==================== design 1
### src/rtl/mac_result_writer.sv
// mac_result_writer: shadows the lane accumulators on the ALU write strobe,
// then streams them one word per granted cycle into the result SRAM.
module mac_result_writer #(
    parameter int unsigned LANES = 7,
    parameter int unsigned DW    = 20,
    parameter int unsigned AW    = 8,
    parameter int unsigned DEPTH = 256
) (
    input  logic                  clk,
    input  logic                  rst,
    input  logic                  cap_en,
    input  logic [LANES*DW-1:0]   mu_flat,
    input  logic                  mem_gnt,
    input  logic                  ptr_clr,
    output logic                  mem_we,
    output logic [AW-1:0]         mem_addr,
    output logic [DW-1:0]         mem_wdata,
    output logic                  busy,
    output logic                  done,
    output logic                  ovf
);

    localparam int unsigned LW = (LANES > 1) ? $clog2(LANES) : 1;

    typedef enum logic [0:0] {
        ST_IDLE  = 1'b0,
        ST_WRITE = 1'b1
    } state_e;

    state_e          state_q, state_d;
    logic [LW-1:0]   lane_q, lane_d;
    logic [AW-1:0]   wr_ptr_q, wr_ptr_d;
    logic            done_q, done_d;
    logic            ovf_q, ovf_d;
    logic [DW-1:0]   shadow_q [LANES];
    logic [DW-1:0]   shadow_d [LANES];
    logic [AW-1:0]   ptr_inc;
    logic            load;

    // Address after the current word, wrapping at the last SRAM word
    always_comb begin
        ptr_inc = (wr_ptr_q == AW'(DEPTH - 1)) ? '0 : wr_ptr_q + AW'(1);
    end

    // Next-state: capture, drain sequencing, overrun and pointer clear
    always_comb begin
        state_d  = state_q;
        lane_d   = lane_q;
        wr_ptr_d = wr_ptr_q;
        done_d   = 1'b0;
        ovf_d    = ovf_q;
        load     = 1'b0;
        for (int unsigned i = 0; i < LANES; i++) begin
            shadow_d[i] = shadow_q[i];
        end

        if (ptr_clr) begin
            ovf_d = 1'b0;
        end

        case (state_q)
            ST_IDLE: begin
                if (cap_en) begin
                    load    = 1'b1;
                    lane_d  = '0;
                    state_d = ST_WRITE;
                end else if (ptr_clr) begin
                    wr_ptr_d = '0;
                end
            end
            ST_WRITE: begin
                if (mem_gnt) begin
                    wr_ptr_d = ptr_inc;
                    if (lane_q == LW'(LANES - 1)) begin
                        done_d = 1'b1;
                        // A capture on the final grant chains straight into the next row
                        if (cap_en) begin
                            load   = 1'b1;
                            lane_d = '0;
                        end else begin
                            state_d = ST_IDLE;
                        end
                    end else begin
                        lane_d = lane_q + LW'(1);
                        if (cap_en) begin
                            ovf_d = 1'b1;
                        end
                    end
                end else if (cap_en) begin
                    ovf_d = 1'b1;
                end
            end
            default: begin
                state_d = ST_IDLE;
            end
        endcase

        if (load) begin
            for (int unsigned i = 0; i < LANES; i++) begin
                shadow_d[i] = mu_flat[(LANES - 1 - i) * DW +: DW];
            end
        end
    end

    // State, pointer, status and shadow registers
    always_ff @(posedge clk) begin
        if (rst) begin
            state_q  <= ST_IDLE;
            lane_q   <= '0;
            wr_ptr_q <= '0;
            done_q   <= 1'b0;
            ovf_q    <= 1'b0;
            for (int unsigned i = 0; i < LANES; i++) begin
                shadow_q[i] <= '0;
            end
        end else begin
            state_q  <= state_d;
            lane_q   <= lane_d;
            wr_ptr_q <= wr_ptr_d;
            done_q   <= done_d;
            ovf_q    <= ovf_d;
            for (int unsigned i = 0; i < LANES; i++) begin
                shadow_q[i] <= shadow_d[i];
            end
        end
    end

    // Select the shadow word for the current lane
    always_comb begin
        mem_wdata = '0;
        for (int unsigned i = 0; i < LANES; i++) begin
            if (lane_q == LW'(i)) begin
                mem_wdata = shadow_q[i];
            end
        end
    end

    assign mem_we   = (state_q == ST_WRITE);
    assign busy     = (state_q == ST_WRITE);
    assign mem_addr = wr_ptr_q;
    assign done     = done_q;
    assign ovf      = ovf_q;

endmodule

### config.mk
export PLATFORM = sky130hd
export DESIGN_NAME = mac_result_writer
export DESIGN_NICKNAME = d
export VERILOG_FILES = /design/src/rtl/mac_result_writer.sv
export SDC_FILE = /design/constraint.sdc
export NUM_CORES = 1
export LEC_CHECK = 0
export CAP_MARGIN = 20
export CORE_ASPECT_RATIO = 0.75
export CORE_MARGIN = 2
export CORE_UTILIZATION = 53
export DETAILED_ROUTE_END_ITERATION = 10
export GPL_ROUTABILITY_DRIVEN = 0
export PLACE_DENSITY = 0.88
export SETUP_SLACK_MARGIN = 0.4
export SLEW_MARGIN = 15
export SYNTH_ARGS = -nofsm -noshare
export SYNTH_HDL_FRONTEND = slang
export SYNTH_SLANG_ARGS = --single-unit
### constraint.sdc
create_clock -name clk -period 4.3 [get_ports clk]
set_input_delay 0.86 -clock clk [delete_from_list [all_inputs] [get_ports clk]]
set_output_delay 0.86 -clock clk [all_outputs]
set_load 0.005 [all_outputs]
==> design_1/gate_families.png <==
Scale: 2 px per µm.
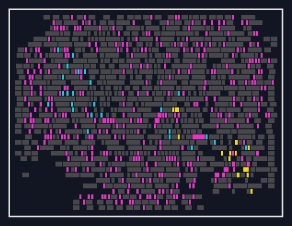
legend:
  cyan:
    family: inverters
    cells: 25
    most_used: inv_1
  yellow:
    family: NOR gates
    cells: 13
    most_used: nor2_1
  magenta:
    family: NAND gates
    cells: 323
    most_used: nand2_1
    where: spread over the die

==> design_1/final_congestion.png <==
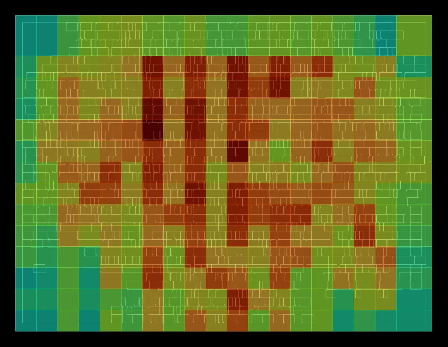
met2 Use GR: 48.41%
GRT Overall Usage: 30.50%

==> impl_metrics.toml <==
# flow metrics
[final_timing]
hold_viol = 0

[clocking]
clk_pin_slew_worst_paths_ps = 60

[worst_setup_path]
r2r_end = "shadow_q[3][15]"
reg2reg_slack_ps = 1990
worstPathCellList = "inv_1, ha_2, buf_4, a21oi_1, o21ai_0, a221oi_1, o21ai_0, clkdlybuf4s50_1"

[layout]
seq_share_pct = 33.56
dominant_cells = "multi-input combinational cells"
final_common_cell = "nand2_1"
logic_area_um2 = 3312

[floorplanning]
row_count = 36

[placed_design]
placed_cell_area_um2 = 8576

[logic_synthesis]
synth-adder-area-share_pct = 1.086

[drt]
wl_met3_um = 1636
drc = 0

[run_status]
status = "complete, no violations"
==> design_1/zoom.png <==
Region (55, 18) to (80, 43) µm. Cells in gray, sequential cells in the stronger gray; small squares are vias.
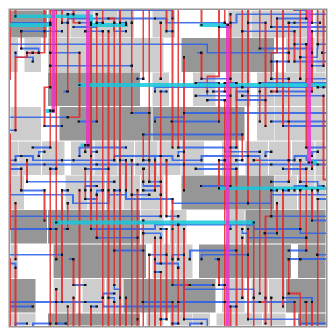
legend:
  red:
    layer: met2
  cyan:
    layer: met3
  magenta:
    layer: met4
  blue:
    layer: met1
sequential cells in the window: 10
netlist names of flops here include: `shadow_q` (8), `lane_q` (2)
cells with their middle in the window: 60
most frequent: nand2_1 (19), a21oi_1 (18), dfxtp_1 (10)

## cells by family after synthesis
logic type      Yosys count
compound gates          311
fa+ha+maj                 6
buf+inv                 102
flops                   154
simple gates            346
## worst max path at each step
stage / startpoint / endpoint / slack [ps]
after floorplan: lane_q[2] / mem_wdata[10] / 1850
after global placement: lane_q[2] / mem_wdata[0] / 880
after detailed placement: lane_q[2] / mem_wdata[12] / 860
final: lane_q[1] / mem_wdata[16] / 460
after CTS: lane_q[2] / mem_wdata[19] / 450
after global routing: lane_q[1] / mem_wdata[11] / 450
## per-stage QoR
| step | cells | setup slack, ps |
|---|---|---|
| final | 1231 | 461.6 |
| after floorplan | 919 | 1852 |
| after global routing | 1231 | 450.3 |
| after CTS | 1231 | 453.3 |
| after global placement | 1201 | 875.2 |
| after detailed placement | 1201 | 863.0 |
## power by group through the flow
stage / Clock [mW] / Sequential [mW] / Combinational (mW)
global placement: 0 / 1.58 / 0.461
detailed placement: 0 / 1.58 / 0.469
CTS: 1.53 / 1.55 / 0.474
finish: 1.53 / 1.55 / 0.479
floorplan: 0 / 1.56 / 0.250
global route: 1.59 / 1.56 / 0.522

==================== design 2
### src/rtl/game_state_monitor.sv
// Watches the game controller's packed state bus on the game tick: tracks the game phase,
// infers game over from a stalled pipe, emits score pulses, keeps high scores and the nearest pipe.
module game_state_monitor #(
    parameter int BIRD_X      = 40,
    parameter int PIPE_W      = 50,
    parameter int STALL_TICKS = 3
) (
    input  logic        clk_100ms,
    input  logic        rst,
    input  logic [1:0]  status,
    input  logic [15:0] score,
    input  logic [15:0] bird_y,
    input  logic [31:0] pipe1,
    input  logic [31:0] pipe2,
    input  logic [31:0] pipe3,
    input  logic [31:0] coin,
    output logic [1:0]  phase,
    output logic        game_over,
    output logic        over_pulse,
    output logic        pass_pulse,
    output logic        coin_pulse,
    output logic [15:0] hi_single,
    output logic [15:0] hi_dual,
    output logic        new_record,
    output logic        near_valid,
    output logic [9:0]  near_x,
    output logic [9:0]  near_top,
    output logic [9:0]  near_bot
);

    localparam logic [1:0] PH_IDLE = 2'b00;
    localparam logic [1:0] PH_PLAY = 2'b01;
    localparam logic [1:0] PH_OVER = 2'b10;

    localparam int SW = $clog2(STALL_TICKS + 1);
    localparam logic [SW-1:0] STALL_LIM  = SW'(STALL_TICKS);
    localparam logic [SW-1:0] STALL_SAT  = {SW{1'b1}};
    localparam logic [SW-1:0] STALL_ZERO = {SW{1'b0}};
    localparam logic [10:0]   BIRD_X_W   = 11'(BIRD_X);
    localparam logic [10:0]   PIPE_W_W   = 11'(PIPE_W);

    logic [1:0]    state_r, state_nxt_s;
    logic [15:0]   score_prev_r;
    logic [9:0]    x_prev_r;
    logic [SW-1:0] stall_cnt_r, stall_nxt_s;
    logic          mode_r;
    logic          game_over_r, over_pulse_r, pass_pulse_r, coin_pulse_r, new_record_r;
    logic [15:0]   hi_single_r, hi_dual_r;
    logic          near_valid_r;
    logic [9:0]    near_x_r, near_top_r, near_bot_r;

    logic          restart_s, same_x_s, stall_hit_s;
    logic [15:0]   delta_s, hi_mode_s;
    logic          over_nxt_s, pass_nxt_s, coin_nxt_s, record_nxt_s;
    logic [15:0]   hi_single_nxt_s, hi_dual_nxt_s;
    logic [31:0]   pipe_s [3];
    logic          found_s;
    logic [9:0]    best_x_s, best_top_s;
    logic [7:0]    best_gap_s;

    // Bird and coin positions plus the pipe pad bits are not needed here.
    logic unused_s;
    assign unused_s = ^{bird_y, coin, pipe1[31:28], pipe2[31:28], pipe3[31:28]};

    assign restart_s   = status[1] ^ status[0];
    assign same_x_s    = (pipe1[19:10] == x_prev_r);
    assign delta_s     = score - score_prev_r;
    assign hi_mode_s   = mode_r ? hi_dual_r : hi_single_r;
    assign stall_hit_s = (stall_nxt_s >= STALL_LIM);
    assign pipe_s[0]   = pipe1;
    assign pipe_s[1]   = pipe2;
    assign pipe_s[2]   = pipe3;

    // Stall counter next value: only counts unchanged pipe1 x while playing.
    always_comb begin
        stall_nxt_s = STALL_ZERO;
        if (state_r == PH_PLAY && !restart_s) begin
            if (same_x_s) begin
                if (stall_cnt_r == STALL_SAT) begin
                    stall_nxt_s = stall_cnt_r;
                end else begin
                    stall_nxt_s = stall_cnt_r + 1'b1;
                end
            end else begin
                stall_nxt_s = STALL_ZERO;
            end
        end else begin
            stall_nxt_s = STALL_ZERO;
        end
    end

    // Phase register.
    always_ff @(posedge clk_100ms or negedge rst) begin
        if (!rst) begin
            state_r <= PH_IDLE;
        end else begin
            state_r <= state_nxt_s;
        end
    end

    // Next phase; a restart status wins over everything else.
    always_comb begin
        state_nxt_s = state_r;
        if (restart_s) begin
            state_nxt_s = PH_IDLE;
        end else begin
            case (state_r)
                PH_IDLE: state_nxt_s = PH_PLAY;
                PH_PLAY: state_nxt_s = stall_hit_s ? PH_OVER : PH_PLAY;
                PH_OVER: state_nxt_s = PH_OVER;
                default: state_nxt_s = PH_IDLE;
            endcase
        end
    end

    // Next values of the event pulses, record flag and high scores.
    always_comb begin
        over_nxt_s      = (state_r == PH_PLAY) && (state_nxt_s == PH_OVER);
        pass_nxt_s      = 1'b0;
        coin_nxt_s      = 1'b0;
        record_nxt_s    = new_record_r;
        hi_single_nxt_s = hi_single_r;
        hi_dual_nxt_s   = hi_dual_r;
        if (state_r == PH_PLAY && !restart_s) begin
            case (delta_s)
                16'd1:   pass_nxt_s = 1'b1;
                16'd2:   coin_nxt_s = 1'b1;
                16'd3:   begin pass_nxt_s = 1'b1; coin_nxt_s = 1'b1; end
                default: begin pass_nxt_s = 1'b0; coin_nxt_s = 1'b0; end
            endcase
        end else begin
            pass_nxt_s = 1'b0;
            coin_nxt_s = 1'b0;
        end
        if (restart_s) begin
            record_nxt_s = 1'b0;
        end else if (over_nxt_s && (score > hi_mode_s)) begin
            record_nxt_s = 1'b1;
            if (mode_r) begin
                hi_dual_nxt_s = score;
            end else begin
                hi_single_nxt_s = score;
            end
        end else begin
            record_nxt_s = new_record_r;
        end
    end

    // Game bookkeeping and registered status outputs.
    always_ff @(posedge clk_100ms or negedge rst) begin
        if (!rst) begin
            score_prev_r <= 16'd0;
            x_prev_r     <= 10'd0;
            stall_cnt_r  <= STALL_ZERO;
            mode_r       <= 1'b0;
            game_over_r  <= 1'b0;
            over_pulse_r <= 1'b0;
            pass_pulse_r <= 1'b0;
            coin_pulse_r <= 1'b0;
            new_record_r <= 1'b0;
            hi_single_r  <= 16'd0;
            hi_dual_r    <= 16'd0;
        end else begin
            score_prev_r <= score;
            x_prev_r     <= pipe1[19:10];
            stall_cnt_r  <= stall_nxt_s;
            if (state_r == PH_IDLE && state_nxt_s == PH_PLAY) begin
                mode_r <= (status == 2'b11);
            end
            game_over_r  <= (state_nxt_s == PH_OVER);
            over_pulse_r <= over_nxt_s;
            pass_pulse_r <= pass_nxt_s;
            coin_pulse_r <= coin_nxt_s;
            new_record_r <= record_nxt_s;
            hi_single_r  <= hi_single_nxt_s;
            hi_dual_r    <= hi_dual_nxt_s;
        end
    end

    // Nearest pipe not yet behind the bird; strict less-than keeps ties on the lower index.
    always_comb begin
        found_s    = 1'b0;
        best_x_s   = 10'd0;
        best_top_s = 10'd0;
        best_gap_s = 8'd0;
        for (int i = 0; i < 3; i++) begin
            if (({1'b0, pipe_s[i][19:10]} + PIPE_W_W) >= BIRD_X_W) begin
                if (!found_s || (pipe_s[i][19:10] < best_x_s)) begin
                    found_s    = 1'b1;
                    best_x_s   = pipe_s[i][19:10];
                    best_top_s = pipe_s[i][9:0];
                    best_gap_s = pipe_s[i][27:20];
                end
            end
        end
    end

    // Nearest-pipe registers hold their value when no candidate exists.
    always_ff @(posedge clk_100ms or negedge rst) begin
        if (!rst) begin
            near_valid_r <= 1'b0;
            near_x_r     <= 10'd0;
            near_top_r   <= 10'd0;
            near_bot_r   <= 10'd0;
        end else begin
            near_valid_r <= found_s;
            if (found_s) begin
                near_x_r   <= best_x_s;
                near_top_r <= best_top_s;
                near_bot_r <= best_top_s + {2'b00, best_gap_s};
            end
        end
    end

    assign phase      = state_r;
    assign game_over  = game_over_r;
    assign over_pulse = over_pulse_r;
    assign pass_pulse = pass_pulse_r;
    assign coin_pulse = coin_pulse_r;
    assign hi_single  = hi_single_r;
    assign hi_dual    = hi_dual_r;
    assign new_record = new_record_r;
    assign near_valid = near_valid_r;
    assign near_x     = near_x_r;
    assign near_top   = near_top_r;
    assign near_bot   = near_bot_r;

endmodule

### config.mk
export PLATFORM = sky130hd
export DESIGN_NAME = game_state_monitor
export DESIGN_NICKNAME = d
export VERILOG_FILES = /design/src/rtl/game_state_monitor.sv
export SDC_FILE = /design/constraint.sdc
export NUM_CORES = 1
export LEC_CHECK = 0
export ABC_AREA = 1
export ABC_CLOCK_PERIOD_IN_PS = 3900
export CAP_MARGIN = 20
export CELL_PAD_IN_SITES_DETAIL_PLACEMENT = 0
export CELL_PAD_IN_SITES_GLOBAL_PLACEMENT = 2
export CORE_MARGIN = 2
export CORE_UTILIZATION = 25
export DETAILED_ROUTE_END_ITERATION = 8
export PLACE_DENSITY_LB_ADDON = 0.12
export RECOVER_POWER = 100
export SYNTH_ARGS = -nofsm -noshare
export SYNTH_HDL_FRONTEND = slang
export SYNTH_SLANG_ARGS = --single-unit
### constraint.sdc
create_clock -name clk_100ms -period 3.9 [get_ports clk_100ms]
set_input_delay 0.975 -clock clk_100ms [delete_from_list [all_inputs] [get_ports clk_100ms]]
set_output_delay 0.975 -clock clk_100ms [all_outputs]
set_load 0.03 [all_outputs]
==> design_2/pins.png <==
Scale: 3 px per µm. Pins as bars across the die edge, other pins in gray.
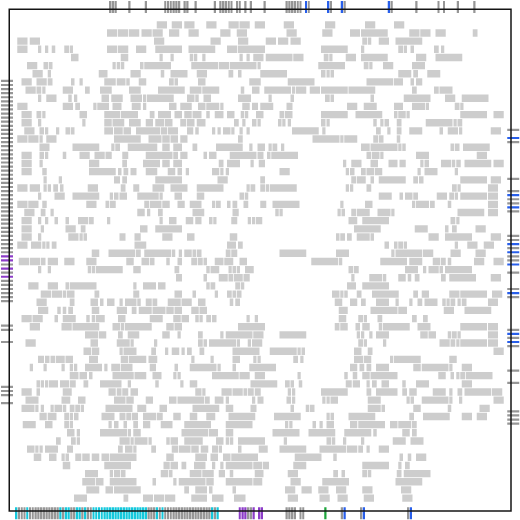
legend:
  purple:
    port: `near_x`
    pins: 10
    direction: output
    edge: 6 bottom, 4 left
  blue:
    port: `hi_single`
    pins: 16
    direction: output
    edge: 9 right, 4 top, 3 bottom
  green:
    port: `over_pulse`
    pins: 1
    direction: output
    edge: bottom
  cyan:
    port: `coin`
    pins: 32
    direction: input
    edge: bottom
all pins by edge: 95 bottom, 62 left, 44 top, 33 right

==> design_2/registers.png <==
Scale: 1.5 px per µm. Other sequential cells in the stronger gray, the rest of the logic in the fainter gray.
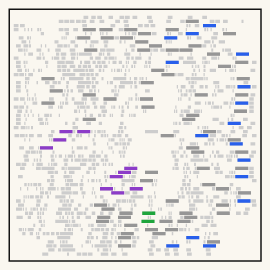
legend:
  green:
    signal: `phase`
    placed_flops: 2
  blue:
    signal: `hi_single`
    placed_flops: 16
  purple:
    signal: `near_x`
    placed_flops: 10
not colored: 71

==> impl_metrics.toml <==
# flow metrics
[pwr]
power_frac_seq_pct = 31.5
powerSeq_mw = 1.23

[logic_synthesis]
ys_ff = 99
ys_sh_aoi_pct = 13.92
syn_inst = 855
top_logic_kind = "simple AND/OR/NAND/NOR gates"

[placed_design]
globalplace.congestion = 0.7927

[floorplanning]
die_x_um = 166.8
row_count = 59

[grt]
globalRouteMet3Util_pct = 2.543

[layout]
stdcell_area_um2 = 10600
postLayoutCoreUtil_pct = 40.69
comb_share_pct = 39.26

[run]
drv_cap = 1

[clocking]
cts_tree = "done"
clockBufferDepth = 2
clk_pin_slew_worst_paths_ps = 70

[worst_setup_path]
crit_cells = 35
critical_path_buf_inv_count = 4
r2r-start = "mode_r"

[final_timing]
slew_viol_final = 61
finalSetupViolCount = 13
worstMarginPinSlew_ps = 1567
tns_ps = -8641
slew-limit-headroom_pct = -4.461
setup_ws_ps = -1164

[run_status]
violations = "max-capacitance violations, max-slew violations, negative setup slack"
status = "complete, but fails checks"
## repair_timing
item / CTS / global route
setup buffers: 23 / 5
cloned: 2 / 0
hold endpoints to repair: 0 / 0
resized: 100 / 56
pin swaps: 47 / 29
endpoints found under the setup margin: 30 / 32
## sequential cells by signal, summed over array words and instances (netlist names)
signal / cells
pass_pulse: 1
near_top: 10
game_over: 1
phase: 2
hi_single: 16
x_prev_r: 10
over_pulse: 1
mode_r: 1
score_prev_r: 16
near_valid: 1
coin_pulse: 1
near_x: 10
stall_cnt_r: 2
hi_dual: 16
near_bot: 10
new_record: 1
## synthesized netlist by cell type, types with 4 or more instances
library cell    n  area [µm²]
nor3_1         13       65.06
buf_2           4       20.02
mux2i_1        15       150.1
nor2_1         43       161.4
or2_2           5       31.28
nand2_2         4       25.02
dfrtp_1        99        2477
o211ai_1        4       30.03
nor4_1          5       31.28
o21ai_1         5       25.02
a21oi_1        41       205.2
xor2_1         18       157.7
a21oi_2         8       70.07
nand3_1        46       230.2
inv_1          94       352.8
clkbuf_1       17       63.81
o21ai_0        86       430.4
buf_6           4       45.04
nand2_1       227       852.1
ha_1           61       763.2
inv_2           7       26.28
nand4_1         9       56.30
xnor2_1        12       105.1

==================== design 3
==> design_3/zoom.png <==
Region (27, 11) to (52, 36) µm. Cells in gray, sequential cells in the stronger gray; small squares are vias.
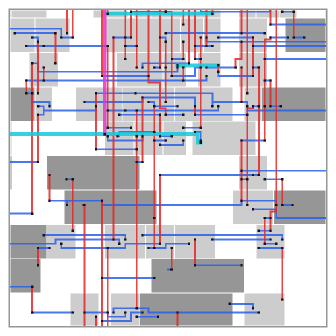
<file path="src/rtl/get_dirc.sv">
// Rotation-direction detector for the one-hot strong-box dial.
// Optional input debounce is enabled by defining GET_DIRC_DEBOUNCE_EN.
module get_dirc #(
    parameter int NPOS            = 10,
    parameter int DEBOUNCE_CYCLES = 4
) (
    input  logic            clk,
    input  logic            rst,
    input  logic [NPOS-1:0] keypad,
    output logic            direction,
    output logic [3:0]      pos,
    output logic            pos_valid,
    output logic            step,
    output logic            err
);

    localparam logic [3:0] LAST = 4'(NPOS - 1);

    logic [NPOS-1:0] sync1;
    logic [NPOS-1:0] sync2;
    logic [NPOS-1:0] acc;
    logic [NPOS-1:0] last_acc;

    always_ff @(posedge clk) begin
        if (rst) begin
            sync1 <= '0;
            sync2 <= '0;
        end else begin
            sync1 <= keypad;
            sync2 <= sync1;
        end
    end

`ifdef GET_DIRC_DEBOUNCE_EN
    localparam int CW = $clog2(DEBOUNCE_CYCLES + 1);

    logic [NPOS-1:0] cand;
    logic [NPOS-1:0] deb;
    logic [CW-1:0]   cnt;

    // cand latches a new value; deb takes it once it has been seen
    // on DEBOUNCE_CYCLES consecutive clocks.
    always_ff @(posedge clk) begin
        if (rst) begin
            cand <= '0;
            deb  <= '0;
            cnt  <= '0;
        end else if (sync2 != cand) begin
            cand <= sync2;
            cnt  <= '0;
        end else if (cnt == CW'(DEBOUNCE_CYCLES - 2)) begin
            deb  <= cand;
            cnt  <= cnt + 1'b1;
        end else if (cnt < CW'(DEBOUNCE_CYCLES - 1)) begin
            cnt  <= cnt + 1'b1;
        end
    end

    assign acc = deb;
`else
    assign acc = sync2;
`endif

    logic       zero;
    logic       multi;
    logic [3:0] k;
    logic [3:0] inc;
    logic [3:0] dec;

    always_comb begin
        k = '0;
        for (int i = 0; i < NPOS; i++) begin
            if (acc[i]) k = 4'(i);
        end
    end

    assign zero  = (acc == '0);
    assign multi = !zero && ((acc & (acc - 1'b1)) != '0);
    assign inc   = (pos == LAST) ? 4'd0 : pos + 4'd1;
    assign dec   = (pos == 4'd0) ? LAST : pos - 4'd1;

    logic       dir_n;
    logic [3:0] pos_n;
    logic       valid_n;
    logic       step_n;
    logic       err_n;

    always_comb begin
        dir_n   = direction;
        pos_n   = pos;
        valid_n = pos_valid;
        step_n  = 1'b0;
        err_n   = 1'b0;
        if (zero) begin
            err_n = 1'b0;
        end else if (multi) begin
            // A held multi-hot sample reports once, not every clock.
            err_n = (acc != last_acc);
        end else if (!pos_valid) begin
            pos_n   = k;
            valid_n = 1'b1;
        end else if (k == pos) begin
            step_n = 1'b0;
        end else if (k == inc) begin
            pos_n  = k;
            dir_n  = 1'b0;
            step_n = 1'b1;
        end else if (k == dec) begin
            pos_n  = k;
            dir_n  = 1'b1;
            step_n = 1'b1;
        end else begin
            pos_n = k;
            err_n = 1'b1;
        end
    end

    always_ff @(posedge clk) begin
        if (rst) begin
            direction <= 1'b0;
            pos       <= '0;
            pos_valid <= 1'b0;
            step      <= 1'b0;
            err       <= 1'b0;
            last_acc  <= '0;
        end else begin
            direction <= dir_n;
            pos       <= pos_n;
            pos_valid <= valid_n;
            step      <= step_n;
            err       <= err_n;
            last_acc  <= acc;
        end
    end

endmodule

</file>
<file path="config.mk">
export PLATFORM = sky130hd
export DESIGN_NAME = get_dirc
export DESIGN_NICKNAME = d
export VERILOG_FILES = /design/src/rtl/get_dirc.sv
export SDC_FILE = /design/constraint.sdc
export NUM_CORES = 1
export LEC_CHECK = 0
export CAP_MARGIN = 10
export CORE_MARGIN = 3
export CORE_UTILIZATION = 35
export DETAILED_ROUTE_END_ITERATION = 12
export MAX_ROUTING_LAYER = met4
export PLACE_DENSITY = 0.57
export SYNTH_ARGS = -nofsm -noshare
export SYNTH_HDL_FRONTEND = slang
export SYNTH_SLANG_ARGS = --single-unit
</file>
<file path="constraint.sdc">
create_clock -name clk -period 2.75 [get_ports clk]
set_clock_uncertainty 0.1 [all_clocks]
set_input_delay 0.55 -clock clk [delete_from_list [all_inputs] [get_ports clk]]
set_output_delay 0.55 -clock clk [all_outputs]
set_load 0.01 [all_outputs]
</file>
==> impl_metrics.toml <==
# flow metrics
[layout]
drive_above_1_share_pct = 13.95
area_growth_pct = 18.98
fill_cells = 490

[clocking]
insertion_delay_ps = 290
h-tree-depth = 2

[logic_synthesis]
enable_flop_cells = 0

[grt]
grt_pass1_vias = 1271
track_usage_pct = 12.46

[worst_hold_path]
hold_start = "sync1[6]"
hold_class = "flip-flop to flip-flop"

[placed_design]
dp.cells = 275

[floorplanning]
row_count = 25
die_x_um = 78.62

[pwr]
power.density_nw_per_um2 = 622.3
p_int_mw = 1.015
comb_power_share_pct = 20.1

[final_timing]
slew_viol_final = 0
finalSetupViolCount = 0
hold_slack_ps = 333.1

[worst_setup_path]
crit_fanout = 12
r2r-start = "acc[9]"
crit_family = "AND-OR/OR-AND gates"

[drt]
wl_per_cell_um = 12.38

[run_status]
status = "complete, no violations"

[run]
drv_cap = 0
## Picture notes: design_3/zoom.png
legend:
  red:
    layer: met2
  blue:
    layer: met1
  magenta:
    layer: met4
  cyan:
    layer: met3
cells with their middle in the window: 35
most frequent: nor2b_1 (7), dfxtp_1 (6), xor2_1 (4)
sequential cells in the window: 6
netlist names of flops here include: `last_acc` (4), `acc` (2)

## power by group through the flow
| stage | logic (mW) | registers (mW) | clock network (mW) |
|---|---|---|---|
| after global routing | 0.304 | 0.622 | 0.512 |
| after CTS | 0.276 | 0.616 | 0.491 |
| after detailed placement | 0.274 | 0.629 | 0 |
| after floorplan | 0.214 | 0.614 | 0 |
| after global placement | 0.275 | 0.629 | 0 |
| final | 0.275 | 0.616 | 0.476 |
## layer usage
metal,part of all wire [%],vias up,routed length [µm]
li1,-,704,-
met1,48,628,1680
met2,45,46,1584
met3,5.4,4,189
met4,1.1,0,37
met5,0,-,0
## synth_stat cells (2+ instances only)
cell	instances
or2_1	2
a31oi_1	2
nand3_1	2
a211oi_2	2
dfxtp_1	38
xor2_1	7
nor3_1	2
nor2b_1	31
nand2b_1	2
a221oi_1	2
or3_1	3
nand2_1	7
o21ai_0	3
or2_2	3
o21bai_1	2
xnor2_1	7
clkbuf_1	5
a21oi_1	6
nor2_1	22
nor3b_1	3
inv_1	4
buf_2	5
## cell type report
class,instances,area share [%]
flip-flops and latches,38,34.64
well taps,67,3.818
repair buffers,23,10.03
clock inverters,1,1.368
inverters,4,0.6838
multi-input cells,143,45.70
clock buffers,6,3.761

==================== design 4
File: src/rtl/uart_rx_param.sv
// Parametrised UART receiver: 2-FF input synchronizer, mid-bit sampling FSM
// with configurable data width, parity and stop bits, and a valid/ready
// holding register that reports parity, framing and overrun conditions.
module uart_rx_param #(
  parameter int CLKS_PER_BIT = 434,
  parameter int DATA_BITS    = 8,
  parameter int PARITY       = 0,
  parameter int STOP_BITS    = 1
) (
  input  logic                 clk,
  input  logic                 rst,
  input  logic                 rx,
  output logic [DATA_BITS-1:0] data,
  output logic                 valid,
  input  logic                 ready,
  output logic                 parity_err,
  output logic                 frame_err,
  output logic                 overrun,
  output logic                 busy
);

  localparam int CW = $clog2(CLKS_PER_BIT);
  localparam int BW = (DATA_BITS > 1) ? $clog2(DATA_BITS) : 1;

  localparam logic [CW-1:0] HALF_LAST = CW'(CLKS_PER_BIT / 2 - 1);
  localparam logic [CW-1:0] FULL_LAST = CW'(CLKS_PER_BIT - 1);
  localparam logic [BW-1:0] BIT_LAST  = BW'(DATA_BITS - 1);
  localparam logic          STOP_LAST = 1'(STOP_BITS - 1);

  typedef enum logic [2:0] {
    S_IDLE,
    S_START,
    S_DATA,
    S_PARITY,
    S_STOP
  } state_t;

  logic rx_meta;
  logic rxs;
  logic rxs_prev;
  logic fall;

  state_t               state, state_nxt;
  logic [CW-1:0]        cnt, cnt_nxt;
  logic [BW-1:0]        bit_idx, bit_idx_nxt;
  logic                 stop_idx, stop_idx_nxt;
  logic [DATA_BITS-1:0] shreg, shreg_nxt;
  logic                 par_err_acc, par_err_nxt;
  logic                 frm_err_acc, frm_err_nxt;
  logic                 frame_done;

  // Bring the asynchronous line into the clock domain and keep the previous sample for edge detection
  always_ff @(posedge clk or negedge rst) begin
    if (!rst) begin
      rx_meta  <= 1'b1;
      rxs      <= 1'b1;
      rxs_prev <= 1'b1;
    end else begin
      rx_meta  <= rx;
      rxs      <= rx_meta;
      rxs_prev <= rxs;
    end
  end

  assign fall = rxs_prev & ~rxs;
  assign busy = (state != S_IDLE);

  // Frame-tracking state, counters and the partially assembled word
  always_ff @(posedge clk or negedge rst) begin
    if (!rst) begin
      state       <= S_IDLE;
      cnt         <= '0;
      bit_idx     <= '0;
      stop_idx    <= 1'b0;
      shreg       <= '0;
      par_err_acc <= 1'b0;
      frm_err_acc <= 1'b0;
    end else begin
      state       <= state_nxt;
      cnt         <= cnt_nxt;
      bit_idx     <= bit_idx_nxt;
      stop_idx    <= stop_idx_nxt;
      shreg       <= shreg_nxt;
      par_err_acc <= par_err_nxt;
      frm_err_acc <= frm_err_nxt;
    end
  end

  // Next-state logic: half-bit wait to the start mid-point, then full-bit steps through data, parity and stop
  always_comb begin
    state_nxt    = state;
    cnt_nxt      = cnt;
    bit_idx_nxt  = bit_idx;
    stop_idx_nxt = stop_idx;
    shreg_nxt    = shreg;
    par_err_nxt  = par_err_acc;
    frm_err_nxt  = frm_err_acc;
    frame_done   = 1'b0;

    case (state)
      S_IDLE: begin
        if (fall) begin
          state_nxt = S_START;
          cnt_nxt   = '0;
        end
      end

      S_START: begin
        if (cnt == HALF_LAST) begin
          if (rxs) begin
            state_nxt = S_IDLE;
          end else begin
            state_nxt    = S_DATA;
            cnt_nxt      = '0;
            bit_idx_nxt  = '0;
            stop_idx_nxt = 1'b0;
            par_err_nxt  = 1'b0;
            frm_err_nxt  = 1'b0;
          end
        end else begin
          cnt_nxt = cnt + 1'b1;
        end
      end

      S_DATA: begin
        if (cnt == FULL_LAST) begin
          cnt_nxt   = '0;
          shreg_nxt = {rxs, shreg[DATA_BITS-1:1]};
          if (bit_idx == BIT_LAST) begin
            state_nxt = (PARITY != 0) ? S_PARITY : S_STOP;
          end else begin
            bit_idx_nxt = bit_idx + 1'b1;
          end
        end else begin
          cnt_nxt = cnt + 1'b1;
        end
      end

      S_PARITY: begin
        if (cnt == FULL_LAST) begin
          cnt_nxt   = '0;
          state_nxt = S_STOP;
          if (PARITY == 1) begin
            par_err_nxt = ~(^shreg ^ rxs);
          end else begin
            par_err_nxt = ^shreg ^ rxs;
          end
        end else begin
          cnt_nxt = cnt + 1'b1;
        end
      end

      S_STOP: begin
        if (cnt == FULL_LAST) begin
          cnt_nxt     = '0;
          frm_err_nxt = frm_err_acc | ~rxs;
          if (stop_idx == STOP_LAST) begin
            frame_done = 1'b1;
            state_nxt  = S_IDLE;
          end else begin
            stop_idx_nxt = stop_idx + 1'b1;
          end
        end else begin
          cnt_nxt = cnt + 1'b1;
        end
      end

      default: begin
        state_nxt = S_IDLE;
      end
    endcase
  end

  // Holding register: load a finished frame if the slot is free or being emptied, otherwise drop it and flag overrun
  always_ff @(posedge clk or negedge rst) begin
    if (!rst) begin
      data       <= '0;
      valid      <= 1'b0;
      parity_err <= 1'b0;
      frame_err  <= 1'b0;
      overrun    <= 1'b0;
    end else begin
      overrun <= 1'b0;
      if (frame_done) begin
        if (!valid || ready) begin
          data       <= shreg_nxt;
          parity_err <= par_err_acc;
          frame_err  <= frm_err_nxt;
          valid      <= 1'b1;
        end else begin
          overrun <= 1'b1;
        end
      end else if (valid && ready) begin
        valid <= 1'b0;
      end
    end
  end

endmodule

File: config.mk
export PLATFORM = sky130hd
export DESIGN_NAME = uart_rx_param
export DESIGN_NICKNAME = d
export VERILOG_FILES = /design/src/rtl/uart_rx_param.sv
export SDC_FILE = /design/constraint.sdc
export NUM_CORES = 1
export LEC_CHECK = 0
export CAP_MARGIN = 20
export CORE_ASPECT_RATIO = 1.25
export CORE_MARGIN = 2
export CORE_UTILIZATION = 40
export CTS_CLUSTER_DIAMETER = 60
export CTS_CLUSTER_SIZE = 25
export DETAILED_ROUTE_END_ITERATION = 12
export PLACE_DENSITY = 0.66
export REMOVE_ABC_BUFFERS = 1
export SLEW_MARGIN = 20
export SYNTH_ARGS = -nofsm -noshare
export SYNTH_HDL_FRONTEND = slang
export SYNTH_SLANG_ARGS = --single-unit
File: constraint.sdc
create_clock -name clk -period 2.8 [get_ports clk]
set_input_delay 0.56 -clock clk [delete_from_list [all_inputs] [get_ports clk]]
set_output_delay 0.56 -clock clk [all_outputs]
set_load 0.005 [all_outputs]
==> design_4/zoom.png <==
Region (21, 13) to (46, 38) µm. Cells in gray, sequential cells in the stronger gray; small squares are vias.
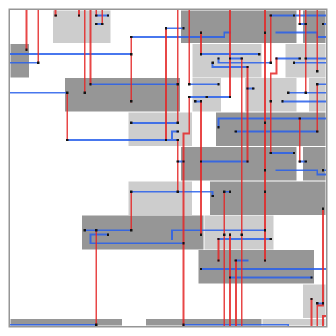
legend:
  red:
    layer: met2
  blue:
    layer: met1
netlist names of flops here include: `shreg` (3), `data` (2)
sequential cells in the window: 7
most frequent: dfrtp_1 (6)
cells with their middle in the window: 16

==> impl_metrics.toml <==
# flow metrics
[placed_design]
hpwl_um = 2690
portBuffers = 16
dp.cells = 240

[final_timing]
slew-limit-headroom_pct = 42.85
finalSetupViolCount = 0
tns_ps = 0

[layout]
antenna_cells = 0
flops = 40
largest_register_ffs = 9
logic_area_um2 = 957.2

[run_status]
status = "complete, no violations"

[run]
drv_cap = 0

[pwr]
p_sw_mw = 0.5107
power_frac_seq_pct = 44.0
switching_share_pct = 31.76

[drt]
routed_wl_um = 3595
drtIter0Drc = 72
wl_per_cell_um = 14.50

[worst_setup_path]
reg2regPathDepth = 7
r2r_end = "data[0]"
critPathArrivalTime_ps = 1690

[grt]
grt_pass1_wl_um = 6244

[logic_synthesis]
syn_inst = 168
common_cells = "dfrtp_1 (37), nor2_1 (15), mux2_2 (11)"

[clocking]
cts_resized = 0
==> design_4/pins.png <==
Scale: 6 px per µm. Pins as bars across the die edge, other pins in gray.
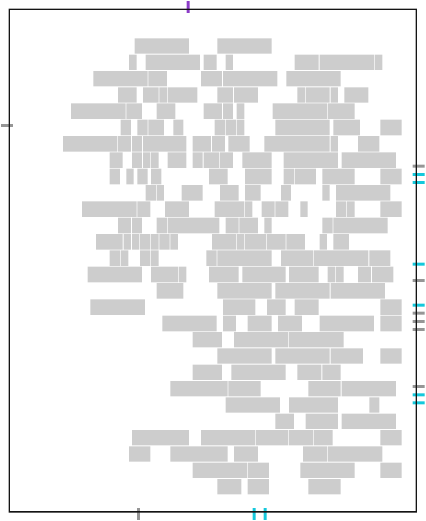
legend:
  purple:
    port: `busy`
    pins: 1
    direction: output
    edge: top
  cyan:
    port: `data`
    pins: 8
    direction: output
    edge: 6 right, 2 bottom
all pins by edge: 12 right, 3 bottom, 1 top, 1 left

==> power by group through the flow <==
stage	clock, mW	combinational, mW	sequential, mW
global placement	0	0.402	0.713
global route	0.532	0.471	0.722
floorplan	0	0.317	0.699
finish	0.490	0.410	0.708
CTS	0.504	0.419	0.707
detailed placement	0	0.416	0.719
==> routing by layer <==
layer  up-vias  wire [µm]
li1        638          -
met1       632       1523
met2        19       1945
met3         4         86
met4         0         39
met5         -          0
==> worst max-delay path by stage <==
stage                        start  endpoint  depth (start not counted)
after floorplan             cnt[1]   data[1]                          7
after global placement      cnt[1]   data[1]                          7
after detailed placement    cnt[1]   data[4]                          7
after CTS                 state[1]      busy                          2
after global routing        cnt[1]   data[4]                          7
final                     state[1]      busy                          2
==> stage by stage <==
step	power, mW	hold slack, ps	utilization [%]	cell area [µm²]	worst slack (ps)
floorplan	1.016	264.4	-	1984	709.1
global placement	1.114	347.3	46.30	2222	627.6
detailed placement	1.135	347.6	46.30	2222	593.1
CTS	1.630	359.3	48.83	2344	538.9
global route	1.726	363.9	48.83	2344	432.0
finish	1.608	358.3	48.83	2344	552.6
==> critical path: stages (launching register included) <==
cell and delay (ps):
dfrtp_1 470, or3_1 460, clkdlybuf4s50_1 480

==================== design 5
==> design_5/zoom.png <==
Region (18, 6) to (43, 31) µm. Cells in gray, sequential cells in the stronger gray; small squares are vias.
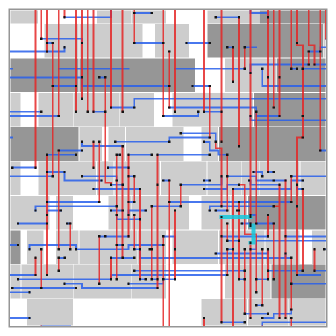
==> design_5/registers.png <==
Scale: 4 px per µm. Other sequential cells in the stronger gray, the rest of the logic in the fainter gray.
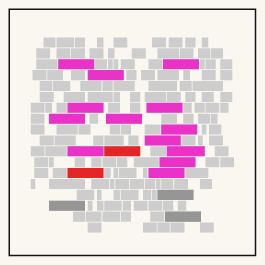
==> design_5/pins.png <==
Scale: 8 px per µm. Pins as bars across the die edge, other pins in gray.
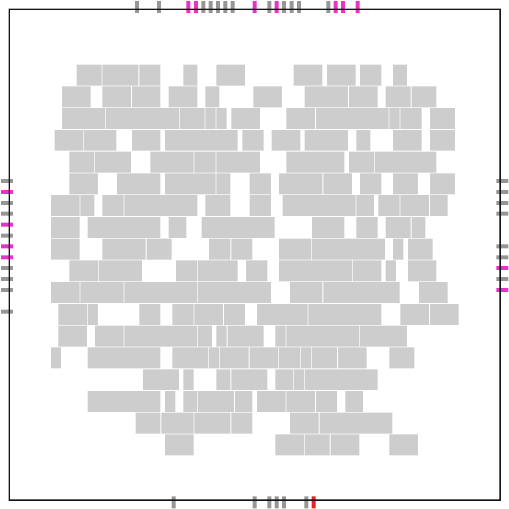
[config.mk]
export PLATFORM = sky130hd
export DESIGN_NAME = program_counter_unit
export DESIGN_NICKNAME = d
export VERILOG_FILES = /design/src/rtl/program_counter_unit.sv
export SDC_FILE = /design/constraint.sdc
export NUM_CORES = 1
export LEC_CHECK = 0
export CAP_MARGIN = 15
export CORE_MARGIN = 5
export CORE_UTILIZATION = 41
export DETAILED_ROUTE_END_ITERATION = 6
export PLACE_DENSITY = 0.78
export SLEW_MARGIN = 10
export SYNTH_ARGS = -nofsm -noshare
export SYNTH_HDL_FRONTEND = slang
export SYNTH_SLANG_ARGS = --single-unit
[constraint.sdc]
create_clock -name clock -period 2.31 [get_ports clock]
set_clock_uncertainty 0.15 [all_clocks]
set_input_delay 0.462 -clock clock [delete_from_list [all_inputs] [get_ports clock]]
set_output_delay 0.462 -clock clock [all_outputs]
set_load 0.005 [all_outputs]
[src/rtl/program_counter_unit.sv]
// program_counter_unit
// Program counter register fed by the jump-select mux. Registers the next
// address each cycle, exposes pc and pc+1, and runs a small control FSM
// for stall, wait-for-input instructions and halt.
// Optional build macro INSTR_COUNTER_EN adds a saturating count of
// instructions issued (every cycle pc loads endereco_proximo).
module program_counter_unit #(
  parameter int unsigned              ADDR_WIDTH = 13,
  parameter logic [ADDR_WIDTH-1:0]    RESET_ADDR = '0,
  parameter int unsigned              CNT_WIDTH  = 32
) (
  input  logic                  clock,
  input  logic                  reset,
  input  logic [ADDR_WIDTH-1:0] endereco_proximo,
  input  logic                  stall,
  input  logic                  halt,
  input  logic                  espera_entrada,
  input  logic                  entrada_confirmada,
  output logic [ADDR_WIDTH-1:0] pc,
  output logic [ADDR_WIDTH-1:0] pc_mais_um,
  output logic                  aguardando,
  output logic                  parado
`ifdef INSTR_COUNTER_EN
  ,
  output logic [CNT_WIDTH-1:0]  instr_count
`endif
);

  typedef enum logic [1:0] {
    RUN     = 2'd0,
    WAIT_IN = 2'd1,
    HALTED  = 2'd2
  } state_t;

  state_t state;
  logic   ent_prev;
  logic   ent_edge;
  logic   advance;

  // Increment that sticks at all-ones instead of wrapping.
  function automatic logic [CNT_WIDTH-1:0] sat_inc(input logic [CNT_WIDTH-1:0] v);
    if (&v) begin
      return v;
    end
    return v + CNT_WIDTH'(1);
  endfunction

  // Sequential successor address; wraps modulo 2^ADDR_WIDTH by width truncation.
  assign pc_mais_um = pc + ADDR_WIDTH'(1);

  // Only a fresh 0->1 transition of the confirm level completes a wait.
  assign ent_edge = entrada_confirmada & ~ent_prev;

  // Previous confirm level, tracked in every state so a level held from
  // before the wait is never mistaken for a new press.
  always_ff @(posedge clock or posedge reset) begin
    if (reset) begin
      ent_prev <= 1'b0;
    end else begin
      ent_prev <= entrada_confirmada;
    end
  end

  // Decide whether pc takes the next address this cycle. Kept as one
  // signal so the pc register and the instruction counter cannot disagree.
  always_comb begin
    advance = 1'b0;
    case (state)
      RUN:     advance = ~stall & ~halt & ~espera_entrada;
      WAIT_IN: advance = ent_edge;
      default: advance = 1'b0;
    endcase
  end

  // Control FSM with registered pc and registered state-decode outputs.
  // Stall outranks halt, which outranks the input wait; in WAIT_IN and
  // HALTED the stall/halt inputs are not looked at.
  always_ff @(posedge clock or posedge reset) begin
    if (reset) begin
      state      <= RUN;
      pc         <= RESET_ADDR;
      aguardando <= 1'b0;
      parado     <= 1'b0;
    end else begin
      if (advance) begin
        pc <= endereco_proximo;
      end
      case (state)
        RUN: begin
          if (stall) begin
            state <= RUN;
          end else if (halt) begin
            state  <= HALTED;
            parado <= 1'b1;
          end else if (espera_entrada) begin
            state      <= WAIT_IN;
            aguardando <= 1'b1;
          end else begin
            state <= RUN;
          end
        end
        WAIT_IN: begin
          if (ent_edge) begin
            state      <= RUN;
            aguardando <= 1'b0;
          end
        end
        HALTED: begin
          state <= HALTED;
        end
        default: begin
          // Unused encoding: recover to RUN without moving pc.
          state      <= RUN;
          aguardando <= 1'b0;
          parado     <= 1'b0;
        end
      endcase
    end
  end

`ifdef INSTR_COUNTER_EN
  // Count issued instructions, saturating at all-ones.
  always_ff @(posedge clock or posedge reset) begin
    if (reset) begin
      instr_count <= '0;
    end else if (advance) begin
      instr_count <= sat_inc(instr_count);
    end
  end
`endif

endmodule
==> impl_metrics.toml <==
# flow metrics
[layout]
postLayoutCoreUtil_pct = 72.12

[drt]
wl_met3_um = 115
num_vias = 967

[logic_synthesis]
synthDistinctLibCells = 27
synth-simple-area-share_pct = 12.12
ys_ff = 18
muxShareOfSynthArea_pct = 19.11
ys_sh_aoi_pct = 5.478

[floorplanning]
die-area_um2 = 3742

[final_timing]
rsz0062_at_grt = "true"

[grt]
grt_util_met1_pct = 19.24
grt_pass1_wl_um = 4871

[pwr]
p_int_mw = 0.5222

[run]
warning_count = 31

[run_status]
status = "complete, no violations"

[clocking]
clk_pin_slew_worst_paths_ps = 110
## Picture notes: design_5/zoom.png
legend:
  red:
    layer: met2
  cyan:
    layer: met3
  blue:
    layer: met1
netlist names of flops here include: `pc` (4), `state` (2)
sequential cells in the window: 7
cells with their middle in the window: 48
most frequent: dfrtp_1 (7), clkdlybuf4s50_1 (6)

## Picture notes: design_5/registers.png
legend:
  magenta:
    signal: `pc`
    placed_flops: 13
  red:
    signal: `state`
    placed_flops: 2
not colored: 3

## Picture notes: design_5/pins.png
legend:
  magenta:
    port: `pc`
    pins: 13
    direction: output
    edge: 7 top, 4 left, 2 right
  red:
    port: `aguardando`
    pins: 1
    direction: output
    edge: bottom
all pins by edge: 19 top, 12 left, 9 right, 7 bottom

[placed cells by master, fill, tap and decap left out, types with 2 or more instances in the layout]
cell | synthesis | final
buf_4 | 0 | 17
xnor2_1 | 5 | 5
nand3_4 | 0 | 2
clkbuf_2 | 0 | 4
clkbuf_4 | 0 | 3
nor3_2 | 0 | 3
a21oi_1 | 2 | 2
dlygate4sd2_1 | 0 | 4
nand2_1 | 2 | 2
nand4_1 | 2 | 2
nand3_1 | 5 | 2
nor2_1 | 3 | 2
clkdlybuf4s50_1 | 0 | 35
inv_1 | 10 | 10
mux2_2 | 4 | 4
nand2b_1 | 2 | 2
dfrtp_1 | 18 | 17
ha_1 | 6 | 5
mux2_4 | 10 | 10
dlymetal6s2s_1 | 0 | 2
xor2_1 | 6 | 6
[sequential cells by signal (all words and copies together) (netlist names)]
register and flops:
ent_prev 1, state 2, pc 13, aguardando 1
parado 1
[cell type report]
class	instances	area share (%)
tap	30	2.082
multi-input combinational	63	36.43
sequential	18	25.05
timing repair buffer	64	32.34
inverter	10	2.082
clock buffer	4	2.012

==================== design 6
File: src/rtl/pipe_pkg.sv
// rtl/pipe_pkg.sv - shared types and constants for the pipeline sequencer
package pipe_pkg;

    typedef enum logic {
        RUN      = 1'b0,
        MEM_WAIT = 1'b1
    } state_t;

    localparam logic [31:0] NOP_INSTR = 32'h0000_0013;
    localparam logic [4:0]  REG_X0    = 5'd0;
    localparam int          TO_W      = 16;

endpackage

File: src/rtl/pipe_hazard_detect.sv
// rtl/pipe_hazard_detect.sv - combinational load-use hazard compare between D and E
module pipe_hazard_detect
    import pipe_pkg::*;
(
    input  logic [4:0] rs1_addr_D,
    input  logic [4:0] rs2_addr_D,
    input  logic       rs1_used_D,
    input  logic       rs2_used_D,
    input  logic [4:0] rd_waddr_E,
    input  logic       mem_read_E,
    output logic       lu_hazard
);

    logic rs1_match;
    logic rs2_match;

    assign rs1_match = rs1_used_D && (rs1_addr_D == rd_waddr_E);
    assign rs2_match = rs2_used_D && (rs2_addr_D == rd_waddr_E);

    // x0 is hard-wired zero, so a load targeting it can never feed a consumer
    assign lu_hazard = mem_read_E && (rd_waddr_E != REG_X0) && (rs1_match || rs2_match);

endmodule

File: src/rtl/pipe_ctrl.sv
// rtl/pipe_ctrl.sv - 5-stage pipeline sequencer: stalls, squashes, dmem wait/timeout
// Optional perf counters built when PIPE_CTRL_PERF_EN is defined.
module pipe_ctrl
    import pipe_pkg::*;
#(
    parameter int MEM_TIMEOUT = 256,
    parameter int CNT_W       = 32
) (
    input  logic             clk,
    input  logic             rst_n,
    input  logic [4:0]       rs1_addr_D,
    input  logic [4:0]       rs2_addr_D,
    input  logic             rs1_used_D,
    input  logic             rs2_used_D,
    input  logic [4:0]       rd_waddr_E,
    input  logic             mem_read_E,
    input  logic             branch_taken_E,
    input  logic             mem_access_M,
    input  logic             dmem_ready,
    output logic             dmem_req,
    output logic             pc_en,
    output logic             fd_en,
    output logic             fd_flush,
    output logic             de_en,
    output logic             de_flush,
    output logic             em_en,
    output logic             mr_en,
    output logic             mr_flush,
    output logic             mem_err,
    output logic [CNT_W-1:0] stall_cycles,
    output logic [CNT_W-1:0] flush_cnt
);

    state_t          state;
    logic [TO_W-1:0] wait_cnt;
    logic            lu_hazard;
    logic            timeout;
    logic            mem_stall;

    pipe_hazard_detect u_hazard (
        .rs1_addr_D (rs1_addr_D),
        .rs2_addr_D (rs2_addr_D),
        .rs1_used_D (rs1_used_D),
        .rs2_used_D (rs2_used_D),
        .rd_waddr_E (rd_waddr_E),
        .mem_read_E (mem_read_E),
        .lu_hazard  (lu_hazard)
    );

    assign timeout   = (state == MEM_WAIT) && !dmem_ready &&
                       (wait_cnt == TO_W'(MEM_TIMEOUT - 1));
    // A timeout releases the pipe like a completed access: the M instr retires as done
    assign mem_stall = (state == RUN) ? (mem_access_M && !dmem_ready)
                                      : (!dmem_ready && !timeout);

    always_comb begin
        pc_en    = 1'b1;
        fd_en    = 1'b1;
        de_en    = 1'b1;
        em_en    = 1'b1;
        mr_en    = 1'b1;
        fd_flush = 1'b0;
        de_flush = 1'b0;
        mr_flush = 1'b0;
        dmem_req = mem_access_M || (state == MEM_WAIT);
        if (!rst_n) begin
            fd_flush = 1'b1;
            de_flush = 1'b1;
            mr_flush = 1'b1;
            dmem_req = 1'b0;
        end else if (mem_stall) begin
            pc_en    = 1'b0;
            fd_en    = 1'b0;
            de_en    = 1'b0;
            em_en    = 1'b0;
            mr_flush = 1'b1;
            dmem_req = 1'b1;
        end else if (branch_taken_E) begin
            fd_flush = 1'b1;
            de_flush = 1'b1;
        end else if (lu_hazard) begin
            pc_en    = 1'b0;
            fd_en    = 1'b0;
            de_flush = 1'b1;
        end
    end

    always_ff @(posedge clk) begin
        if (!rst_n) begin
            state    <= RUN;
            wait_cnt <= '0;
            mem_err  <= 1'b0;
        end else begin
            case (state)
                RUN: begin
                    wait_cnt <= '0;
                    if (mem_access_M && !dmem_ready) state <= MEM_WAIT;
                end
                MEM_WAIT: begin
                    if (dmem_ready) begin
                        state    <= RUN;
                        wait_cnt <= '0;
                    end else if (timeout) begin
                        state    <= RUN;
                        wait_cnt <= '0;
                        mem_err  <= 1'b1;
                    end else begin
                        wait_cnt <= wait_cnt + TO_W'(1);
                    end
                end
                default: state <= RUN;
            endcase
        end
    end

`ifdef PIPE_CTRL_PERF_EN
    always_ff @(posedge clk) begin
        if (!rst_n) begin
            stall_cycles <= '0;
            flush_cnt    <= '0;
        end else begin
            if (!pc_en) stall_cycles <= stall_cycles + CNT_W'(1);
            if (branch_taken_E && !mem_stall) flush_cnt <= flush_cnt + CNT_W'(1);
        end
    end
`else
    assign stall_cycles = '0;
    assign flush_cnt    = '0;
`endif

endmodule

File: config.mk
export PLATFORM = sky130hd
export DESIGN_NAME = pipe_ctrl
export DESIGN_NICKNAME = d
export VERILOG_FILES = /design/src/rtl/pipe_pkg.sv /design/src/rtl/pipe_hazard_detect.sv /design/src/rtl/pipe_ctrl.sv
export SDC_FILE = /design/constraint.sdc
export NUM_CORES = 1
export LEC_CHECK = 0
export CELL_PAD_IN_SITES_DETAIL_PLACEMENT = 1
export CELL_PAD_IN_SITES_GLOBAL_PLACEMENT = 1
export CORE_AREA = 2 2 78 80
export DETAILED_ROUTE_END_ITERATION = 16
export DIE_AREA = 0 0 80 82
export GPL_TIMING_DRIVEN = 0
export PLACE_DENSITY = 0.95
export SYNTH_ARGS = -nofsm -noshare
export SYNTH_HDL_FRONTEND = slang
export SYNTH_HIERARCHICAL = 1
export SYNTH_SLANG_ARGS = --single-unit
File: constraint.sdc
create_clock -name clk -period 2.9 [get_ports clk]
set_clock_uncertainty 0.05 [all_clocks]
set_input_delay 0.435 -clock clk [delete_from_list [all_inputs] [get_ports clk]]
set_output_delay 0.435 -clock clk [all_outputs]
set_load 0.02 [all_outputs]
==> impl_metrics.toml <==
# flow metrics
[run_status]
status = "complete, no violations"

[logic_synthesis]
enable_flop_cells = 0
ys_seq_share_pct = 24.20
ff_type = "dfxtp_1"
yosysWarnings = 6

[clocking]
post_cts_buffers = 1
postCtsHoldBufs = 0
h-tree-depth = 1

[floorplanning]
row_count = 28
ioPinCount = 97
fp-utilization_pct = 25.91
coreArea_um2 = 5746

[worst_setup_path]
critPathArrivalTime_ps = 2280

[grt]
antenna_found_initial = 0
grt_pass1_wl_um = 5547

[drt]
top_layer_used = "met4"
-- cells by family after synthesis --
family / count (synthesis) / share of synthesized area (%)
buffers and inverters: 75 / 36.89
xor gates and xnor gates: 24 / 14.12
DFF: 18 / 24.20
AOI/OAI and AO/OA: 8 / 3.445
adders and majority gates: 1 / 0.8402
other: 2 / 0.5044
and+or+nand+nor: 53 / 20.00
-- power by group --
part | switching [mW] | leakage [nW] | internal (mW) | total [mW]
sequential | 0.00118 | 0.145 | 0.248 | 0.249
clock | 0.0793 | 0.0216 | 0.0922 | 0.172
combinational | 0.123 | 0.869 | 0.106 | 0.229
total | 0.204 | 1.04 | 0.446 | 0.650
-- registers in the layout, indices dropped and copies added (netlist names) --
| register | cells |
|---|---|
| mem_err | 1 |
| state | 1 |
| wait_cnt | 16 |
-- final cells by class --
| type | instances | area (µm²) |
|---|---|---|
| fill | 719 | 3562 |
| multi-input combinational | 151 | 824.5 |
| buffer | 68 | 523.0 |
| sequential | 18 | 360.3 |
| timing repair buffer | 32 | 314.1 |
| tap | 75 | 93.84 |
| clock buffer | 3 | 41.29 |
| inverter | 7 | 26.28 |
==> design_6/pins.png <==
Scale: 6 px per µm. Pins as bars across the die edge, other pins in gray.
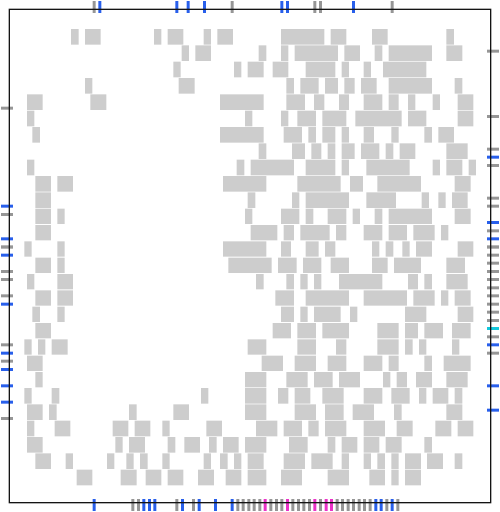
legend:
  blue:
    port: `flush_cnt`
    pins: 32
    direction: output
    edge: 11 bottom, 8 left, 7 top, 6 right
  magenta:
    port: `rs1_addr_D`
    pins: 5
    direction: input
    edge: bottom
  cyan:
    port: `em_en`
    pins: 1
    direction: output
    edge: right

==> design_6/final_congestion.png <==
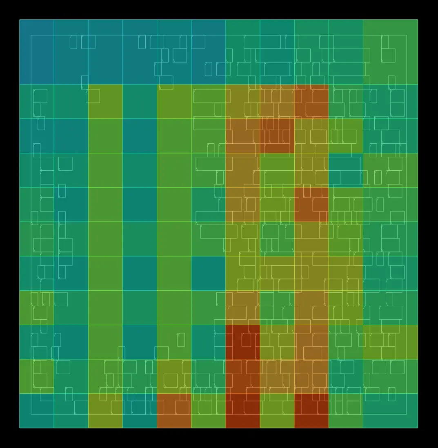
met2 Use GR: 22.92%
GRT busiest layer: met2
grt met3 use: 0.5495%
post-layout util: 38.00%

==> design_6/cell_classes.png <==
Scale: 4 px per µm.
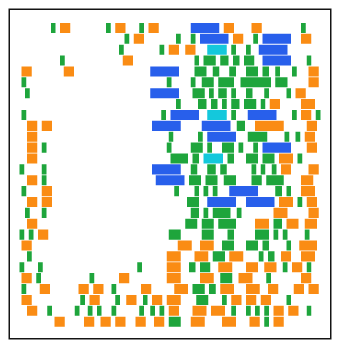
legend:
  orange:
    class: other buffers and delay cells
    cells: 100
  cyan:
    class: cells driving clock nets
    cells: 3
  blue:
    class: flip-flops
    cells: 18
  green:
    class: all other logic
    cells: 158


==================== design 7
<file path="config.mk">
export PLATFORM = sky130hd
export DESIGN_NAME = fetch_stage
export DESIGN_NICKNAME = d
export VERILOG_FILES = /design/src/rtl/fetch_stage.sv
export SDC_FILE = /design/constraint.sdc
export NUM_CORES = 1
export LEC_CHECK = 0
export CAP_MARGIN = 15
export CELL_PAD_IN_SITES_DETAIL_PLACEMENT = 1
export CELL_PAD_IN_SITES_GLOBAL_PLACEMENT = 1
export CORE_UTILIZATION = 40
export CTS_BUF_LIST = sky130_fd_sc_hd__clkbuf_8
export DETAILED_ROUTE_END_ITERATION = 12
export PLACE_DENSITY_LB_ADDON = 0.1
export SKIP_CTS_REPAIR_TIMING = 1
export SYNTH_ARGS = -nofsm -noshare
export SYNTH_HDL_FRONTEND = slang
export SYNTH_SLANG_ARGS = --single-unit
</file>
<file path="constraint.sdc">
create_clock -name Clk -period 2.1 [get_ports Clk]
set_clock_uncertainty 0.1 [all_clocks]
set_input_delay 0.525 -clock Clk [delete_from_list [all_inputs] [get_ports Clk]]
set_output_delay 0.525 -clock Clk [all_outputs]
set_load 0.02 [all_outputs]
</file>
<file path="src/rtl/fetch_stage.sv">
// fetch_stage: PC, variable-latency instruction fetch with one-entry skid, redirect squash.
// Optional HALT stop when FETCH_HALT_DETECT_EN is defined.
module fetch_stage (
  input  logic        Clk,
  input  logic        Rst,
  input  logic        Stall,
  input  logic        Redirect,
  input  logic [15:0] RedirectPc,
  output logic        MemRd,
  output logic [15:0] MemAddr,
  input  logic        MemDone,
  input  logic [15:0] MemData,
  output logic [15:0] Instruction,
  output logic [15:0] PcPlus2,
  output logic        InstValid,
  output logic        Halted,
  output logic        Err
);
  typedef enum logic [1:0] {IDLE, WAIT, FULL, HALT} state_t;
  state_t state, stateNext;
  logic live, squash, outValid, done, accept, toSkid, memHalt, skidHalt;
  logic [15:0] pc, pcPlus2, target, redirTarget, outInst, outPc2, skidInst, skidPc2;
`ifdef FETCH_HALT_DETECT_EN
  assign memHalt = MemData[15:11] == 5'b00000;
  assign skidHalt = skidInst[15:11] == 5'b00000;
`else
  assign memHalt = 1'b0;
  assign skidHalt = 1'b0;
`endif
  // live keeps MemRd low in the first cycle after reset
  assign MemRd = live && (state == IDLE || state == WAIT);
  assign MemAddr = pc;
  assign pcPlus2 = pc + 16'd2;
  assign done = MemRd && MemDone;
  assign accept = done && !squash;
  assign toSkid = accept && outValid && Stall;
  assign redirTarget = {RedirectPc[15:1], 1'b0};
  assign Instruction = outValid ? outInst : 16'h0800;
  assign PcPlus2 = outPc2;
  assign InstValid = outValid;
  assign Halted = state == HALT;
  always_ff @(posedge Clk or negedge Rst)
    if (!Rst) state <= IDLE;
    else state <= stateNext;
  always_comb begin
    stateNext = state;
    if (Redirect) stateNext = (MemRd && !MemDone) ? WAIT : IDLE;
    else if (state == FULL) stateNext = Stall ? FULL : skidHalt ? HALT : IDLE;
    else if (done) stateNext = squash ? IDLE : toSkid ? FULL : memHalt ? HALT : IDLE;
    else if (MemRd) stateNext = WAIT;
  end
  always_ff @(posedge Clk or negedge Rst) begin
    if (!Rst) begin
      live <= 1'b0;
      squash <= 1'b0;
      outValid <= 1'b0;
      Err <= 1'b0;
      pc <= '0;
      target <= '0;
      outInst <= '0;
      outPc2 <= '0;
      skidInst <= '0;
      skidPc2 <= '0;
    end else begin
      live <= 1'b1;
      if (Redirect) begin
        Err <= Err | RedirectPc[0];
        outValid <= 1'b0;
        squash <= MemRd && !MemDone;
        // an in-flight request keeps its address; the target waits until its data is dropped
        if (MemRd && !MemDone) target <= redirTarget;
        else pc <= redirTarget;
      end else begin
        if (!Stall) outValid <= 1'b0;
        if (state == FULL && !Stall) begin
          outValid <= 1'b1;
          outInst <= skidInst;
          outPc2 <= skidPc2;
        end
        if (done && squash) begin
          squash <= 1'b0;
          pc <= target;
        end
        if (accept) begin
          pc <= pcPlus2;
          if (toSkid) begin
            skidInst <= MemData;
            skidPc2 <= pcPlus2;
          end else begin
            outValid <= 1'b1;
            outInst <= MemData;
            outPc2 <= pcPlus2;
          end
        end
      end
    end
  end
endmodule
</file>
==> impl_metrics.toml <==
# flow metrics
[run_status]
status = "complete, but fails checks"
violations = "design-rule violations"

[pwr]
power.density_nw_per_um2 = 872.1
leakage_nw = 3.005

[final_timing]
setup_ws_ps = 46.51
slew-limit-headroom_pct = 63.60

[clocking]
clockBufferDepth = 2
clk_pin_slew_worst_paths_ps = 100

[floorplanning]
fp-utilization_pct = 40.98
ioPinCount = 89

[worst_setup_path]
slowest_stage = "clkdlybuf4s50_1"
cp-end-kind = "primary output"
critPathArrivalTime_ps = 1430
crit_fanout = 4

[logic_synthesis]
ff_type = "dfrtp_1"
muxShareOfSynthArea_pct = 9.037
ys_sh_aoi_pct = 16.12
netlist_area_um2 = 4679
top_area_cell = "dfrtp_1"

[placed_design]
globalplace.congestion = 0.8102
placed_cell_area_um2 = 5978

[drt]
num_vias = 3789
detail-route-antenna-nets = 0
drc = 2

[grt]
track_usage_pct = 21.68
overflow = 0

[layout]
final_common_cell = "dfrtp_1"
fin_nets = 594
## final cells by class
cell class / count / area (µm²) / area share (%)
clock buffers: 9 / 123.9 / 1.965
clock inverters: 7 / 101.3 / 1.608
inverters: 5 / 18.77 / 0.2977
multi-input cells: 313 / 2051 / 32.53
flip-flops and latches: 99 / 2484 / 39.40
well taps: 143 / 178.9 / 2.838
repair buffers: 128 / 1346 / 21.36
## per-layer routing
layer	wire length, µm	vias to the layer above	GRT usage (%)
met5	0	-	0
met4	219	0	8.459
met3	428	16	2.822
met2	6066	79	36.25
met1	5689	1902	28.66
li1	-	1792	-
## flip-flops by register name (all words and copies together), names as in the netlist, 2 cells and up
name      cells
target       15
skidInst     16
outInst      16
MemAddr      15
skidPc2      15
PcPlus2      16
state         2
## final timing paths
check	from	to	slack, ps	cells past startpoint
worst max-delay path	MemAddr[12]	MemAddr[12]	50	1
max in group asynchronous	Rst	MemAddr[8]	1360	2
worst min-delay path	Rst	skidInst[2]	90	2
worst max register to register	MemAddr[1]	skidPc2[14]	80	5
worst min register to register	Err	Err	390	1
min in group Clk	Err	Err	390	1
==> design_7/gate_families.png <==
Scale: 2 px per µm.
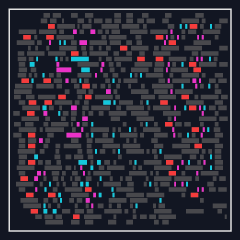
legend:
  cyan:
    family: NOR gates
    cells: 62
    most_used: nor2_1
    where: spread over the die
  red:
    family: multiplexers
    cells: 38
    most_used: mux2_2
    where: spread over the die
  magenta:
    family: NAND gates
    cells: 58
    most_used: nand2_1
    where: spread over the die


==================== design 8
## config.mk

```make
export PLATFORM = sky130hd
export DESIGN_NAME = adder_result_fifo
export DESIGN_NICKNAME = d
export VERILOG_FILES = /design/src/rtl/adder_result_fifo.sv
export SDC_FILE = /design/constraint.sdc
export NUM_CORES = 1
export LEC_CHECK = 0
export ABC_AREA = 1
export ABC_CLOCK_PERIOD_IN_PS = 2200
export CORE_UTILIZATION = 41
export DETAILED_ROUTE_END_ITERATION = 10
export MAX_ROUTING_LAYER = met4
export PLACE_DENSITY = 0.63
export SYNTH_ARGS = -nofsm -noshare
export SYNTH_HDL_FRONTEND = slang
export SYNTH_SLANG_ARGS = --single-unit
```

## constraint.sdc

```tcl
create_clock -name clk -period 2.2 [get_ports clk]
set_clock_uncertainty 0.2 [all_clocks]
set_input_delay 0.66 -clock clk [delete_from_list [all_inputs] [get_ports clk]]
set_output_delay 0.66 -clock clk [all_outputs]
set_load 0.01 [all_outputs]
```

## src/rtl/adder_result_fifo.sv

```systemverilog
// adder_result_fifo: first-word-fall-through FIFO for {carry,sum} adder results.
// Optional feature: define ADDER_RESULT_FIFO_CARRY_CNT_EN to enable carry_cnt.
//
// Ports:
//   clk        rising-edge clock
//   rst        asynchronous active-high reset
//   in_valid   upstream result present
//   in_s/in_c  upstream sum / carry
//   in_ready   FIFO can accept (not full)
//   out_valid  head entry present (not empty)
//   out_s/out_c head entry sum / carry, zero when empty
//   out_ready  downstream consumes head
//   count      occupancy 0..DEPTH
//   drop       sticky: a result arrived while full and was lost
//   carry_cnt  saturating count of accepted entries with carry set
//              (constant 0 unless ADDER_RESULT_FIFO_CARRY_CNT_EN)
module adder_result_fifo #(
    parameter int DEPTH = 4
) (
    input  logic                     clk,
    input  logic                     rst,
    input  logic                     in_valid,
    input  logic [3:0]               in_s,
    input  logic                     in_c,
    output logic                     in_ready,
    output logic                     out_valid,
    output logic [3:0]               out_s,
    output logic                     out_c,
    input  logic                     out_ready,
    output logic [$clog2(DEPTH):0]   count,
    output logic                     drop,
    output logic [7:0]               carry_cnt
);

    localparam int AW = $clog2(DEPTH);
    localparam int CW = AW + 1;

    logic [4:0]    r_mem [DEPTH];
    logic [AW-1:0] r_wptr;
    logic [AW-1:0] r_rptr;
    logic [CW-1:0] r_count;
    logic          r_drop;

    logic          w_full;
    logic          w_empty;
    logic          w_push;
    logic          w_pop;
    logic [4:0]    w_head;

    assign w_full  = (r_count == CW'(DEPTH));
    assign w_empty = (r_count == '0);
    // Push is gated by full only: a pop in the same cycle does not
    // free a slot for the incoming word.
    assign w_push  = in_valid && !w_full;
    assign w_pop   = !w_empty && out_ready;
    assign w_head  = r_mem[r_rptr];

    // Storage is not reset; it is masked by out_valid on the outputs.
    always_ff @(posedge clk) begin
        if (w_push) begin
            r_mem[r_wptr] <= {in_c, in_s};
        end
    end

    always_ff @(posedge clk or posedge rst) begin
        if (rst) begin
            r_wptr  <= '0;
            r_rptr  <= '0;
            r_count <= '0;
            r_drop  <= 1'b0;
        end else begin
            if (w_push) begin
                r_wptr <= r_wptr + AW'(1);
            end
            if (w_pop) begin
                r_rptr <= r_rptr + AW'(1);
            end
            case ({w_push, w_pop})
                2'b10:   r_count <= r_count + CW'(1);
                2'b01:   r_count <= r_count - CW'(1);
                default: r_count <= r_count;
            endcase
            if (in_valid && w_full) begin
                r_drop <= 1'b1;
            end
        end
    end

`ifdef ADDER_RESULT_FIFO_CARRY_CNT_EN
    logic [7:0] r_carry_cnt;

    always_ff @(posedge clk or posedge rst) begin
        if (rst) begin
            r_carry_cnt <= '0;
        end else if (w_push && in_c && (r_carry_cnt != 8'hFF)) begin
            r_carry_cnt <= r_carry_cnt + 8'd1;
        end
    end

    assign carry_cnt = r_carry_cnt;
`else
    assign carry_cnt = 8'd0;
`endif

    assign in_ready  = !w_full;
    assign out_valid = !w_empty;
    assign out_s     = w_empty ? 4'd0 : w_head[3:0];
    assign out_c     = w_empty ? 1'b0 : w_head[4];
    assign count     = r_count;
    assign drop      = r_drop;

endmodule

```

==> design_8/gate_families.png <==
Scale: 4 px per µm.
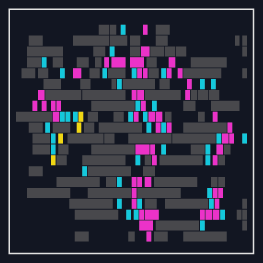
legend:
  cyan:
    family: inverters
    cells: 38
    most_used: inv_1
  yellow:
    family: NOR gates
    cells: 4
    most_used: nor2_1
    where: left middle
  magenta:
    family: NAND gates
    cells: 51
    most_used: nand2_1
    where: spread over the die

==> impl_metrics.toml <==
# flow metrics
[worst_setup_path]
crit_cells = 5
reg2reg_slack_ps = 190
slowest_delay_ps = 460
cp-end-kind = "primary output"

[layout]
nClkBuffers = 3
buffers = 37
finalNonFillerCells = 230
area_growth_pct = 25.51

[run_status]
violations = "negative setup slack"
status = "complete, but fails checks"

[final_timing]
finalSetupViolCount = 4
setup_ws_ps = -30.32

[drt]
m1WireLength_um = 1107
dr.pass1.iters = 4

[logic_synthesis]
synth-adder-area-share_pct = 5.846
muxShareOfSynthArea_pct = 0
synth_chip_area_um2 = 1413
ys_sh_xor_pct = 1.240
top_logic_kind = "simple AND/OR/NAND/NOR gates"
synth_dominant_cell_count = "inv_1"
synth.avg_cell_area_um2 = 9.481
topCellsByArea = "edfxtp_1 (43%), dfrtp_1 (14%), inv_1 (9.8%)"
ys_cells = 149

[floorplanning]
row_count = 20

[clocking]
h-tree-depth = 1

[pwr]
power_frac_seq_pct = 36.0
power.density_nw_per_um2 = 1249
==> design_8/final_congestion.png <==
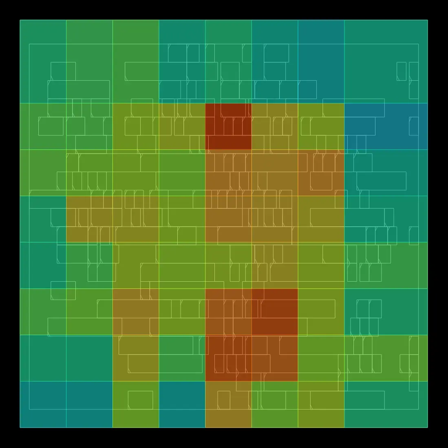
Wirelength per Cell: 11.70 µm
GRT busiest layer: met2
met1 usage: 20.03%
GRT Overall Usage: 16.64%
met2 Use GR: 28.89%

## flip-flops by register name, summed over array words and instances (netlist names)
signal and count:
r_rptr 2, count 3, r_mem 20, drop 1, r_wptr 2
## power groups by stage
| stage | clock, mW | combinational (mW) | sequential, mW |
|---|---|---|---|
| after floorplan | 0 | 0.633 | 0.814 |
| after global placement | 0 | 1.20 | 0.797 |
| after detailed placement | 0 | 1.24 | 0.804 |
| after CTS | 0.216 | 1.18 | 0.795 |
| after global routing | 0.233 | 1.33 | 0.814 |
| final | 0.208 | 1.21 | 0.798 |
## cells in the final DEF, fill, tap and decap left out
master,count
inv_1,34
nand2_1,33
edfxtp_1,20
buf_4,17
nand3_1,11
clkdlybuf4s50_1,9
conb_1,8
dfrtp_1,7
buf_2,6
nand3_2,5
ha_1,5
inv_2,4
nor2_1,4
a21oi_1,3
clkbuf_4,3
xnor2_1,2
a21oi_2,2
dlygate4sd2_1,2
o21ai_1,1
nand2_2,1
o21ai_0,1
o21bai_1,1
nand4_1,1
fa_2,1
clkinv_1,1
dlymetal6s2s_1,1
clkdlybuf4s15_1,1
buf_12,1
dfrtp_2,1

==================== design 9
==> design_9/registers.png <==
Scale: 3 px per µm. Other sequential cells in the stronger gray, the rest of the logic in the fainter gray.
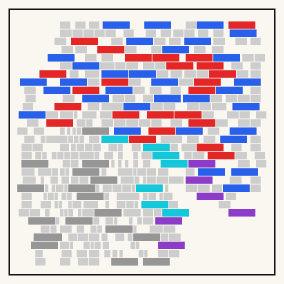
==> design_9/zoom.png <==
Region (31, 14) to (56, 39) µm. Cells in gray, sequential cells in the stronger gray; small squares are vias.
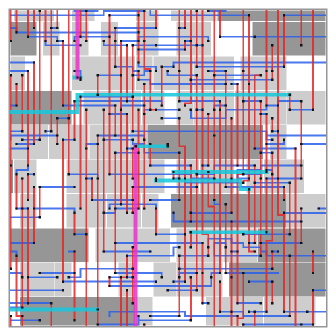
==> design_9/pins.png <==
Scale: 6 px per µm. Pins as bars across the die edge, other pins in gray.
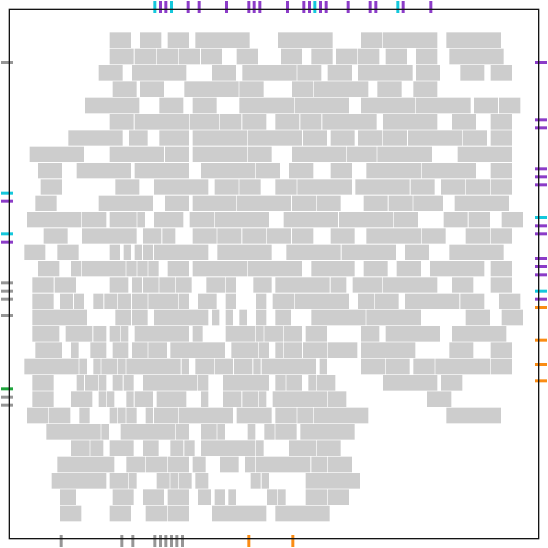
$ cat src/rtl/lab4_imem_loader_if.sv
// Byte-stream ingress and instruction-memory write port of the program loader.
// master = loader side, slave = stream source / memory side.
interface lab4_imem_loader_if #(
  parameter int ADDR_W = 6
);
  logic              byte_valid;
  logic [7:0]        byte_data;
  logic              byte_ready;
  logic              mem_we;
  logic [ADDR_W-1:0] mem_addr;
  logic [31:0]       mem_wdata;

  modport master (
    input  byte_valid, byte_data,
    output byte_ready, mem_we, mem_addr, mem_wdata
  );

  modport slave (
    output byte_valid, byte_data,
    input  byte_ready, mem_we, mem_addr, mem_wdata
  );
endinterface

$ cat src/rtl/lab4_imem_loader.sv
// Program loader: packs a big-endian byte stream into 32-bit words and writes
// them to instruction memory, holding the CPU in reset until a load completes.
module lab4_imem_loader #(
  parameter int DEPTH  = 64,
  parameter int ADDR_W = 6
) (
  input  logic                clk,
  input  logic                rst,
  input  logic                start,
  input  logic [ADDR_W:0]     word_count,
  lab4_imem_loader_if.master  bus,
  output logic                cpu_hold,
  output logic                busy,
  output logic                done,
  output logic                err
);

  typedef enum logic [1:0] {IDLE, LOAD, WRITE, DONE} state_e;

  localparam logic [ADDR_W:0] DEPTH_C = (ADDR_W+1)'(DEPTH);

  state_e            state_q, state_d;
  logic [ADDR_W:0]   target_q, target_d;
  logic [ADDR_W:0]   word_cnt_q, word_cnt_d;
  logic [1:0]        byte_cnt_q, byte_cnt_d;
  logic [23:0]       buf_q, buf_d;
  logic              byte_ready_q, byte_ready_d;
  logic              mem_we_q, mem_we_d;
  logic [ADDR_W-1:0] mem_addr_q, mem_addr_d;
  logic [31:0]       mem_wdata_q, mem_wdata_d;
  logic              cpu_hold_q, cpu_hold_d;
  logic              busy_q, busy_d;
  logic              done_q, done_d;
  logic              err_q, err_d;

  logic [ADDR_W:0]   start_target;
  logic [ADDR_W:0]   word_inc;

  assign start_target = (word_count > DEPTH_C) ? DEPTH_C : word_count;
  assign word_inc     = word_cnt_q + (ADDR_W+1)'(1);

  always_comb begin
    // NOTE: every _d starts as its _q so no path through the case leaves a
    // signal unassigned, which would otherwise infer a latch.
    state_d      = state_q;
    target_d     = target_q;
    word_cnt_d   = word_cnt_q;
    byte_cnt_d   = byte_cnt_q;
    buf_d        = buf_q;
    byte_ready_d = byte_ready_q;
    mem_we_d     = mem_we_q;
    mem_addr_d   = mem_addr_q;
    mem_wdata_d  = mem_wdata_q;
    cpu_hold_d   = cpu_hold_q;
    busy_d       = busy_q;
    done_d       = done_q;
    err_d        = err_q;

    unique case (state_q)
      IDLE, DONE: begin
        if (start) begin
          target_d   = start_target;
          err_d      = (word_count > DEPTH_C);
          byte_cnt_d = '0;
          word_cnt_d = '0;
          if (start_target == '0) begin
            state_d      = DONE;
            done_d       = 1'b1;
            busy_d       = 1'b0;
            cpu_hold_d   = 1'b0;
            byte_ready_d = 1'b0;
          end else begin
            state_d      = LOAD;
            done_d       = 1'b0;
            busy_d       = 1'b1;
            cpu_hold_d   = 1'b1;
            byte_ready_d = 1'b1;
          end
        end
      end

      LOAD: begin
        if (bus.byte_valid && byte_ready_q) begin
          // Shifting left leaves byte 0 in bits [31:24] once four have arrived.
          buf_d = {buf_q[15:0], bus.byte_data};
          if (byte_cnt_q == 2'd3) begin
            mem_wdata_d  = {buf_q, bus.byte_data};
            mem_addr_d   = word_cnt_q[ADDR_W-1:0];
            mem_we_d     = 1'b1;
            byte_ready_d = 1'b0;
            byte_cnt_d   = '0;
            state_d      = WRITE;
          end else begin
            byte_cnt_d = byte_cnt_q + 2'd1;
          end
        end
      end

      WRITE: begin
        mem_we_d   = 1'b0;
        word_cnt_d = word_inc;
        if (word_inc == target_q) begin
          state_d      = DONE;
          done_d       = 1'b1;
          busy_d       = 1'b0;
          cpu_hold_d   = 1'b0;
          byte_ready_d = 1'b0;
        end else begin
          state_d      = LOAD;
          byte_ready_d = 1'b1;
        end
      end

      default: state_d = IDLE;
    endcase
  end

  // NOTE: the word buffer is a handful of flops, not a memory array, so it is
  // cleared on reset along with the counters to drop any partial word.
  always_ff @(posedge clk or negedge rst) begin
    if (!rst) begin
      state_q      <= IDLE;
      target_q     <= '0;
      word_cnt_q   <= '0;
      byte_cnt_q   <= '0;
      buf_q        <= '0;
      byte_ready_q <= 1'b0;
      mem_we_q     <= 1'b0;
      mem_addr_q   <= '0;
      mem_wdata_q  <= '0;
      cpu_hold_q   <= 1'b1;
      busy_q       <= 1'b0;
      done_q       <= 1'b0;
      err_q        <= 1'b0;
    end else begin
      state_q      <= state_d;
      target_q     <= target_d;
      word_cnt_q   <= word_cnt_d;
      byte_cnt_q   <= byte_cnt_d;
      buf_q        <= buf_d;
      byte_ready_q <= byte_ready_d;
      mem_we_q     <= mem_we_d;
      mem_addr_q   <= mem_addr_d;
      mem_wdata_q  <= mem_wdata_d;
      cpu_hold_q   <= cpu_hold_d;
      busy_q       <= busy_d;
      done_q       <= done_d;
      err_q        <= err_d;
    end
  end

  assign bus.byte_ready = byte_ready_q;
  assign bus.mem_we     = mem_we_q;
  assign bus.mem_addr   = mem_addr_q;
  assign bus.mem_wdata  = mem_wdata_q;
  assign cpu_hold       = cpu_hold_q;
  assign busy           = busy_q;
  assign done           = done_q;
  assign err            = err_q;

endmodule
$ cat src/flat_wrapper.sv
// flat-port wrapper written by rule: the top's interface ports become plain ports
module lab4_imem_loader_flat 
#(
  parameter int DEPTH  = 64,
  parameter int ADDR_W = 6
)
  (clk, rst, start, word_count, cpu_hold, busy, done, err, bus_byte_valid, bus_byte_data, bus_byte_ready, bus_mem_we, bus_mem_addr, bus_mem_wdata);
  lab4_imem_loader_if #(.ADDR_W(ADDR_W)) bus_i ();
  input  logic clk;
  input  logic rst;
  input  logic start;
  input  logic [ADDR_W:0] word_count;
  output logic cpu_hold;
  output logic busy;
  output logic done;
  output logic err;
  input wire logic [$bits(bus_i.byte_valid)-1:0] bus_byte_valid;
  input wire logic [$bits(bus_i.byte_data)-1:0] bus_byte_data;
  output wire logic [$bits(bus_i.byte_ready)-1:0] bus_byte_ready;
  output wire logic [$bits(bus_i.mem_we)-1:0] bus_mem_we;
  output wire logic [$bits(bus_i.mem_addr)-1:0] bus_mem_addr;
  output wire logic [$bits(bus_i.mem_wdata)-1:0] bus_mem_wdata;
  assign bus_i.byte_valid = bus_byte_valid;
  assign bus_i.byte_data = bus_byte_data;
  assign bus_byte_ready = bus_i.byte_ready;
  assign bus_mem_we = bus_i.mem_we;
  assign bus_mem_addr = bus_i.mem_addr;
  assign bus_mem_wdata = bus_i.mem_wdata;
  lab4_imem_loader #(.DEPTH(DEPTH), .ADDR_W(ADDR_W)) u_core (.clk(clk), .rst(rst), .start(start), .word_count(word_count), .bus(bus_i), .cpu_hold(cpu_hold), .busy(busy), .done(done), .err(err));
endmodule
$ cat config.mk
export PLATFORM = sky130hd
export DESIGN_NAME = lab4_imem_loader_flat
export DESIGN_NICKNAME = d
export VERILOG_FILES = /design/src/rtl/lab4_imem_loader_if.sv /design/src/rtl/lab4_imem_loader.sv /design/src/flat_wrapper.sv
export SDC_FILE = /design/constraint.sdc
export NUM_CORES = 1
export LEC_CHECK = 0
export CAP_MARGIN = 25
export CORE_MARGIN = 2
export CORE_UTILIZATION = 53
export CTS_CLUSTER_SIZE = 28
export DETAILED_ROUTE_END_ITERATION = 10
export MAX_ROUTING_LAYER = met4
export PLACE_DENSITY = 0.83
export SLEW_MARGIN = 20
export SYNTH_ARGS = -nofsm -noshare
export SYNTH_HDL_FRONTEND = slang
export SYNTH_SLANG_ARGS = --single-unit
$ cat constraint.sdc
create_clock -name clk -period 2.2 [get_ports clk]
set_input_delay 0.44 -clock clk [delete_from_list [all_inputs] [get_ports clk]]
set_output_delay 0.44 -clock clk [all_outputs]
set_load 0.05 [all_outputs]
==> impl_metrics.toml <==
# flow metrics
[logic_synthesis]
synthDistinctLibCells = 44
common_cells = "dfrtp_1 (85), mux2_2 (50), nand2_1 (24)"
top_logic_kind = "multiplexers"
ys_seq_share_pct = 57.60

[clocking]
cts_sinks = 86
clockBufferDepth = 2

[grt]
overflow = 0
antenna_found_initial = 0

[floorplanning]
fp-utilization_pct = 55.03
row_count = 30

[final_timing]
finalSetupViolCount = 0
setup_ws_ps = 45.08
worstMarginPinSlew_ps = 578.8
fin_crit_sh_pct = 97.95
slew-limit-headroom_pct = 61.16

[drt]
num_vias = 2550
drtIter0Drc = 130
dr_wl_met2_um = 3694

[layout]
inv_count = 3
nClkBuffers = 10

[run]
warning_count = 28

[worst_setup_path]
crit_end = "cpu_hold"

[run_status]
status = "complete, no violations"

[pwr]
max-vdd-ir-drop_mv = 1.082
Notes on design_9/registers.png above:
legend:
  red:
    signal: `u_core.buf_q`
    placed_flops: 24
  blue:
    signal: `u_core.bus.mem_wdata`
    placed_flops: 32
  purple:
    signal: `u_core.bus.mem_addr`
    placed_flops: 6
    where: bottom right
  cyan:
    signal: `u_core.word_cnt_q`
    placed_flops: 7
    where: middle
not colored: 17

Notes on design_9/zoom.png above:
legend:
  red:
    layer: met2
  cyan:
    layer: met3
  blue:
    layer: met1
  magenta:
    layer: met4
sequential cells in the window: 8
netlist names of flops here include: `u_core.word_cnt_q` (4), `u_core.target_q` (3)
cells with their middle in the window: 52
most frequent: nand2_1 (8), dfrtp_1 (8)

Notes on design_9/pins.png above:
legend:
  orange:
    port: `bus_mem_addr`
    pins: 6
    direction: output
    edge: 4 right, 2 bottom
  green:
    port: `done`
    pins: 1
    direction: output
    edge: left
  cyan:
    port: `bus_byte_data`
    pins: 8
    direction: input
    edge: 4 top, 2 right, 2 left
  purple:
    port: `bus_mem_wdata`
    pins: 32
    direction: output
    edge: 18 top, 12 right, 2 left
all pins by edge: 22 top, 18 right, 12 left, 11 bottom

## flip-flops by register name (all words and copies together) (netlist names)
name / flops
u_core.bus.mem_wdata: 32
u_core.buf_q: 24
u_core.target_q: 7
u_core.word_cnt_q: 7
u_core.bus.mem_addr: 6
u_core.byte_cnt_q: 2
u_core.state_q: 2
u_core.bus.byte_ready: 1
u_core.bus.mem_we: 1
u_core.busy: 1
u_core.cpu_hold: 1
u_core.done: 1
u_core.err: 1
## layer usage
metal,vias to the layer above,track usage [%]
li1,1162,-
met1,1301,27.39
met2,70,33.40
met3,17,3.393
met4,0,10.49
met5,-,-
## how the worst min path moves through the flow
stage | to | slack [ps] | from
2_1_floorplan | u_core.buf_q[0] | 140 | rst
3_5_place_dp | u_core.err | 300 | rst
3_3_place_gp | u_core.err | 300 | rst
4_1_cts | u_core.bus.mem_wdata[7] | 460 | rst
6_report | u_core.bus.mem_wdata[7] | 470 | rst
5_1_grt | u_core.bus.mem_wdata[7] | 480 | rst
## timing repair
| item | in CTS | in global routing |
|---|---|---|
| endpoints found under the hold margin | 9 | 0 |
| hold buffers | 1 | 0 |
| setup endpoints to repair | 0 | 0 |
| buffers inserted | 0 | 0 |
| resized | 0 | 0 |

==================== design 10
==> design_10/final_congestion.png <==
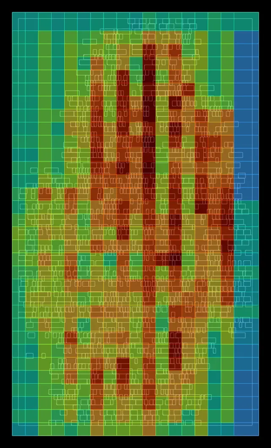
--- src/rtl/mac_tx_arbiter.sv ---
// mac_tx_arbiter: frame-atomic round-robin arbiter that builds the header and forwards payload onto the MAC byte stream
module mac_tx_arbiter #(
    parameter int          IFG_CYCLES = 12,
    parameter logic [15:0] IP_PRTC    = 16'h0800
) (
    input  logic        clk,
    input  logic        reset,
    input  logic [47:0] dst_mac,
    input  logic [47:0] src_mac,
    input  logic        cmd_valid_in,
    input  logic [3:0]  cmd_code_in,
    output logic        cmd_ready_o,
    input  logic        data_req_in,
    input  logic [15:0] data_len_in,
    output logic        data_grant_o,
    input  logic [7:0]  data_tdata_in,
    input  logic        data_tvalid_in,
    input  logic        data_tlast_in,
    output logic        data_tready_o,
    output logic [7:0]  tx_tdata_out,
    output logic        tx_tvalid_out,
    output logic        tx_tlast_out,
    input  logic        tx_tready_in,
    output logic        busy_o,
    output logic        len_err_o
);
    typedef enum logic [2:0] {S_IDLE, S_HDR, S_PAYLOAD, S_PAD, S_DRAIN, S_GAP} state_t;
    state_t       r_state, w_next;
    logic [47:0]  r_dst, r_src;
    logic [3:0]   r_code;
    logic [15:0]  r_len, r_rem;
    logic         r_is_data, r_last_grant, r_drain;
    logic [4:0]   r_byte_cnt;
    logic [31:0]  r_gap_cnt;
    logic [7:0]   r_tdata;
    logic         r_tvalid, r_tlast, r_cmd_ready, r_data_grant, r_len_err;
    logic         w_space, w_load, w_fire_last, w_grant, w_pick_data, w_acc;
    logic         w_hdr_last_ld, w_gap_done, w_data_tready;
    logic [15:0]  w_dhdr;
    logic [143:0] w_hdr;
    logic [7:0]   w_hdr_byte;

    assign w_space       = !r_tvalid || tx_tready_in;
    assign w_load        = w_space && !r_tlast;
    assign w_fire_last   = r_tvalid && r_tlast && tx_tready_in;
    assign w_grant       = (r_state == S_IDLE) && (cmd_valid_in || data_req_in);
    assign w_pick_data   = data_req_in && (!cmd_valid_in || !r_last_grant);
    assign w_data_tready = ((r_state == S_PAYLOAD) && w_load) || (r_state == S_DRAIN);
    assign w_acc         = data_tvalid_in && w_data_tready;
    assign w_hdr_last_ld = (r_state == S_HDR) && w_load && (r_byte_cnt == 5'd17);
    assign w_gap_done    = (r_gap_cnt + 32'd2) >= 32'(IFG_CYCLES);
    assign w_dhdr        = r_is_data ? 16'h4100 : {4'b1000, r_code, 8'h00};
    assign w_hdr         = {r_dst, r_src, IP_PRTC, w_dhdr, r_len};
    assign w_hdr_byte    = 8'(w_hdr >> (8'd136 - {r_byte_cnt, 3'b000}));

    // state register
    always_ff @(posedge clk) begin
        r_state <= !reset ? S_IDLE : w_next;
    end

    // next-state: frames run atomically, GAP ends the frame before re-arbitration
    always_comb begin
        w_next = r_state;
        case (r_state)
            S_IDLE:    w_next = w_grant ? S_HDR : S_IDLE;
            S_HDR:     w_next = (w_hdr_last_ld && r_len != 16'd0) ? S_PAYLOAD : w_fire_last ? S_GAP : S_HDR;
            S_PAYLOAD: w_next = w_fire_last ? (r_drain ? S_DRAIN : S_GAP) :
                                (w_acc && data_tlast_in && r_rem > 16'd1) ? S_PAD : S_PAYLOAD;
            S_PAD:     w_next = w_fire_last ? S_GAP : S_PAD;
            S_DRAIN:   w_next = (w_acc && data_tlast_in) ? S_GAP : S_DRAIN;
            S_GAP:     w_next = w_gap_done ? S_IDLE : S_GAP;
            default:   w_next = S_IDLE;
        endcase
    end

    // datapath: grant latching, output byte register (loads only when empty or being consumed), counters
    always_ff @(posedge clk) begin
        if (!reset) begin
            r_dst        <= '0;
            r_src        <= '0;
            r_code       <= '0;
            r_len        <= '0;
            r_rem        <= '0;
            r_is_data    <= 1'b0;
            r_last_grant <= 1'b1;
            r_drain      <= 1'b0;
            r_byte_cnt   <= '0;
            r_gap_cnt    <= '0;
            r_tdata      <= '0;
            r_tvalid     <= 1'b0;
            r_tlast      <= 1'b0;
            r_cmd_ready  <= 1'b0;
            r_data_grant <= 1'b0;
            r_len_err    <= 1'b0;
        end else begin
            r_cmd_ready  <= w_grant && !w_pick_data;
            r_data_grant <= w_grant && w_pick_data;
            r_len_err    <= (r_state == S_PAYLOAD) && w_acc && (data_tlast_in ? r_rem > 16'd1 : r_rem == 16'd1);
            r_gap_cnt    <= (r_state == S_GAP) ? r_gap_cnt + 32'd1 : 32'd0;
            if (w_grant) begin
                r_dst      <= dst_mac;
                r_src      <= src_mac;
                r_is_data  <= w_pick_data;
                r_code     <= w_pick_data ? 4'h0 : cmd_code_in;
                r_len      <= w_pick_data ? data_len_in : 16'h0000;
                r_byte_cnt <= '0;
                r_drain    <= 1'b0;
            end else if ((r_state == S_PAYLOAD) && w_acc && r_rem == 16'd1 && !data_tlast_in) begin
                r_drain <= 1'b1;
            end
            if (w_fire_last)
                r_last_grant <= r_is_data;
            if ((r_state == S_HDR) && w_load) begin
                r_tdata    <= w_hdr_byte;
                r_tvalid   <= 1'b1;
                r_tlast    <= (r_byte_cnt == 5'd17) && (r_len == 16'd0);
                r_byte_cnt <= r_byte_cnt + 5'd1;
                if (r_byte_cnt == 5'd17)
                    r_rem <= r_len;
            end else if ((r_state == S_PAYLOAD) && w_load) begin
                r_tdata  <= data_tdata_in;
                r_tvalid <= w_acc;
                r_tlast  <= w_acc && (r_rem == 16'd1);
                if (w_acc)
                    r_rem <= r_rem - 16'd1;
            end else if ((r_state == S_PAD) && w_load) begin
                r_tdata  <= 8'h00;
                r_tvalid <= 1'b1;
                r_tlast  <= (r_rem == 16'd1);
                r_rem    <= r_rem - 16'd1;
            end else if (w_space) begin
                r_tvalid <= 1'b0;
                r_tlast  <= 1'b0;
            end
        end
    end

    assign cmd_ready_o   = r_cmd_ready;
    assign data_grant_o  = r_data_grant;
    assign data_tready_o = w_data_tready;
    assign tx_tdata_out  = r_tdata;
    assign tx_tvalid_out = r_tvalid;
    assign tx_tlast_out  = r_tlast;
    assign busy_o        = (r_state != S_IDLE);
    assign len_err_o     = r_len_err;
endmodule

--- config.mk ---
export PLATFORM = sky130hd
export DESIGN_NAME = mac_tx_arbiter
export DESIGN_NICKNAME = d
export VERILOG_FILES = /design/src/rtl/mac_tx_arbiter.sv
export SDC_FILE = /design/constraint.sdc
export NUM_CORES = 1
export LEC_CHECK = 0
export ABC_AREA = 1
export CORE_ASPECT_RATIO = 1.75
export CORE_MARGIN = 3
export CORE_UTILIZATION = 35
export CTS_CLUSTER_DIAMETER = 40
export DETAILED_ROUTE_END_ITERATION = 6
export PLACE_DENSITY = 0.63
export RECOVER_POWER = 25
export SETUP_SLACK_MARGIN = 0.15
export SLEW_MARGIN = 30
export SYNTH_ARGS = -nofsm -noshare
export SYNTH_HDL_FRONTEND = slang
export SYNTH_SLANG_ARGS = --single-unit
--- constraint.sdc ---
create_clock -name clk -period 6.15 [get_ports clk]
set_clock_uncertainty 0.2 [all_clocks]
set_input_delay 1.23 -clock clk [delete_from_list [all_inputs] [get_ports clk]]
set_output_delay 1.23 -clock clk [all_outputs]
set_load 0.02 [all_outputs]
==> impl_metrics.toml <==
# flow metrics
[logic_synthesis]
synth_chip_area_um2 = 9473
yosysWarnings = 0
fp_nets = 1554
synth_dominant_cell_count = "nand2_1"

[final_timing]
finalSetupViolCount = 0
slew_viol_final = 69
finalCriticalPeriod_ps = 4677

[floorplanning]
num_tap_cells = 324
die_x_um = 130.4

[run_status]
status = "complete, but fails checks"
violations = "max-capacitance violations, max-slew violations"

[worst_hold_path]
hold_start = "r_dst[3]"

[run]
drv_cap = 2

[clocking]
post_cts_buffers = 0

[layout]
fin_nets = 1665
comb_share_pct = 40.79
top_regs = "r_dst: 48 flops, r_src: 48 flops, r_gap_cnt: 32 flops"
nClkBuffers = 20

[placed_design]
pre_cts_slack_ps = 1954

[pwr]
max-vdd-ir-drop_mv = 0.2292

[worst_setup_path]
critical_path_buf_inv_count = 5
About design_10/final_congestion.png:
GRT Overall Usage: 21.97%
met1 usage: 22.75%
Wirelength per Cell: 17.08 µm

[through the flow]
stage / hold slack, ps / power [mW]
after floorplan: 220.0 / 1.728
after global routing: 277.3 / 3.214
after detailed placement: 244.0 / 1.957
after global placement: 237.4 / 1.951
after CTS: 254.5 / 3.089
final: 254.4 / 3.064
[placed cells by master (no fill, tap or decap), types with 11 or more instances in the layout]
cell | synthesis | layout
nor3_1 | 15 | 15
dfxtp_1 | 188 | 188
nand3_1 | 52 | 52
a21oi_1 | 140 | 140
nand2_1 | 267 | 267
nor2_1 | 187 | 187
clkdlybuf4s50_1 | 0 | 140
clkbuf_16 | 0 | 17
o22ai_1 | 11 | 11
inv_1 | 169 | 170
nand4_1 | 20 | 20
xor2_1 | 13 | 13
o21ai_0 | 193 | 193
[logic make-up after synthesis]
group | synth area share, %
xor+xnor | 1.823
compound gates | 22.47
simple gates | 24.63
fa+ha+maj | 1.189
flops | 39.73
mux | 0.3170
buf+inv | 9.840
[report_power, final]
part           leakage, nW  switching [mW]  internal, mW
combinational         2.60           0.358         0.225
sequential            1.54          0.0420          1.31
clock                0.280           0.520         0.612

==================== design 11
--- src/rtl/crack_arbiter.sv ---
// Arbiter for four key-search cores: holds them in reset, times the search,
// latches the first winning key (lowest core index) or flags total failure.
//
// state     | meaning
// ----------+------------------------------------------------------------
// ST_HOLD   | cores held in reset for RST_CYCLES cycles
// ST_SEARCH | cores running; elapsed counting, failures accumulating
// ST_FOUND  | winner latched, cores stopped (terminal until reset)
// ST_FAILED | every core exhausted its keyspace, cores stopped (terminal)
module crack_arbiter #(
  parameter int RST_CYCLES = 4,
  parameter int BLINK_BITS = 24
) (
  input  logic        clk,
  input  logic        reset,
  input  logic [3:0]  success,
  input  logic [3:0]  total_failure,
  input  logic [23:0] secret_key0,
  input  logic [23:0] secret_key1,
  input  logic [23:0] secret_key2,
  input  logic [23:0] secret_key3,
  output logic        core_reset_n,
  output logic        stop,
  output logic        found,
  output logic        all_failed,
  output logic [1:0]  winner_id,
  output logic [23:0] found_key,
  output logic [31:0] elapsed,
  output logic [9:0]  LEDR
);

  localparam logic [1:0] ST_HOLD   = 2'd0;
  localparam logic [1:0] ST_SEARCH = 2'd1;
  localparam logic [1:0] ST_FOUND  = 2'd2;
  localparam logic [1:0] ST_FAILED = 2'd3;

  localparam logic [7:0]  HOLD_LAST   = 8'(RST_CYCLES - 1);
  localparam logic [31:0] ELAPSED_MAX = 32'hFFFF_FFFF;

  logic [1:0]            state_q, state_d;
  logic [7:0]            hold_cnt_q, hold_cnt_d;
  logic [31:0]           elapsed_q, elapsed_d;
  logic [3:0]            fail_seen_q, fail_seen_d;
  logic [1:0]            winner_q, winner_d;
  logic [23:0]           key_q, key_d;
  logic [BLINK_BITS-1:0] blink_q, blink_d;
  logic                  core_reset_n_q, core_reset_n_d;
  logic                  stop_q, stop_d;
  logic                  found_q, found_d;
  logic                  all_failed_q, all_failed_d;

  logic [1:0]  win_idx;
  logic [23:0] win_key;
  logic [3:0]  fail_all;
  logic        blink_msb;
  logic [3:0]  winner_onehot;

  // Lowest-index success wins; scanning downward lets the lowest overwrite.
  always_comb begin
    win_idx = 2'd0;
    for (int i = 3; i >= 0; i--) begin
      if (success[i]) win_idx = 2'(i);
    end
    case (win_idx)
      2'd0:    win_key = secret_key0;
      2'd1:    win_key = secret_key1;
      2'd2:    win_key = secret_key2;
      default: win_key = secret_key3;
    endcase
  end

  assign fail_all = fail_seen_q | total_failure;

  always_comb begin
    state_d     = state_q;
    hold_cnt_d  = hold_cnt_q;
    elapsed_d   = elapsed_q;
    fail_seen_d = fail_seen_q;
    winner_d    = winner_q;
    key_d       = key_q;
    blink_d     = blink_q + 1'b1;

    case (state_q)
      ST_HOLD: begin
        hold_cnt_d = hold_cnt_q + 8'd1;
        if (hold_cnt_q == HOLD_LAST) state_d = ST_SEARCH;
      end
      ST_SEARCH: begin
        // The edge leaving SEARCH still counts that final cycle.
        if (elapsed_q != ELAPSED_MAX) elapsed_d = elapsed_q + 32'd1;
        fail_seen_d = fail_all;
        if (|success) begin
          state_d  = ST_FOUND;
          winner_d = win_idx;
          key_d    = win_key;
        end else if (fail_all == 4'hF) begin
          state_d = ST_FAILED;
        end
      end
      default: ;
    endcase

    // Status outputs decode the next state so they flip on the entering edge.
    core_reset_n_d = (state_d != ST_HOLD);
    stop_d         = (state_d == ST_FOUND) || (state_d == ST_FAILED);
    found_d        = (state_d == ST_FOUND);
    all_failed_d   = (state_d == ST_FAILED);
  end

  always_ff @(posedge clk) begin
    if (reset) begin
      state_q        <= ST_HOLD;
      hold_cnt_q     <= '0;
      elapsed_q      <= '0;
      fail_seen_q    <= '0;
      winner_q       <= '0;
      key_q          <= '0;
      blink_q        <= '0;
      core_reset_n_q <= 1'b0;
      stop_q         <= 1'b0;
      found_q        <= 1'b0;
      all_failed_q   <= 1'b0;
    end else begin
      state_q        <= state_d;
      hold_cnt_q     <= hold_cnt_d;
      elapsed_q      <= elapsed_d;
      fail_seen_q    <= fail_seen_d;
      winner_q       <= winner_d;
      key_q          <= key_d;
      blink_q        <= blink_d;
      core_reset_n_q <= core_reset_n_d;
      stop_q         <= stop_d;
      found_q        <= found_d;
      all_failed_q   <= all_failed_d;
    end
  end

  assign blink_msb     = blink_q[BLINK_BITS-1];
  assign winner_onehot = 4'b0001 << winner_q;

  always_comb begin
    case (state_q)
      ST_SEARCH: LEDR = {5'b00000, fail_seen_q, blink_msb};
      ST_FOUND:  LEDR = {1'b1, winner_onehot, 5'b00000};
      ST_FAILED: LEDR = {10{blink_msb}};
      default:   LEDR = 10'd0;
    endcase
  end

  assign core_reset_n = core_reset_n_q;
  assign stop         = stop_q;
  assign found        = found_q;
  assign all_failed   = all_failed_q;
  assign winner_id    = winner_q;
  assign found_key    = key_q;
  assign elapsed      = elapsed_q;

endmodule

--- config.mk ---
export PLATFORM = sky130hd
export DESIGN_NAME = crack_arbiter
export DESIGN_NICKNAME = d
export VERILOG_FILES = /design/src/rtl/crack_arbiter.sv
export SDC_FILE = /design/constraint.sdc
export NUM_CORES = 1
export LEC_CHECK = 0
export CORE_MARGIN = 2
export CORE_UTILIZATION = 48
export DETAILED_ROUTE_END_ITERATION = 7
export PLACE_DENSITY = 0.94
export SETUP_SLACK_MARGIN = 0.05
export SKIP_CTS_REPAIR_TIMING = 1
export SLEW_MARGIN = 20
export SYNTH_ARGS = -nofsm -noshare
export SYNTH_HDL_FRONTEND = slang
export SYNTH_SLANG_ARGS = --single-unit
--- constraint.sdc ---
create_clock -name clk -period 4.85 [get_ports clk]
set_clock_uncertainty 0.1 [all_clocks]
set_input_delay 0.7275 -clock clk [delete_from_list [all_inputs] [get_ports clk]]
set_output_delay 0.7275 -clock clk [all_outputs]
set_load 0.05 [all_outputs]
==> design_11/pins.png <==
Scale: 4 px per µm. Pins as bars across the die edge, other pins in gray.
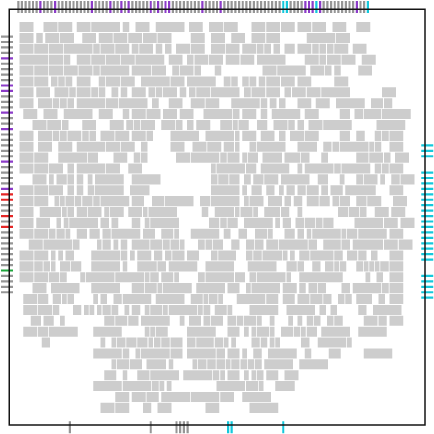
legend:
  red:
    port: `success`
    pins: 4
    direction: input
    edge: left
  purple:
    port: `secret_key0`
    pins: 24
    direction: input
    edge: 17 top, 7 left
  cyan:
    port: `elapsed`
    pins: 32
    direction: output
    edge: 25 right, 4 top, 3 bottom
  green:
    port: `stop`
    pins: 1
    direction: output
    edge: left
all pins by edge: 96 top, 48 left, 25 right, 9 bottom

==> impl_metrics.toml <==
# flow metrics
[pwr]
switching_share_pct = 34.98
max-vdd-ir-drop_mv = 0.2194
powerComb_mw = 0.608

[drt]
dr.pass1.iters = 6
drc = 0
detail-route-antenna-nets = 0
num_vias = 5166

[placed_design]
dp.cells = 848

[layout]
logic_area_um2 = 2616
postLayoutCoreUtil_pct = 70.32

[final_timing]
slew-limit-headroom_pct = 36.28
setup_ws_ps = 1666
worstMarginPinSlew_ps = 955.7

[floorplanning]
ioPinCount = 178
row_count = 36
die_x_um = 103.5

[logic_synthesis]
ff_type = "dfxtp_1"
synth_dominant_cell_count = "dfxtp_1"
yosysWarnings = 0
synthDistinctLibCells = 51
ys_sh_aoi_pct = 23.10
ys_sh_xor_pct = 5.709
enable_flop_cells = 0
muxShareOfSynthArea_pct = 0.9208

[clocking]
clockBufferDepth = 2
cts_tree = "done"

[run_status]
status = "complete, no violations"

[run]
drv_cap = 0

[worst_setup_path]
critPathArrivalTime_ps = 2360

[grt]
overflow = 0
## worst max-delay path: stages, from the launching register on
cell and delay, ps:
dfxtp_1 640, nand2_1 200, a21boi_0 280, clkdlybuf4s50_1 850
## metal layers
metal	GRT usage [%]	part of all wire [%]	vias up
met1	33.79	40	2433
li1	-	-	2437
met5	0	0	-
met4	12.84	3.5	0
met2	46.59	49	256
met3	4.594	7.0	40
## path summary, 6_finish.rpt
path,start,to,cells after the start
worst min register to register,blink_q[0],blink_q[0],1
worst max register to register,state_q[0],elapsed[26],5
worst max-delay path,state_q[1],LEDR[1],3
worst min-delay path,blink_q[0],blink_q[0],1
## sequential cells by signal (all words and copies together), names as in the netlist
name,flops
found,1
blink_q,24
fail_seen_q,4
winner_id,2
found_key,24
elapsed,32
state_q,2
all_failed,1
hold_cnt_q,8
core_reset_n,1
## layout make-up
cell class	instances	share of cell area [%]
multi-input combinational	424	38.42
sequential	99	29.10
timing repair buffer	182	26.49
tap	133	2.444
clock buffer	9	1.819
clock inverter	7	1.176
inverter	10	0.5512
## kinds of logic after synthesis
group	after synthesis
xor gates and xnor gates	31
buffers and inverters	44
DFF	99
muxes	4
and+or+nand+nor	208
AOI/OAI and AO/OA	178
adders and majority gates	3

==================== design 12
==> design_12/pins.png <==
Scale: 4 px per µm. Pins as bars across the die edge, other pins in gray.
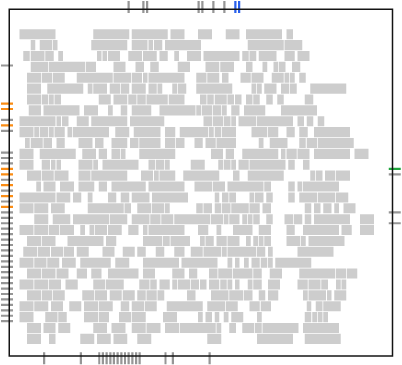
==> design_12/registers.png <==
Scale: 3 px per µm. Other sequential cells in the stronger gray, the rest of the logic in the fainter gray.
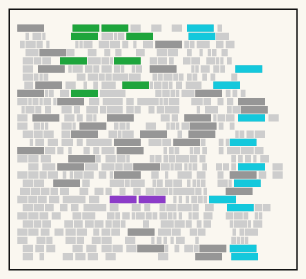
--- src/rtl/tmr_fault_monitor_if.sv ---
// Sample bus from the TMR voter stage into the fault monitor.
// Handshake: valid-only, no backpressure. When valid is high, a/b/c/voted
// form one sample that the monitor consumes on that rising edge. The
// monitor is always ready, so the bus carries no ready signal.
interface tmr_fault_monitor_if #(
  parameter int WIDTH = 8
);
  logic             valid;
  logic [WIDTH-1:0] a;
  logic [WIDTH-1:0] b;
  logic [WIDTH-1:0] c;
  logic [WIDTH-1:0] voted;

  modport master (output valid, a, b, c, voted);
  modport slave  (input  valid, a, b, c, voted);
endinterface

--- src/rtl/tmr_fault_monitor.sv ---
// Classifies each TMR replica against the voted word on every valid sample.
// It tracks per-replica health (HEALTHY/SUSPECT/FAILED) and keeps saturating
// error counts. It also flags samples where two or more replicas disagree
// with the vote, because such a vote cannot be trusted.
module tmr_fault_monitor #(
  parameter int WIDTH        = 8,
  parameter int CNT_W        = 8,
  parameter int FAIL_THRESH  = 3,
  parameter int CLEAN_CYCLES = 4
) (
  input  logic                 clk,
  input  logic                 rst_n,
  tmr_fault_monitor_if.slave   smp,
  input  logic                 clr,
  output logic [1:0]           state_a,
  output logic [1:0]           state_b,
  output logic [1:0]           state_c,
  output logic [CNT_W-1:0]     err_cnt_a,
  output logic [CNT_W-1:0]     err_cnt_b,
  output logic [CNT_W-1:0]     err_cnt_c,
  output logic                 multi_err,
  output logic                 irq
);

  typedef enum logic [1:0] {
    HEALTHY = 2'b00,
    SUSPECT = 2'b01,
    FAILED  = 2'b10
  } health_t;

  localparam logic [3:0]       FT      = 4'(FAIL_THRESH);
  localparam logic [3:0]       CC      = 4'(CLEAN_CYCLES);
  localparam logic [CNT_W-1:0] CNT_MAX = {CNT_W{1'b1}};
  localparam logic [CNT_W-1:0] CNT_ONE = {{(CNT_W-1){1'b0}}, 1'b1};

  logic [WIDTH-1:0] lane_w [3];
  logic [2:0]       mis;
  logic             two_plus;

  health_t          st_q   [3];
  health_t          st_d   [3];
  logic [3:0]       mrun_q [3];
  logic [3:0]       mrun_d [3];
  logic [3:0]       crun_q [3];
  logic [3:0]       crun_d [3];
  logic [CNT_W-1:0] cnt_q  [3];
  logic [CNT_W-1:0] cnt_d  [3];
  logic             multi_q, multi_d;
  logic             irq_q, irq_d;
  logic             enter_fail;

  assign lane_w[0] = smp.a;
  assign lane_w[1] = smp.b;
  assign lane_w[2] = smp.c;

  // Per-lane full-width disagreement with the vote, and the two-or-more case.
  always_comb begin
    for (int i = 0; i < 3; i++) mis[i] = (lane_w[i] != smp.voted);
    two_plus = (mis[0] & mis[1]) | (mis[0] & mis[2]) | (mis[1] & mis[2]);
  end

  // Next-state logic. clr beats valid, and an idle cycle freezes everything except irq.
  always_comb begin
    st_d       = st_q;
    mrun_d     = mrun_q;
    crun_d     = crun_q;
    cnt_d      = cnt_q;
    multi_d    = multi_q;
    irq_d      = 1'b0;
    enter_fail = 1'b0;
    if (clr) begin
      for (int i = 0; i < 3; i++) begin
        st_d[i]   = HEALTHY;
        mrun_d[i] = 4'd0;
        crun_d[i] = 4'd0;
        cnt_d[i]  = '0;
      end
      multi_d = 1'b0;
    end else if (smp.valid) begin
      for (int i = 0; i < 3; i++) begin
        if (mis[i] && (cnt_q[i] != CNT_MAX)) cnt_d[i] = cnt_q[i] + CNT_ONE;
        case (st_q[i])
          HEALTHY: begin
            if (mis[i]) begin
              mrun_d[i] = 4'd1;
              crun_d[i] = 4'd0;
              if (FT == 4'd1) begin
                st_d[i]    = FAILED;
                enter_fail = 1'b1;
              end else begin
                st_d[i] = SUSPECT;
              end
            end
          end
          SUSPECT: begin
            if (mis[i]) begin
              mrun_d[i] = mrun_q[i] + 4'd1;
              crun_d[i] = 4'd0;
              if ((mrun_q[i] + 4'd1) == FT) begin
                st_d[i]    = FAILED;
                enter_fail = 1'b1;
              end
            end else begin
              mrun_d[i] = 4'd0;
              crun_d[i] = crun_q[i] + 4'd1;
              if ((crun_q[i] + 4'd1) == CC) begin
                st_d[i]   = HEALTHY;
                crun_d[i] = 4'd0;
              end
            end
          end
          FAILED:  st_d[i] = FAILED;
          default: st_d[i] = HEALTHY;
        endcase
      end
      if (two_plus) multi_d = 1'b1;
      irq_d = enter_fail | (two_plus & ~multi_q);
    end
  end

  // State registers with asynchronous active-low clear.
  always_ff @(posedge clk or negedge rst_n) begin
    if (!rst_n) begin
      for (int i = 0; i < 3; i++) begin
        st_q[i]   <= HEALTHY;
        mrun_q[i] <= 4'd0;
        crun_q[i] <= 4'd0;
        cnt_q[i]  <= '0;
      end
      multi_q <= 1'b0;
      irq_q   <= 1'b0;
    end else begin
      st_q    <= st_d;
      mrun_q  <= mrun_d;
      crun_q  <= crun_d;
      cnt_q   <= cnt_d;
      multi_q <= multi_d;
      irq_q   <= irq_d;
    end
  end

  assign state_a   = st_q[0];
  assign state_b   = st_q[1];
  assign state_c   = st_q[2];
  assign err_cnt_a = cnt_q[0];
  assign err_cnt_b = cnt_q[1];
  assign err_cnt_c = cnt_q[2];
  assign multi_err = multi_q;
  assign irq       = irq_q;

endmodule
--- src/flat_wrapper.sv ---
// flat-port wrapper written by rule: the top's interface ports become plain ports
module tmr_fault_monitor_flat 
#(
  parameter int WIDTH        = 8,
  parameter int CNT_W        = 8,
  parameter int FAIL_THRESH  = 3,
  parameter int CLEAN_CYCLES = 4
)
  (clk, rst_n, clr, state_a, state_b, state_c, err_cnt_a, err_cnt_b, err_cnt_c, multi_err, irq, smp_valid, smp_a, smp_b, smp_c, smp_voted);
  tmr_fault_monitor_if #(.WIDTH(WIDTH)) smp_i ();
  input  logic clk;
  input  logic rst_n;
  input  logic clr;
  output logic [1:0] state_a;
  output logic [1:0] state_b;
  output logic [1:0] state_c;
  output logic [CNT_W-1:0] err_cnt_a;
  output logic [CNT_W-1:0] err_cnt_b;
  output logic [CNT_W-1:0] err_cnt_c;
  output logic multi_err;
  output logic irq;
  input wire logic [$bits(smp_i.valid)-1:0] smp_valid;
  input wire logic [$bits(smp_i.a)-1:0] smp_a;
  input wire logic [$bits(smp_i.b)-1:0] smp_b;
  input wire logic [$bits(smp_i.c)-1:0] smp_c;
  input wire logic [$bits(smp_i.voted)-1:0] smp_voted;
  assign smp_i.valid = smp_valid;
  assign smp_i.a = smp_a;
  assign smp_i.b = smp_b;
  assign smp_i.c = smp_c;
  assign smp_i.voted = smp_voted;
  tmr_fault_monitor #(.WIDTH(WIDTH), .CNT_W(CNT_W), .FAIL_THRESH(FAIL_THRESH), .CLEAN_CYCLES(CLEAN_CYCLES)) u_core (.clk(clk), .rst_n(rst_n), .smp(smp_i), .clr(clr), .state_a(state_a), .state_b(state_b), .state_c(state_c), .err_cnt_a(err_cnt_a), .err_cnt_b(err_cnt_b), .err_cnt_c(err_cnt_c), .multi_err(multi_err), .irq(irq));
endmodule
--- config.mk ---
export PLATFORM = sky130hd
export DESIGN_NAME = tmr_fault_monitor_flat
export DESIGN_NICKNAME = d
export VERILOG_FILES = /design/src/rtl/tmr_fault_monitor_if.sv /design/src/rtl/tmr_fault_monitor.sv /design/src/flat_wrapper.sv
export SDC_FILE = /design/constraint.sdc
export NUM_CORES = 1
export LEC_CHECK = 0
export CAP_MARGIN = 20
export CORE_ASPECT_RATIO = 0.9
export CORE_MARGIN = 2
export CORE_UTILIZATION = 49
export DETAILED_ROUTE_END_ITERATION = 8
export PLACE_DENSITY = 0.74
export SLEW_MARGIN = 40
export SYNTH_ARGS = -nofsm -noshare
export SYNTH_HDL_FRONTEND = slang
export SYNTH_SLANG_ARGS = --single-unit
--- constraint.sdc ---
create_clock -name clk -period 2.6 [get_ports clk]
set_input_delay 0.52 -clock clk [delete_from_list [all_inputs] [get_ports clk]]
set_output_delay 0.52 -clock clk [all_outputs]
set_load 0.02 [all_outputs]
==> impl_metrics.toml <==
# flow metrics
[run_status]
status = "complete, no violations"

[drt]
dr_wl_met2_um = 3874
wl_met3_um = 432
dr.pass1.iters = 4

[layout]
comb_cells = 311
flop_area_um2 = 1401
nClkBuffers = 6
area_growth_pct = 28.44
antenna_cells = 0
seq_share_pct = 29.59
buf_share_pct = 18.71
comb_share_pct = 46.08

[grt]
grt_pass1_vias = 3165
grt_max_degree = 44
globalRouteMet3Util_pct = 5.304

[clocking]
clk_pin_slew_worst_paths_ps = 110
cts_buffers = 5
cts_tree = "done"

[worst_setup_path]
cp-end-kind = "flip-flop"
worstPathCellList = "clkdlybuf4s50_1, xor2_1, nor4_2, buf_4, and2_1, nor4b_4, and3_1, mux2_4"

[pwr]
total_power_mw = 1.856
powerClk_mw = 0.517
power.share.clock_pct = 27.8
power_frac_seq_pct = 50.7

[placed_design]
placed_cell_area_um2 = 4638

[logic_synthesis]
topCellsByArea = "dfrtp_1 (38%), xor2_1 (5.5%), xnor2_1 (5.2%)"
ys_seq_share_pct = 38.00

[final_timing]
slew-limit-headroom_pct = 53.21

[floorplanning]
num_tap_cells = 93
About design_12/pins.png:
legend:
  blue:
    port: `state_c`
    pins: 2
    direction: output
    edge: top
  orange:
    port: `err_cnt_a`
    pins: 8
    direction: output
    edge: left
  green:
    port: `irq`
    pins: 1
    direction: output
    edge: right

About design_12/registers.png:
legend:
  cyan:
    signal: `u_core.crun_q`
    placed_flops: 12
  purple:
    signal: `u_core.state_a`
    placed_flops: 2
  green:
    signal: `u_core.err_cnt_c`
    placed_flops: 8
not colored: 34

==> path summary, 6_finish.rpt <==
check	depth (start not counted)	from	end	slack [ps]
worst min-delay path	1	rst_n	u_core.mrun_q[6]	240
worst min register to register	1	u_core.mrun_q[3]	u_core.mrun_q[3]	530
min in group clk	1	u_core.mrun_q[3]	u_core.mrun_q[3]	530
worst max-delay path	8	smp_voted[3]	u_core.err_cnt_c[5]	250
max in group asynchronous	2	rst_n	u_core.err_cnt_b[7]	1670
worst max register to register	6	u_core.err_cnt_b[0]	u_core.err_cnt_b[7]	550
==> state kept, by name, indices dropped and copies added (netlist names) <==
signal            cells
u_core.mrun_q        12
u_core.irq            1
u_core.multi_err      1
u_core.err_cnt_c      8
u_core.state_c        2
u_core.crun_q        12
u_core.state_a        2
u_core.err_cnt_b      8
u_core.state_b        2
u_core.err_cnt_a      8
==> cell families after synthesis <==
| family | count (synthesis) | share of synthesized area [%] |
|---|---|---|
| flip-flops | 56 | 38.00 |
| multiplexers | 11 | 3.529 |
| AND-OR/OR-AND | 68 | 12.15 |
| AND/OR/NAND/NOR | 171 | 27.45 |
| adder cells (fa/ha/maj) | 16 | 5.361 |
| buffers and inverters | 25 | 2.816 |
| XOR/XNOR | 45 | 10.69 |

==================== design 13
==> design_13/gate_families.png <==
Scale: 4 px per µm.
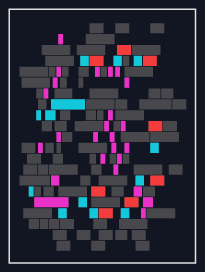
==> design_13/registers.png <==
Scale: 4 px per µm. Other sequential cells in the stronger gray, the rest of the logic in the fainter gray.
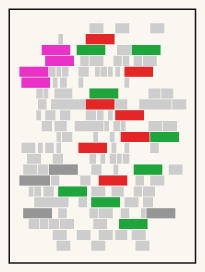
## src/rtl/uart_rx_deser_param.sv

```systemverilog
`default_nettype none
// ============================================================================
// Module   : uart_rx_deser_param
// Purpose  : UART receive-path deserializer. Assembles DATA_WIDTH sampled
//            bits (LSB- or MSB-first), counts bits internally, computes the
//            expected parity bit and presents the finished word through a
//            valid/ready output register. A word that completes while the
//            previous one is still unconsumed is dropped and flagged with a
//            one-cycle overrun pulse.
// Ports    : clk          - clock
//            rst          - synchronous, active-low reset
//            sampled_bit  - data bit from the sampler
//            deser_en     - strobe: accept sampled_bit as the next data bit
//            frame_start  - strobe: start bit detected, begin a new word
//            par_typ      - 0 = even parity, 1 = odd parity
//            out_data     - completed word
//            out_valid    - out_data/par_bit hold an unconsumed word
//            out_ready    - consumer accepts the word while out_valid is high
//            par_bit      - expected parity bit for out_data
//            overrun      - one-cycle pulse: a completed word was dropped
//            busy         - high while a word is being assembled
// Revision : 1.0 - initial release
// ============================================================================
module uart_rx_deser_param #(
    parameter int DATA_WIDTH = 8,
    parameter bit LSB_FIRST  = 1'b1
) (
    input  logic                  clk,
    input  logic                  rst,
    input  logic                  sampled_bit,
    input  logic                  deser_en,
    input  logic                  frame_start,
    input  logic                  par_typ,
    output logic [DATA_WIDTH-1:0] out_data,
    output logic                  out_valid,
    input  logic                  out_ready,
    output logic                  par_bit,
    output logic                  overrun,
    output logic                  busy
);

    localparam int CNT_W = $clog2(DATA_WIDTH + 1);

    localparam logic [CNT_W-1:0] c_last_bit = CNT_W'(DATA_WIDTH - 1);
    localparam logic [CNT_W-1:0] c_cnt_one  = CNT_W'(1);

    typedef enum logic [0:0] {
        ST_IDLE  = 1'b0,
        ST_SHIFT = 1'b1
    } state_t;

    state_t                r_state;
    logic [CNT_W-1:0]      r_cnt;
    logic [DATA_WIDTH-1:0] r_shreg;

    logic [DATA_WIDTH-1:0] w_next_shreg;
    logic                  w_accept;
    logic                  w_complete;
    logic                  w_next_par;

    // Shift direction selects where the first received bit ends up.
    generate
        if (LSB_FIRST) begin : g_lsb_first
            assign w_next_shreg = {sampled_bit, r_shreg[DATA_WIDTH-1:1]};
        end else begin : g_msb_first
            assign w_next_shreg = {r_shreg[DATA_WIDTH-2:0], sampled_bit};
        end
    endgenerate

    // frame_start has priority: a coincident data bit is discarded.
    assign w_accept   = (r_state == ST_SHIFT) && deser_en && !frame_start;
    assign w_complete = w_accept && (r_cnt == c_last_bit);
    assign w_next_par = (^w_next_shreg) ^ par_typ;

    always_ff @(posedge clk) begin
        if (!rst) begin
            r_state   <= ST_IDLE;
            r_cnt     <= '0;
            r_shreg   <= '0;
            busy      <= 1'b0;
            out_data  <= '0;
            out_valid <= 1'b0;
            par_bit   <= 1'b0;
            overrun   <= 1'b0;
        end else begin
            overrun <= 1'b0;

            // Assembly state machine.
            if (frame_start) begin
                r_state <= ST_SHIFT;
                r_cnt   <= '0;
                r_shreg <= '0;
                busy    <= 1'b1;
            end else if (w_accept) begin
                r_shreg <= w_next_shreg;
                if (w_complete) begin
                    r_state <= ST_IDLE;
                    r_cnt   <= '0;
                    busy    <= 1'b0;
                end else begin
                    r_cnt <= r_cnt + c_cnt_one;
                end
            end

            // Output register: a completing word may replace a word that is
            // being handshaken in the same cycle; otherwise it is dropped.
            if (w_complete) begin
                if (!out_valid || out_ready) begin
                    out_data  <= w_next_shreg;
                    par_bit   <= w_next_par;
                    out_valid <= 1'b1;
                end else begin
                    overrun <= 1'b1;
                end
            end else if (out_valid && out_ready) begin
                out_valid <= 1'b0;
            end
        end
    end

endmodule
`default_nettype wire

```

## config.mk

```make
export PLATFORM = sky130hd
export DESIGN_NAME = uart_rx_deser_param
export DESIGN_NICKNAME = d
export VERILOG_FILES = /design/src/rtl/uart_rx_deser_param.sv
export SDC_FILE = /design/constraint.sdc
export NUM_CORES = 1
export LEC_CHECK = 0
export CORE_ASPECT_RATIO = 1.4
export CORE_MARGIN = 2
export CORE_UTILIZATION = 39
export CTS_CLUSTER_SIZE = 14
export DETAILED_ROUTE_END_ITERATION = 12
export MAX_ROUTING_LAYER = met4
export RECOVER_POWER = 50
export SLEW_MARGIN = 25
export SYNTH_ARGS = -nofsm -noshare
export SYNTH_HDL_FRONTEND = slang
export SYNTH_SLANG_ARGS = --single-unit
```

## constraint.sdc

```tcl
create_clock -name clk -period 1.73 [get_ports clk]
set_clock_uncertainty 0.1 [all_clocks]
set_input_delay 0.346 -clock clk [delete_from_list [all_inputs] [get_ports clk]]
set_output_delay 0.346 -clock clk [all_outputs]
set_load 0.005 [all_outputs]
```

==> impl_metrics.toml <==
# flow metrics
[placed_design]
hpwl_um = 1434
portBuffers = 18
globalplace.congestion = 0.7261

[pwr]
power.density_nw_per_um2 = 656.0
comb_power_share_pct = 7.0
powerSeq_mw = 0.537
p_sw_mw = 0.1810
p_int_mw = 0.6554

[worst_setup_path]
critical_path_buf_inv_count = 1

[clocking]
cts_buffers = 3
post_cts_buffers = 0
insertion_delay_ps = 310

[drt]
wl_per_cell_um = 11.56
dr_wl_met2_um = 1029
m1WireLength_um = 754

[run_status]
status = "complete, no violations"

[final_timing]
hold_viol = 0
tns_ps = 0

[floorplanning]
die-area_um2 = 2910
coreArea_um2 = 2391
chipHeight_um = 63.04

[grt]
grt_util_met1_pct = 17.20
antenna_found_initial = 0

[logic_synthesis]
ys_async_sr_fraction_pct = 0
top_area_cell = "dfxtp_1"
synth_dominant_cell_count = "dfxtp_1"
Notes on design_13/gate_families.png above:
legend:
  magenta:
    family: NAND gates
    cells: 25
    most_used: nand2_1
  cyan:
    family: NOR gates
    cells: 13
    most_used: nor2b_1
  red:
    family: multiplexers
    cells: 8
    most_used: mux2i_1

Notes on design_13/registers.png above:
legend:
  red:
    signal: `r_shreg`
    placed_flops: 7
  magenta:
    signal: `r_cnt`
    placed_flops: 4
    where: top left
  green:
    signal: `out_data`
    placed_flops: 8
not colored: 4

## cell type report
| cell class | count | area share [%] |
|---|---|---|
| multi-input cells | 72 | 38.27 |
| flip-flops and latches | 23 | 36.21 |
| repair buffers | 27 | 20.12 |
| well taps | 34 | 3.337 |
| clock buffers | 4 | 2.061 |
## sequential cells by signal, summed over array words and instances, names as in the netlist
register and count:
out_data 8, r_shreg 7, r_cnt 4, out_valid 1, overrun 1, par_bit 1
r_state 1
## cell families after synthesis
group	after synthesis	synth area share, %
AND-OR/OR-AND	14	7.862
XOR/XNOR	7	7.732
adder cells (fa/ha/maj)	1	1.288
buffers and inverters	4	2.319
flip-flops	23	47.42
multiplexers	8	8.248
AND/OR/NAND/NOR	42	25.13
## final timing paths
check / start / to / slack [ps] / cells after the start
max: r_state / busy / 60 / 1
min: r_cnt[1] / r_cnt[1] / 390 / 2
max reg2reg: r_cnt[0] / out_data[1] / 230 / 5
min reg2reg: r_cnt[1] / r_cnt[1] / 390 / 2
## through the flow
step           instances  power (mW)
4_1_cts              160      0.8442
5_1_grt              160      0.8746
2_1_floorplan         99      0.5733
6_report             160      0.8364
3_3_place_gp         156      0.6074
3_5_place_dp         156      0.6080

==================== design 14
==> design_14/pins.png <==
Scale: 6 px per µm. Pins as bars across the die edge, other pins in gray.
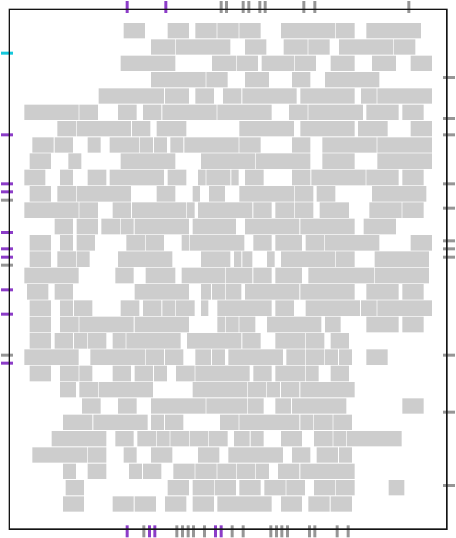
==> design_14/registers.png <==
Scale: 3 px per µm. Other sequential cells in the stronger gray, the rest of the logic in the fainter gray.
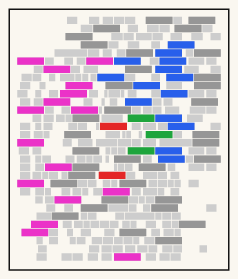
==> design_14/zoom.png <==
Region (24, 13) to (49, 38) µm. Cells in gray, sequential cells in the stronger gray; small squares are vias.
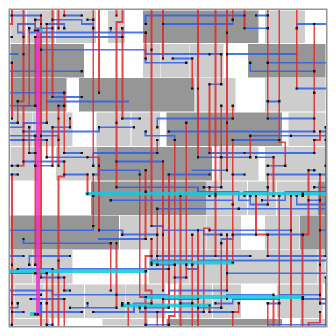
$ cat config.mk
export PLATFORM = sky130hd
export DESIGN_NAME = fsub_seq_ctrl
export DESIGN_NICKNAME = d
export VERILOG_FILES = /design/src/rtl/fsub_seq_ctrl.sv
export SDC_FILE = /design/constraint.sdc
export NUM_CORES = 1
export LEC_CHECK = 0
export CORE_ASPECT_RATIO = 1.2
export CORE_MARGIN = 2
export CORE_UTILIZATION = 55
export DETAILED_ROUTE_END_ITERATION = 16
export MAX_ROUTING_LAYER = met4
export PLACE_DENSITY = 0.8
export SLEW_MARGIN = 20
export SYNTH_ARGS = -nofsm -noshare
export SYNTH_HDL_FRONTEND = slang
export SYNTH_SLANG_ARGS = --single-unit
$ cat constraint.sdc
create_clock -name CK -period 3.2 [get_ports CK]
set_input_delay 0.48 -clock CK [delete_from_list [all_inputs] [get_ports CK]]
set_output_delay 0.48 -clock CK [all_outputs]
set_load 0.02 [all_outputs]
$ cat src/rtl/fsub_seq_ctrl.sv
// Sequential subtractor: A + ~B + BI evaluated two bits per cycle through a
// single borrow-chain slice, with START/ABORT handshake and a one-cycle DONE.
module fsub_seq_ctrl #(
    parameter int WIDTH = 16
) (
    input  logic             CK,
    input  logic             RSTN,
    input  logic             START,
    input  logic             ABORT,
    input  logic [WIDTH-1:0] A,
    input  logic [WIDTH-1:0] B,
    input  logic             BI,
    output logic             BUSY,
    output logic             DONE,
    output logic [WIDTH-1:0] S,
    output logic             BOUT
);

    localparam int NSLICE = WIDTH / 2;
    localparam int CW     = (NSLICE > 1) ? $clog2(NSLICE) : 1;
    localparam logic [CW-1:0] LAST_SLICE = CW'(NSLICE - 1);

    localparam logic [1:0] ST_IDLE = 2'd0;
    localparam logic [1:0] ST_RUN  = 2'd1;
    localparam logic [1:0] ST_FIN  = 2'd2;

    logic [1:0]       state;
    logic [1:0]       state_nx;
    logic [CW-1:0]    cnt;
    logic [WIDTH-1:0] a_q;
    logic [WIDTH-1:0] b_q;
    logic [WIDTH-1:0] part_q;
    logic [WIDTH-1:0] part_nx;
    logic             chain_q;
    logic [1:0]       slice_s;
    logic             slice_mid;
    logic             slice_c;
    logic             accept;
    logic             last_slice;
    logic             step;

    function automatic logic maj3(input logic x, input logic y, input logic z);
        return (x & y) | (x & z) | (y & z);
    endfunction

    // Two-bit borrow-chain slice on the low pair of the shifting operands.
    always_comb begin
        slice_s[0] = a_q[0] ^ ~b_q[0] ^ chain_q;
        slice_mid  = maj3(a_q[0], ~b_q[0], chain_q);
        slice_s[1] = a_q[1] ^ ~b_q[1] ^ slice_mid;
        slice_c    = maj3(a_q[1], ~b_q[1], slice_mid);
    end

    // Partial result fills from the top so the final pair lands in the LSB-correct place.
    assign part_nx = WIDTH'({slice_s, part_q} >> 2);

    assign accept     = (state != ST_RUN) && START && !ABORT;
    assign last_slice = (cnt == LAST_SLICE);
    assign step       = (state == ST_RUN) && !ABORT;

    always_comb begin
        state_nx = state;
        case (state)
            ST_RUN: begin
                if (ABORT)
                    state_nx = ST_IDLE;
                else if (last_slice)
                    state_nx = ST_FIN;
                else
                    state_nx = ST_RUN;
            end
            default: begin
                state_nx = accept ? ST_RUN : ST_IDLE;
            end
        endcase
    end

    always_ff @(posedge CK or negedge RSTN) begin
        if (!RSTN)
            state <= ST_IDLE;
        else
            state <= state_nx;
    end

    always_ff @(posedge CK or negedge RSTN) begin
        if (!RSTN) begin
            a_q     <= '0;
            b_q     <= '0;
            part_q  <= '0;
            chain_q <= 1'b0;
            cnt     <= '0;
        end else if (accept) begin
            a_q     <= A;
            b_q     <= B;
            part_q  <= '0;
            chain_q <= BI;
            cnt     <= '0;
        end else if (step) begin
            a_q     <= a_q >> 2;
            b_q     <= b_q >> 2;
            part_q  <= part_nx;
            chain_q <= slice_c;
            cnt     <= last_slice ? '0 : cnt + CW'(1);
        end
    end

    // Visible result only moves on the RUN->FIN edge.
    always_ff @(posedge CK or negedge RSTN) begin
        if (!RSTN) begin
            S    <= '0;
            BOUT <= 1'b0;
        end else if (step && last_slice) begin
            S    <= part_nx;
            BOUT <= slice_c;
        end
    end

    assign BUSY = (state == ST_RUN);
    assign DONE = (state == ST_FIN);

endmodule

==> impl_metrics.toml <==
# flow metrics
[final_timing]
tns_ps = 0
rsz0062_at_grt = "false"
setup_ws_ps = 750.3
slew-limit-headroom_pct = 32.28
worstMarginPinSlew_ps = 1012

[logic_synthesis]
synth-simple-area-share_pct = 9.928
ys_seq_share_pct = 55.47
syn_inst = 240

[placed_design]
portBuffers = 55
hpwl_um = 4124

[layout]
stdcell_area_um2 = 3928
final_common_cell = "dfrtp_1"

[worst_setup_path]
setup.worst_path.start = "state[1]"
slowest_delay_ps = 630

[grt]
grt_max_degree = 51
grt_pass1_vias = 2208

[run_status]
status = "complete, no violations"

[pwr]
p_sw_mw = 0.5610

[floorplanning]
die-area_um2 = 6280
fp-utilization_pct = 56.04

[drt]
dr.pass1.iters = 4

[clocking]
cts_buffers = 9
cts_root_buf = "clkbuf_8"
## Picture notes: design_14/pins.png
legend:
  purple:
    port: `B`
    pins: 16
    direction: input
    edge: 9 left, 5 bottom, 2 top
  cyan:
    port: `CK`
    pins: 1
    direction: input
    edge: left
all pins by edge: 21 bottom, 13 left, 11 right, 11 top

## Picture notes: design_14/registers.png
legend:
  magenta:
    signal: `b_q`
    placed_flops: 16
  green:
    signal: `cnt`
    placed_flops: 3
  red:
    signal: `state`
    placed_flops: 2
  blue:
    signal: `part_q`
    placed_flops: 14
not colored: 34

## Picture notes: design_14/zoom.png
legend:
  magenta:
    layer: met4
  blue:
    layer: met1
  cyan:
    layer: met3
  red:
    layer: met2
cells with their middle in the window: 43
netlist names of flops here include: `a_q` (6)
most frequent: dfrtp_1 (8), a31oi_1 (7)
sequential cells in the window: 8

-- power groups by stage --
stage / sequential (mW) / clock, mW / combinational (mW)
2_1_floorplan: 1.02 / 0 / 0.189
3_3_place_gp: 1.03 / 0 / 0.288
3_5_place_dp: 1.04 / 0 / 0.301
4_1_cts: 1.02 / 0.821 / 0.303
5_1_grt: 1.03 / 0.865 / 0.339
6_report: 1.02 / 0.807 / 0.307
-- area by class of cell --
cell class                      instances  share of cell area [%]
Sequential cell                        69                   43.96
Clock buffer                            9                   3.154
Clock inverter                          7                   2.612
Timing Repair Buffer                   64                   16.18
Multi-Input combinational cell        140                   31.48
Tap cell                               64                   2.039
Inverter                                6                  0.5734
-- metal layers --
| metal | routed length (µm) | share of wire [%] | track usage (%) |
|---|---|---|---|
| met4 | 85 | 1.3 | 7.576 |
| met1 | 2957 | 45 | 32.32 |
| met2 | 3269 | 50 | 35.62 |
| met5 | 0 | 0 | - |
| met3 | 266 | 4.0 | 5.349 |
-- critical path: cells and delay by family, from the launching register on --
family / cells / cell delay, ps
buf+inv: 2 / 860
flops: 1 / 380
simple gates: 1 / 380

==================== design 15
<file path="config.mk">
export PLATFORM = sky130hd
export DESIGN_NAME = instr_mem_loadable
export DESIGN_NICKNAME = d
export VERILOG_FILES = /design/src/rtl/instr_mem_loadable.sv
export SDC_FILE = /design/constraint.sdc
export NUM_CORES = 2
export LEC_CHECK = 0
export CAP_MARGIN = 10
export CORE_ASPECT_RATIO = 0.9
export CORE_UTILIZATION = 25
export CTS_CLUSTER_DIAMETER = 30
export DETAILED_ROUTE_END_ITERATION = 7
export DONT_BUFFER_PORTS = 1
export GPL_TIMING_DRIVEN = 0
export PLACE_DENSITY = 0.36
export SYNTH_ARGS = -nofsm -noshare
export SYNTH_HDL_FRONTEND = slang
export SYNTH_SLANG_ARGS = --single-unit
</file>
<file path="constraint.sdc">
create_clock -name clk -period 3.2 [get_ports clk]
set_input_delay 0.32 -clock clk [delete_from_list [all_inputs] [get_ports clk]]
set_output_delay 0.32 -clock clk [all_outputs]
set_load 0.05 [all_outputs]
</file>
<file path="src/rtl/instr_mem_loadable.sv">
// Loadable instruction memory for the fetch stage: the program is streamed in through a load port,
// and fetches use a req/ready/valid handshake with a one-entry output register.
module instr_mem_loadable #(
  parameter int                 DATA_W    = 32,
  parameter int                 DEPTH     = 64,
  parameter int                 ADDR_W    = 32,
  parameter int                 BYTE_ADDR = 0,
  parameter logic [DATA_W-1:0]  NOP_INSTR = 32'hE2800000,
  localparam int                LEN_W     = $clog2(DEPTH + 1)
) (
  input  logic              clk,
  input  logic              rst,
  input  logic              load_en,
  input  logic              load_valid,
  input  logic [DATA_W-1:0] load_data,
  output logic              load_full,
  output logic [LEN_W-1:0]  prog_len,
  input  logic              fetch_req,
  input  logic [ADDR_W-1:0] fetch_addr,
  output logic              fetch_ready,
  output logic              instr_valid,
  input  logic              instr_stall,
  output logic [DATA_W-1:0] instr,
  output logic [ADDR_W-1:0] instr_addr,
  output logic              fault
);

  localparam int IDX_W = (DEPTH > 1) ? $clog2(DEPTH) : 1;

  typedef enum logic [1:0] {
    S_IDLE = 2'd0,
    S_LOAD = 2'd1,
    S_RUN  = 2'd2
  } state_t;

  state_t              state_q, state_d;
  logic [LEN_W-1:0]    len_q, len_d;
  logic                full_q, full_d;
  logic                valid_q, valid_d;
  logic [DATA_W-1:0]   instr_q, instr_d;
  logic [ADDR_W-1:0]   addr_q, addr_d;
  logic                fault_q, fault_d;

  logic [DATA_W-1:0]   mem [DEPTH];

  logic                wr_en_s;
  logic                accept_s;
  logic                misalign_s;
  logic                hit_s;
  logic [ADDR_W-1:0]   idx_full_s;
  logic [IDX_W-1:0]    mem_idx_s;
  logic [DATA_W-1:0]   rd_data_s;

  assign fetch_ready = (state_q == S_RUN) && (!valid_q || !instr_stall);
  assign accept_s    = fetch_req && fetch_ready;

  // Address decode: the word index is only usable when it lies inside the loaded program.
  always_comb begin
    idx_full_s = (BYTE_ADDR != 0) ? (fetch_addr >> 2) : fetch_addr;
    misalign_s = (BYTE_ADDR != 0) && (fetch_addr[1:0] != 2'b00);
    hit_s      = (idx_full_s < ADDR_W'(len_q)) && !misalign_s;
    mem_idx_s  = idx_full_s[IDX_W-1:0];
    if (hit_s) begin
      rd_data_s = mem[mem_idx_s];
    end else begin
      rd_data_s = NOP_INSTR;
    end
  end

  // Next-state: mode FSM, load pointer and fetch output register.
  always_comb begin
    state_d = state_q;
    len_d   = len_q;
    full_d  = full_q;
    valid_d = valid_q;
    instr_d = instr_q;
    addr_d  = addr_q;
    fault_d = fault_q;
    wr_en_s = 1'b0;
    case (state_q)
      S_IDLE: begin
        if (load_en) begin
          state_d = S_LOAD;
          len_d   = {LEN_W{1'b0}};
          full_d  = 1'b0;
          valid_d = 1'b0;
        end else begin
          state_d = S_IDLE;
        end
      end
      S_LOAD: begin
        // A word offered in the cycle load_en falls is still stored.
        if (load_valid && !full_q) begin
          wr_en_s = 1'b1;
          len_d   = len_q + LEN_W'(1);
          full_d  = ((len_q + LEN_W'(1)) == LEN_W'(DEPTH));
        end else begin
          wr_en_s = 1'b0;
        end
        if (!load_en) begin
          state_d = S_RUN;
        end else begin
          state_d = S_LOAD;
        end
      end
      S_RUN: begin
        if (load_en) begin
          state_d = S_LOAD;
          len_d   = {LEN_W{1'b0}};
          full_d  = 1'b0;
          valid_d = 1'b0;
        end else if (accept_s) begin
          valid_d = 1'b1;
          instr_d = rd_data_s;
          addr_d  = fetch_addr;
          fault_d = !hit_s;
        end else if (valid_q && !instr_stall) begin
          valid_d = 1'b0;
        end else begin
          valid_d = valid_q;
        end
      end
      default: begin
        state_d = S_IDLE;
      end
    endcase
  end

  // Control and output registers.
  always_ff @(posedge clk) begin
    if (rst) begin
      state_q <= S_IDLE;
      len_q   <= {LEN_W{1'b0}};
      full_q  <= 1'b0;
      valid_q <= 1'b0;
      instr_q <= NOP_INSTR;
      addr_q  <= {ADDR_W{1'b0}};
      fault_q <= 1'b0;
    end else begin
      state_q <= state_d;
      len_q   <= len_d;
      full_q  <= full_d;
      valid_q <= valid_d;
      instr_q <= instr_d;
      addr_q  <= addr_d;
      fault_q <= fault_d;
    end
  end

  // Program storage; deliberately not cleared by reset.
  always_ff @(posedge clk) begin
    if (wr_en_s) begin
      mem[len_q[IDX_W-1:0]] <= load_data;
    end
  end

  assign load_full   = full_q;
  assign prog_len    = len_q;
  assign instr_valid = valid_q;
  assign instr       = instr_q;
  assign instr_addr  = addr_q;
  assign fault       = fault_q;

endmodule

</file>
==> design_15/pins.png <==
Pins as bars across the die edge, other pins in gray.
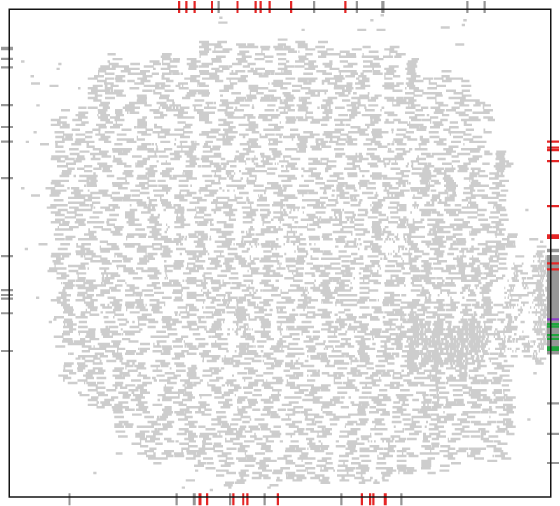
legend:
  red:
    port: `instr`
    pins: 32
    direction: output
    edge: 12 bottom, 10 top, 10 right
  purple:
    port: `instr_stall`
    pins: 1
    direction: input
    edge: right
  green:
    port: `prog_len`
    pins: 7
    direction: output
    edge: right
all pins by edge: 94 right, 20 bottom, 17 top, 14 left

==> impl_metrics.toml <==
# flow metrics
[grt]
track_usage_pct = 21.54

[worst_setup_path]
criticalPathCategory = "input pin to flip-flop"
crit_fanout = 10
slowest_delay_ps = 680
critPathArrivalTime_ps = 3970
cp-end-kind = "flip-flop"

[logic_synthesis]
ys_seq_share_pct = 77.48
syn_inst = 3632

[pwr]
max-vdd-ir-drop_mv = 0.3706
powerComb_mw = 3.33
powerSeq_mw = 30.6

[run_status]
status = "complete, but fails checks"
violations = "negative setup slack"

[clocking]
h-tree-depth = 6
cts_tree = "done"
post_cts_buffers = 115

[final_timing]
rsz0062_at_grt = "true"
setup_ws_ps = -32.26
finalSetupViolCount = 2

[layout]
stdcell_area_um2 = 111400
inv_count = 12
dominant_cells = "flip-flops and latches"
logic_area_um2 = 17650
buf_share_pct = 6.852

[drt]
via_per_inst = 4.966

[placed_design]
globalplace.congestion = 0.7721
==> design_15/final_congestion.png <==
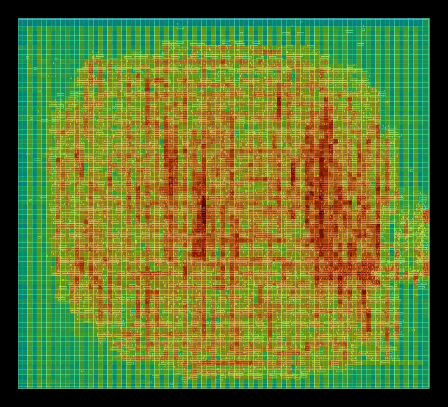
GRT busiest layer: met2
grt met3 use: 4.915%
Wirelength per Cell: 38.55 µm

## flip-flops by register name, indices dropped and copies added (netlist names)
register / flops
mem: 2048
instr: 32
instr_addr: 32
prog_len: 7
state_q: 2
fault: 1
instr_valid: 1
load_full: 1
## cells by family after synthesis
| kind of cell | Yosys count | synth area share (%) |
|---|---|---|
| AND-OR/OR-AND | 275 | 2.212 |
| flip-flops | 2124 | 77.48 |
| multiplexers | 664 | 16.75 |
| AND/OR/NAND/NOR | 353 | 1.904 |
| XOR/XNOR | 2 | 0.02154 |
| buffers and inverters | 206 | 1.501 |
| adder cells (fa/ha/maj) | 8 | 0.1231 |
## layer usage
| metal | track usage (%) | routed length (µm) |
|---|---|---|
| met5 | 0 | 114 |
| met4 | 5.571 | 8628 |
| met3 | 4.915 | 27460 |
| met2 | 33.37 | 162500 |
| met1 | 30.40 | 159200 |
## path summary, 6_finish.rpt
check	cells after the start	end
worst min-delay path	4	prog_len[1]
worst max register to register	8	mem[45][29]
worst max-delay path	10	instr[9]
worst min register to register	1	state_q[0]
## tightest hold or removal path, cell delays in order
cell      delay [ps]
and3_1           140
clkbuf_1         270
nand2_1          160
a21oi_1           50

==================== design 16
--- src/rtl/adc_sample_ctrl_if.sv ---
// Signal bundle between the serial ADC front-end and its surroundings:
// ADC SPI-style pins plus the conditioned sample stream.
`timescale 1ns/1ps
interface adc_sample_ctrl_if;
  logic        enable;
  logic        adc_sdo;
  logic        adc_cs_n;
  logic        adc_sclk;
  logic [11:0] sample_data;
  logic        data_valid;
  logic        frame_err;
  logic        busy;

  modport master (
    input  enable, adc_sdo,
    output adc_cs_n, adc_sclk, sample_data, data_valid, frame_err, busy
  );

  modport slave (
    output enable, adc_sdo,
    input  adc_cs_n, adc_sclk, sample_data, data_valid, frame_err, busy
  );
endinterface

--- src/rtl/adc_sample_ctrl.sv ---
// Periodic 16-clock serial ADC reader with leading-zero frame check and
// power-of-two averaging of good frames into a 12-bit DC-link sample stream.
`timescale 1ns/1ps
module adc_sample_ctrl #(
  parameter int CLK_DIV       = 4,
  parameter int CS_SETUP      = 2,
  parameter int SAMPLE_PERIOD = 2000,
  parameter int AVG_LOG2      = 2
) (
  input  logic               clk,
  input  logic               rst,
  adc_sample_ctrl_if.master  bus
);
  localparam int DATA_W  = 12;
  localparam int ACC_W   = DATA_W + AVG_LOG2;
  localparam int GCNT_W  = AVG_LOG2 + 1;
  localparam int PER_W   = (SAMPLE_PERIOD > 1) ? $clog2(SAMPLE_PERIOD) : 1;
  localparam int TMR_MAX = (CS_SETUP > CLK_DIV) ? CS_SETUP : CLK_DIV;
  localparam int TMR_W   = $clog2(TMR_MAX);

  localparam logic [TMR_W-1:0]  SETUP_LAST = TMR_W'(CS_SETUP - 1);
  localparam logic [TMR_W-1:0]  DIV_LAST   = TMR_W'(CLK_DIV - 1);
  localparam logic [PER_W-1:0]  PER_LAST   = PER_W'(SAMPLE_PERIOD - 1);
  localparam logic [GCNT_W-1:0] GCNT_LAST  = GCNT_W'((1 << AVG_LOG2) - 1);

  typedef enum logic [2:0] {IDLE, SETUP, SHIFT, DONE, QUIET} state_t;

  state_t              state, state_nxt;
  logic [PER_W-1:0]    pcnt;
  logic [TMR_W-1:0]    tmr;
  logic                phase;
  logic [3:0]          bitcnt;
  logic [15:0]         shreg;
  logic [ACC_W-1:0]    acc;
  logic [ACC_W-1:0]    acc_sum;
  logic [GCNT_W-1:0]   gcnt;
  logic [DATA_W-1:0]   sample_data;
  logic                data_valid;
  logic                frame_err;
  logic                cs_n;
  logic                sclk;
  logic                busy;
  logic                start;
  logic                div_end;

  function automatic logic [DATA_W-1:0] avg_trunc(input logic [ACC_W-1:0] sum);
    return sum[ACC_W-1:AVG_LOG2];
  endfunction

  assign start   = bus.enable && (pcnt == '0) && (state == IDLE);
  assign div_end = (tmr == DIV_LAST);
  assign acc_sum = acc + ACC_W'(shreg[DATA_W-1:0]);

  always_ff @(posedge clk) begin
    if (rst) state <= IDLE;
    else     state <= state_nxt;
  end

  // SCLK is low in the first half of each bit period, so it is simply the phase flag
  always_comb begin
    state_nxt = state;
    cs_n      = 1'b1;
    sclk      = 1'b1;
    busy      = 1'b1;
    case (state)
      IDLE: begin
        busy = 1'b0;
        if (start) state_nxt = SETUP;
      end
      SETUP: begin
        cs_n = 1'b0;
        if (tmr == SETUP_LAST) state_nxt = SHIFT;
      end
      SHIFT: begin
        cs_n = 1'b0;
        sclk = phase;
        if (div_end && phase && (bitcnt == 4'hF)) state_nxt = DONE;
      end
      DONE:    state_nxt = QUIET;
      QUIET:   if (div_end) state_nxt = IDLE;
      default: state_nxt = IDLE;
    endcase
  end

  always_ff @(posedge clk) begin
    if (rst) begin
      pcnt        <= '0;
      tmr         <= '0;
      phase       <= 1'b0;
      bitcnt      <= '0;
      shreg       <= '0;
      acc         <= '0;
      gcnt        <= '0;
      sample_data <= '0;
      data_valid  <= 1'b0;
      frame_err   <= 1'b0;
    end else begin
      data_valid <= 1'b0;
      frame_err  <= 1'b0;

      if (!bus.enable || (pcnt == PER_LAST)) pcnt <= '0;
      else                                   pcnt <= pcnt + 1'b1;

      // one timer serves setup, half-period and quiet timing; it restarts on every state change
      if ((state_nxt != state) || ((state == SHIFT) && div_end)) tmr <= '0;
      else if (state != IDLE)                                   tmr <= tmr + 1'b1;

      if ((state == SHIFT) && div_end) begin
        phase <= ~phase;
        if (!phase) shreg  <= {shreg[14:0], bus.adc_sdo};
        else        bitcnt <= bitcnt + 1'b1;
      end

      if (state == DONE) begin
        if (shreg[15:12] != 4'h0) begin
          frame_err <= 1'b1;
        end else if (gcnt == GCNT_LAST) begin
          sample_data <= avg_trunc(acc_sum);
          data_valid  <= 1'b1;
          acc         <= '0;
          gcnt        <= '0;
        end else begin
          acc  <= acc_sum;
          gcnt <= gcnt + 1'b1;
        end
      end else if ((state == IDLE) && !bus.enable) begin
        acc  <= '0;
        gcnt <= '0;
      end
    end
  end

  assign bus.adc_cs_n    = cs_n;
  assign bus.adc_sclk    = sclk;
  assign bus.busy        = busy;
  assign bus.sample_data = sample_data;
  assign bus.data_valid  = data_valid;
  assign bus.frame_err   = frame_err;
endmodule

--- src/flat_wrapper.sv ---
// flat-port wrapper written by rule: the top's interface ports become plain ports
module adc_sample_ctrl_flat 
#(
  parameter int CLK_DIV       = 4,
  parameter int CS_SETUP      = 2,
  parameter int SAMPLE_PERIOD = 2000,
  parameter int AVG_LOG2      = 2
)
  (clk, rst, bus_enable, bus_adc_sdo, bus_adc_cs_n, bus_adc_sclk, bus_sample_data, bus_data_valid, bus_frame_err, bus_busy);
  adc_sample_ctrl_if bus_i ();
  input  logic clk;
  input  logic rst;
  input wire logic [$bits(bus_i.enable)-1:0] bus_enable;
  input wire logic [$bits(bus_i.adc_sdo)-1:0] bus_adc_sdo;
  output wire logic [$bits(bus_i.adc_cs_n)-1:0] bus_adc_cs_n;
  output wire logic [$bits(bus_i.adc_sclk)-1:0] bus_adc_sclk;
  output wire logic [$bits(bus_i.sample_data)-1:0] bus_sample_data;
  output wire logic [$bits(bus_i.data_valid)-1:0] bus_data_valid;
  output wire logic [$bits(bus_i.frame_err)-1:0] bus_frame_err;
  output wire logic [$bits(bus_i.busy)-1:0] bus_busy;
  assign bus_i.enable = bus_enable;
  assign bus_i.adc_sdo = bus_adc_sdo;
  assign bus_adc_cs_n = bus_i.adc_cs_n;
  assign bus_adc_sclk = bus_i.adc_sclk;
  assign bus_sample_data = bus_i.sample_data;
  assign bus_data_valid = bus_i.data_valid;
  assign bus_frame_err = bus_i.frame_err;
  assign bus_busy = bus_i.busy;
  adc_sample_ctrl #(.CLK_DIV(CLK_DIV), .CS_SETUP(CS_SETUP), .SAMPLE_PERIOD(SAMPLE_PERIOD), .AVG_LOG2(AVG_LOG2)) u_core (.clk(clk), .rst(rst), .bus(bus_i));
endmodule
--- config.mk ---
export PLATFORM = sky130hd
export DESIGN_NAME = adc_sample_ctrl_flat
export DESIGN_NICKNAME = d
export VERILOG_FILES = /design/src/rtl/adc_sample_ctrl_if.sv /design/src/rtl/adc_sample_ctrl.sv /design/src/flat_wrapper.sv
export SDC_FILE = /design/constraint.sdc
export NUM_CORES = 1
export LEC_CHECK = 0
export CAP_MARGIN = 20
export CORE_UTILIZATION = 35
export CTS_BUF_LIST = sky130_fd_sc_hd__clkbuf_8
export CTS_CLUSTER_SIZE = 20
export DETAILED_ROUTE_END_ITERATION = 7
export GPL_TIMING_DRIVEN = 0
export SETUP_SLACK_MARGIN = 0.4
export SYNTH_ARGS = -nofsm -noshare
export SYNTH_HDL_FRONTEND = slang
export SYNTH_SLANG_ARGS = --single-unit
--- constraint.sdc ---
create_clock -name clk -period 2.4 [get_ports clk]
set_clock_uncertainty 0.1 [all_clocks]
set_input_delay 0.48 -clock clk [delete_from_list [all_inputs] [get_ports clk]]
set_output_delay 0.48 -clock clk [all_outputs]
set_load 0.005 [all_outputs]
==> impl_metrics.toml <==
# flow metrics
[grt]
grt_pass1_wl_um = 13630
antenna_found_initial = 0
busiest_layer = "met2"
grt_pass1_vias = 2815

[clocking]
cts_root_buf = "clkbuf_8"
postCtsHoldBufs = 0
insertion_delay_ps = 340

[run_status]
status = "complete, no violations"

[logic_synthesis]
muxShareOfSynthArea_pct = 0.6389
synthDistinctLibCells = 59
top_area_cell = "dfxtp_1"

[drt]
drc = 0
wl_per_cell_um = 14.70

[layout]
drive_above_1_share_pct = 22.50

[worst_setup_path]
crit_fanout = 5

[final_timing]
hold_slack_ps = 351.6
fin_crit_sh_pct = 90.00

[worst_hold_path]
hold_start = "u_core.bus.sample_data[2]"
sequential cells by signal, summed over array words and instances (netlist names):
register / count
u_core.pcnt: 11
u_core.tmr: 2
u_core.bus.sample_data: 12
u_core.gcnt: 3
u_core.bus.frame_err: 1
u_core.state: 3
u_core.shreg: 16
u_core.phase: 1
u_core.bitcnt: 4
u_core.bus.data_valid: 1
u_core.acc: 14
report_power, final:
| part | total [mW] | internal, mW | switching [mW] |
|---|---|---|---|
| Combinational | 0.147 | 0.0608 | 0.0865 |
| Sequential | 1.14 | 1.13 | 0.00747 |
| Clock | 0.948 | 0.497 | 0.451 |
layout make-up:
cell class | count | area (µm²) | area share, %
sequential | 68 | 1378 | 32.16
clock inverter | 5 | 52.55 | 1.227
timing repair buffer | 32 | 290.3 | 6.776
buffer | 18 | 135.1 | 3.154
tap | 129 | 161.4 | 3.768
clock buffer | 10 | 137.6 | 3.213
inverter | 9 | 37.54 | 0.8762
multi-input combinational | 298 | 2092 | 48.83
==> design_16/zoom.png <==
Region (37, 17) to (62, 42) µm. Cells in gray, sequential cells in the stronger gray; small squares are vias.
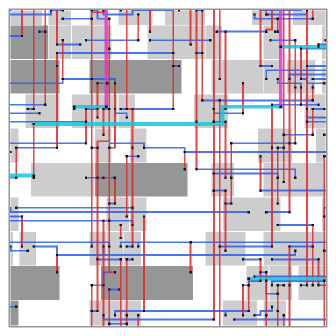
legend:
  blue:
    layer: met1
  cyan:
    layer: met3
  red:
    layer: met2
  magenta:
    layer: met4
sequential cells in the window: 5
netlist names of flops here include: `u_core.shreg` (5)
cells with their middle in the window: 41
most frequent: nand2_1 (9), dfxtp_1 (5), a21oi_1 (4)

==> design_16/registers.png <==
Scale: 3 px per µm. Other sequential cells in the stronger gray, the rest of the logic in the fainter gray.
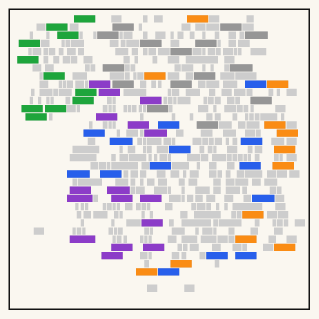
legend:
  orange:
    signal: `u_core.bus.sample_data`
    placed_flops: 12
  green:
    signal: `u_core.pcnt`
    placed_flops: 11
    where: top left
  blue:
    signal: `u_core.acc`
    placed_flops: 14
  purple:
    signal: `u_core.shreg`
    placed_flops: 16
not colored: 15


==================== design 17
==> design_17/final_congestion.png <==
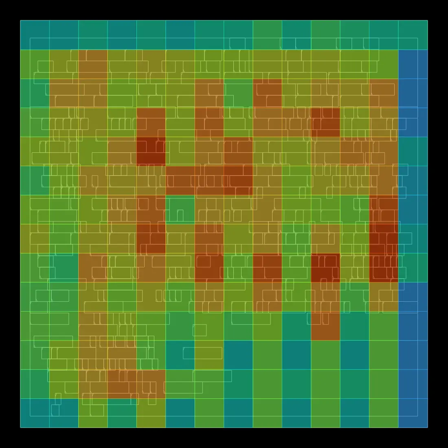
==> design_17/zoom.png <==
Region (36, 16) to (61, 41) µm. Cells in gray, sequential cells in the stronger gray; small squares are vias.
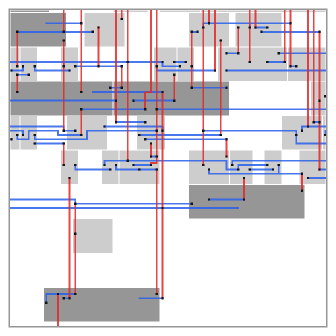
**src/rtl/keypad_scanner.sv**
```systemverilog
// keypad_scanner: row-scanning controller for a 4x3 matrix keypad.
// Drives one row at a time, samples the synchronized columns at the end of
// each row dwell, debounces whole-frame snapshots and emits single-key press
// events through a 1-entry valid/ready output buffer.
// Optional feature macro: KEYPAD_REPEAT_EN (auto-repeat while one key is held).
//
// Handshake: KEY_VALID/KEY_CODE form a valid/ready source. An event is
// transferred on any clock edge where KEY_VALID and KEY_READY are both high;
// KEY_CODE never changes while KEY_VALID is high unless that same edge is a
// transfer, and a new event that finds the buffer full and not being drained
// is dropped with a one-cycle OVERRUN pulse.
module keypad_scanner #(
    parameter int SCAN_DIV       = 1000,
    parameter int DEBOUNCE_SCANS = 4,
    parameter int REPEAT_SCANS   = 50
) (
    input  logic       CLK,
    input  logic       RST_N,
    output logic [3:0] ROW_DRIVE,
    input  logic [2:0] COL,
    output logic [3:0] KEY_CODE,
    output logic       KEY_VALID,
    input  logic       KEY_READY,
    output logic       KEY_HELD,
    output logic       OVERRUN
);

    localparam int             DW         = (SCAN_DIV > 1) ? $clog2(SCAN_DIV) : 1;
    localparam logic [DW-1:0]  DWELL_LAST = DW'(SCAN_DIV - 1);
    localparam logic [3:0]     STABLE_MAX = 4'(DEBOUNCE_SCANS);

    logic [2:0]    col_meta;
    logic [2:0]    col_sync;
    logic [DW-1:0] dwell;
    logic [1:0]    row;
    // Rows 0..2 are stored; row 3 is taken straight from col_sync at frame end.
    logic [8:0]    work;
    logic [11:0]   prev_snap;
    logic [11:0]   deb_state;
    logic [3:0]    stable;

    logic          last_dwell;
    logic          frame_end;
    logic [11:0]   frame_snap;
    logic [3:0]    stable_nxt;
    logic          accept;
    logic [3:0]    snap_ones;
    logic [3:0]    snap_idx;
    logic          single_key;
    logic          new_press;
    logic          rpt_hit;
    logic          event_fire;

    assign last_dwell = (dwell == DWELL_LAST);
    assign frame_end  = last_dwell && (row == 2'd3);
    assign frame_snap = {col_sync, work};

    // Population count and index of the highest set bit of the frame snapshot.
    always_comb begin
        snap_ones = 4'd0;
        snap_idx  = 4'd0;
        for (int i = 0; i < 12; i++) begin
            if (frame_snap[i]) begin
                snap_ones = snap_ones + 4'd1;
                snap_idx  = 4'(i);
            end
        end
    end

    // Next stable count: saturating increment on a repeated frame, else clear.
    always_comb begin
        stable_nxt = 4'd0;
        if (frame_snap == prev_snap) begin
            stable_nxt = (stable == STABLE_MAX) ? stable : stable + 4'd1;
        end
    end

    assign accept     = frame_end && (stable_nxt == STABLE_MAX);
    assign single_key = (snap_ones == 4'd1);
    assign new_press  = single_key && ((frame_snap & deb_state) == 12'd0);

`ifdef KEYPAD_REPEAT_EN
    logic [7:0] rpt_cnt;

    // A repeat is due on the REPEAT_SCANS-th accepting frame with the same single key.
    assign rpt_hit = accept && single_key && (frame_snap == deb_state) &&
                     (rpt_cnt == 8'(REPEAT_SCANS - 1));

    // Repeat counter: counts accepting frames of an unchanged single-key state.
    always_ff @(posedge CLK or negedge RST_N) begin
        if (!RST_N) begin
            rpt_cnt <= 8'd0;
        end else if (accept) begin
            if ((frame_snap != deb_state) || !single_key || rpt_hit) begin
                rpt_cnt <= 8'd0;
            end else begin
                rpt_cnt <= rpt_cnt + 8'd1;
            end
        end
    end
`else
    assign rpt_hit = 1'b0;
`endif

    assign event_fire = accept && single_key && (new_press || rpt_hit);

    // Two-flop synchronizer for the asynchronous column lines.
    always_ff @(posedge CLK or negedge RST_N) begin
        if (!RST_N) begin
            col_meta <= 3'd0;
            col_sync <= 3'd0;
        end else begin
            col_meta <= COL;
            col_sync <= col_meta;
        end
    end

    // Dwell counter and row pointer; the row drive rotates when the dwell wraps.
    always_ff @(posedge CLK or negedge RST_N) begin
        if (!RST_N) begin
            dwell     <= '0;
            row       <= 2'd0;
            ROW_DRIVE <= 4'b0001;
        end else if (last_dwell) begin
            dwell     <= '0;
            row       <= row + 2'd1;
            ROW_DRIVE <= {ROW_DRIVE[2:0], ROW_DRIVE[3]};
        end else begin
            dwell <= dwell + DW'(1);
        end
    end

    // Capture the synchronized columns on the last dwell cycle of rows 0..2.
    always_ff @(posedge CLK or negedge RST_N) begin
        if (!RST_N) begin
            work <= 9'd0;
        end else if (last_dwell) begin
            case (row)
                2'd0:    work[2:0] <= col_sync;
                2'd1:    work[5:3] <= col_sync;
                2'd2:    work[8:6] <= col_sync;
                default: ;
            endcase
        end
    end

    // Frame-end debounce: track stability and load the debounced state on accept.
    always_ff @(posedge CLK or negedge RST_N) begin
        if (!RST_N) begin
            stable    <= 4'd0;
            prev_snap <= 12'd0;
            deb_state <= 12'd0;
            KEY_HELD  <= 1'b0;
        end else if (frame_end) begin
            stable    <= stable_nxt;
            prev_snap <= frame_snap;
            if (accept) begin
                deb_state <= frame_snap;
                KEY_HELD  <= (frame_snap != 12'd0);
            end
        end
    end

    // One-entry output buffer with overrun detection.
    always_ff @(posedge CLK or negedge RST_N) begin
        if (!RST_N) begin
            KEY_CODE  <= 4'd0;
            KEY_VALID <= 1'b0;
            OVERRUN   <= 1'b0;
        end else begin
            OVERRUN <= 1'b0;
            if (event_fire) begin
                if (KEY_VALID && !KEY_READY) begin
                    OVERRUN <= 1'b1;
                end else begin
                    KEY_CODE  <= snap_idx;
                    KEY_VALID <= 1'b1;
                end
            end else if (KEY_VALID && KEY_READY) begin
                KEY_VALID <= 1'b0;
            end
        end
    end

endmodule

```
**config.mk**
```make
export PLATFORM = sky130hd
export DESIGN_NAME = keypad_scanner
export DESIGN_NICKNAME = d
export VERILOG_FILES = /design/src/rtl/keypad_scanner.sv
export SDC_FILE = /design/constraint.sdc
export NUM_CORES = 1
export LEC_CHECK = 0
export CORE_MARGIN = 2
export CORE_UTILIZATION = 45
export CTS_BUF_LIST = sky130_fd_sc_hd__clkbuf_16
export CTS_CLUSTER_SIZE = 30
export DETAILED_ROUTE_END_ITERATION = 10
export MAX_ROUTING_LAYER = met4
export PLACE_DENSITY = 0.61
export RECOVER_POWER = 50
export SLEW_MARGIN = 20
export SYNTH_ARGS = -nofsm -noshare
export SYNTH_HDL_FRONTEND = slang
export SYNTH_SLANG_ARGS = --single-unit
```
**constraint.sdc**
```tcl
create_clock -name CLK -period 8.16 [get_ports CLK]
set_input_delay 1.632 -clock CLK [delete_from_list [all_inputs] [get_ports CLK]]
set_output_delay 1.632 -clock CLK [all_outputs]
set_load 0.05 [all_outputs]
```
==> impl_metrics.toml <==
# flow metrics
[run_status]
status = "complete, but fails checks"
violations = "max-capacitance violations, max-slew violations"

[drt]
detail-route-antenna-nets = 0
routed_wl_um = 7943

[run]
drv_cap = 1
warning_count = 32

[layout]
drive_above_1_share_pct = 13.59
fin_nets = 432

[worst_setup_path]
crit_top_cell = "ha_1"

[pwr]
max-vdd-ir-drop_mv = 0.1478

[logic_synthesis]
synth_dominant_cell_count = "nand2_1"
netlist_area_um2 = 3864

[final_timing]
hold_slack_ps = 345.5
slew_viol_final = 67

[floorplanning]
die_x_um = 96.66
## Picture notes: design_17/final_congestion.png
met2 Use GR: 29.22%
Wirelength per Cell: 15.36 µm
GRT busiest layer: met2
post-layout util: 53.32%
grt met3 use: 3.540%

## Picture notes: design_17/zoom.png
legend:
  red:
    layer: met2
  blue:
    layer: met1
sequential cells in the window: 4
cells with their middle in the window: 25
most frequent: nand2_1 (9), xnor2_1 (5), dfrtp_1 (4)
netlist names of flops here include: `prev_snap` (4)

==> area by class of cell <==
class | count | area [µm²] | area share, %
Sequential cell | 66 | 1654 | 37.57
Clock buffer | 9 | 225.2 | 5.115
Inverter | 18 | 67.56 | 1.535
Clock inverter | 7 | 67.56 | 1.535
Multi-Input combinational cell | 291 | 2072 | 47.06
Timing Repair Buffer | 21 | 185.2 | 4.206
Tap cell | 105 | 131.4 | 2.984
==> where the power goes <==
| part | switching (mW) | internal (mW) | total (mW) |
|---|---|---|---|
| Sequential | 0.00360 | 0.329 | 0.333 |
| Clock | 0.141 | 0.236 | 0.376 |
| Combinational | 0.0135 | 0.00709 | 0.0206 |
| Total | 0.158 | 0.572 | 0.730 |
==> flip-flops by register name, indices dropped and copies added, names as in the netlist <==
register	cells
KEY_CODE	4
dwell	10
ROW_DRIVE	4
row	2
col_sync	3
prev_snap	12
deb_state	12
col_meta	3
OVERRUN	1
KEY_HELD	1
KEY_VALID	1
work	9
stable	4
==> what timing repair did <==
action,CTS,global route
hold buffers,0,0
endpoints found under the setup margin,0,5
setup buffers,0,1
resized,0,4
endpoints found under the hold margin,0,0

==================== design 18
==> design_18/final_congestion.png <==
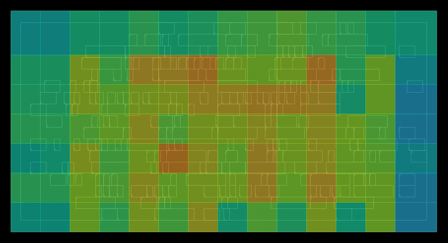
<file path="src/rtl/serial_add_pkg.sv">
// Shared types and limits for the bit-serial adder controller.
package serial_add_pkg;

   // Controller sequencing states.
   typedef enum logic [1:0] {
      IDLE = 2'd0,
      RUN  = 2'd1,
      DONE = 2'd2
   } state_t;

   // Upper bound on operand width accepted by the controller.
   localparam int unsigned MAX_WIDTH = 32;

endpackage : serial_add_pkg

</file>
<file path="src/rtl/serial_add_ctrl_if.sv">
// Request/result bundle between a requesting datapath and serial_add_ctrl.
interface serial_add_ctrl_if #(
   parameter int unsigned WIDTH = 8
) ();

   logic             start;
   logic [WIDTH-1:0] a;
   logic [WIDTH-1:0] b;
   logic             cin;
   logic             busy;
   logic             done;
   logic [WIDTH-1:0] sum;
   logic             cout;
   logic             ovf;

   // Requester side: issues operands, observes status and result.
   modport master (
      output start, a, b, cin,
      input  busy, done, sum, cout, ovf
   );

   // Controller side: consumes operands, produces status and result.
   modport slave (
      input  start, a, b, cin,
      output busy, done, sum, cout, ovf
   );

endinterface : serial_add_ctrl_if

</file>
<file path="src/rtl/serial_add_ctrl_full_adder.sv">
// Single-bit full adder cell shared by the serial controller.
module full_adder (
   input  logic a,
   input  logic b,
   input  logic c,
   output logic sum,
   output logic carry
);

   assign sum   = a ^ b ^ c;
   assign carry = (a & b) | (c & (a ^ b));

endmodule : full_adder

</file>
<file path="src/rtl/serial_add_ctrl.sv">
// Bit-serial WIDTH-bit adder: one full-adder step per clock, LSB first,
// with registered sum, carry-out, signed overflow and a one-cycle done pulse.
module serial_add_ctrl
   import serial_add_pkg::*;
#(
   parameter int unsigned WIDTH = 8
) (
   input  logic              clk,
   input  logic              rst_n,
   serial_add_ctrl_if.slave  bus
);

   localparam int unsigned          CNT_W     = $clog2(WIDTH);
   localparam logic [CNT_W-1:0]     LAST_STEP = CNT_W'(WIDTH - 1);

   if ((WIDTH < 2) || (WIDTH > MAX_WIDTH)) begin : g_bad_width
      $error("serial_add_ctrl: WIDTH must be within 2..%0d", MAX_WIDTH);
   end

   state_t           r_state;
   logic [WIDTH-1:0] r_a;
   logic [WIDTH-1:0] r_b;
   logic [WIDTH-1:0] r_sum;
   logic             r_carry;
   logic [CNT_W-1:0] r_cnt;
   logic             r_cout;
   logic             r_ovf;
   logic             r_busy;
   logic             r_done;

   logic             w_fa_sum;
   logic             w_fa_carry;

   full_adder u_full_adder (
      .a     (r_a[0]),
      .b     (r_b[0]),
      .c     (r_carry),
      .sum   (w_fa_sum),
      .carry (w_fa_carry)
   );

   // Sequencer: latch operands, step the full adder WIDTH times, pulse done.
   always_ff @(posedge clk or negedge rst_n) begin
      if (!rst_n) begin
         r_state <= IDLE;
         r_a     <= '0;
         r_b     <= '0;
         r_sum   <= '0;
         r_carry <= 1'b0;
         r_cnt   <= '0;
         r_cout  <= 1'b0;
         r_ovf   <= 1'b0;
         r_busy  <= 1'b0;
         r_done  <= 1'b0;
      end else begin
         case (r_state)
            IDLE: begin
               if (bus.start) begin
                  r_a     <= bus.a;
                  r_b     <= bus.b;
                  r_carry <= bus.cin;
                  r_cnt   <= '0;
                  r_sum   <= '0;
                  r_cout  <= 1'b0;
                  r_ovf   <= 1'b0;
                  r_busy  <= 1'b1;
                  r_state <= RUN;
               end
            end
            RUN: begin
               r_sum   <= {w_fa_sum, r_sum[WIDTH-1:1]};
               r_carry <= w_fa_carry;
               r_a     <= r_a >> 1;
               r_b     <= r_b >> 1;
               r_cnt   <= r_cnt + CNT_W'(1);
               if (r_cnt == LAST_STEP) begin
                  // r_carry is the carry into the MSB on this final step
                  r_cout  <= w_fa_carry;
                  r_ovf   <= r_carry ^ w_fa_carry;
                  r_busy  <= 1'b0;
                  r_done  <= 1'b1;
                  r_state <= DONE;
               end
            end
            DONE: begin
               r_done  <= 1'b0;
               r_state <= IDLE;
            end
            default: begin
               r_busy  <= 1'b0;
               r_done  <= 1'b0;
               r_state <= IDLE;
            end
         endcase
      end
   end

   assign bus.busy = r_busy;
   assign bus.done = r_done;
   assign bus.sum  = r_sum;
   assign bus.cout = r_cout;
   assign bus.ovf  = r_ovf;

endmodule : serial_add_ctrl

</file>
<file path="src/flat_wrapper.sv">
// flat-port wrapper written by rule: the top's interface ports become plain ports
module serial_add_ctrl_flat import serial_add_pkg::*;
#(
   parameter int unsigned WIDTH = 8
)
  (clk, rst_n, bus_start, bus_a, bus_b, bus_cin, bus_busy, bus_done, bus_sum, bus_cout, bus_ovf);
  serial_add_ctrl_if #(.WIDTH(WIDTH)) bus_i ();
  input  logic clk;
  input  logic rst_n;
  input wire logic [$bits(bus_i.start)-1:0] bus_start;
  input wire logic [$bits(bus_i.a)-1:0] bus_a;
  input wire logic [$bits(bus_i.b)-1:0] bus_b;
  input wire logic [$bits(bus_i.cin)-1:0] bus_cin;
  output wire logic [$bits(bus_i.busy)-1:0] bus_busy;
  output wire logic [$bits(bus_i.done)-1:0] bus_done;
  output wire logic [$bits(bus_i.sum)-1:0] bus_sum;
  output wire logic [$bits(bus_i.cout)-1:0] bus_cout;
  output wire logic [$bits(bus_i.ovf)-1:0] bus_ovf;
  assign bus_i.start = bus_start;
  assign bus_i.a = bus_a;
  assign bus_i.b = bus_b;
  assign bus_i.cin = bus_cin;
  assign bus_busy = bus_i.busy;
  assign bus_done = bus_i.done;
  assign bus_sum = bus_i.sum;
  assign bus_cout = bus_i.cout;
  assign bus_ovf = bus_i.ovf;
  serial_add_ctrl #(.WIDTH(WIDTH)) u_core (.clk(clk), .rst_n(rst_n), .bus(bus_i));
endmodule
</file>
<file path="config.mk">
export PLATFORM = sky130hd
export DESIGN_NAME = serial_add_ctrl_flat
export DESIGN_NICKNAME = d
export VERILOG_FILES = /design/src/rtl/serial_add_pkg.sv /design/src/rtl/serial_add_ctrl_if.sv /design/src/rtl/serial_add_ctrl_full_adder.sv /design/src/rtl/serial_add_ctrl.sv /design/src/flat_wrapper.sv
export SDC_FILE = /design/constraint.sdc
export NUM_CORES = 1
export LEC_CHECK = 0
export ABC_AREA = 1
export CORE_ASPECT_RATIO = 0.5
export CORE_MARGIN = 2
export CORE_UTILIZATION = 37
export DETAILED_ROUTE_END_ITERATION = 8
export PLACE_DENSITY = 0.59
export SLEW_MARGIN = 20
export SYNTH_ARGS = -nofsm -noshare
export SYNTH_HDL_FRONTEND = slang
export SYNTH_SLANG_ARGS = --single-unit
</file>
<file path="constraint.sdc">
create_clock -name clk -period 1.8 [get_ports clk]
set_input_delay 0.18 -clock clk [delete_from_list [all_inputs] [get_ports clk]]
set_output_delay 0.18 -clock clk [all_outputs]
set_load 0.01 [all_outputs]
</file>
==> impl_metrics.toml <==
# flow metrics
[run_status]
status = "complete, no violations"

[layout]
final_common_cell = "nand2_1"
drive_above_1_share_pct = 8.225
area_growth_pct = 22.88
logic_area_um2 = 598.1

[logic_synthesis]
synth-adder-area-share_pct = 2.675
synth_chip_area_um2 = 1684

[final_timing]
tns_ps = 0

[worst_setup_path]
setup.worst_path.start = "u_core.r_state[0]"
cp-end-kind = "flip-flop"

[floorplanning]
coreArea_um2 = 4382

[pwr]
powerSeq_mw = 1.34

[clocking]
h-tree-depth = 2
cts_tree = "done"

[worst_hold_path]
hold_class = "input pin to asynchronous set/reset pin"
## Picture notes: design_18/final_congestion.png
Wirelength per Cell: 11.45 µm
met2 Use GR: 22.97%
GRT busiest layer: met2
post-layout util: 47.23%
grt met3 use: 3.763%

## flip-flops by register name (all words and copies together), names as in the netlist
signal and count:
u_core.bus.ovf 1, u_core.r_a 8, u_core.r_state 2, u_core.bus.done 1, u_core.bus.cout 1, u_core.bus.sum 8, u_core.r_b 8, u_core.r_cnt 3
u_core.bus.busy 1, u_core.r_carry 1
## how the worst max path moves through the flow
stage	to	slack (ps)	cells past startpoint
after CTS	u_core.r_a[5]	370	4
after detailed placement	u_core.r_a[5]	390	4
after global placement	u_core.r_a[6]	390	4
after floorplan	u_core.bus.ovf	580	7
after global routing	u_core.r_a[5]	260	4
final	u_core.r_a[5]	360	4
## critical path, cell delays in order (launching register included)
cell and delay (ps):
dfrtp_1 460, nand2_4 390, nand2_4 250, nand3_1 160, nand2_1 60
## cells in the mapped netlist (all sizes together)
| cell type | instances |
|---|---|
| a21oi | 1 |
| nand2 | 60 |
| o22ai | 6 |
| o21ai | 6 |
| nor2 | 4 |
| dfrtp | 34 |
| nand4 | 1 |
| buf | 9 |
| fa | 1 |
| ha | 2 |
| nand3 | 39 |
| inv | 36 |

==================== design 19
==> design_19/registers.png <==
Scale: 1 px per µm. Other sequential cells in the stronger gray, the rest of the logic in the fainter gray.
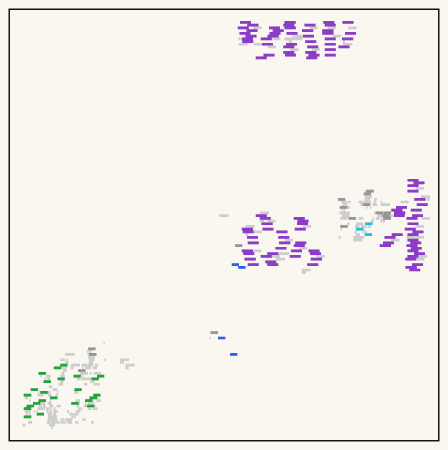
==> design_19/final_congestion.png <==
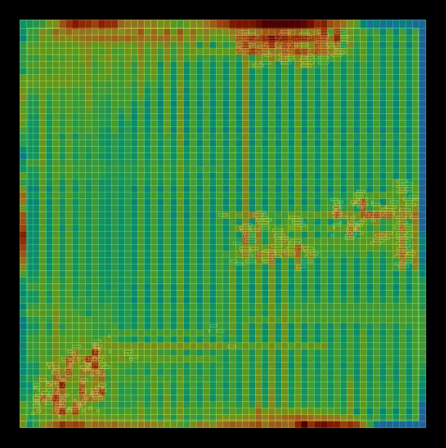
$ cat src/rtl/huffman_dc_scheduler_if.sv
// huffman_dc_scheduler_if: block input, encoder drive/return and result output bundle
interface huffman_dc_scheduler_if;
   logic         in_valid;
   logic         in_ready;
   logic [511:0] in_matrix;
   logic         restart;
   logic [511:0] enc_matrix;
   logic         enc_is_luminance;
   logic [23:0]  enc_out;
   logic         out_valid;
   logic         out_ready;
   logic [23:0]  out_data;
   logic [1:0]   out_comp;
   logic         out_last;
   modport slave (
      input  in_valid, in_matrix, restart, enc_out, out_ready,
      output in_ready, enc_matrix, enc_is_luminance, out_valid, out_data, out_comp, out_last
   );
   modport master (
      output in_valid, in_matrix, restart, enc_out, out_ready,
      input  in_ready, enc_matrix, enc_is_luminance, out_valid, out_data, out_comp, out_last
   );
endinterface

$ cat src/rtl/huffman_dc_scheduler.sv
// huffman_dc_scheduler: DPCM front end and credit-limited result FIFO for the 2-cycle Huffman DC encoder
module huffman_dc_scheduler #(
   parameter int Y_PER_MCU = 4,
   parameter int BUF_DEPTH = 4,
   parameter int ENC_LAT   = 2
) (
   input logic clk,
   input logic rst,
   huffman_dc_scheduler_if.slave bus
);
   localparam int IW = $clog2(Y_PER_MCU + 2);
   localparam int CW = $clog2(BUF_DEPTH + 1);
   localparam int AW = BUF_DEPTH > 1 ? $clog2(BUF_DEPTH) : 1;
   localparam logic [1:0] COMP_Y = 2'd0, COMP_CB = 2'd1, COMP_CR = 2'd2;
   logic [IW-1:0]           blk_idx;
   logic [2:0][7:0]         pred;
   logic [CW-1:0]           outstanding, fifo_cnt;
   logic [AW-1:0]           wr_ptr, rd_ptr;
   logic [26:0]             mem [BUF_DEPTH];
   logic [ENC_LAT-1:0]      tag_v, tag_l;
   logic [ENC_LAT-1:0][1:0] tag_c;
   logic [1:0]              comp;
   logic                    last, accept, pop, wr, zero_p;
   logic [7:0]              diff;
   logic [26:0]             head;
   always_comb begin
      comp   = blk_idx < IW'(Y_PER_MCU) ? COMP_Y : blk_idx == IW'(Y_PER_MCU) ? COMP_CB : COMP_CR;
      last   = comp == COMP_CR;
      zero_p = bus.restart && blk_idx == '0;
      diff   = bus.in_matrix[7:0] - (zero_p ? 8'd0 : pred[comp]);
      accept = bus.in_valid && bus.in_ready;
      pop    = bus.out_valid && bus.out_ready;
      wr     = tag_v[ENC_LAT-1];
      head   = mem[rd_ptr];
   end
   assign bus.in_ready         = !rst && outstanding < CW'(BUF_DEPTH);
   assign bus.out_valid        = !rst && fifo_cnt != '0;
   assign bus.enc_matrix       = {bus.in_matrix[511:8], diff};
   assign bus.enc_is_luminance = comp == COMP_Y;
   assign bus.out_data         = head[23:0];
   assign bus.out_comp         = head[25:24];
   assign bus.out_last         = head[26];
   always_ff @(posedge clk) begin
      if (rst) begin
         blk_idx     <= '0;
         pred        <= '0;
         outstanding <= '0;
         fifo_cnt    <= '0;
         wr_ptr      <= '0;
         rd_ptr      <= '0;
         tag_v       <= '0;
      end else begin
         if (accept) begin
            blk_idx <= last ? '0 : blk_idx + IW'(1);
            if (zero_p) pred <= '0;
            pred[comp] <= bus.in_matrix[7:0];
         end
         outstanding <= outstanding + CW'(accept) - CW'(pop);
         fifo_cnt    <= fifo_cnt + CW'(wr) - CW'(pop);
         tag_v       <= ENC_LAT'({tag_v, accept});
         if (wr) wr_ptr <= wr_ptr == AW'(BUF_DEPTH - 1) ? '0 : wr_ptr + AW'(1);
         if (pop) rd_ptr <= rd_ptr == AW'(BUF_DEPTH - 1) ? '0 : rd_ptr + AW'(1);
      end
   end
   // Tag payload and FIFO storage need no reset: tag_v and the pointers qualify them.
   always_ff @(posedge clk) begin
      tag_c <= (2 * ENC_LAT)'({tag_c, comp});
      tag_l <= ENC_LAT'({tag_l, last});
      if (wr) mem[wr_ptr] <= {tag_l[ENC_LAT-1], tag_c[ENC_LAT-1], bus.enc_out};
   end
endmodule

$ cat src/flat_wrapper.sv
// flat-port wrapper written by rule: the top's interface ports become plain ports
module huffman_dc_scheduler_flat 
#(
   parameter int Y_PER_MCU = 4,
   parameter int BUF_DEPTH = 4,
   parameter int ENC_LAT   = 2
)
  (clk, rst, bus_in_valid, bus_in_matrix, bus_restart, bus_enc_out, bus_out_ready, bus_in_ready, bus_enc_matrix, bus_enc_is_luminance, bus_out_valid, bus_out_data, bus_out_comp, bus_out_last);
  huffman_dc_scheduler_if bus_i ();
  input logic clk;
  input logic rst;
  input wire logic [$bits(bus_i.in_valid)-1:0] bus_in_valid;
  input wire logic [$bits(bus_i.in_matrix)-1:0] bus_in_matrix;
  input wire logic [$bits(bus_i.restart)-1:0] bus_restart;
  input wire logic [$bits(bus_i.enc_out)-1:0] bus_enc_out;
  input wire logic [$bits(bus_i.out_ready)-1:0] bus_out_ready;
  output wire logic [$bits(bus_i.in_ready)-1:0] bus_in_ready;
  output wire logic [$bits(bus_i.enc_matrix)-1:0] bus_enc_matrix;
  output wire logic [$bits(bus_i.enc_is_luminance)-1:0] bus_enc_is_luminance;
  output wire logic [$bits(bus_i.out_valid)-1:0] bus_out_valid;
  output wire logic [$bits(bus_i.out_data)-1:0] bus_out_data;
  output wire logic [$bits(bus_i.out_comp)-1:0] bus_out_comp;
  output wire logic [$bits(bus_i.out_last)-1:0] bus_out_last;
  assign bus_i.in_valid = bus_in_valid;
  assign bus_i.in_matrix = bus_in_matrix;
  assign bus_i.restart = bus_restart;
  assign bus_i.enc_out = bus_enc_out;
  assign bus_i.out_ready = bus_out_ready;
  assign bus_in_ready = bus_i.in_ready;
  assign bus_enc_matrix = bus_i.enc_matrix;
  assign bus_enc_is_luminance = bus_i.enc_is_luminance;
  assign bus_out_valid = bus_i.out_valid;
  assign bus_out_data = bus_i.out_data;
  assign bus_out_comp = bus_i.out_comp;
  assign bus_out_last = bus_i.out_last;
  huffman_dc_scheduler #(.Y_PER_MCU(Y_PER_MCU), .BUF_DEPTH(BUF_DEPTH), .ENC_LAT(ENC_LAT)) u_core (.clk(clk), .rst(rst), .bus(bus_i));
endmodule
$ cat config.mk
export PLATFORM = sky130hd
export DESIGN_NAME = huffman_dc_scheduler_flat
export DESIGN_NICKNAME = d
export VERILOG_FILES = /design/src/rtl/huffman_dc_scheduler_if.sv /design/src/rtl/huffman_dc_scheduler.sv /design/src/flat_wrapper.sv
export SDC_FILE = /design/constraint.sdc
export NUM_CORES = 1
export LEC_CHECK = 0
export ABC_AREA = 0
export CAP_MARGIN = 20
export CORE_AREA = 8 8 420 422
export DETAILED_ROUTE_END_ITERATION = 10
export DIE_AREA = 0 0 428 430
export DONT_BUFFER_PORTS = 1
export HOLD_SLACK_MARGIN = 0.15
export PLACE_DENSITY_LB_ADDON = 0.3
export SYNTH_ARGS = -nofsm -noshare
export SYNTH_HDL_FRONTEND = slang
export SYNTH_SLANG_ARGS = --single-unit
$ cat constraint.sdc
create_clock -name clk -period 7.61 [get_ports clk]
set_clock_uncertainty 0.05 [all_clocks]
set_input_delay 1.1415 -clock clk [delete_from_list [all_inputs] [get_ports clk]]
set_output_delay 1.1415 -clock clk [all_outputs]
set_load 0.01 [all_outputs]
==> impl_metrics.toml <==
# flow metrics
[drt]
m1WireLength_um = 20510
detail-route-antenna-nets = 0

[final_timing]
rsz0062_at_grt = "false"
finalSetupViolCount = 0

[floorplanning]
coreArea_um2 = 170200
row_count = 152
ioPinCount = 1083
num_tap_cells = 2233
fp-utilization_pct = 5.885

[logic_synthesis]
top_area_cell = "buf_4"
ys_seq_share_pct = 41.77
top_area_share_pct = 38.07

[clocking]
insertion_delay_ps = 510
cts_sinks = 155
postCtsHoldBufs = 0
post_cts_buffers = 0
cts_root_buf = "clkbuf_16"

[layout]
flop_area_um2 = 4187
inv_count = 23
stdcell_area_um2 = 9618

[pwr]
power.density_nw_per_um2 = 227.6
power.share.clock_pct = 41.2

[grt]
globalRouteMet3Util_pct = 14.38

[run_status]
status = "complete, no violations"

[run]
drv_cap = 0
## Picture notes: design_19/registers.png
legend:
  purple:
    signal: `u_core.mem`
    placed_flops: 108
  green:
    signal: `u_core.pred`
    placed_flops: 24
    where: bottom left
  blue:
    signal: `u_core.tag_c`
    placed_flops: 4
  cyan:
    signal: `u_core.outstanding`
    placed_flops: 3
not colored: 16

## Picture notes: design_19/final_congestion.png
GRT busiest layer: met3
Wirelength per Cell: 28.67 µm
met1 usage: 6.065%
met2 Use GR: 8.942%
GRT Overall Usage: 7.950%

## cells by family (layout without fill, tap and decap cells)
group	after synthesis	count (layout)	share of synthesized area, %
AND-OR/OR-AND	49	49	3.722
XOR/XNOR	10	10	0.8744
adder cells (fa/ha/maj)	21	21	2.848
buffers and inverters	540	60	39.32
flip-flops	155	155	41.77
multiplexers	37	37	7.082
other	0	5	0
AND/OR/NAND/NOR	88	88	4.384
## stage by stage
stage	util (%)	power, mW	hold slack [ps]	cells
after global routing	5.643	2.312	385.4	2653
final	5.651	2.189	355.0	2658
after CTS	5.643	2.263	392.7	2653
after detailed placement	5.298	1.326	353.4	2621
after global placement	5.298	1.317	351.3	2621
after floorplan	-	1.482	259.6	900
## critical path, cell delays in order, from the launching register on
cell	delay (ps)
dfxtp_1	330
inv_1	80
ha_1	580
nand2_2	310
a31oi_1	360
ha_1	280
nor2b_1	140
o2111ai_1	240
nand3b_1	130
xor2_1	630
## final timing paths
kind,startpoint,endpoint,cells after the start
setup / recovery,u_core.blk_idx[0],bus_enc_matrix[5],9
hold / removal,u_core.tag_c[1],u_core.tag_c[3],0
setup reg to reg,u_core.blk_idx[0],u_core.pred[19],7
hold reg to reg,u_core.tag_c[1],u_core.tag_c[3],0

==================== design 20
==> design_20/pins.png <==
Scale: 2 px per µm. Pins as bars across the die edge, other pins in gray.
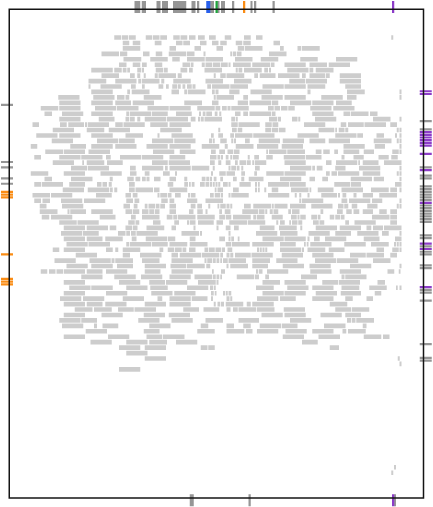
==> design_20/zoom.png <==
Region (91, 61) to (116, 86) µm. Cells in gray, sequential cells in the stronger gray; small squares are vias.
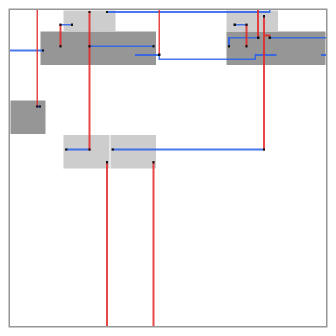
### src/rtl/cache_ctrl.sv
// rtl/cache_ctrl.sv - 4-way write-back/write-allocate cache sequencer; define CACHE_STATS_EN for hit/miss counters
module cache_ctrl #(
    parameter int WAYS       = 4,
    parameter int TOTAL_SIZE = 16,
    parameter int ADDR_W     = 8,
    parameter int DATA_W     = 8,
    localparam int SETS      = TOTAL_SIZE / WAYS,
    localparam int IDX_W     = $clog2(SETS),
    localparam int WAY_W     = $clog2(WAYS),
    localparam int TAG_W     = ADDR_W - IDX_W
) (
    input  logic              clk,
    input  logic              rst,
    input  logic              cpu_req,
    input  logic              cpu_we,
    input  logic [ADDR_W-1:0] cpu_addr,
    input  logic [DATA_W-1:0] cpu_wdata,
    output logic              cpu_ready,
    output logic [DATA_W-1:0] cpu_rdata,
    output logic              cpu_hit,
    output logic              mem_req,
    output logic              mem_we,
    output logic [ADDR_W-1:0] mem_addr,
    output logic [DATA_W-1:0] mem_wdata,
    input  logic              mem_ack,
    input  logic [DATA_W-1:0] mem_rdata,
    output logic              lru_we,
    output logic [WAY_W-1:0]  lru_way,
    output logic [IDX_W-1:0]  lru_index,
    input  logic [WAY_W-1:0]  lru_replace_way,
    output logic [15:0]       hit_count,
    output logic [15:0]       miss_count
);

    typedef enum logic [2:0] {IDLE, LOOKUP, WRITEBACK, REFILL, RESPOND} state_t;

    state_t            state;
    logic              req_we;
    logic [ADDR_W-1:0] req_addr;
    logic [DATA_W-1:0] req_wdata;
    logic [WAY_W-1:0]  way_q;

    logic [TAG_W-1:0]  tag_mem  [SETS][WAYS];
    logic [DATA_W-1:0] data_mem [SETS][WAYS];
    logic [WAYS-1:0]   valid_q  [SETS];
    logic [WAYS-1:0]   dirty_q  [SETS];

    logic [IDX_W-1:0]  req_idx;
    logic [TAG_W-1:0]  req_tag;
    logic              lk_hit;
    logic [WAY_W-1:0]  lk_hit_way;
    logic              inv_found;
    logic [WAY_W-1:0]  inv_way;
    logic [WAY_W-1:0]  lk_victim;
    logic              refill_done;
    logic              data_we;
    logic [WAY_W-1:0]  data_way;
    logic [DATA_W-1:0] data_wval;

    assign req_idx     = req_addr[IDX_W-1:0];
    assign req_tag     = req_addr[ADDR_W-1:IDX_W];
    assign refill_done = (state == REFILL) && mem_req && mem_ack;

    // Tag compare across the set; victim prefers the lowest invalid way over the LRU choice
    always_comb begin
        lk_hit     = 1'b0;
        lk_hit_way = '0;
        inv_found  = 1'b0;
        inv_way    = '0;
        for (int w = 0; w < WAYS; w++) begin
            if (valid_q[req_idx][w] && (tag_mem[req_idx][w] == req_tag) && !lk_hit) begin
                lk_hit     = 1'b1;
                lk_hit_way = WAY_W'(w);
            end
            if (!valid_q[req_idx][w] && !inv_found) begin
                inv_found = 1'b1;
                inv_way   = WAY_W'(w);
            end
        end
        lk_victim = inv_found ? inv_way : lru_replace_way;
    end

    // Line data written on a write hit, or on refill completion (write data wins over memory data)
    always_comb begin
        data_we   = ((state == LOOKUP) && lk_hit && req_we) || refill_done;
        data_way  = (state == LOOKUP) ? lk_hit_way : way_q;
        data_wval = (state == REFILL && !req_we) ? mem_rdata : req_wdata;
    end

    // Tag and data arrays carry no reset; valid bits qualify them
    always_ff @(posedge clk) begin
        if (data_we) begin
            data_mem[req_idx][data_way] <= data_wval;
        end
        if (refill_done) begin
            tag_mem[req_idx][way_q] <= req_tag;
        end
    end

    // Main sequencer with registered CPU, memory and LRU outputs
    always_ff @(posedge clk or posedge rst) begin
        if (rst) begin
            state     <= IDLE;
            req_we    <= 1'b0;
            req_addr  <= '0;
            req_wdata <= '0;
            way_q     <= '0;
            cpu_ready <= 1'b0;
            cpu_rdata <= '0;
            cpu_hit   <= 1'b0;
            mem_req   <= 1'b0;
            mem_we    <= 1'b0;
            mem_addr  <= '0;
            mem_wdata <= '0;
            lru_we    <= 1'b0;
            lru_way   <= '0;
            lru_index <= '0;
            for (int s = 0; s < SETS; s++) begin
                valid_q[s] <= '0;
                dirty_q[s] <= '0;
            end
        end else begin
            cpu_ready <= 1'b0;
            lru_we    <= 1'b0;
            case (state)
                IDLE: begin
                    if (cpu_req) begin
                        req_we    <= cpu_we;
                        req_addr  <= cpu_addr;
                        req_wdata <= cpu_wdata;
                        lru_index <= cpu_addr[IDX_W-1:0];
                        state     <= LOOKUP;
                    end
                end
                LOOKUP: begin
                    if (lk_hit) begin
                        way_q     <= lk_hit_way;
                        cpu_hit   <= 1'b1;
                        cpu_rdata <= req_we ? req_wdata : data_mem[req_idx][lk_hit_way];
                        if (req_we) begin
                            dirty_q[req_idx][lk_hit_way] <= 1'b1;
                        end
                        cpu_ready <= 1'b1;
                        lru_we    <= 1'b1;
                        lru_way   <= lk_hit_way;
                        state     <= RESPOND;
                    end else begin
                        way_q   <= lk_victim;
                        cpu_hit <= 1'b0;
                        mem_req <= 1'b1;
                        if (valid_q[req_idx][lk_victim] && dirty_q[req_idx][lk_victim]) begin
                            mem_we    <= 1'b1;
                            mem_addr  <= {tag_mem[req_idx][lk_victim], req_idx};
                            mem_wdata <= data_mem[req_idx][lk_victim];
                            state     <= WRITEBACK;
                        end else begin
                            mem_we    <= 1'b0;
                            mem_addr  <= req_addr;
                            mem_wdata <= '0;
                            state     <= REFILL;
                        end
                    end
                end
                WRITEBACK: begin
                    if (mem_req && mem_ack) begin
                        mem_we    <= 1'b0;
                        mem_addr  <= req_addr;
                        mem_wdata <= '0;
                        state     <= REFILL;
                    end
                end
                REFILL: begin
                    if (refill_done) begin
                        mem_req                 <= 1'b0;
                        valid_q[req_idx][way_q] <= 1'b1;
                        dirty_q[req_idx][way_q] <= req_we;
                        cpu_rdata               <= data_wval;
                        cpu_ready               <= 1'b1;
                        lru_we                  <= 1'b1;
                        lru_way                 <= way_q;
                        state                   <= RESPOND;
                    end
                end
                RESPOND: begin
                    state <= IDLE;
                end
                default: begin
                    state <= IDLE;
                end
            endcase
        end
    end

`ifdef CACHE_STATS_EN
    // Saturating hit/miss statistics, counted once per response
    always_ff @(posedge clk or posedge rst) begin
        if (rst) begin
            hit_count  <= '0;
            miss_count <= '0;
        end else if (state == RESPOND) begin
            if (cpu_hit) begin
                if (hit_count != 16'hFFFF) begin
                    hit_count <= hit_count + 16'd1;
                end
            end else begin
                if (miss_count != 16'hFFFF) begin
                    miss_count <= miss_count + 16'd1;
                end
            end
        end
    end
`else
    assign hit_count  = '0;
    assign miss_count = '0;
`endif

endmodule

### config.mk
export PLATFORM = sky130hd
export DESIGN_NAME = cache_ctrl
export DESIGN_NICKNAME = d
export VERILOG_FILES = /design/src/rtl/cache_ctrl.sv
export SDC_FILE = /design/constraint.sdc
export NUM_CORES = 1
export LEC_CHECK = 0
export CORE_ASPECT_RATIO = 1.2
export CORE_MARGIN = 10
export CORE_UTILIZATION = 33
export CTS_CLUSTER_DIAMETER = 200
export DETAILED_ROUTE_END_ITERATION = 12
export HOLD_SLACK_MARGIN = 0.03
export SLEW_MARGIN = 10
export SYNTH_ARGS = -nofsm -noshare
export SYNTH_HDL_FRONTEND = slang
export SYNTH_SLANG_ARGS = --single-unit
### constraint.sdc
create_clock -name clk -period 5.42 [get_ports clk]
set_input_delay 1.084 -clock clk [delete_from_list [all_inputs] [get_ports clk]]
set_output_delay 1.084 -clock clk [all_outputs]
set_load 0.02 [all_outputs]
==> impl_metrics.toml <==
# flow metrics
[run_status]
status = "complete, no violations"

[floorplanning]
die-area_um2 = 50270
chipHeight_um = 243.6

[layout]
largest_register_ffs = 128

[logic_synthesis]
ys_async_sr_fraction_pct = 27.27
synth.avg_cell_area_um2 = 15.81
muxShareOfSynthArea_pct = 16.07
syn_inst = 870

[worst_setup_path]
criticalPathCategory = "flip-flop to flip-flop"
reg2regPathDepth = 8
critPathRequiredTime_ps = 5530

[final_timing]
finalSetupViolCount = 0
slew-limit-headroom_pct = 17.73

[pwr]
power.share.clock_pct = 25.2

[worst_hold_path]
min_to = "valid_q[3]"

[grt]
grt_pass1_wl_um = 51430

[clocking]
cts_root_buf = "clkbuf_16"
cts_resized = 0
Notes on design_20/pins.png above:
legend:
  green:
    port: `mem_req`
    pins: 1
    direction: output
    edge: top
  orange:
    port: `mem_wdata`
    pins: 8
    direction: output
    edge: 7 left, 1 top
  purple:
    port: `miss_count`
    pins: 16
    direction: output
    edge: 14 right, 1 top, 1 bottom
  blue:
    port: `lru_way`
    pins: 2
    direction: output
    edge: top
all pins by edge: 45 right, 34 top, 12 left, 5 bottom

Notes on design_20/zoom.png above:
legend:
  red:
    layer: met2
  blue:
    layer: met1
netlist names of flops here include: `mem_addr` (2)
cells with their middle in the window: 6
most frequent: mux2_2 (2), dfrtp_1 (2), clkdlybuf4s50_1 (2)
sequential cells in the window: 2

[critical path: stages (launching register included)]
cell and delay, ps:
dfrtp_4 1160, mux2i_1 350, xor2_1 110, and3_1 230, o211ai_2 380, o21ai_4 160, o22ai_1 670, a21oi_1 280
nor3_1 860
[metrics by stage]
stage / worst slack, ps / util, % / power [mW]
2_1_floorplan: 1886 / - / 5.841
3_3_place_gp: 810.1 / 36.07 / 6.899
3_5_place_dp: 694.1 / 36.10 / 6.930
4_1_cts: 693.6 / 38.88 / 9.255
5_1_grt: 448.4 / 38.95 / 9.618
6_report: 814.4 / 38.95 / 9.182
[worst max path at each step]
stage,cells past startpoint,slack [ps],end,startpoint
2_1_floorplan,10,1890,data_mem[1][0],req_addr[0]
3_3_place_gp,8,810,data_mem[3][4],req_addr[1]
3_5_place_dp,7,690,data_mem[3][11],req_addr[1]
4_1_cts,7,690,data_mem[3][13],req_addr[1]
5_1_grt,8,450,data_mem[0][31],req_addr[1]
6_report,8,810,data_mem[0][24],req_addr[1]
[layout make-up]
class	count	area, µm²
fillers	3751	25000
flip-flops and latches	308	8836
multi-input cells	483	4478
clock buffers	47	983.4
repair buffers	76	728.2
well taps	539	674.4
clock inverters	15	155.1
inverters	24	92.59

==================== design 21
==> design_21/pins.png <==
Scale: 4 px per µm. Pins as bars across the die edge, other pins in gray.
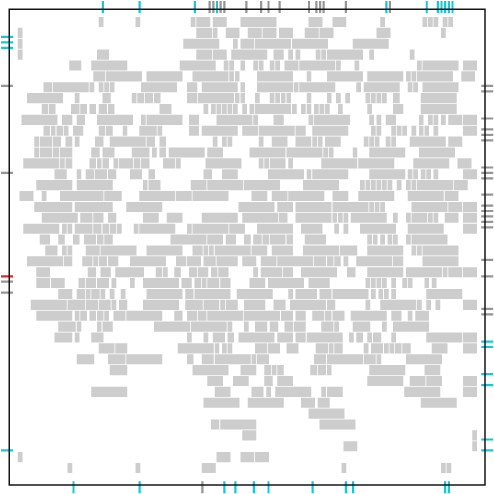
===== config.mk =====
export PLATFORM = sky130hd
export DESIGN_NAME = program_loader_flat
export DESIGN_NICKNAME = d
export VERILOG_FILES = /design/src/rtl/program_loader_if.sv /design/src/rtl/program_loader.sv /design/src/flat_wrapper.sv
export SDC_FILE = /design/constraint.sdc
export NUM_CORES = 1
export LEC_CHECK = 0
export ABC_CLOCK_PERIOD_IN_PS = 4500
export CELL_PAD_IN_SITES_DETAIL_PLACEMENT = 0
export CELL_PAD_IN_SITES_GLOBAL_PLACEMENT = 1
export CORE_MARGIN = 1.5
export CORE_UTILIZATION = 46
export CTS_BUF_LIST = sky130_fd_sc_hd__clkbuf_4
export CTS_CLUSTER_SIZE = 10
export DETAILED_ROUTE_END_ITERATION = 8
export HOLD_SLACK_MARGIN = 0.15
export PLACE_DENSITY = 0.95
export REMOVE_ABC_BUFFERS = 1
export SYNTH_ARGS = -nofsm -noshare
export SYNTH_HDL_FRONTEND = slang
export SYNTH_SLANG_ARGS = --single-unit

===== constraint.sdc =====
create_clock -name clk -period 4.5 [get_ports clk]
set_input_delay 0.45 -clock clk [delete_from_list [all_inputs] [get_ports clk]]
set_output_delay 0.45 -clock clk [all_outputs]
set_load 0.02 [all_outputs]

===== src/rtl/program_loader_if.sv =====
// Instruction-memory write port and loader status bundle.
// Driven by program_loader, consumed by the datapath's IMEM and PC logic.
interface program_loader_if;
  logic        imem_we;
  logic [31:0] imem_addr;
  logic [31:0] imem_wdata;
  logic        busy;
  logic        run;
  logic        error;

  modport master (
    output imem_we, imem_addr, imem_wdata,
    output busy, run, error
  );

  modport slave (
    input imem_we, imem_addr, imem_wdata,
    input busy, run, error
  );
endinterface


===== src/rtl/program_loader.sv =====
// Boot loader: 16x-oversampled 8N1 UART feeding a word-count-prefixed image into IMEM.
// Optional trailing XOR checksum byte when LOADER_CHECKSUM_EN is defined.
module program_loader #(
  parameter int BAUD_DIV = 27,
  parameter int ADDR_W   = 10
) (
  input  logic             clk,
  input  logic             reset,
  input  logic             rx,
  program_loader_if.master bus
);

  typedef enum logic [1:0] {RX_IDLE, RX_START, RX_DATA, RX_STOP} rx_t;
  typedef enum logic [2:0] {CNT_HI, CNT_LO, WORD, CHK, DONE, ERROR} st_t;

`ifdef LOADER_CHECKSUM_EN
  localparam st_t W_END = CHK;
`else
  localparam st_t W_END = DONE;
`endif

  logic        r_rx_s1, r_rx_s2;
  rx_t         r_rx_st;
  logic [15:0] r_div;
  logic [3:0]  r_tcnt;
  logic [2:0]  r_bcnt;
  logic [7:0]  r_sh;
  logic        r_bv, r_ferr;
  wire         w_tick = (r_div == 16'(BAUD_DIV - 1));

  always_ff @(posedge clk or posedge reset) begin
    if (reset) begin
      r_rx_s1 <= 1'b1;
      r_rx_s2 <= 1'b1;
    end else begin
      r_rx_s1 <= rx;
      r_rx_s2 <= r_rx_s1;
    end
  end

  always_ff @(posedge clk or posedge reset) begin
    if (reset) begin
      r_rx_st <= RX_IDLE;
      r_div   <= '0;
      r_tcnt  <= '0;
      r_bcnt  <= '0;
      r_sh    <= '0;
      r_bv    <= 1'b0;
      r_ferr  <= 1'b0;
    end else begin
      r_bv   <= 1'b0;
      r_ferr <= 1'b0;
      r_div  <= (w_tick || r_rx_st == RX_IDLE) ? '0 : r_div + 16'd1;
      unique case (r_rx_st)
        RX_IDLE: if (!r_rx_s2) begin
          r_rx_st <= RX_START;
          r_tcnt  <= '0;
        end
        RX_START: if (w_tick) begin
          if (r_tcnt == 4'd7) begin
            r_tcnt  <= '0;
            r_bcnt  <= '0;
            r_rx_st <= r_rx_s2 ? RX_IDLE : RX_DATA;
          end else r_tcnt <= r_tcnt + 4'd1;
        end
        RX_DATA: if (w_tick) begin
          if (r_tcnt == 4'd15) begin
            r_tcnt <= '0;
            r_sh   <= {r_rx_s2, r_sh[7:1]};
            r_bcnt <= r_bcnt + 3'd1;
            if (r_bcnt == 3'd7) r_rx_st <= RX_STOP;
          end else r_tcnt <= r_tcnt + 4'd1;
        end
        RX_STOP: if (w_tick) begin
          if (r_tcnt == 4'd15) begin
            r_tcnt  <= '0;
            r_bv    <= r_rx_s2;
            r_ferr  <= !r_rx_s2;
            r_rx_st <= RX_IDLE;
          end else r_tcnt <= r_tcnt + 4'd1;
        end
        default: r_rx_st <= RX_IDLE;
      endcase
    end
  end

  st_t         r_st, w_nst;
  logic [15:0] r_n;
  logic [ADDR_W:0] r_widx;
  logic [1:0]  r_bidx;
  logic [31:0] r_asm, r_wdata, r_addr;
  logic        r_we;
  wire  [7:0]  w_byte  = r_sh;
  wire  [15:0] w_n_new = {r_n[15:8], w_byte};
  wire  [16:0] w_max   = 17'd1 << ADDR_W;
  wire         w_live  = (r_st != DONE) && (r_st != ERROR);

  always_ff @(posedge clk or posedge reset) begin
    if (reset) r_st <= CNT_HI;
    else       r_st <= w_nst;
  end

`ifdef LOADER_CHECKSUM_EN
  logic [7:0] r_xor;
`endif

  always_comb begin
    w_nst = r_st;
    if (r_ferr && w_live) w_nst = ERROR;
    else begin
      unique case (r_st)
        CNT_HI: if (r_bv) w_nst = CNT_LO;
        CNT_LO: if (r_bv) begin
          if ({1'b0, w_n_new} > w_max) w_nst = ERROR;
          else if (w_n_new == 16'd0)   w_nst = W_END;
          else                         w_nst = WORD;
        end
        // Leave only after the final strobe so run lags imem_we by a cycle
        WORD: if (r_we && r_widx == r_n[ADDR_W:0]) w_nst = W_END;
`ifdef LOADER_CHECKSUM_EN
        CHK: if (r_bv) w_nst = (w_byte == r_xor) ? DONE : ERROR;
`endif
        default: ;
      endcase
    end
  end

  always_ff @(posedge clk or posedge reset) begin
    if (reset) begin
      r_n     <= '0;
      r_widx  <= '0;
      r_bidx  <= '0;
      r_asm   <= '0;
      r_wdata <= '0;
      r_addr  <= '0;
      r_we    <= 1'b0;
`ifdef LOADER_CHECKSUM_EN
      r_xor   <= '0;
`endif
    end else begin
      r_we <= 1'b0;
      if (r_bv) begin
        case (r_st)
          CNT_HI: r_n[15:8] <= w_byte;
          CNT_LO: begin
            r_n[7:0] <= w_byte;
            r_widx   <= '0;
            r_bidx   <= '0;
`ifdef LOADER_CHECKSUM_EN
            r_xor    <= '0;
`endif
          end
          WORD: begin
            r_asm <= {r_asm[23:0], w_byte};
`ifdef LOADER_CHECKSUM_EN
            r_xor <= r_xor ^ w_byte;
`endif
            if (r_bidx == 2'd3) begin
              r_we    <= 1'b1;
              r_wdata <= {r_asm[23:0], w_byte};
              r_addr  <= 32'(r_widx[ADDR_W-1:0]) << 2;
              r_widx  <= r_widx + 1'b1;
              r_bidx  <= '0;
            end else r_bidx <= r_bidx + 2'd1;
          end
          default: ;
        endcase
      end
    end
  end

  always_comb begin
    bus.busy  = 1'b0;
    bus.run   = 1'b0;
    bus.error = 1'b0;
    unique case (r_st)
      CNT_LO, WORD, CHK: bus.busy = 1'b1;
      DONE:              bus.run   = 1'b1;
      ERROR:             bus.error = 1'b1;
      default: ;
    endcase
    // A bad stop bit shows as error one cycle before the FSM lands in ERROR
    if (r_ferr && w_live) begin
      bus.busy  = 1'b0;
      bus.error = 1'b1;
    end
  end

  assign bus.imem_we    = r_we;
  assign bus.imem_addr  = r_addr;
  assign bus.imem_wdata = r_wdata;

endmodule


===== src/flat_wrapper.sv =====
// flat-port wrapper written by rule: the top's interface ports become plain ports
module program_loader_flat 
#(
  parameter int BAUD_DIV = 27,
  parameter int ADDR_W   = 10
)
  (clk, reset, rx, bus_imem_we, bus_imem_addr, bus_imem_wdata, bus_busy, bus_run, bus_error);
  program_loader_if bus_i ();
  input  logic clk;
  input  logic reset;
  input  logic rx;
  output wire logic [$bits(bus_i.imem_we)-1:0] bus_imem_we;
  output wire logic [$bits(bus_i.imem_addr)-1:0] bus_imem_addr;
  output wire logic [$bits(bus_i.imem_wdata)-1:0] bus_imem_wdata;
  output wire logic [$bits(bus_i.busy)-1:0] bus_busy;
  output wire logic [$bits(bus_i.run)-1:0] bus_run;
  output wire logic [$bits(bus_i.error)-1:0] bus_error;
  assign bus_imem_we = bus_i.imem_we;
  assign bus_imem_addr = bus_i.imem_addr;
  assign bus_imem_wdata = bus_i.imem_wdata;
  assign bus_busy = bus_i.busy;
  assign bus_run = bus_i.run;
  assign bus_error = bus_i.error;
  program_loader #(.BAUD_DIV(BAUD_DIV), .ADDR_W(ADDR_W)) u_core (.clk(clk), .reset(reset), .rx(rx), .bus(bus_i));
endmodule

==> impl_metrics.toml <==
# flow metrics
[final_timing]
finalCriticalPeriod_ps = 3201
tns_ps = 0
clock.fmax_mhz = 312.4
fin_crit_sh_pct = 71.14
worstMarginPinSlew_ps = 1075

[run_status]
status = "complete, no violations"

[run]
drv_cap = 0

[logic_synthesis]
enable_flop_cells = 0
muxShareOfSynthArea_pct = 8.693

[layout]
flop_area_um2 = 3406
nClkBuffers = 18
finalNonFillerCells = 829

[grt]
overflow = 0
grt_pass1_vias = 4083

[placed_design]
pre_cts_slack_ps = 1248

[worst_setup_path]
start_kind = "flip-flop"
reg2regPathDepth = 7

[worst_hold_path]
hold_start = "rx"
Notes on design_21/pins.png above:
legend:
  cyan:
    port: `bus_imem_addr`
    pins: 32
    direction: output
    edge: 11 top, 11 bottom, 6 right, 4 left
  red:
    port: `bus_error`
    pins: 1
    direction: output
    edge: left
all pins by edge: 25 top, 25 right, 12 bottom, 9 left

placed cells by master (no fill, tap or decap), types with 3 or more instances in the layout:
cell / instances
a21oi_1: 9
a22o_1: 3
and4_1: 4
clkbuf_4: 18
clkdlybuf4s50_1: 48
clkinv_1: 3
clkinvlp_4: 4
conb_1: 22
dfrtp_1: 134
ha_1: 11
inv_1: 12
mux2_2: 35
mux2_4: 8
nand2_1: 168
nand2b_1: 5
nand3_1: 13
nand4_1: 10
nor2_1: 35
nor3_1: 11
nor4_1: 9
o21ai_0: 12
or3_1: 7
xnor2_1: 22
xor2_1: 8
cell usage after synthesis, types with 2 or more instances:
master and number:
nand2_1 169, dfrtp_1 134, mux2_2 35, nor2_1 35, buf_4 22, xnor2_1 22, inv_1 13, nand3_1 13
o21ai_0 12, ha_1 11, nor3_1 11, nand4_1 10, a21oi_1 9, nor4_1 9, buf_2 8, clkbuf_1 8
mux2_4 8, xor2_1 8, or3_1 7, nand2b_1 5, and4_1 4, a22o_1 3, buf_1 3, a21o_1 2
and3_1 2, buf_6 2, dfstp_2 2, mux2i_1 2, nor2b_1 2, nor4bb_1 2, o21a_1 2, or2_2 2

==================== design 22
<file path="src/rtl/sd_pkg.sv">
// Shared sigma-delta definitions: PCM width default, CIC order and the
// derived internal width / output scaling used by the demodulator.
package sd_pkg;

   localparam int unsigned SD_DATA_WIDTH  = 16;
   localparam int unsigned SD_LOG2_DECIM  = 6;
   localparam int unsigned CIC_ORDER      = 3;
   // Decimated outputs discarded after reset/clear while the comb delays fill
   localparam int unsigned WARMUP_FRAMES  = CIC_ORDER - 1;

   typedef logic [SD_DATA_WIDTH-1:0] pcm_t;

   // Internal CIC register width: order*log2(R) bit growth plus sign and +R^N headroom
   function automatic int unsigned cic_width(input int unsigned log2_decim);
      return CIC_ORDER * log2_decim + 2;
   endfunction

   // Arithmetic right shift that maps the +/-R^N comb range onto the PCM word
   function automatic int unsigned cic_shift(input int unsigned log2_decim,
                                             input int unsigned data_width);
      return CIC_ORDER * log2_decim - data_width + 1;
   endfunction

endpackage

</file>
<file path="src/rtl/cic_integrator.sv">
// Enabled W-bit accumulator for one CIC integrator stage; wraps modulo 2^W.
module cic_integrator #(
   parameter int unsigned W = 20
) (
   input  logic         clk,
   input  logic         resetn,
   input  logic         clear,
   input  logic         en,
   input  logic [W-1:0] din,
   output logic [W-1:0] acc
);

   // Accumulate on each accepted sample; clear has priority over the enable
   always_ff @(posedge clk) begin
      if (!resetn || clear) begin
         acc <= '0;
      end else if (en) begin
         acc <= acc + din;
      end
   end

endmodule

</file>
<file path="src/rtl/sigma_delta_demod.sv">
// 1-bit PDM/sigma-delta demodulator: 3rd-order CIC decimator by 2^LOG2_DECIM
// with output scaling, saturation and a warm-up blanking period.
module sigma_delta_demod
   import sd_pkg::*;
#(
   parameter int unsigned DATA_WIDTH   = SD_DATA_WIDTH,
   parameter int unsigned LOG2_DECIM   = SD_LOG2_DECIM,
   parameter bit          UNSIGNED_OUT = 1'b1
) (
   input  logic                  clk,
   input  logic                  resetn,
   input  logic                  clear,
   input  logic                  sample_en,
   input  logic                  bit_in,
   output logic [DATA_WIDTH-1:0] pcm_data,
   output logic                  pcm_valid
);

   localparam int unsigned W     = cic_width(LOG2_DECIM);
   localparam int unsigned SHIFT = cic_shift(LOG2_DECIM, DATA_WIDTH);
   localparam logic [1:0]  WARM_LAST = 2'(WARMUP_FRAMES);
   localparam logic signed [W-1:0] PCM_MAX =
      {{(W-DATA_WIDTH+1){1'b0}}, {(DATA_WIDTH-1){1'b1}}};
   localparam logic signed [W-1:0] PCM_MIN =
      {{(W-DATA_WIDTH+1){1'b1}}, {(DATA_WIDTH-1){1'b0}}};

   logic [W-1:0]            x;
   logic [W-1:0]            i1, i2, i3;
   logic [W-1:0]            d1, d2, d3;
   logic [W-1:0]            c1, c2, c3;
   logic signed [W-1:0]     scaled;
   logic [DATA_WIDTH-1:0]   sat;
   logic [DATA_WIDTH-1:0]   pcm_next;
   logic [LOG2_DECIM-1:0]   cnt;
   logic                    dec_stb;
   logic [1:0]              warm_cnt;

   // Map the bit to +1 / -1 at full internal width
   always_comb begin
      x = bit_in ? W'(1) : '1;
   end

   // Each stage adds the previous stage's pre-edge value: pipelined integrators
   cic_integrator #(.W(W)) u_int1 (
      .clk(clk), .resetn(resetn), .clear(clear), .en(sample_en), .din(x),  .acc(i1)
   );
   cic_integrator #(.W(W)) u_int2 (
      .clk(clk), .resetn(resetn), .clear(clear), .en(sample_en), .din(i1), .acc(i2)
   );
   cic_integrator #(.W(W)) u_int3 (
      .clk(clk), .resetn(resetn), .clear(clear), .en(sample_en), .din(i2), .acc(i3)
   );

   // Decimation counter; strobe registered on the edge accepting the R-th bit
   always_ff @(posedge clk) begin
      if (!resetn || clear) begin
         cnt     <= '0;
         dec_stb <= 1'b0;
      end else begin
         dec_stb <= sample_en && (cnt == '1);
         if (sample_en) begin
            cnt <= cnt + LOG2_DECIM'(1);
         end
      end
   end

   // Comb chain, scaling, saturation and output coding
   always_comb begin
      c1     = i3 - d1;
      c2     = c1 - d2;
      c3     = c2 - d3;
      scaled = $signed(c3) >>> SHIFT;
      if (scaled > PCM_MAX) begin
         sat = PCM_MAX[DATA_WIDTH-1:0];
      end else if (scaled < PCM_MIN) begin
         sat = PCM_MIN[DATA_WIDTH-1:0];
      end else begin
         sat = scaled[DATA_WIDTH-1:0];
      end
      pcm_next = sat;
      if (UNSIGNED_OUT) begin
         pcm_next[DATA_WIDTH-1] = ~sat[DATA_WIDTH-1];
      end
   end

   // Comb delays advance on every decimated frame; output only after warm-up
   always_ff @(posedge clk) begin
      if (!resetn || clear) begin
         d1        <= '0;
         d2        <= '0;
         d3        <= '0;
         warm_cnt  <= '0;
         pcm_data  <= '0;
         pcm_valid <= 1'b0;
      end else begin
         pcm_valid <= 1'b0;
         if (dec_stb) begin
            d1 <= i3;
            d2 <= c1;
            d3 <= c2;
            if (warm_cnt == WARM_LAST) begin
               pcm_data  <= pcm_next;
               pcm_valid <= 1'b1;
            end else begin
               warm_cnt <= warm_cnt + 2'd1;
            end
         end
      end
   end

endmodule

</file>
<file path="config.mk">
export PLATFORM = sky130hd
export DESIGN_NAME = sigma_delta_demod
export DESIGN_NICKNAME = d
export VERILOG_FILES = /design/src/rtl/sd_pkg.sv /design/src/rtl/cic_integrator.sv /design/src/rtl/sigma_delta_demod.sv
export SDC_FILE = /design/constraint.sdc
export NUM_CORES = 1
export LEC_CHECK = 0
export CORE_MARGIN = 2
export CORE_UTILIZATION = 60
export DETAILED_ROUTE_END_ITERATION = 12
export GPL_TIMING_DRIVEN = 0
export PLACE_DENSITY = 0.77
export SYNTH_ARGS = -nofsm -noshare
export SYNTH_HDL_FRONTEND = slang
export SYNTH_SLANG_ARGS = --single-unit
export TNS_END_PERCENT = 10
</file>
<file path="constraint.sdc">
create_clock -name clk -period 6.2 [get_ports clk]
set_clock_uncertainty 0.05 [all_clocks]
set_input_delay 1.24 -clock clk [delete_from_list [all_inputs] [get_ports clk]]
set_output_delay 1.24 -clock clk [all_outputs]
set_load 0.005 [all_outputs]
</file>
==> impl_metrics.toml <==
# flow metrics
[logic_synthesis]
synth_chip_area_um2 = 10270
ys_cells = 1251
muxShareOfSynthArea_pct = 7.807

[layout]
buffers = 69
seq_share_pct = 25.27
buf_share_pct = 3.920
logic_area_um2 = 6967

[drt]
num_vias = 8813
drtIter0Drc = 597
dr.pass1.iters = 7

[worst_setup_path]
critPathArrivalTime_ps = 6180
crit_end = "pcm_data[9]"

[grt]
grt_pass1_vias = 8440

[final_timing]
fin_crit_sh_pct = 95.37
hold_viol = 0

[pwr]
p_int_mw = 1.965
power_frac_seq_pct = 33.7

[floorplanning]
coreArea_um2 = 16640
fp-utilization_pct = 61.73

[run_status]
status = "complete, no violations"

[worst_hold_path]
min_to = "pcm_data[15]"

[clocking]
cts_sinks = 146
## per-stage QoR
| stage | setup TNS (ps) | utilization [%] |
|---|---|---|
| 6_report | 0 | 69.63 |
| 5_1_grt | -979.2 | 69.63 |
| 4_1_cts | 0 | 68.56 |
| 3_5_place_dp | -2700 | 64.59 |
| 3_3_place_gp | -1389 | 64.59 |
| 2_1_floorplan | 0 | - |
## placed cells by master (no fill, tap or decap), types with 5 or more instances in the layout
cell type	n
nand4_1	10
dfxtp_1	144
o21ai_1	8
nand2b_1	17
nor2b_1	18
xnor2_1	56
a21o_1	25
xnor2_2	5
clkbuf_16	18
a211oi_1	9
nor2_1	181
nand2_1	73
mux2i_1	79
clkdlybuf4s50_1	20
and3_1	8
o21ai_0	46
ha_1	112
o31a_1	6
buf_1	14
o21bai_1	8
buf_4	10
o22ai_1	9
a31oi_1	6
o22a_1	5
inv_1	92
o21ai_2	14
or3_1	7
o31ai_1	7
o21a_1	22
nand3_1	23
clkbuf_1	24
a21oi_1	68
o2111ai_1	5
xor2_1	26
nor3_1	35
## per-layer routing
metal	GRT usage (%)	routed length (µm)
met4	5.731	287
met2	44.61	10850
met5	0	0
met1	34.18	11520
met3	5.218	876
==> design_22/gate_families.png <==
Scale: 2 px per µm.
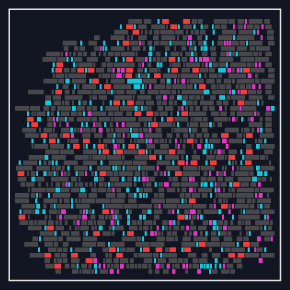
legend:
  magenta:
    family: NAND gates
    cells: 132
    most_used: nand2_1
    where: spread over the die
  cyan:
    family: NOR gates
    cells: 248
    most_used: nor2_1
    where: spread over the die
  red:
    family: multiplexers
    cells: 80
    most_used: mux2i_1
    where: spread over the die

==> design_22/final_congestion.png <==
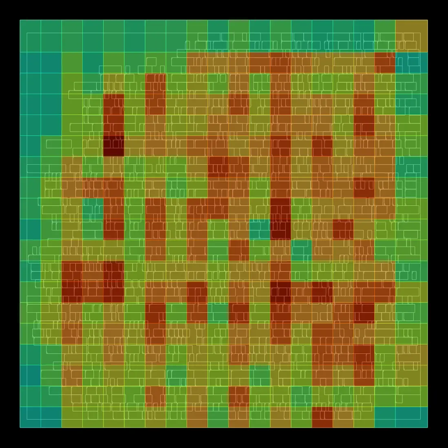
met1 usage: 34.18%
Wirelength per Cell: 15.38 µm
met2 Use GR: 44.61%
GRT busiest layer: met2
grt met3 use: 5.218%


==================== design 23
==> design_23/pins.png <==
Scale: 3 px per µm. Pins as bars across the die edge, other pins in gray.
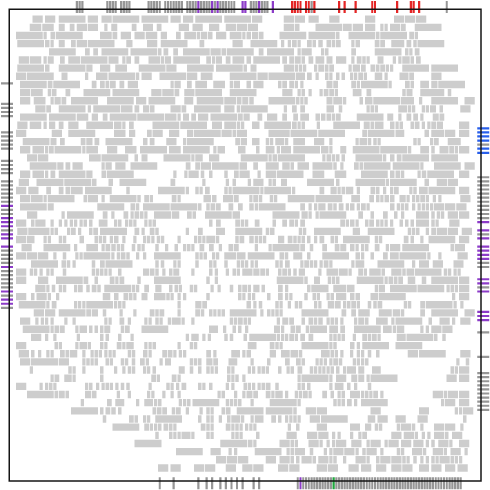
## src/rtl/loop_replay_ctrl.sv

```systemverilog
// loop_replay_ctrl
//   Sequencer for the loop-buffer uop cache. Captures a detected loop body
//   into a 1-cycle-latency BRAM, replays it to decode over valid/ready
//   (wrapping at the loop end) until a mispredict ends the loop. It then
//   flushes the front end and redirects fetch to the loop exit PC.
//
// Ports
//   clk, reset                    clock, asynchronous active-high reset
//   fill_valid/instr/last/pc      loop body capture stream
//   start                         begin replay of a captured loop
//   mispredict                    loop exit / wrong path detected
//   out_valid/ready/instr         replay stream towards decode
//   bram_we/waddr/wdata           BRAM write port
//   bram_re/raddr/rdata           BRAM read port (rdata valid the cycle after re)
//   busy                          controller not idle
//   flush, redirect_pc            one-cycle front-end flush with fetch target
//   overflow                      one-cycle pulse: loop body too long to hold
//   iter_count                    completed replay passes, saturating
module loop_replay_ctrl #(
    parameter int ADDR_W = 6,
    parameter int DATA_W = 32
) (
    input  logic              clk,
    input  logic              reset,
    input  logic              fill_valid,
    input  logic [DATA_W-1:0] fill_instr,
    input  logic              fill_last,
    input  logic [31:0]       fill_pc,
    input  logic              start,
    input  logic              mispredict,
    output logic              out_valid,
    input  logic              out_ready,
    output logic [DATA_W-1:0] out_instr,
    output logic              bram_we,
    output logic [ADDR_W-1:0] bram_waddr,
    output logic [DATA_W-1:0] bram_wdata,
    output logic              bram_re,
    output logic [ADDR_W-1:0] bram_raddr,
    input  logic [DATA_W-1:0] bram_rdata,
    output logic              busy,
    output logic              flush,
    output logic [31:0]       redirect_pc,
    output logic              overflow,
    output logic [15:0]       iter_count
);

    localparam int LEN_W = ADDR_W + 1;

    localparam logic [2:0] S_IDLE   = 3'd0;
    localparam logic [2:0] S_FILL   = 3'd1;
    localparam logic [2:0] S_READY  = 3'd2;
    localparam logic [2:0] S_REPLAY = 3'd3;
    localparam logic [2:0] S_EXIT   = 3'd4;

    // The longest loop that fits is 2**ADDR_W-1 entries, so writing this
    // index without the closing branch means the body cannot be held.
    localparam logic [ADDR_W-1:0] LAST_FILL_IDX = ADDR_W'((2 ** ADDR_W) - 2);

    logic [2:0]        state;
    logic [ADDR_W-1:0] wcnt;
    logic [LEN_W-1:0]  len;
    logic [31:0]       exit_pc;
    logic [31:0]       last_pc;
    logic [ADDR_W-1:0] rptr;
    logic              rd_vld_p1;
    logic [1:0]        occ;
    logic [DATA_W-1:0] head;
    logic [DATA_W-1:0] tail;
    logic [15:0]       iter_q;

    logic              fill_acc;
    logic              pop;
    logic              push;
    logic [2:0]        slots;
    logic [1:0]        occ_left;
    logic [LEN_W-1:0]  rptr_inc;
    logic              wrap;

    always_comb begin
        fill_acc = fill_valid && ((state == S_IDLE) ||
                                  ((state == S_FILL) && !mispredict));
        pop      = (occ != 2'd0) && out_ready;
        push     = rd_vld_p1;
        occ_left = occ - {1'b0, pop};
        // A pop in this cycle frees its slot immediately, which is what lets
        // the read pipeline sustain one instruction per cycle.
        slots    = {1'b0, occ} + {2'b0, rd_vld_p1} - {2'b0, pop};
        rptr_inc = {1'b0, rptr} + LEN_W'(1);
        wrap     = (rptr_inc == len);
    end

    assign bram_we     = fill_acc;
    assign bram_waddr  = (state == S_FILL) ? wcnt : '0;
    assign bram_wdata  = fill_acc ? fill_instr : '0;
    assign bram_re     = (state == S_REPLAY) && !mispredict && (slots < 3'd2);
    assign bram_raddr  = rptr;
    assign out_valid   = (occ != 2'd0);
    assign out_instr   = head;
    assign busy        = (state != S_IDLE);
    assign flush       = (state == S_EXIT);
    assign redirect_pc = flush ? exit_pc : 32'd0;
    assign overflow    = (state == S_FILL) && fill_valid && !fill_last &&
                         !mispredict && (wcnt == LAST_FILL_IDX);
    assign iter_count  = iter_q;

    always_ff @(posedge clk or posedge reset) begin
        if (reset) begin
            state     <= S_IDLE;
            wcnt      <= '0;
            len       <= '0;
            exit_pc   <= '0;
            last_pc   <= '0;
            rptr      <= '0;
            rd_vld_p1 <= 1'b0;
            occ       <= 2'd0;
            head      <= '0;
            tail      <= '0;
            iter_q    <= '0;
        end else begin
            case (state)
                S_IDLE: begin
                    if (fill_valid) begin
                        last_pc <= fill_pc;
                        if (fill_last) begin
                            len     <= LEN_W'(1);
                            exit_pc <= fill_pc + 32'd4;
                            state   <= S_READY;
                        end else begin
                            wcnt  <= ADDR_W'(1);
                            state <= S_FILL;
                        end
                    end
                end
                S_FILL: begin
                    if (mispredict) begin
                        exit_pc <= (fill_valid ? fill_pc : last_pc) + 32'd4;
                        state   <= S_EXIT;
                    end else if (fill_valid) begin
                        last_pc <= fill_pc;
                        if (fill_last) begin
                            len     <= {1'b0, wcnt} + LEN_W'(1);
                            exit_pc <= fill_pc + 32'd4;
                            state   <= S_READY;
                        end else if (wcnt == LAST_FILL_IDX) begin
                            state <= S_IDLE;
                        end else begin
                            wcnt <= wcnt + ADDR_W'(1);
                        end
                    end
                end
                S_READY: begin
                    if (start) begin
                        rptr      <= '0;
                        iter_q    <= '0;
                        rd_vld_p1 <= 1'b0;
                        occ       <= 2'd0;
                        state     <= S_REPLAY;
                    end
                end
                S_REPLAY: begin
                    if (mispredict) begin
                        rd_vld_p1 <= 1'b0;
                        occ       <= 2'd0;
                        state     <= S_EXIT;
                    end else begin
                        // read issue stage -> BRAM data returns next cycle
                        rd_vld_p1 <= bram_re;
                        if (bram_re) begin
                            rptr <= wrap ? '0 : rptr_inc[ADDR_W-1:0];
                            if (wrap && (iter_q != 16'hFFFF)) begin
                                iter_q <= iter_q + 16'd1;
                            end
                        end
                        // return stage -> two-entry skid FIFO, head drives decode
                        if (pop) begin
                            head <= tail;
                        end
                        if (push) begin
                            if (occ_left == 2'd0) begin
                                head <= bram_rdata;
                            end else begin
                                tail <= bram_rdata;
                            end
                        end
                        occ <= occ + {1'b0, push} - {1'b0, pop};
                    end
                end
                S_EXIT: begin
                    state <= S_IDLE;
                end
                default: begin
                    state <= S_IDLE;
                end
            endcase
        end
    end

endmodule

```

## config.mk

```make
export PLATFORM = sky130hd
export DESIGN_NAME = loop_replay_ctrl
export DESIGN_NICKNAME = d
export VERILOG_FILES = /design/src/rtl/loop_replay_ctrl.sv
export SDC_FILE = /design/constraint.sdc
export NUM_CORES = 1
export LEC_CHECK = 0
export ABC_AREA = 1
export ABC_CLOCK_PERIOD_IN_PS = 6200
export CAP_MARGIN = 30
export CORE_MARGIN = 1.5
export CORE_UTILIZATION = 47
export DETAILED_ROUTE_END_ITERATION = 8
export PLACE_DENSITY = 0.74
export SYNTH_ARGS = -nofsm -noshare
export SYNTH_HDL_FRONTEND = slang
export SYNTH_SLANG_ARGS = --single-unit
```

## constraint.sdc

```tcl
create_clock -name clk -period 6.2 [get_ports clk]
set_input_delay 1.86 -clock clk [delete_from_list [all_inputs] [get_ports clk]]
set_output_delay 1.86 -clock clk [all_outputs]
set_load 0.02 [all_outputs]
```

==> impl_metrics.toml <==
# flow metrics
[layout]
flop_area_um2 = 4229
flops = 169
drive_above_1_share_pct = 7.050
comb_cells = 1188
logic_area_um2 = 5747

[logic_synthesis]
ys_ff = 169
enable_flop_cells = 0

[clocking]
cts_tree = "done"

[floorplanning]
chipHeight_um = 156.7
num_tap_cells = 319

[final_timing]
finalCriticalPeriod_ps = 5982

[worst_setup_path]
slowest_delay_ps = 630
worstPathCellList = "clkdlybuf4s50_1, nand2_1, nand2_2, nor2_1, inv_1, nor2_1, clkdlybuf4s50_1"

[drt]
dr.pass1.iters = 5

[grt]
grt_pass1_vias = 10540

[run_status]
status = "complete, no violations"

[placed_design]
dp.cells = 2131
Notes on design_23/pins.png above:
legend:
  green:
    port: `bram_we`
    pins: 1
    direction: output
    edge: bottom
  blue:
    port: `bram_raddr`
    pins: 6
    direction: output
    edge: right
  red:
    port: `iter_count`
    pins: 16
    direction: output
    edge: top
  purple:
    port: `redirect_pc`
    pins: 32
    direction: output
    edge: 13 right, 11 left, 7 top, 1 bottom
all pins by edge: 72 bottom, 69 top, 47 right, 45 left

==> registers in the layout, indices dropped and copies added (netlist names) <==
name and cells:
out_instr 32, tail 32, wcnt 6, bram_raddr 6, occ 2, exit_pc 32
push 1, iter_count 16, len 7, state 3, last_pc 32
==> critical path: cells and delay by family <==
kind          cells  cell delay (ps)
buf+inv           3             1840
simple gates      4              410
==> power breakdown <==
group	leakage [nW]	internal, mW	switching [mW]
Clock	0.286	0.545	0.548
Sequential	2.17	1.50	0.230
Combinational	4.21	0.994	1.73
Total	6.67	3.04	2.50
==> metrics by stage <==
stage	instance area, µm²	utilization (%)	hold WS (ps)
floorplan	11110	-	447.9
global placement	13600	58.29	461.0
detailed placement	13630	58.41	465.7
CTS	14220	60.96	489.1
global route	14220	60.97	514.7
finish	14220	60.97	483.0
==> worst paths after layout <==
path / startpoint / to / slack [ps] / cells after the start
max in group asynchronous: reset / exit_pc[2] / 3420 / 3
setup reg to reg: occ[1] / iter_count[9] / 3170 / 14
hold reg to reg: last_pc[31] / last_pc[31] / 480 / 2
setup / recovery: mispredict / bram_wdata[7] / 220 / 7
min in group asynchronous: reset / last_pc[22] / 2010 / 3
hold / removal: last_pc[31] / last_pc[31] / 480 / 2

==================== design 24
==> design_24/registers.png <==
Scale: 3 px per µm. Other sequential cells in the stronger gray, the rest of the logic in the fainter gray.
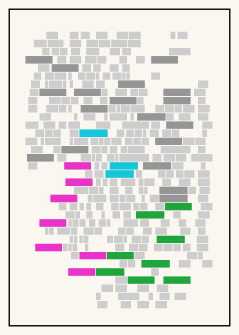
File: src/rtl/bist_engine_param.sv
// Self-sequencing BIST wrapper: two LFSRs drive key/data into the core, a MISR
// compacts the core output, and the final signature is checked against a golden value.
module bist_engine_param #(
   parameter int               WIDTH        = 8,
   parameter int               NUM_PATTERNS = 64,
   parameter int               DRAIN_CYCLES = 32,
   parameter logic [WIDTH-1:0] LFSR_TAPS    = 8'h63,
   parameter logic [WIDTH-1:0] MISR_TAPS    = 8'h63,
   parameter logic [WIDTH-1:0] KEY_SEED     = 8'hA5,
   parameter logic [WIDTH-1:0] DATA_SEED    = 8'h0F,
   parameter logic [WIDTH-1:0] GOLDEN_SIG   = 8'hC0
) (
   input  logic             clk,
   input  logic             rst,
   input  logic             bist_mode,
   input  logic             start,
   input  logic [WIDTH-1:0] key_in,
   input  logic [WIDTH-1:0] d_in,
   input  logic [WIDTH-1:0] dut_out,
   input  logic             dut_vld,
   output logic [WIDTH-1:0] key_to_dut,
   output logic [WIDTH-1:0] d_to_dut,
   output logic             pat_vld,
   output logic [WIDTH-1:0] d_out,
   output logic [WIDTH-1:0] sig,
   output logic             busy,
   output logic             done,
   output logic             pass
);

   localparam int MAX_CNT = (NUM_PATTERNS > DRAIN_CYCLES) ? NUM_PATTERNS : DRAIN_CYCLES;
   localparam int CW      = $clog2(MAX_CNT + 1);
   localparam logic [CW-1:0] LAST_PAT   = CW'(NUM_PATTERNS - 1);
   localparam logic [CW-1:0] LAST_DRAIN = CW'(DRAIN_CYCLES - 1);

   typedef enum logic [2:0] {
      S_IDLE,
      S_LOAD,
      S_DRIVE,
      S_DRAIN,
      S_COMPARE,
      S_DONE
   } state_t;

   state_t           r_state;
   state_t           w_next;
   logic [CW-1:0]    r_cnt;
   logic [WIDTH-1:0] r_key;
   logic [WIDTH-1:0] r_data;
   logic [WIDTH-1:0] r_sig;
   logic             r_done;
   logic             r_pass;
   logic             w_busy;
   logic             w_abort;
   logic             w_compact;

   always_ff @(posedge clk or negedge rst) begin
      if (!rst) begin
         r_state <= S_IDLE;
      end else begin
         r_state <= w_next;
      end
   end

   always_comb begin
      w_next = r_state;
      case (r_state)
         S_IDLE:    if (bist_mode && start) w_next = S_LOAD;
         S_LOAD:    w_next = bist_mode ? S_DRIVE : S_IDLE;
         S_DRIVE: begin
            if (!bist_mode)             w_next = S_IDLE;
            else if (r_cnt == LAST_PAT) w_next = S_DRAIN;
         end
         S_DRAIN: begin
            if (!bist_mode)               w_next = S_IDLE;
            else if (r_cnt == LAST_DRAIN) w_next = S_COMPARE;
         end
         S_COMPARE: w_next = bist_mode ? S_DONE : S_IDLE;
         S_DONE: begin
            if (!bist_mode) w_next = S_IDLE;
            else if (start) w_next = S_LOAD;
         end
         default:   w_next = S_IDLE;
      endcase
   end

   assign w_busy    = (r_state == S_LOAD) || (r_state == S_DRIVE) ||
                      (r_state == S_DRAIN) || (r_state == S_COMPARE);
   assign w_abort   = w_busy && !bist_mode;
   assign w_compact = !w_abort && dut_vld && ((r_state == S_DRIVE) || (r_state == S_DRAIN));

   // An abort clears the verdict but freezes the LFSRs and signature where they stand.
   always_ff @(posedge clk or negedge rst) begin
      if (!rst) begin
         r_cnt  <= '0;
         r_key  <= KEY_SEED;
         r_data <= DATA_SEED;
         r_sig  <= '0;
         r_done <= 1'b0;
         r_pass <= 1'b0;
      end else if (w_abort) begin
         r_done <= 1'b0;
         r_pass <= 1'b0;
      end else begin
         if (w_compact) begin
            r_sig <= {r_sig[WIDTH-2:0], ^(r_sig & MISR_TAPS)} ^ dut_out;
         end
         case (r_state)
            S_LOAD: begin
               r_key  <= KEY_SEED;
               r_data <= DATA_SEED;
               r_sig  <= '0;
               r_cnt  <= '0;
               r_done <= 1'b0;
               r_pass <= 1'b0;
            end
            S_DRIVE: begin
               r_key  <= {r_key[WIDTH-2:0], ^(r_key & LFSR_TAPS)};
               r_data <= {r_data[WIDTH-2:0], ^(r_data & LFSR_TAPS)};
               r_cnt  <= (r_cnt == LAST_PAT) ? '0 : r_cnt + 1'b1;
            end
            S_DRAIN: begin
               r_cnt <= (r_cnt == LAST_DRAIN) ? '0 : r_cnt + 1'b1;
            end
            S_COMPARE: begin
               r_pass <= (r_sig == GOLDEN_SIG);
               r_done <= 1'b1;
            end
            default: ;
         endcase
      end
   end

   assign key_to_dut = bist_mode ? r_key  : key_in;
   assign d_to_dut   = bist_mode ? r_data : d_in;
   assign d_out      = bist_mode ? r_sig  : dut_out;
   assign sig        = r_sig;
   assign pat_vld    = (r_state == S_DRIVE);
   assign busy       = w_busy;
   assign done       = r_done;
   assign pass       = r_pass;

endmodule

File: config.mk
export PLATFORM = sky130hd
export DESIGN_NAME = bist_engine_param
export DESIGN_NICKNAME = d
export VERILOG_FILES = /design/src/rtl/bist_engine_param.sv
export SDC_FILE = /design/constraint.sdc
export NUM_CORES = 1
export LEC_CHECK = 0
export CORE_AREA = 5 5 68 100
export CTS_BUF_LIST = sky130_fd_sc_hd__clkbuf_8
export DETAILED_ROUTE_END_ITERATION = 10
export DIE_AREA = 0 0 73 105
export GPL_ROUTABILITY_DRIVEN = 0
export HOLD_SLACK_MARGIN = 0.1
export PLACE_DENSITY = 0.66
export SYNTH_ARGS = -nofsm -noshare
export SYNTH_HDL_FRONTEND = slang
export SYNTH_SLANG_ARGS = --single-unit
File: constraint.sdc
create_clock -name clk -period 1.69 [get_ports clk]
set_input_delay 0.4225 -clock clk [delete_from_list [all_inputs] [get_ports clk]]
set_output_delay 0.4225 -clock clk [all_outputs]
set_load 0.03 [all_outputs]
==> impl_metrics.toml <==
# flow metrics
[run_status]
status = "complete, no violations"

[layout]
seq_share_pct = 27.30
final-clk-cell-share_pct = 2.427
fill_cells = 522
antenna_cells = 0
finalNonFillerCells = 378

[floorplanning]
ioPinCount = 65
row_count = 34
coreArea_um2 = 5786

[drt]
dr.pass1.iters = 4

[logic_synthesis]
ys_seq_share_pct = 43.88
syn_inst = 188
ys_sh_xor_pct = 7.173
ys_sh_aoi_pct = 13.08
netlist_area_um2 = 2076
ff_type = "dfrtp_1"
muxShareOfSynthArea_pct = 17.84

[worst_setup_path]
critPathArrivalTime_ps = 1250
critPathRequiredTime_ps = 1270
cp-end-kind = "primary output"

[grt]
antenna_found_initial = 0

[placed_design]
dp.cells = 359

[final_timing]
hold_viol = 0
worstMarginPinSlew_ps = 374.0
slew-limit-headroom_pct = 74.87

[clocking]
cts_sinks = 36

[pwr]
leakage_nw = 1.593
Notes on design_24/registers.png above:
legend:
  magenta:
    signal: `r_cnt`
    placed_flops: 7
  green:
    signal: `r_key`
    placed_flops: 8
  cyan:
    signal: `r_state`
    placed_flops: 3
not colored: 18

[worst min-delay path by stage]
stage / from / to / slack (ps) / cells after the start
finish: done / done / 500 / 1
global route: done / done / 530 / 1
CTS: done / done / 490 / 1
detailed placement: rst / pass / 400 / 2
global placement: rst / r_data[7] / 400 / 2
floorplan: rst / done / 130 / 0
[worst max-delay path, cell delays in order, from the launching register on]
cell     delay [ps]
dfrtp_2         460
nor2_2          180
xnor2_2         160
buf_6           170
[power by group]
group | total (mW) | internal [mW] | switching (mW)
clock network | 0.582 | 0.277 | 0.305
logic | 2.96 | 1.48 | 1.48
registers | 1.38 | 1.19 | 0.184
total | 4.92 | 2.96 | 1.96
[routing by layer]
layer  vias up  GRT usage (%)  part of all wire, %  wire, µm
li1        918              -                    -         -
met1       902          17.68                   39      2229
met2        43          26.57                   54      3082
met3         7          3.458                  5.5       314
met4         0          5.409                  1.5        83
met5         -              0                    0         0
[flip-flops by register name, indices dropped and copies added, names as in the netlist]
register  count
done          1
pass          1
r_cnt         7
r_data        8
r_key         8
r_state       3
sig           8

==================== design 25
--- src/rtl/queue_calc_pkg.sv ---
// queue_calc_pkg: shared encodings for the queue calculator.
// Holds the command and ALU opcode encodings, the control FSM state
// enum and a helper that reports which ALU opcodes the current build
// supports (MUL depends on QUEUE_CALC_MUL_EN).
package queue_calc_pkg;

  typedef enum logic [1:0] {
    CMD_NOP  = 2'd0,
    CMD_PUSH = 2'd1,
    CMD_POP  = 2'd2,
    CMD_CALC = 2'd3
  } cmd_op_e;

  typedef enum logic [2:0] {
    ALU_ADD = 3'd0,
    ALU_SUB = 3'd1,
    ALU_AND = 3'd2,
    ALU_OR  = 3'd3,
    ALU_XOR = 3'd4,
    ALU_MUL = 3'd5,
    ALU_SHL = 3'd6,
    ALU_SHR = 3'd7
  } alu_op_e;

  typedef enum logic [1:0] {
    ST_IDLE  = 2'd0,
    ST_EXEC  = 2'd1,
    ST_WRITE = 2'd2
  } state_e;

  // True when the build can execute the given ALU opcode.
  function automatic logic alu_op_supported(input logic [2:0] op);
`ifdef QUEUE_CALC_MUL_EN
    return (op == op);
`else
    return (op != ALU_MUL);
`endif
  endfunction

endpackage

--- src/rtl/queue_calc_alu.sv ---
// queue_calc_alu: combinational WIDTH-bit ALU for the queue calculator.
// a is the older queue entry, b the newer one. carry is the carry out
// of ADD or the borrow (a < b) of SUB, and 0 for every other opcode.
// The multiplier exists only when QUEUE_CALC_MUL_EN is defined; without
// it the MUL opcode yields 0 (the top never issues it in that build).
module queue_calc_alu
  import queue_calc_pkg::*;
#(
  parameter int WIDTH = 8
) (
  input  logic [WIDTH-1:0] a,
  input  logic [WIDTH-1:0] b,
  input  logic [2:0]       op,
  output logic [WIDTH-1:0] y,
  output logic             carry
);

  // Shift amount width; a 1-bit datapath still gets a 1-bit amount.
  localparam int SW = (WIDTH > 1) ? $clog2(WIDTH) : 1;

  logic [WIDTH:0] sum;
  logic [WIDTH:0] diff;
  logic [SW-1:0]  sh;

  // Select the operation result and its carry/borrow flag.
  always_comb begin
    sum   = {1'b0, a} + {1'b0, b};
    diff  = {1'b0, a} - {1'b0, b};
    sh    = b[SW-1:0];
    y     = '0;
    carry = 1'b0;
    case (op)
      ALU_ADD: begin
        y     = sum[WIDTH-1:0];
        carry = sum[WIDTH];
      end
      ALU_SUB: begin
        y     = diff[WIDTH-1:0];
        carry = diff[WIDTH];
      end
      ALU_AND: y = a & b;
      ALU_OR:  y = a | b;
      ALU_XOR: y = a ^ b;
      ALU_MUL: begin
`ifdef QUEUE_CALC_MUL_EN
        y = a * b;
`else
        y = '0;
`endif
      end
      ALU_SHL: y = a << sh;
      ALU_SHR: y = a >> sh;
      default: y = '0;
    endcase
  end

endmodule

--- src/rtl/queue_calc.sv ---
// queue_calc: circular operand queue with an attached ALU.
// Build option: define QUEUE_CALC_MUL_EN to enable the multiplier
// (alu_op 5); otherwise a CALC with alu_op 5 is rejected with err.
//
// Handshake: a command transfers on a rising clk edge where
// cmd_valid && cmd_ready. cmd_ready is high only in ST_IDLE; the source
// keeps cmd_valid, cmd_op, alu_op and push_val stable until the transfer.
// Every transferred command either takes effect or is rejected with a
// one-cycle err pulse; err and result_valid never pulse together.
//
// PUSH/POP/NOP complete in IDLE. CALC walks IDLE -> EXEC (operands
// registered) -> WRITE (result stored, two popped, one pushed) -> IDLE.
module queue_calc
  import queue_calc_pkg::*;
#(
  parameter int WIDTH = 8,
  parameter int DEPTH = 8
) (
  input  logic                    clk,
  input  logic                    rst,
  input  logic                    cmd_valid,
  output logic                    cmd_ready,
  input  logic [1:0]              cmd_op,
  input  logic [2:0]              alu_op,
  input  logic [WIDTH-1:0]        push_val,
  output logic [WIDTH-1:0]        result,
  output logic                    result_valid,
  output logic                    carry,
  output logic [$clog2(DEPTH):0]  count,
  output logic                    full,
  output logic                    empty,
  output logic                    err,
  output logic [1:0]              state_dbg
);

  localparam int PW = $clog2(DEPTH);
  localparam int CW = PW + 1;

  state_e           state_q, state_d;
  logic [PW-1:0]    head_q, head_d;
  logic [PW-1:0]    tail_q, tail_d;
  logic [CW-1:0]    count_q, count_d;
  logic [WIDTH-1:0] result_q, result_d;
  logic             result_valid_q, result_valid_d;
  logic             carry_q, carry_d;
  logic             err_q, err_d;
  logic [WIDTH-1:0] a_q, a_d;
  logic [WIDTH-1:0] b_q, b_d;
  logic [2:0]       op_q, op_d;

  logic [WIDTH-1:0] mem_q [DEPTH];
  logic             mem_we;
  logic [PW-1:0]    mem_waddr;
  logic [WIDTH-1:0] mem_wdata;

  logic [WIDTH-1:0] alu_y;
  logic             alu_carry;
  logic             is_full;
  logic             is_empty;

  assign is_full  = (count_q == CW'(DEPTH));
  assign is_empty = (count_q == '0);

  queue_calc_alu #(
    .WIDTH (WIDTH)
  ) u_alu (
    .a     (a_q),
    .b     (b_q),
    .op    (op_q),
    .y     (alu_y),
    .carry (alu_carry)
  );

  // Next-state, pointer, counter and output computation for the FSM.
  always_comb begin
    state_d        = state_q;
    head_d         = head_q;
    tail_d         = tail_q;
    count_d        = count_q;
    result_d       = result_q;
    result_valid_d = 1'b0;
    carry_d        = carry_q;
    err_d          = 1'b0;
    a_d            = a_q;
    b_d            = b_q;
    op_d           = op_q;
    mem_we         = 1'b0;
    mem_waddr      = tail_q;
    mem_wdata      = push_val;
    case (state_q)
      ST_IDLE: begin
        if (cmd_valid) begin
          case (cmd_op)
            CMD_PUSH: begin
              if (is_full) begin
                err_d = 1'b1;
              end else begin
                mem_we  = 1'b1;
                tail_d  = tail_q + PW'(1);
                count_d = count_q + CW'(1);
              end
            end
            CMD_POP: begin
              if (is_empty) begin
                err_d = 1'b1;
              end else begin
                result_d       = mem_q[head_q];
                result_valid_d = 1'b1;
                head_d         = head_q + PW'(1);
                count_d        = count_q - CW'(1);
              end
            end
            CMD_CALC: begin
              if ((count_q < CW'(2)) || !alu_op_supported(alu_op)) begin
                err_d = 1'b1;
              end else begin
                // alu_op is captured at the transfer edge because the
                // source may change it once the command has been taken.
                op_d    = alu_op;
                state_d = ST_EXEC;
              end
            end
            default: ;
          endcase
        end
      end
      ST_EXEC: begin
        a_d     = mem_q[head_q];
        b_d     = mem_q[head_q + PW'(1)];
        state_d = ST_WRITE;
      end
      ST_WRITE: begin
        // When the queue was full the tail slot equals the old head slot,
        // which is consumed in this same step, so overwriting it is safe.
        result_d       = alu_y;
        carry_d        = alu_carry;
        result_valid_d = 1'b1;
        mem_we         = 1'b1;
        mem_wdata      = alu_y;
        head_d         = head_q + PW'(2);
        tail_d         = tail_q + PW'(1);
        count_d        = count_q - CW'(1);
        state_d        = ST_IDLE;
      end
      default: state_d = ST_IDLE;
    endcase
  end

  // Control state and registered outputs, cleared asynchronously.
  always_ff @(posedge clk or posedge rst) begin
    if (rst) begin
      state_q        <= ST_IDLE;
      head_q         <= '0;
      tail_q         <= '0;
      count_q        <= '0;
      result_q       <= '0;
      result_valid_q <= 1'b0;
      carry_q        <= 1'b0;
      err_q          <= 1'b0;
      a_q            <= '0;
      b_q            <= '0;
      op_q           <= '0;
    end else begin
      state_q        <= state_d;
      head_q         <= head_d;
      tail_q         <= tail_d;
      count_q        <= count_d;
      result_q       <= result_d;
      result_valid_q <= result_valid_d;
      carry_q        <= carry_d;
      err_q          <= err_d;
      a_q            <= a_d;
      b_q            <= b_d;
      op_q           <= op_d;
    end
  end

  // Queue storage; contents are deliberately left untouched by reset.
  always_ff @(posedge clk) begin
    if (mem_we) begin
      mem_q[mem_waddr] <= mem_wdata;
    end
  end

  assign cmd_ready    = (state_q == ST_IDLE);
  assign result       = result_q;
  assign result_valid = result_valid_q;
  assign carry        = carry_q;
  assign count        = count_q;
  assign full         = is_full;
  assign empty        = is_empty;
  assign err          = err_q;
  assign state_dbg    = state_q;

endmodule

--- config.mk ---
export PLATFORM = sky130hd
export DESIGN_NAME = queue_calc
export DESIGN_NICKNAME = d
export VERILOG_FILES = /design/src/rtl/queue_calc_pkg.sv /design/src/rtl/queue_calc_alu.sv /design/src/rtl/queue_calc.sv
export SDC_FILE = /design/constraint.sdc
export NUM_CORES = 1
export LEC_CHECK = 0
export ABC_AREA = 1
export CORE_MARGIN = 2
export CORE_UTILIZATION = 65
export DETAILED_ROUTE_END_ITERATION = 7
export HOLD_SLACK_MARGIN = 0.08
export PLACE_DENSITY = 0.95
export SYNTH_ARGS = -nofsm -noshare
export SYNTH_HDL_FRONTEND = slang
export SYNTH_SLANG_ARGS = --single-unit
--- constraint.sdc ---
create_clock -name clk -period 6.5 [get_ports clk]
set_input_delay 1.625 -clock clk [delete_from_list [all_inputs] [get_ports clk]]
set_output_delay 1.625 -clock clk [all_outputs]
set_load 0.03 [all_outputs]
==> design_25/final_congestion.png <==
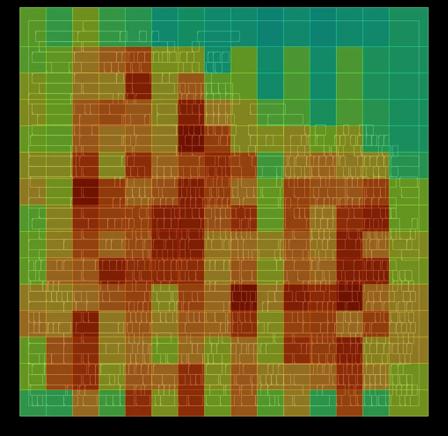
post-layout util: 71.74%
met2 Use GR: 53.50%
GRT busiest layer: met2
GRT Overall Usage: 32.56%

==> design_25/pins.png <==
Scale: 4 px per µm. Pins as bars across the die edge, other pins in gray.
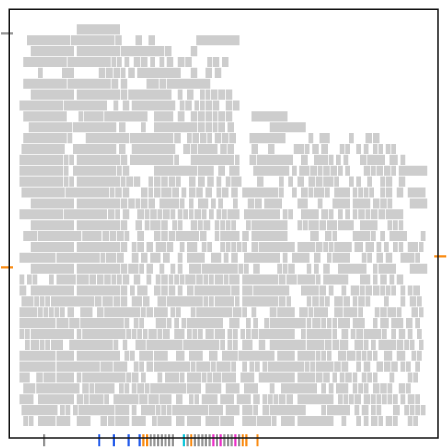
legend:
  magenta:
    port: `alu_op`
    pins: 3
    direction: input
    edge: bottom
  cyan:
    port: `cmd_ready`
    pins: 1
    direction: output
    edge: bottom
  orange:
    port: `push_val`
    pins: 8
    direction: input
    edge: 6 bottom, 1 left, 1 right
  blue:
    port: `count`
    pins: 4
    direction: output
    edge: bottom
all pins by edge: 33 bottom, 2 left, 1 right

## cell type report
cell class                 instances  area (µm²)
inverter                         104       390.4
clock inverter                     7       58.81
clock buffer                       9       123.9
fill                             745        2904
sequential                       106        2973
tap                              136       170.2
multi-input combinational        612        3284
timing repair buffer              38       372.9
## through the flow
stage               util [%]  hold slack (ps)  instance area (µm²)  power [mW]  cells
global route           71.74            551.5                 7373       3.769   1012
CTS                    71.74            541.9                 7373       3.459   1012
finish                 71.74            543.2                 7373       3.522   1012
global placement       69.97            461.6                 7191       3.012    996
detailed placement     69.97            505.4                 7191       3.077    996
floorplan                  -            492.6                 6874       2.563    862
## routing by layer
metal | routed length [µm] | GRT usage (%)
met5 | 0 | 0
met3 | 1609 | 4.498
met2 | 8678 | 53.50
met4 | 757 | 13.36
met1 | 7186 | 43.82
## where the power goes
group | internal (mW) | switching [mW] | total [mW] | leakage, nW
clock | 0.146 | 0.237 | 0.383 | 0.0925
sequential | 0.862 | 0.201 | 1.06 | 1.09
combinational | 0.689 | 1.39 | 2.08 | 2.11
==> impl_metrics.toml <==
# flow metrics
[run_status]
status = "complete, no violations"

[clocking]
h-tree-depth = 3
postCtsHoldBufs = 0

[worst_setup_path]
crit_family = "buffers and inverters"
crit_top_cell = "inv_1"

[logic_synthesis]
ys_seq_share_pct = 43.25
ff_type = "edfxtp_1"
synth_chip_area_um2 = 6874
fp_nets = 911
synth_dominant_cell_count = "nand2_1"

[pwr]
max-vdd-ir-drop_mv = 0.3109

[layout]
drive_above_1_share_pct = 6.279
antenna_cells = 0

[grt]
grt_max_degree = 69
antenna_found_initial = 0

[final_timing]
fin_crit_sh_pct = 56.50
tns_ps = 0
clock.fmax_mhz = 272.3

[floorplanning]
row_count = 37
ioPinCount = 36

==================== design 26
==> design_26/final_congestion.png <==
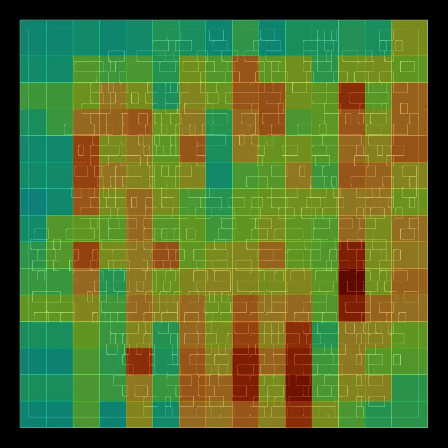
==> design_26/zoom.png <==
Region (40, 19) to (65, 44) µm. Cells in gray, sequential cells in the stronger gray; small squares are vias.
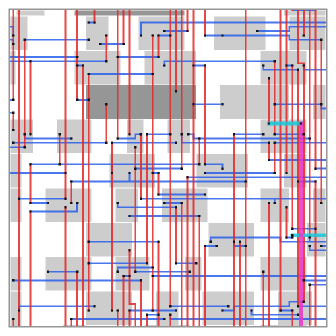
==> design_26/registers.png <==
Scale: 2 px per µm. Other sequential cells in the stronger gray, the rest of the logic in the fainter gray.
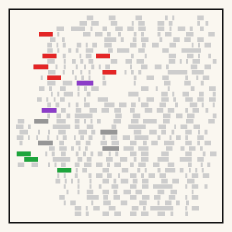
File: src/rtl/fsm_dispatcher_pkg.sv
// Shared control-unit definitions: per-channel control bundle, dispatcher states
// and index-width helper.
package fsm_dispatcher_pkg;

    typedef struct packed {
        logic [1:0]  sel_rd;
        logic [18:0] flags;
    } ctrl_bundle_t;

    localparam int unsigned CTRL_W = $bits(ctrl_bundle_t);

    typedef enum logic [1:0] {
        ST_IDLE  = 2'd0,
        ST_RUN   = 2'd1,
        ST_ERROR = 2'd2
    } disp_state_e;

    function automatic int unsigned idx_width(input int unsigned n);
        return (n > 1) ? $clog2(n) : 1;
    endfunction

endpackage

File: src/rtl/fsm_dispatcher_onehot_to_index.sv
// Converts an N-bit request vector to a binary index; valid only when exactly one bit is set.
module onehot_to_index
    import fsm_dispatcher_pkg::*;
#(
    parameter  int unsigned N    = 3,
    localparam int unsigned IDXW = idx_width(N)
) (
    input  logic [N-1:0]    vec_i,
    output logic [IDXW-1:0] idx_o,
    output logic            valid_o
);

    // OR of set-bit positions; meaningful only when valid_o is high
    always_comb begin
        idx_o = '0;
        for (int unsigned k = 0; k < N; k++) begin
            if (vec_i[k]) begin
                idx_o = idx_o | IDXW'(k);
            end
        end
    end

    assign valid_o = (vec_i != '0) && ((vec_i & (vec_i - N'(1))) == '0);

endmodule

File: src/rtl/fsm_dispatcher.sv
// Instruction-class dispatcher: accepts a one-hot start, grants one sub-FSM, muxes its
// control bundle out until completion, and guards the run with a watchdog.
module fsm_dispatcher
    import fsm_dispatcher_pkg::*;
#(
    parameter  int unsigned N       = 3,
    parameter  int unsigned CW      = CTRL_W,
    parameter  int unsigned TIMEOUT = 64,
    localparam int unsigned IDXW    = idx_width(N)
) (
    input  logic            clk,
    input  logic            reset,
    input  logic [N-1:0]    start,
    input  logic            clear,
    input  logic [N*CW-1:0] ctrl_in,
    input  logic [N-1:0]    done_in,
    output logic [N-1:0]    grant,
    output logic [CW-1:0]   ctrl_out,
    output logic            done,
    output logic            busy,
    output logic [IDXW-1:0] owner,
    output logic            illegal,
    output logic            overrun,
    output logic            timeout
);

    localparam int unsigned    WDW     = $clog2(TIMEOUT);
    localparam logic [WDW-1:0] WD_LAST = WDW'(TIMEOUT - 1);

    disp_state_e     state_q, state_d;
    logic [IDXW-1:0] owner_q, owner_d;
    logic [N-1:0]    grant_q, grant_d;
    logic [WDW-1:0]  wd_q, wd_d;
    logic            illegal_q, illegal_d;
    logic            overrun_q, overrun_d;

    logic [IDXW-1:0] start_idx;
    logic            start_valid;
    logic            start_any;
    logic            in_run;
    logic [CW-1:0]   owner_ctrl;
    logic            owner_done;

    onehot_to_index #(.N(N)) u_start_dec (
        .vec_i   (start),
        .idx_o   (start_idx),
        .valid_o (start_valid)
    );

    assign start_any = |start;
    assign in_run    = (state_q == ST_RUN);

    // Owner-selected bundle and completion; other channels are ignored
    always_comb begin
        owner_ctrl = '0;
        owner_done = 1'b0;
        for (int unsigned k = 0; k < N; k++) begin
            if (owner_q == IDXW'(k)) begin
                owner_ctrl = ctrl_in[k*CW +: CW];
                owner_done = done_in[k];
            end
        end
    end

    always_comb begin
        state_d   = state_q;
        owner_d   = owner_q;
        grant_d   = '0;
        wd_d      = wd_q;
        illegal_d = illegal_q;
        overrun_d = overrun_q;

        unique case (state_q)
            ST_IDLE: begin
                if (start_valid) begin
                    state_d = ST_RUN;
                    owner_d = start_idx;
                    grant_d = start;
                    wd_d    = '0;
                end else if (start_any) begin
                    illegal_d = 1'b1;
                end
            end
            ST_RUN: begin
                if (start_any) begin
                    overrun_d = 1'b1;
                end
                // Completion beats the watchdog when both land in the same cycle
                if (owner_done) begin
                    state_d = ST_IDLE;
                end else if (wd_q == WD_LAST) begin
                    state_d = ST_ERROR;
                end else begin
                    wd_d = wd_q + WDW'(1);
                end
            end
            ST_ERROR: begin
                if (start_any) begin
                    overrun_d = 1'b1;
                end
                if (clear) begin
                    state_d = ST_IDLE;
                end
            end
            default: begin
                state_d = ST_IDLE;
            end
        endcase

        if (clear) begin
            illegal_d = 1'b0;
            overrun_d = 1'b0;
        end
    end

    always_ff @(posedge clk) begin
        if (reset) begin
            state_q   <= ST_IDLE;
            owner_q   <= '0;
            grant_q   <= '0;
            wd_q      <= '0;
            illegal_q <= 1'b0;
            overrun_q <= 1'b0;
        end else begin
            state_q   <= state_d;
            owner_q   <= owner_d;
            grant_q   <= grant_d;
            wd_q      <= wd_d;
            illegal_q <= illegal_d;
            overrun_q <= overrun_d;
        end
    end

    assign grant    = grant_q;
    assign owner    = owner_q;
    assign illegal  = illegal_q;
    assign overrun  = overrun_q;
    assign busy     = (state_q != ST_IDLE);
    assign timeout  = (state_q == ST_ERROR);
    assign ctrl_out = in_run ? owner_ctrl : '0;
    assign done     = in_run & owner_done;

endmodule
File: config.mk
export PLATFORM = sky130hd
export DESIGN_NAME = fsm_dispatcher
export DESIGN_NICKNAME = d
export VERILOG_FILES = /design/src/rtl/fsm_dispatcher_pkg.sv /design/src/rtl/fsm_dispatcher_onehot_to_index.sv /design/src/rtl/fsm_dispatcher.sv
export SDC_FILE = /design/constraint.sdc
export NUM_CORES = 1
export LEC_CHECK = 0
export ABC_AREA = 1
export ABC_CLOCK_PERIOD_IN_PS = 1500
export CELL_PAD_IN_SITES_DETAIL_PLACEMENT = 2
export CELL_PAD_IN_SITES_GLOBAL_PLACEMENT = 2
export CORE_MARGIN = 2
export CORE_UTILIZATION = 14
export CTS_CLUSTER_DIAMETER = 60
export DETAILED_ROUTE_END_ITERATION = 6
export PLACE_DENSITY = 0.75
export SLEW_MARGIN = 10
export SYNTH_ARGS = -nofsm -noshare
export SYNTH_HDL_FRONTEND = slang
export SYNTH_HIERARCHICAL = 1
export SYNTH_SLANG_ARGS = --single-unit
File: constraint.sdc
create_clock -name clk -period 1.5 [get_ports clk]
set_input_delay 0.375 -clock clk [delete_from_list [all_inputs] [get_ports clk]]
set_output_delay 0.375 -clock clk [all_outputs]
set_load 0.005 [all_outputs]
==> impl_metrics.toml <==
# flow metrics
[grt]
track_usage_pct = 17.79
overflow = 0
grt_pass1_vias = 2877

[logic_synthesis]
synth_chip_area_um2 = 1455
netlist_area_um2 = 1455
yosysWarnings = 6
syn_inst = 269
ff_type = "dfxtp_1"

[pwr]
total_power_mw = 3.007

[final_timing]
setup_ws_ps = -476.9
slew-limit-headroom_pct = 80.67
finalSetupViolCount = 31
hold_slack_ps = 494.4

[clocking]
cts_resized = 251
h-tree-depth = 1
post_cts_buffers = 34

[floorplanning]
chipHeight_um = 106.0
die_x_um = 106.0
coreArea_um2 = 10180
die-area_um2 = 11230

[run_status]
status = "complete, but fails checks"
violations = "negative setup slack"

[layout]
fill_cells = 1151
nClkBuffers = 4
inv_count = 43
comb_share_pct = 35.48

[worst_setup_path]
setup.worst_path.start = "owner[1]"

[drt]
drc = 0
About design_26/final_congestion.png:
grt met3 use: 1.717%
Wirelength per Cell: 18.66 µm
met2 Use GR: 37.28%

About design_26/zoom.png:
legend:
  cyan:
    layer: met3
  red:
    layer: met2
  blue:
    layer: met1
  magenta:
    layer: met4
netlist names of flops here include: `owner` (1)
cells with their middle in the window: 34
sequential cells in the window: 1
most frequent: nand3_2 (6), clkdlybuf4s50_1 (6)

About design_26/registers.png:
legend:
  purple:
    signal: `state_q`
    placed_flops: 2
  red:
    signal: `wd_q`
    placed_flops: 6
    where: top left
  green:
    signal: `grant`
    placed_flops: 3
not colored: 4

## report_power, final
group | switching, mW | internal, mW
clock | 0.153 | 0.188
combinational | 1.03 | 1.18
sequential | 0.0256 | 0.429
## routing by layer
metal	vias to the layer above	track usage, %	wire [µm]
met5	-	0	0
met4	0	2.256	174
met3	12	1.717	327
met2	64	37.28	6169
met1	1215	19.34	4057
li1	1197	-	-
## worst max path at each step
stage	cells past startpoint	slack, ps	endpoint
finish	8	-480	ctrl_out[17]
global route	8	-520	ctrl_out[17]
CTS	9	-380	ctrl_out[9]
detailed placement	13	-570	wd_q[1]
global placement	6	-570	ctrl_out[0]
floorplan	6	30	ctrl_out[0]
## kinds of logic after synthesis
logic type / count (synthesis) / synth area share [%]
and+or+nand+nor: 172 / 52.79
buffers and inverters: 58 / 15.56
AOI/OAI and AO/OA: 19 / 6.707
DFF: 15 / 20.64
adders and majority gates: 5 / 4.299
## sequential cells by signal (all words and copies together), names as in the netlist
| register | flops |
|---|---|
| illegal | 1 |
| owner | 2 |
| grant | 3 |
| state_q | 2 |
| wd_q | 6 |
| overrun | 1 |


==> layout pictures side by side <==
Sequential cells grouped by signal name.
picture 1
Scale: 1.5 px per µm. Other sequential cells in the stronger gray, the rest of the logic in the fainter gray.
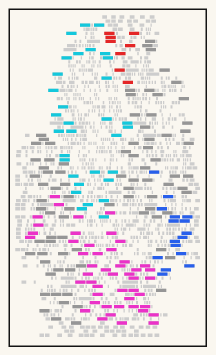
picture 2
Scale: 2 px per µm. Other sequential cells in the stronger gray, the rest of the logic in the fainter gray.
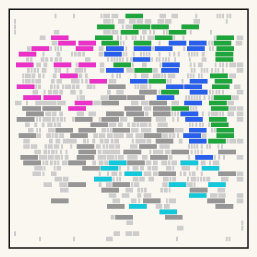
picture 3
Scale: 3 px per µm. Other sequential cells in the stronger gray, the rest of the logic in the fainter gray.
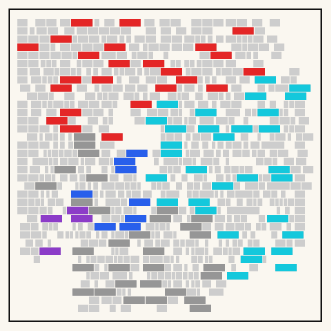
picture 4
Scale: 4 px per µm. Other sequential cells in the stronger gray, the rest of the logic in the fainter gray.
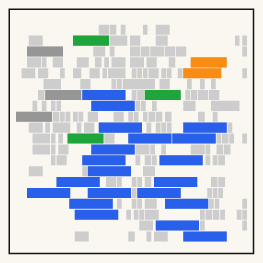
picture 5
Scale: 2 px per µm. Other sequential cells in the stronger gray, the rest of the logic in the fainter gray.
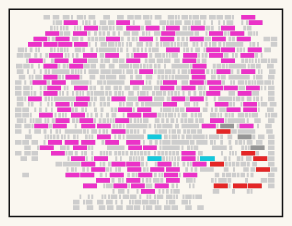
picture 6
Scale: 2 px per µm. Other sequential cells in the stronger gray, the rest of the logic in the fainter gray.
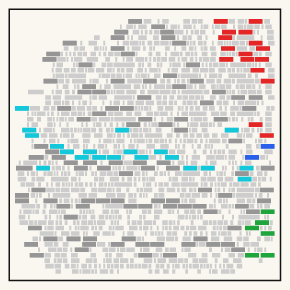
The one with the fewest sequential cells is picture 4.
design 21 -> picture 2
design 8 -> picture 4
design 1 -> picture 5
design 11 -> picture 3
design 10 -> picture 1
design 22 -> picture 6

Key to picture 2:
legend:
  green:
    signal: `u_core.bus.imem_wdata`
    placed_flops: 32
  blue:
    signal: `u_core.r_asm`
    placed_flops: 24
  magenta:
    signal: `u_core.r_div`
    placed_flops: 16
    where: top left
  cyan:
    signal: `u_core.r_widx`
    placed_flops: 11


==> gallery <==
Layout detail.
panel A
Region (28, 12) to (53, 37) µm. Cells in gray, sequential cells in the stronger gray; small squares are vias.
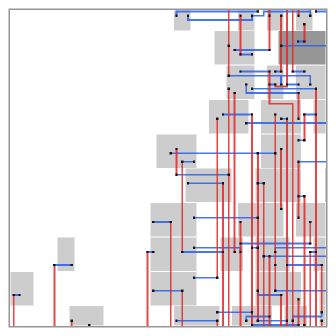
panel B
Region (71, 38) to (96, 63) µm. Cells in gray, sequential cells in the stronger gray; small squares are vias.
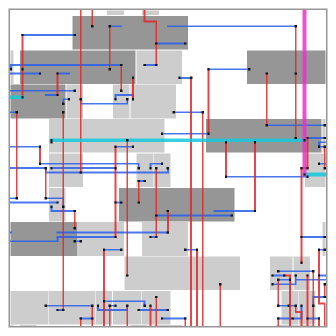
panel C
Region (55, 28) to (80, 53) µm. Cells in gray, sequential cells in the stronger gray; small squares are vias.
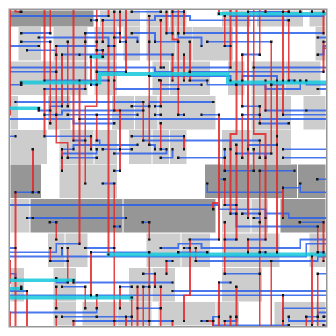
panel D
Region (47, 23) to (72, 48) µm. Cells in gray, sequential cells in the stronger gray; small squares are vias.
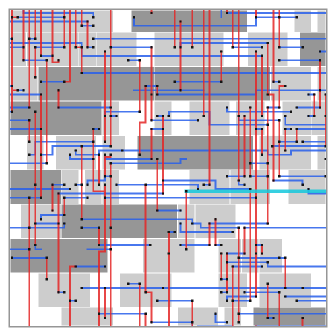
panel E
Region (11, 6) to (36, 31) µm. Cells in gray, sequential cells in the stronger gray; small squares are vias.
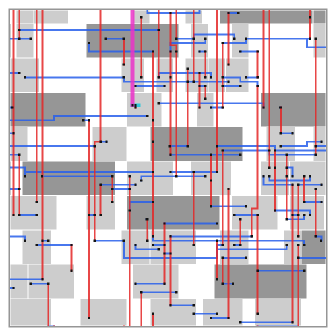
panel F
Region (289, 150) to (314, 175) µm. Cells in gray, sequential cells in the stronger gray; small squares are vias.
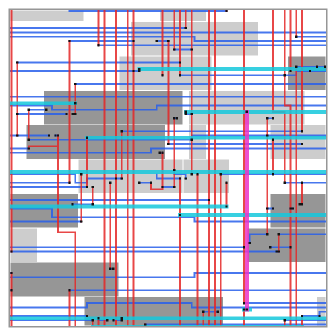
Panel D comes from design 21.
Panel C comes from design 22.
Panel A comes from design 6.
Panel B comes from design 2.
Panel F comes from design 15.
Panel E comes from design 13.

No activity file was given, so power comes from the tool's default toggle rates.
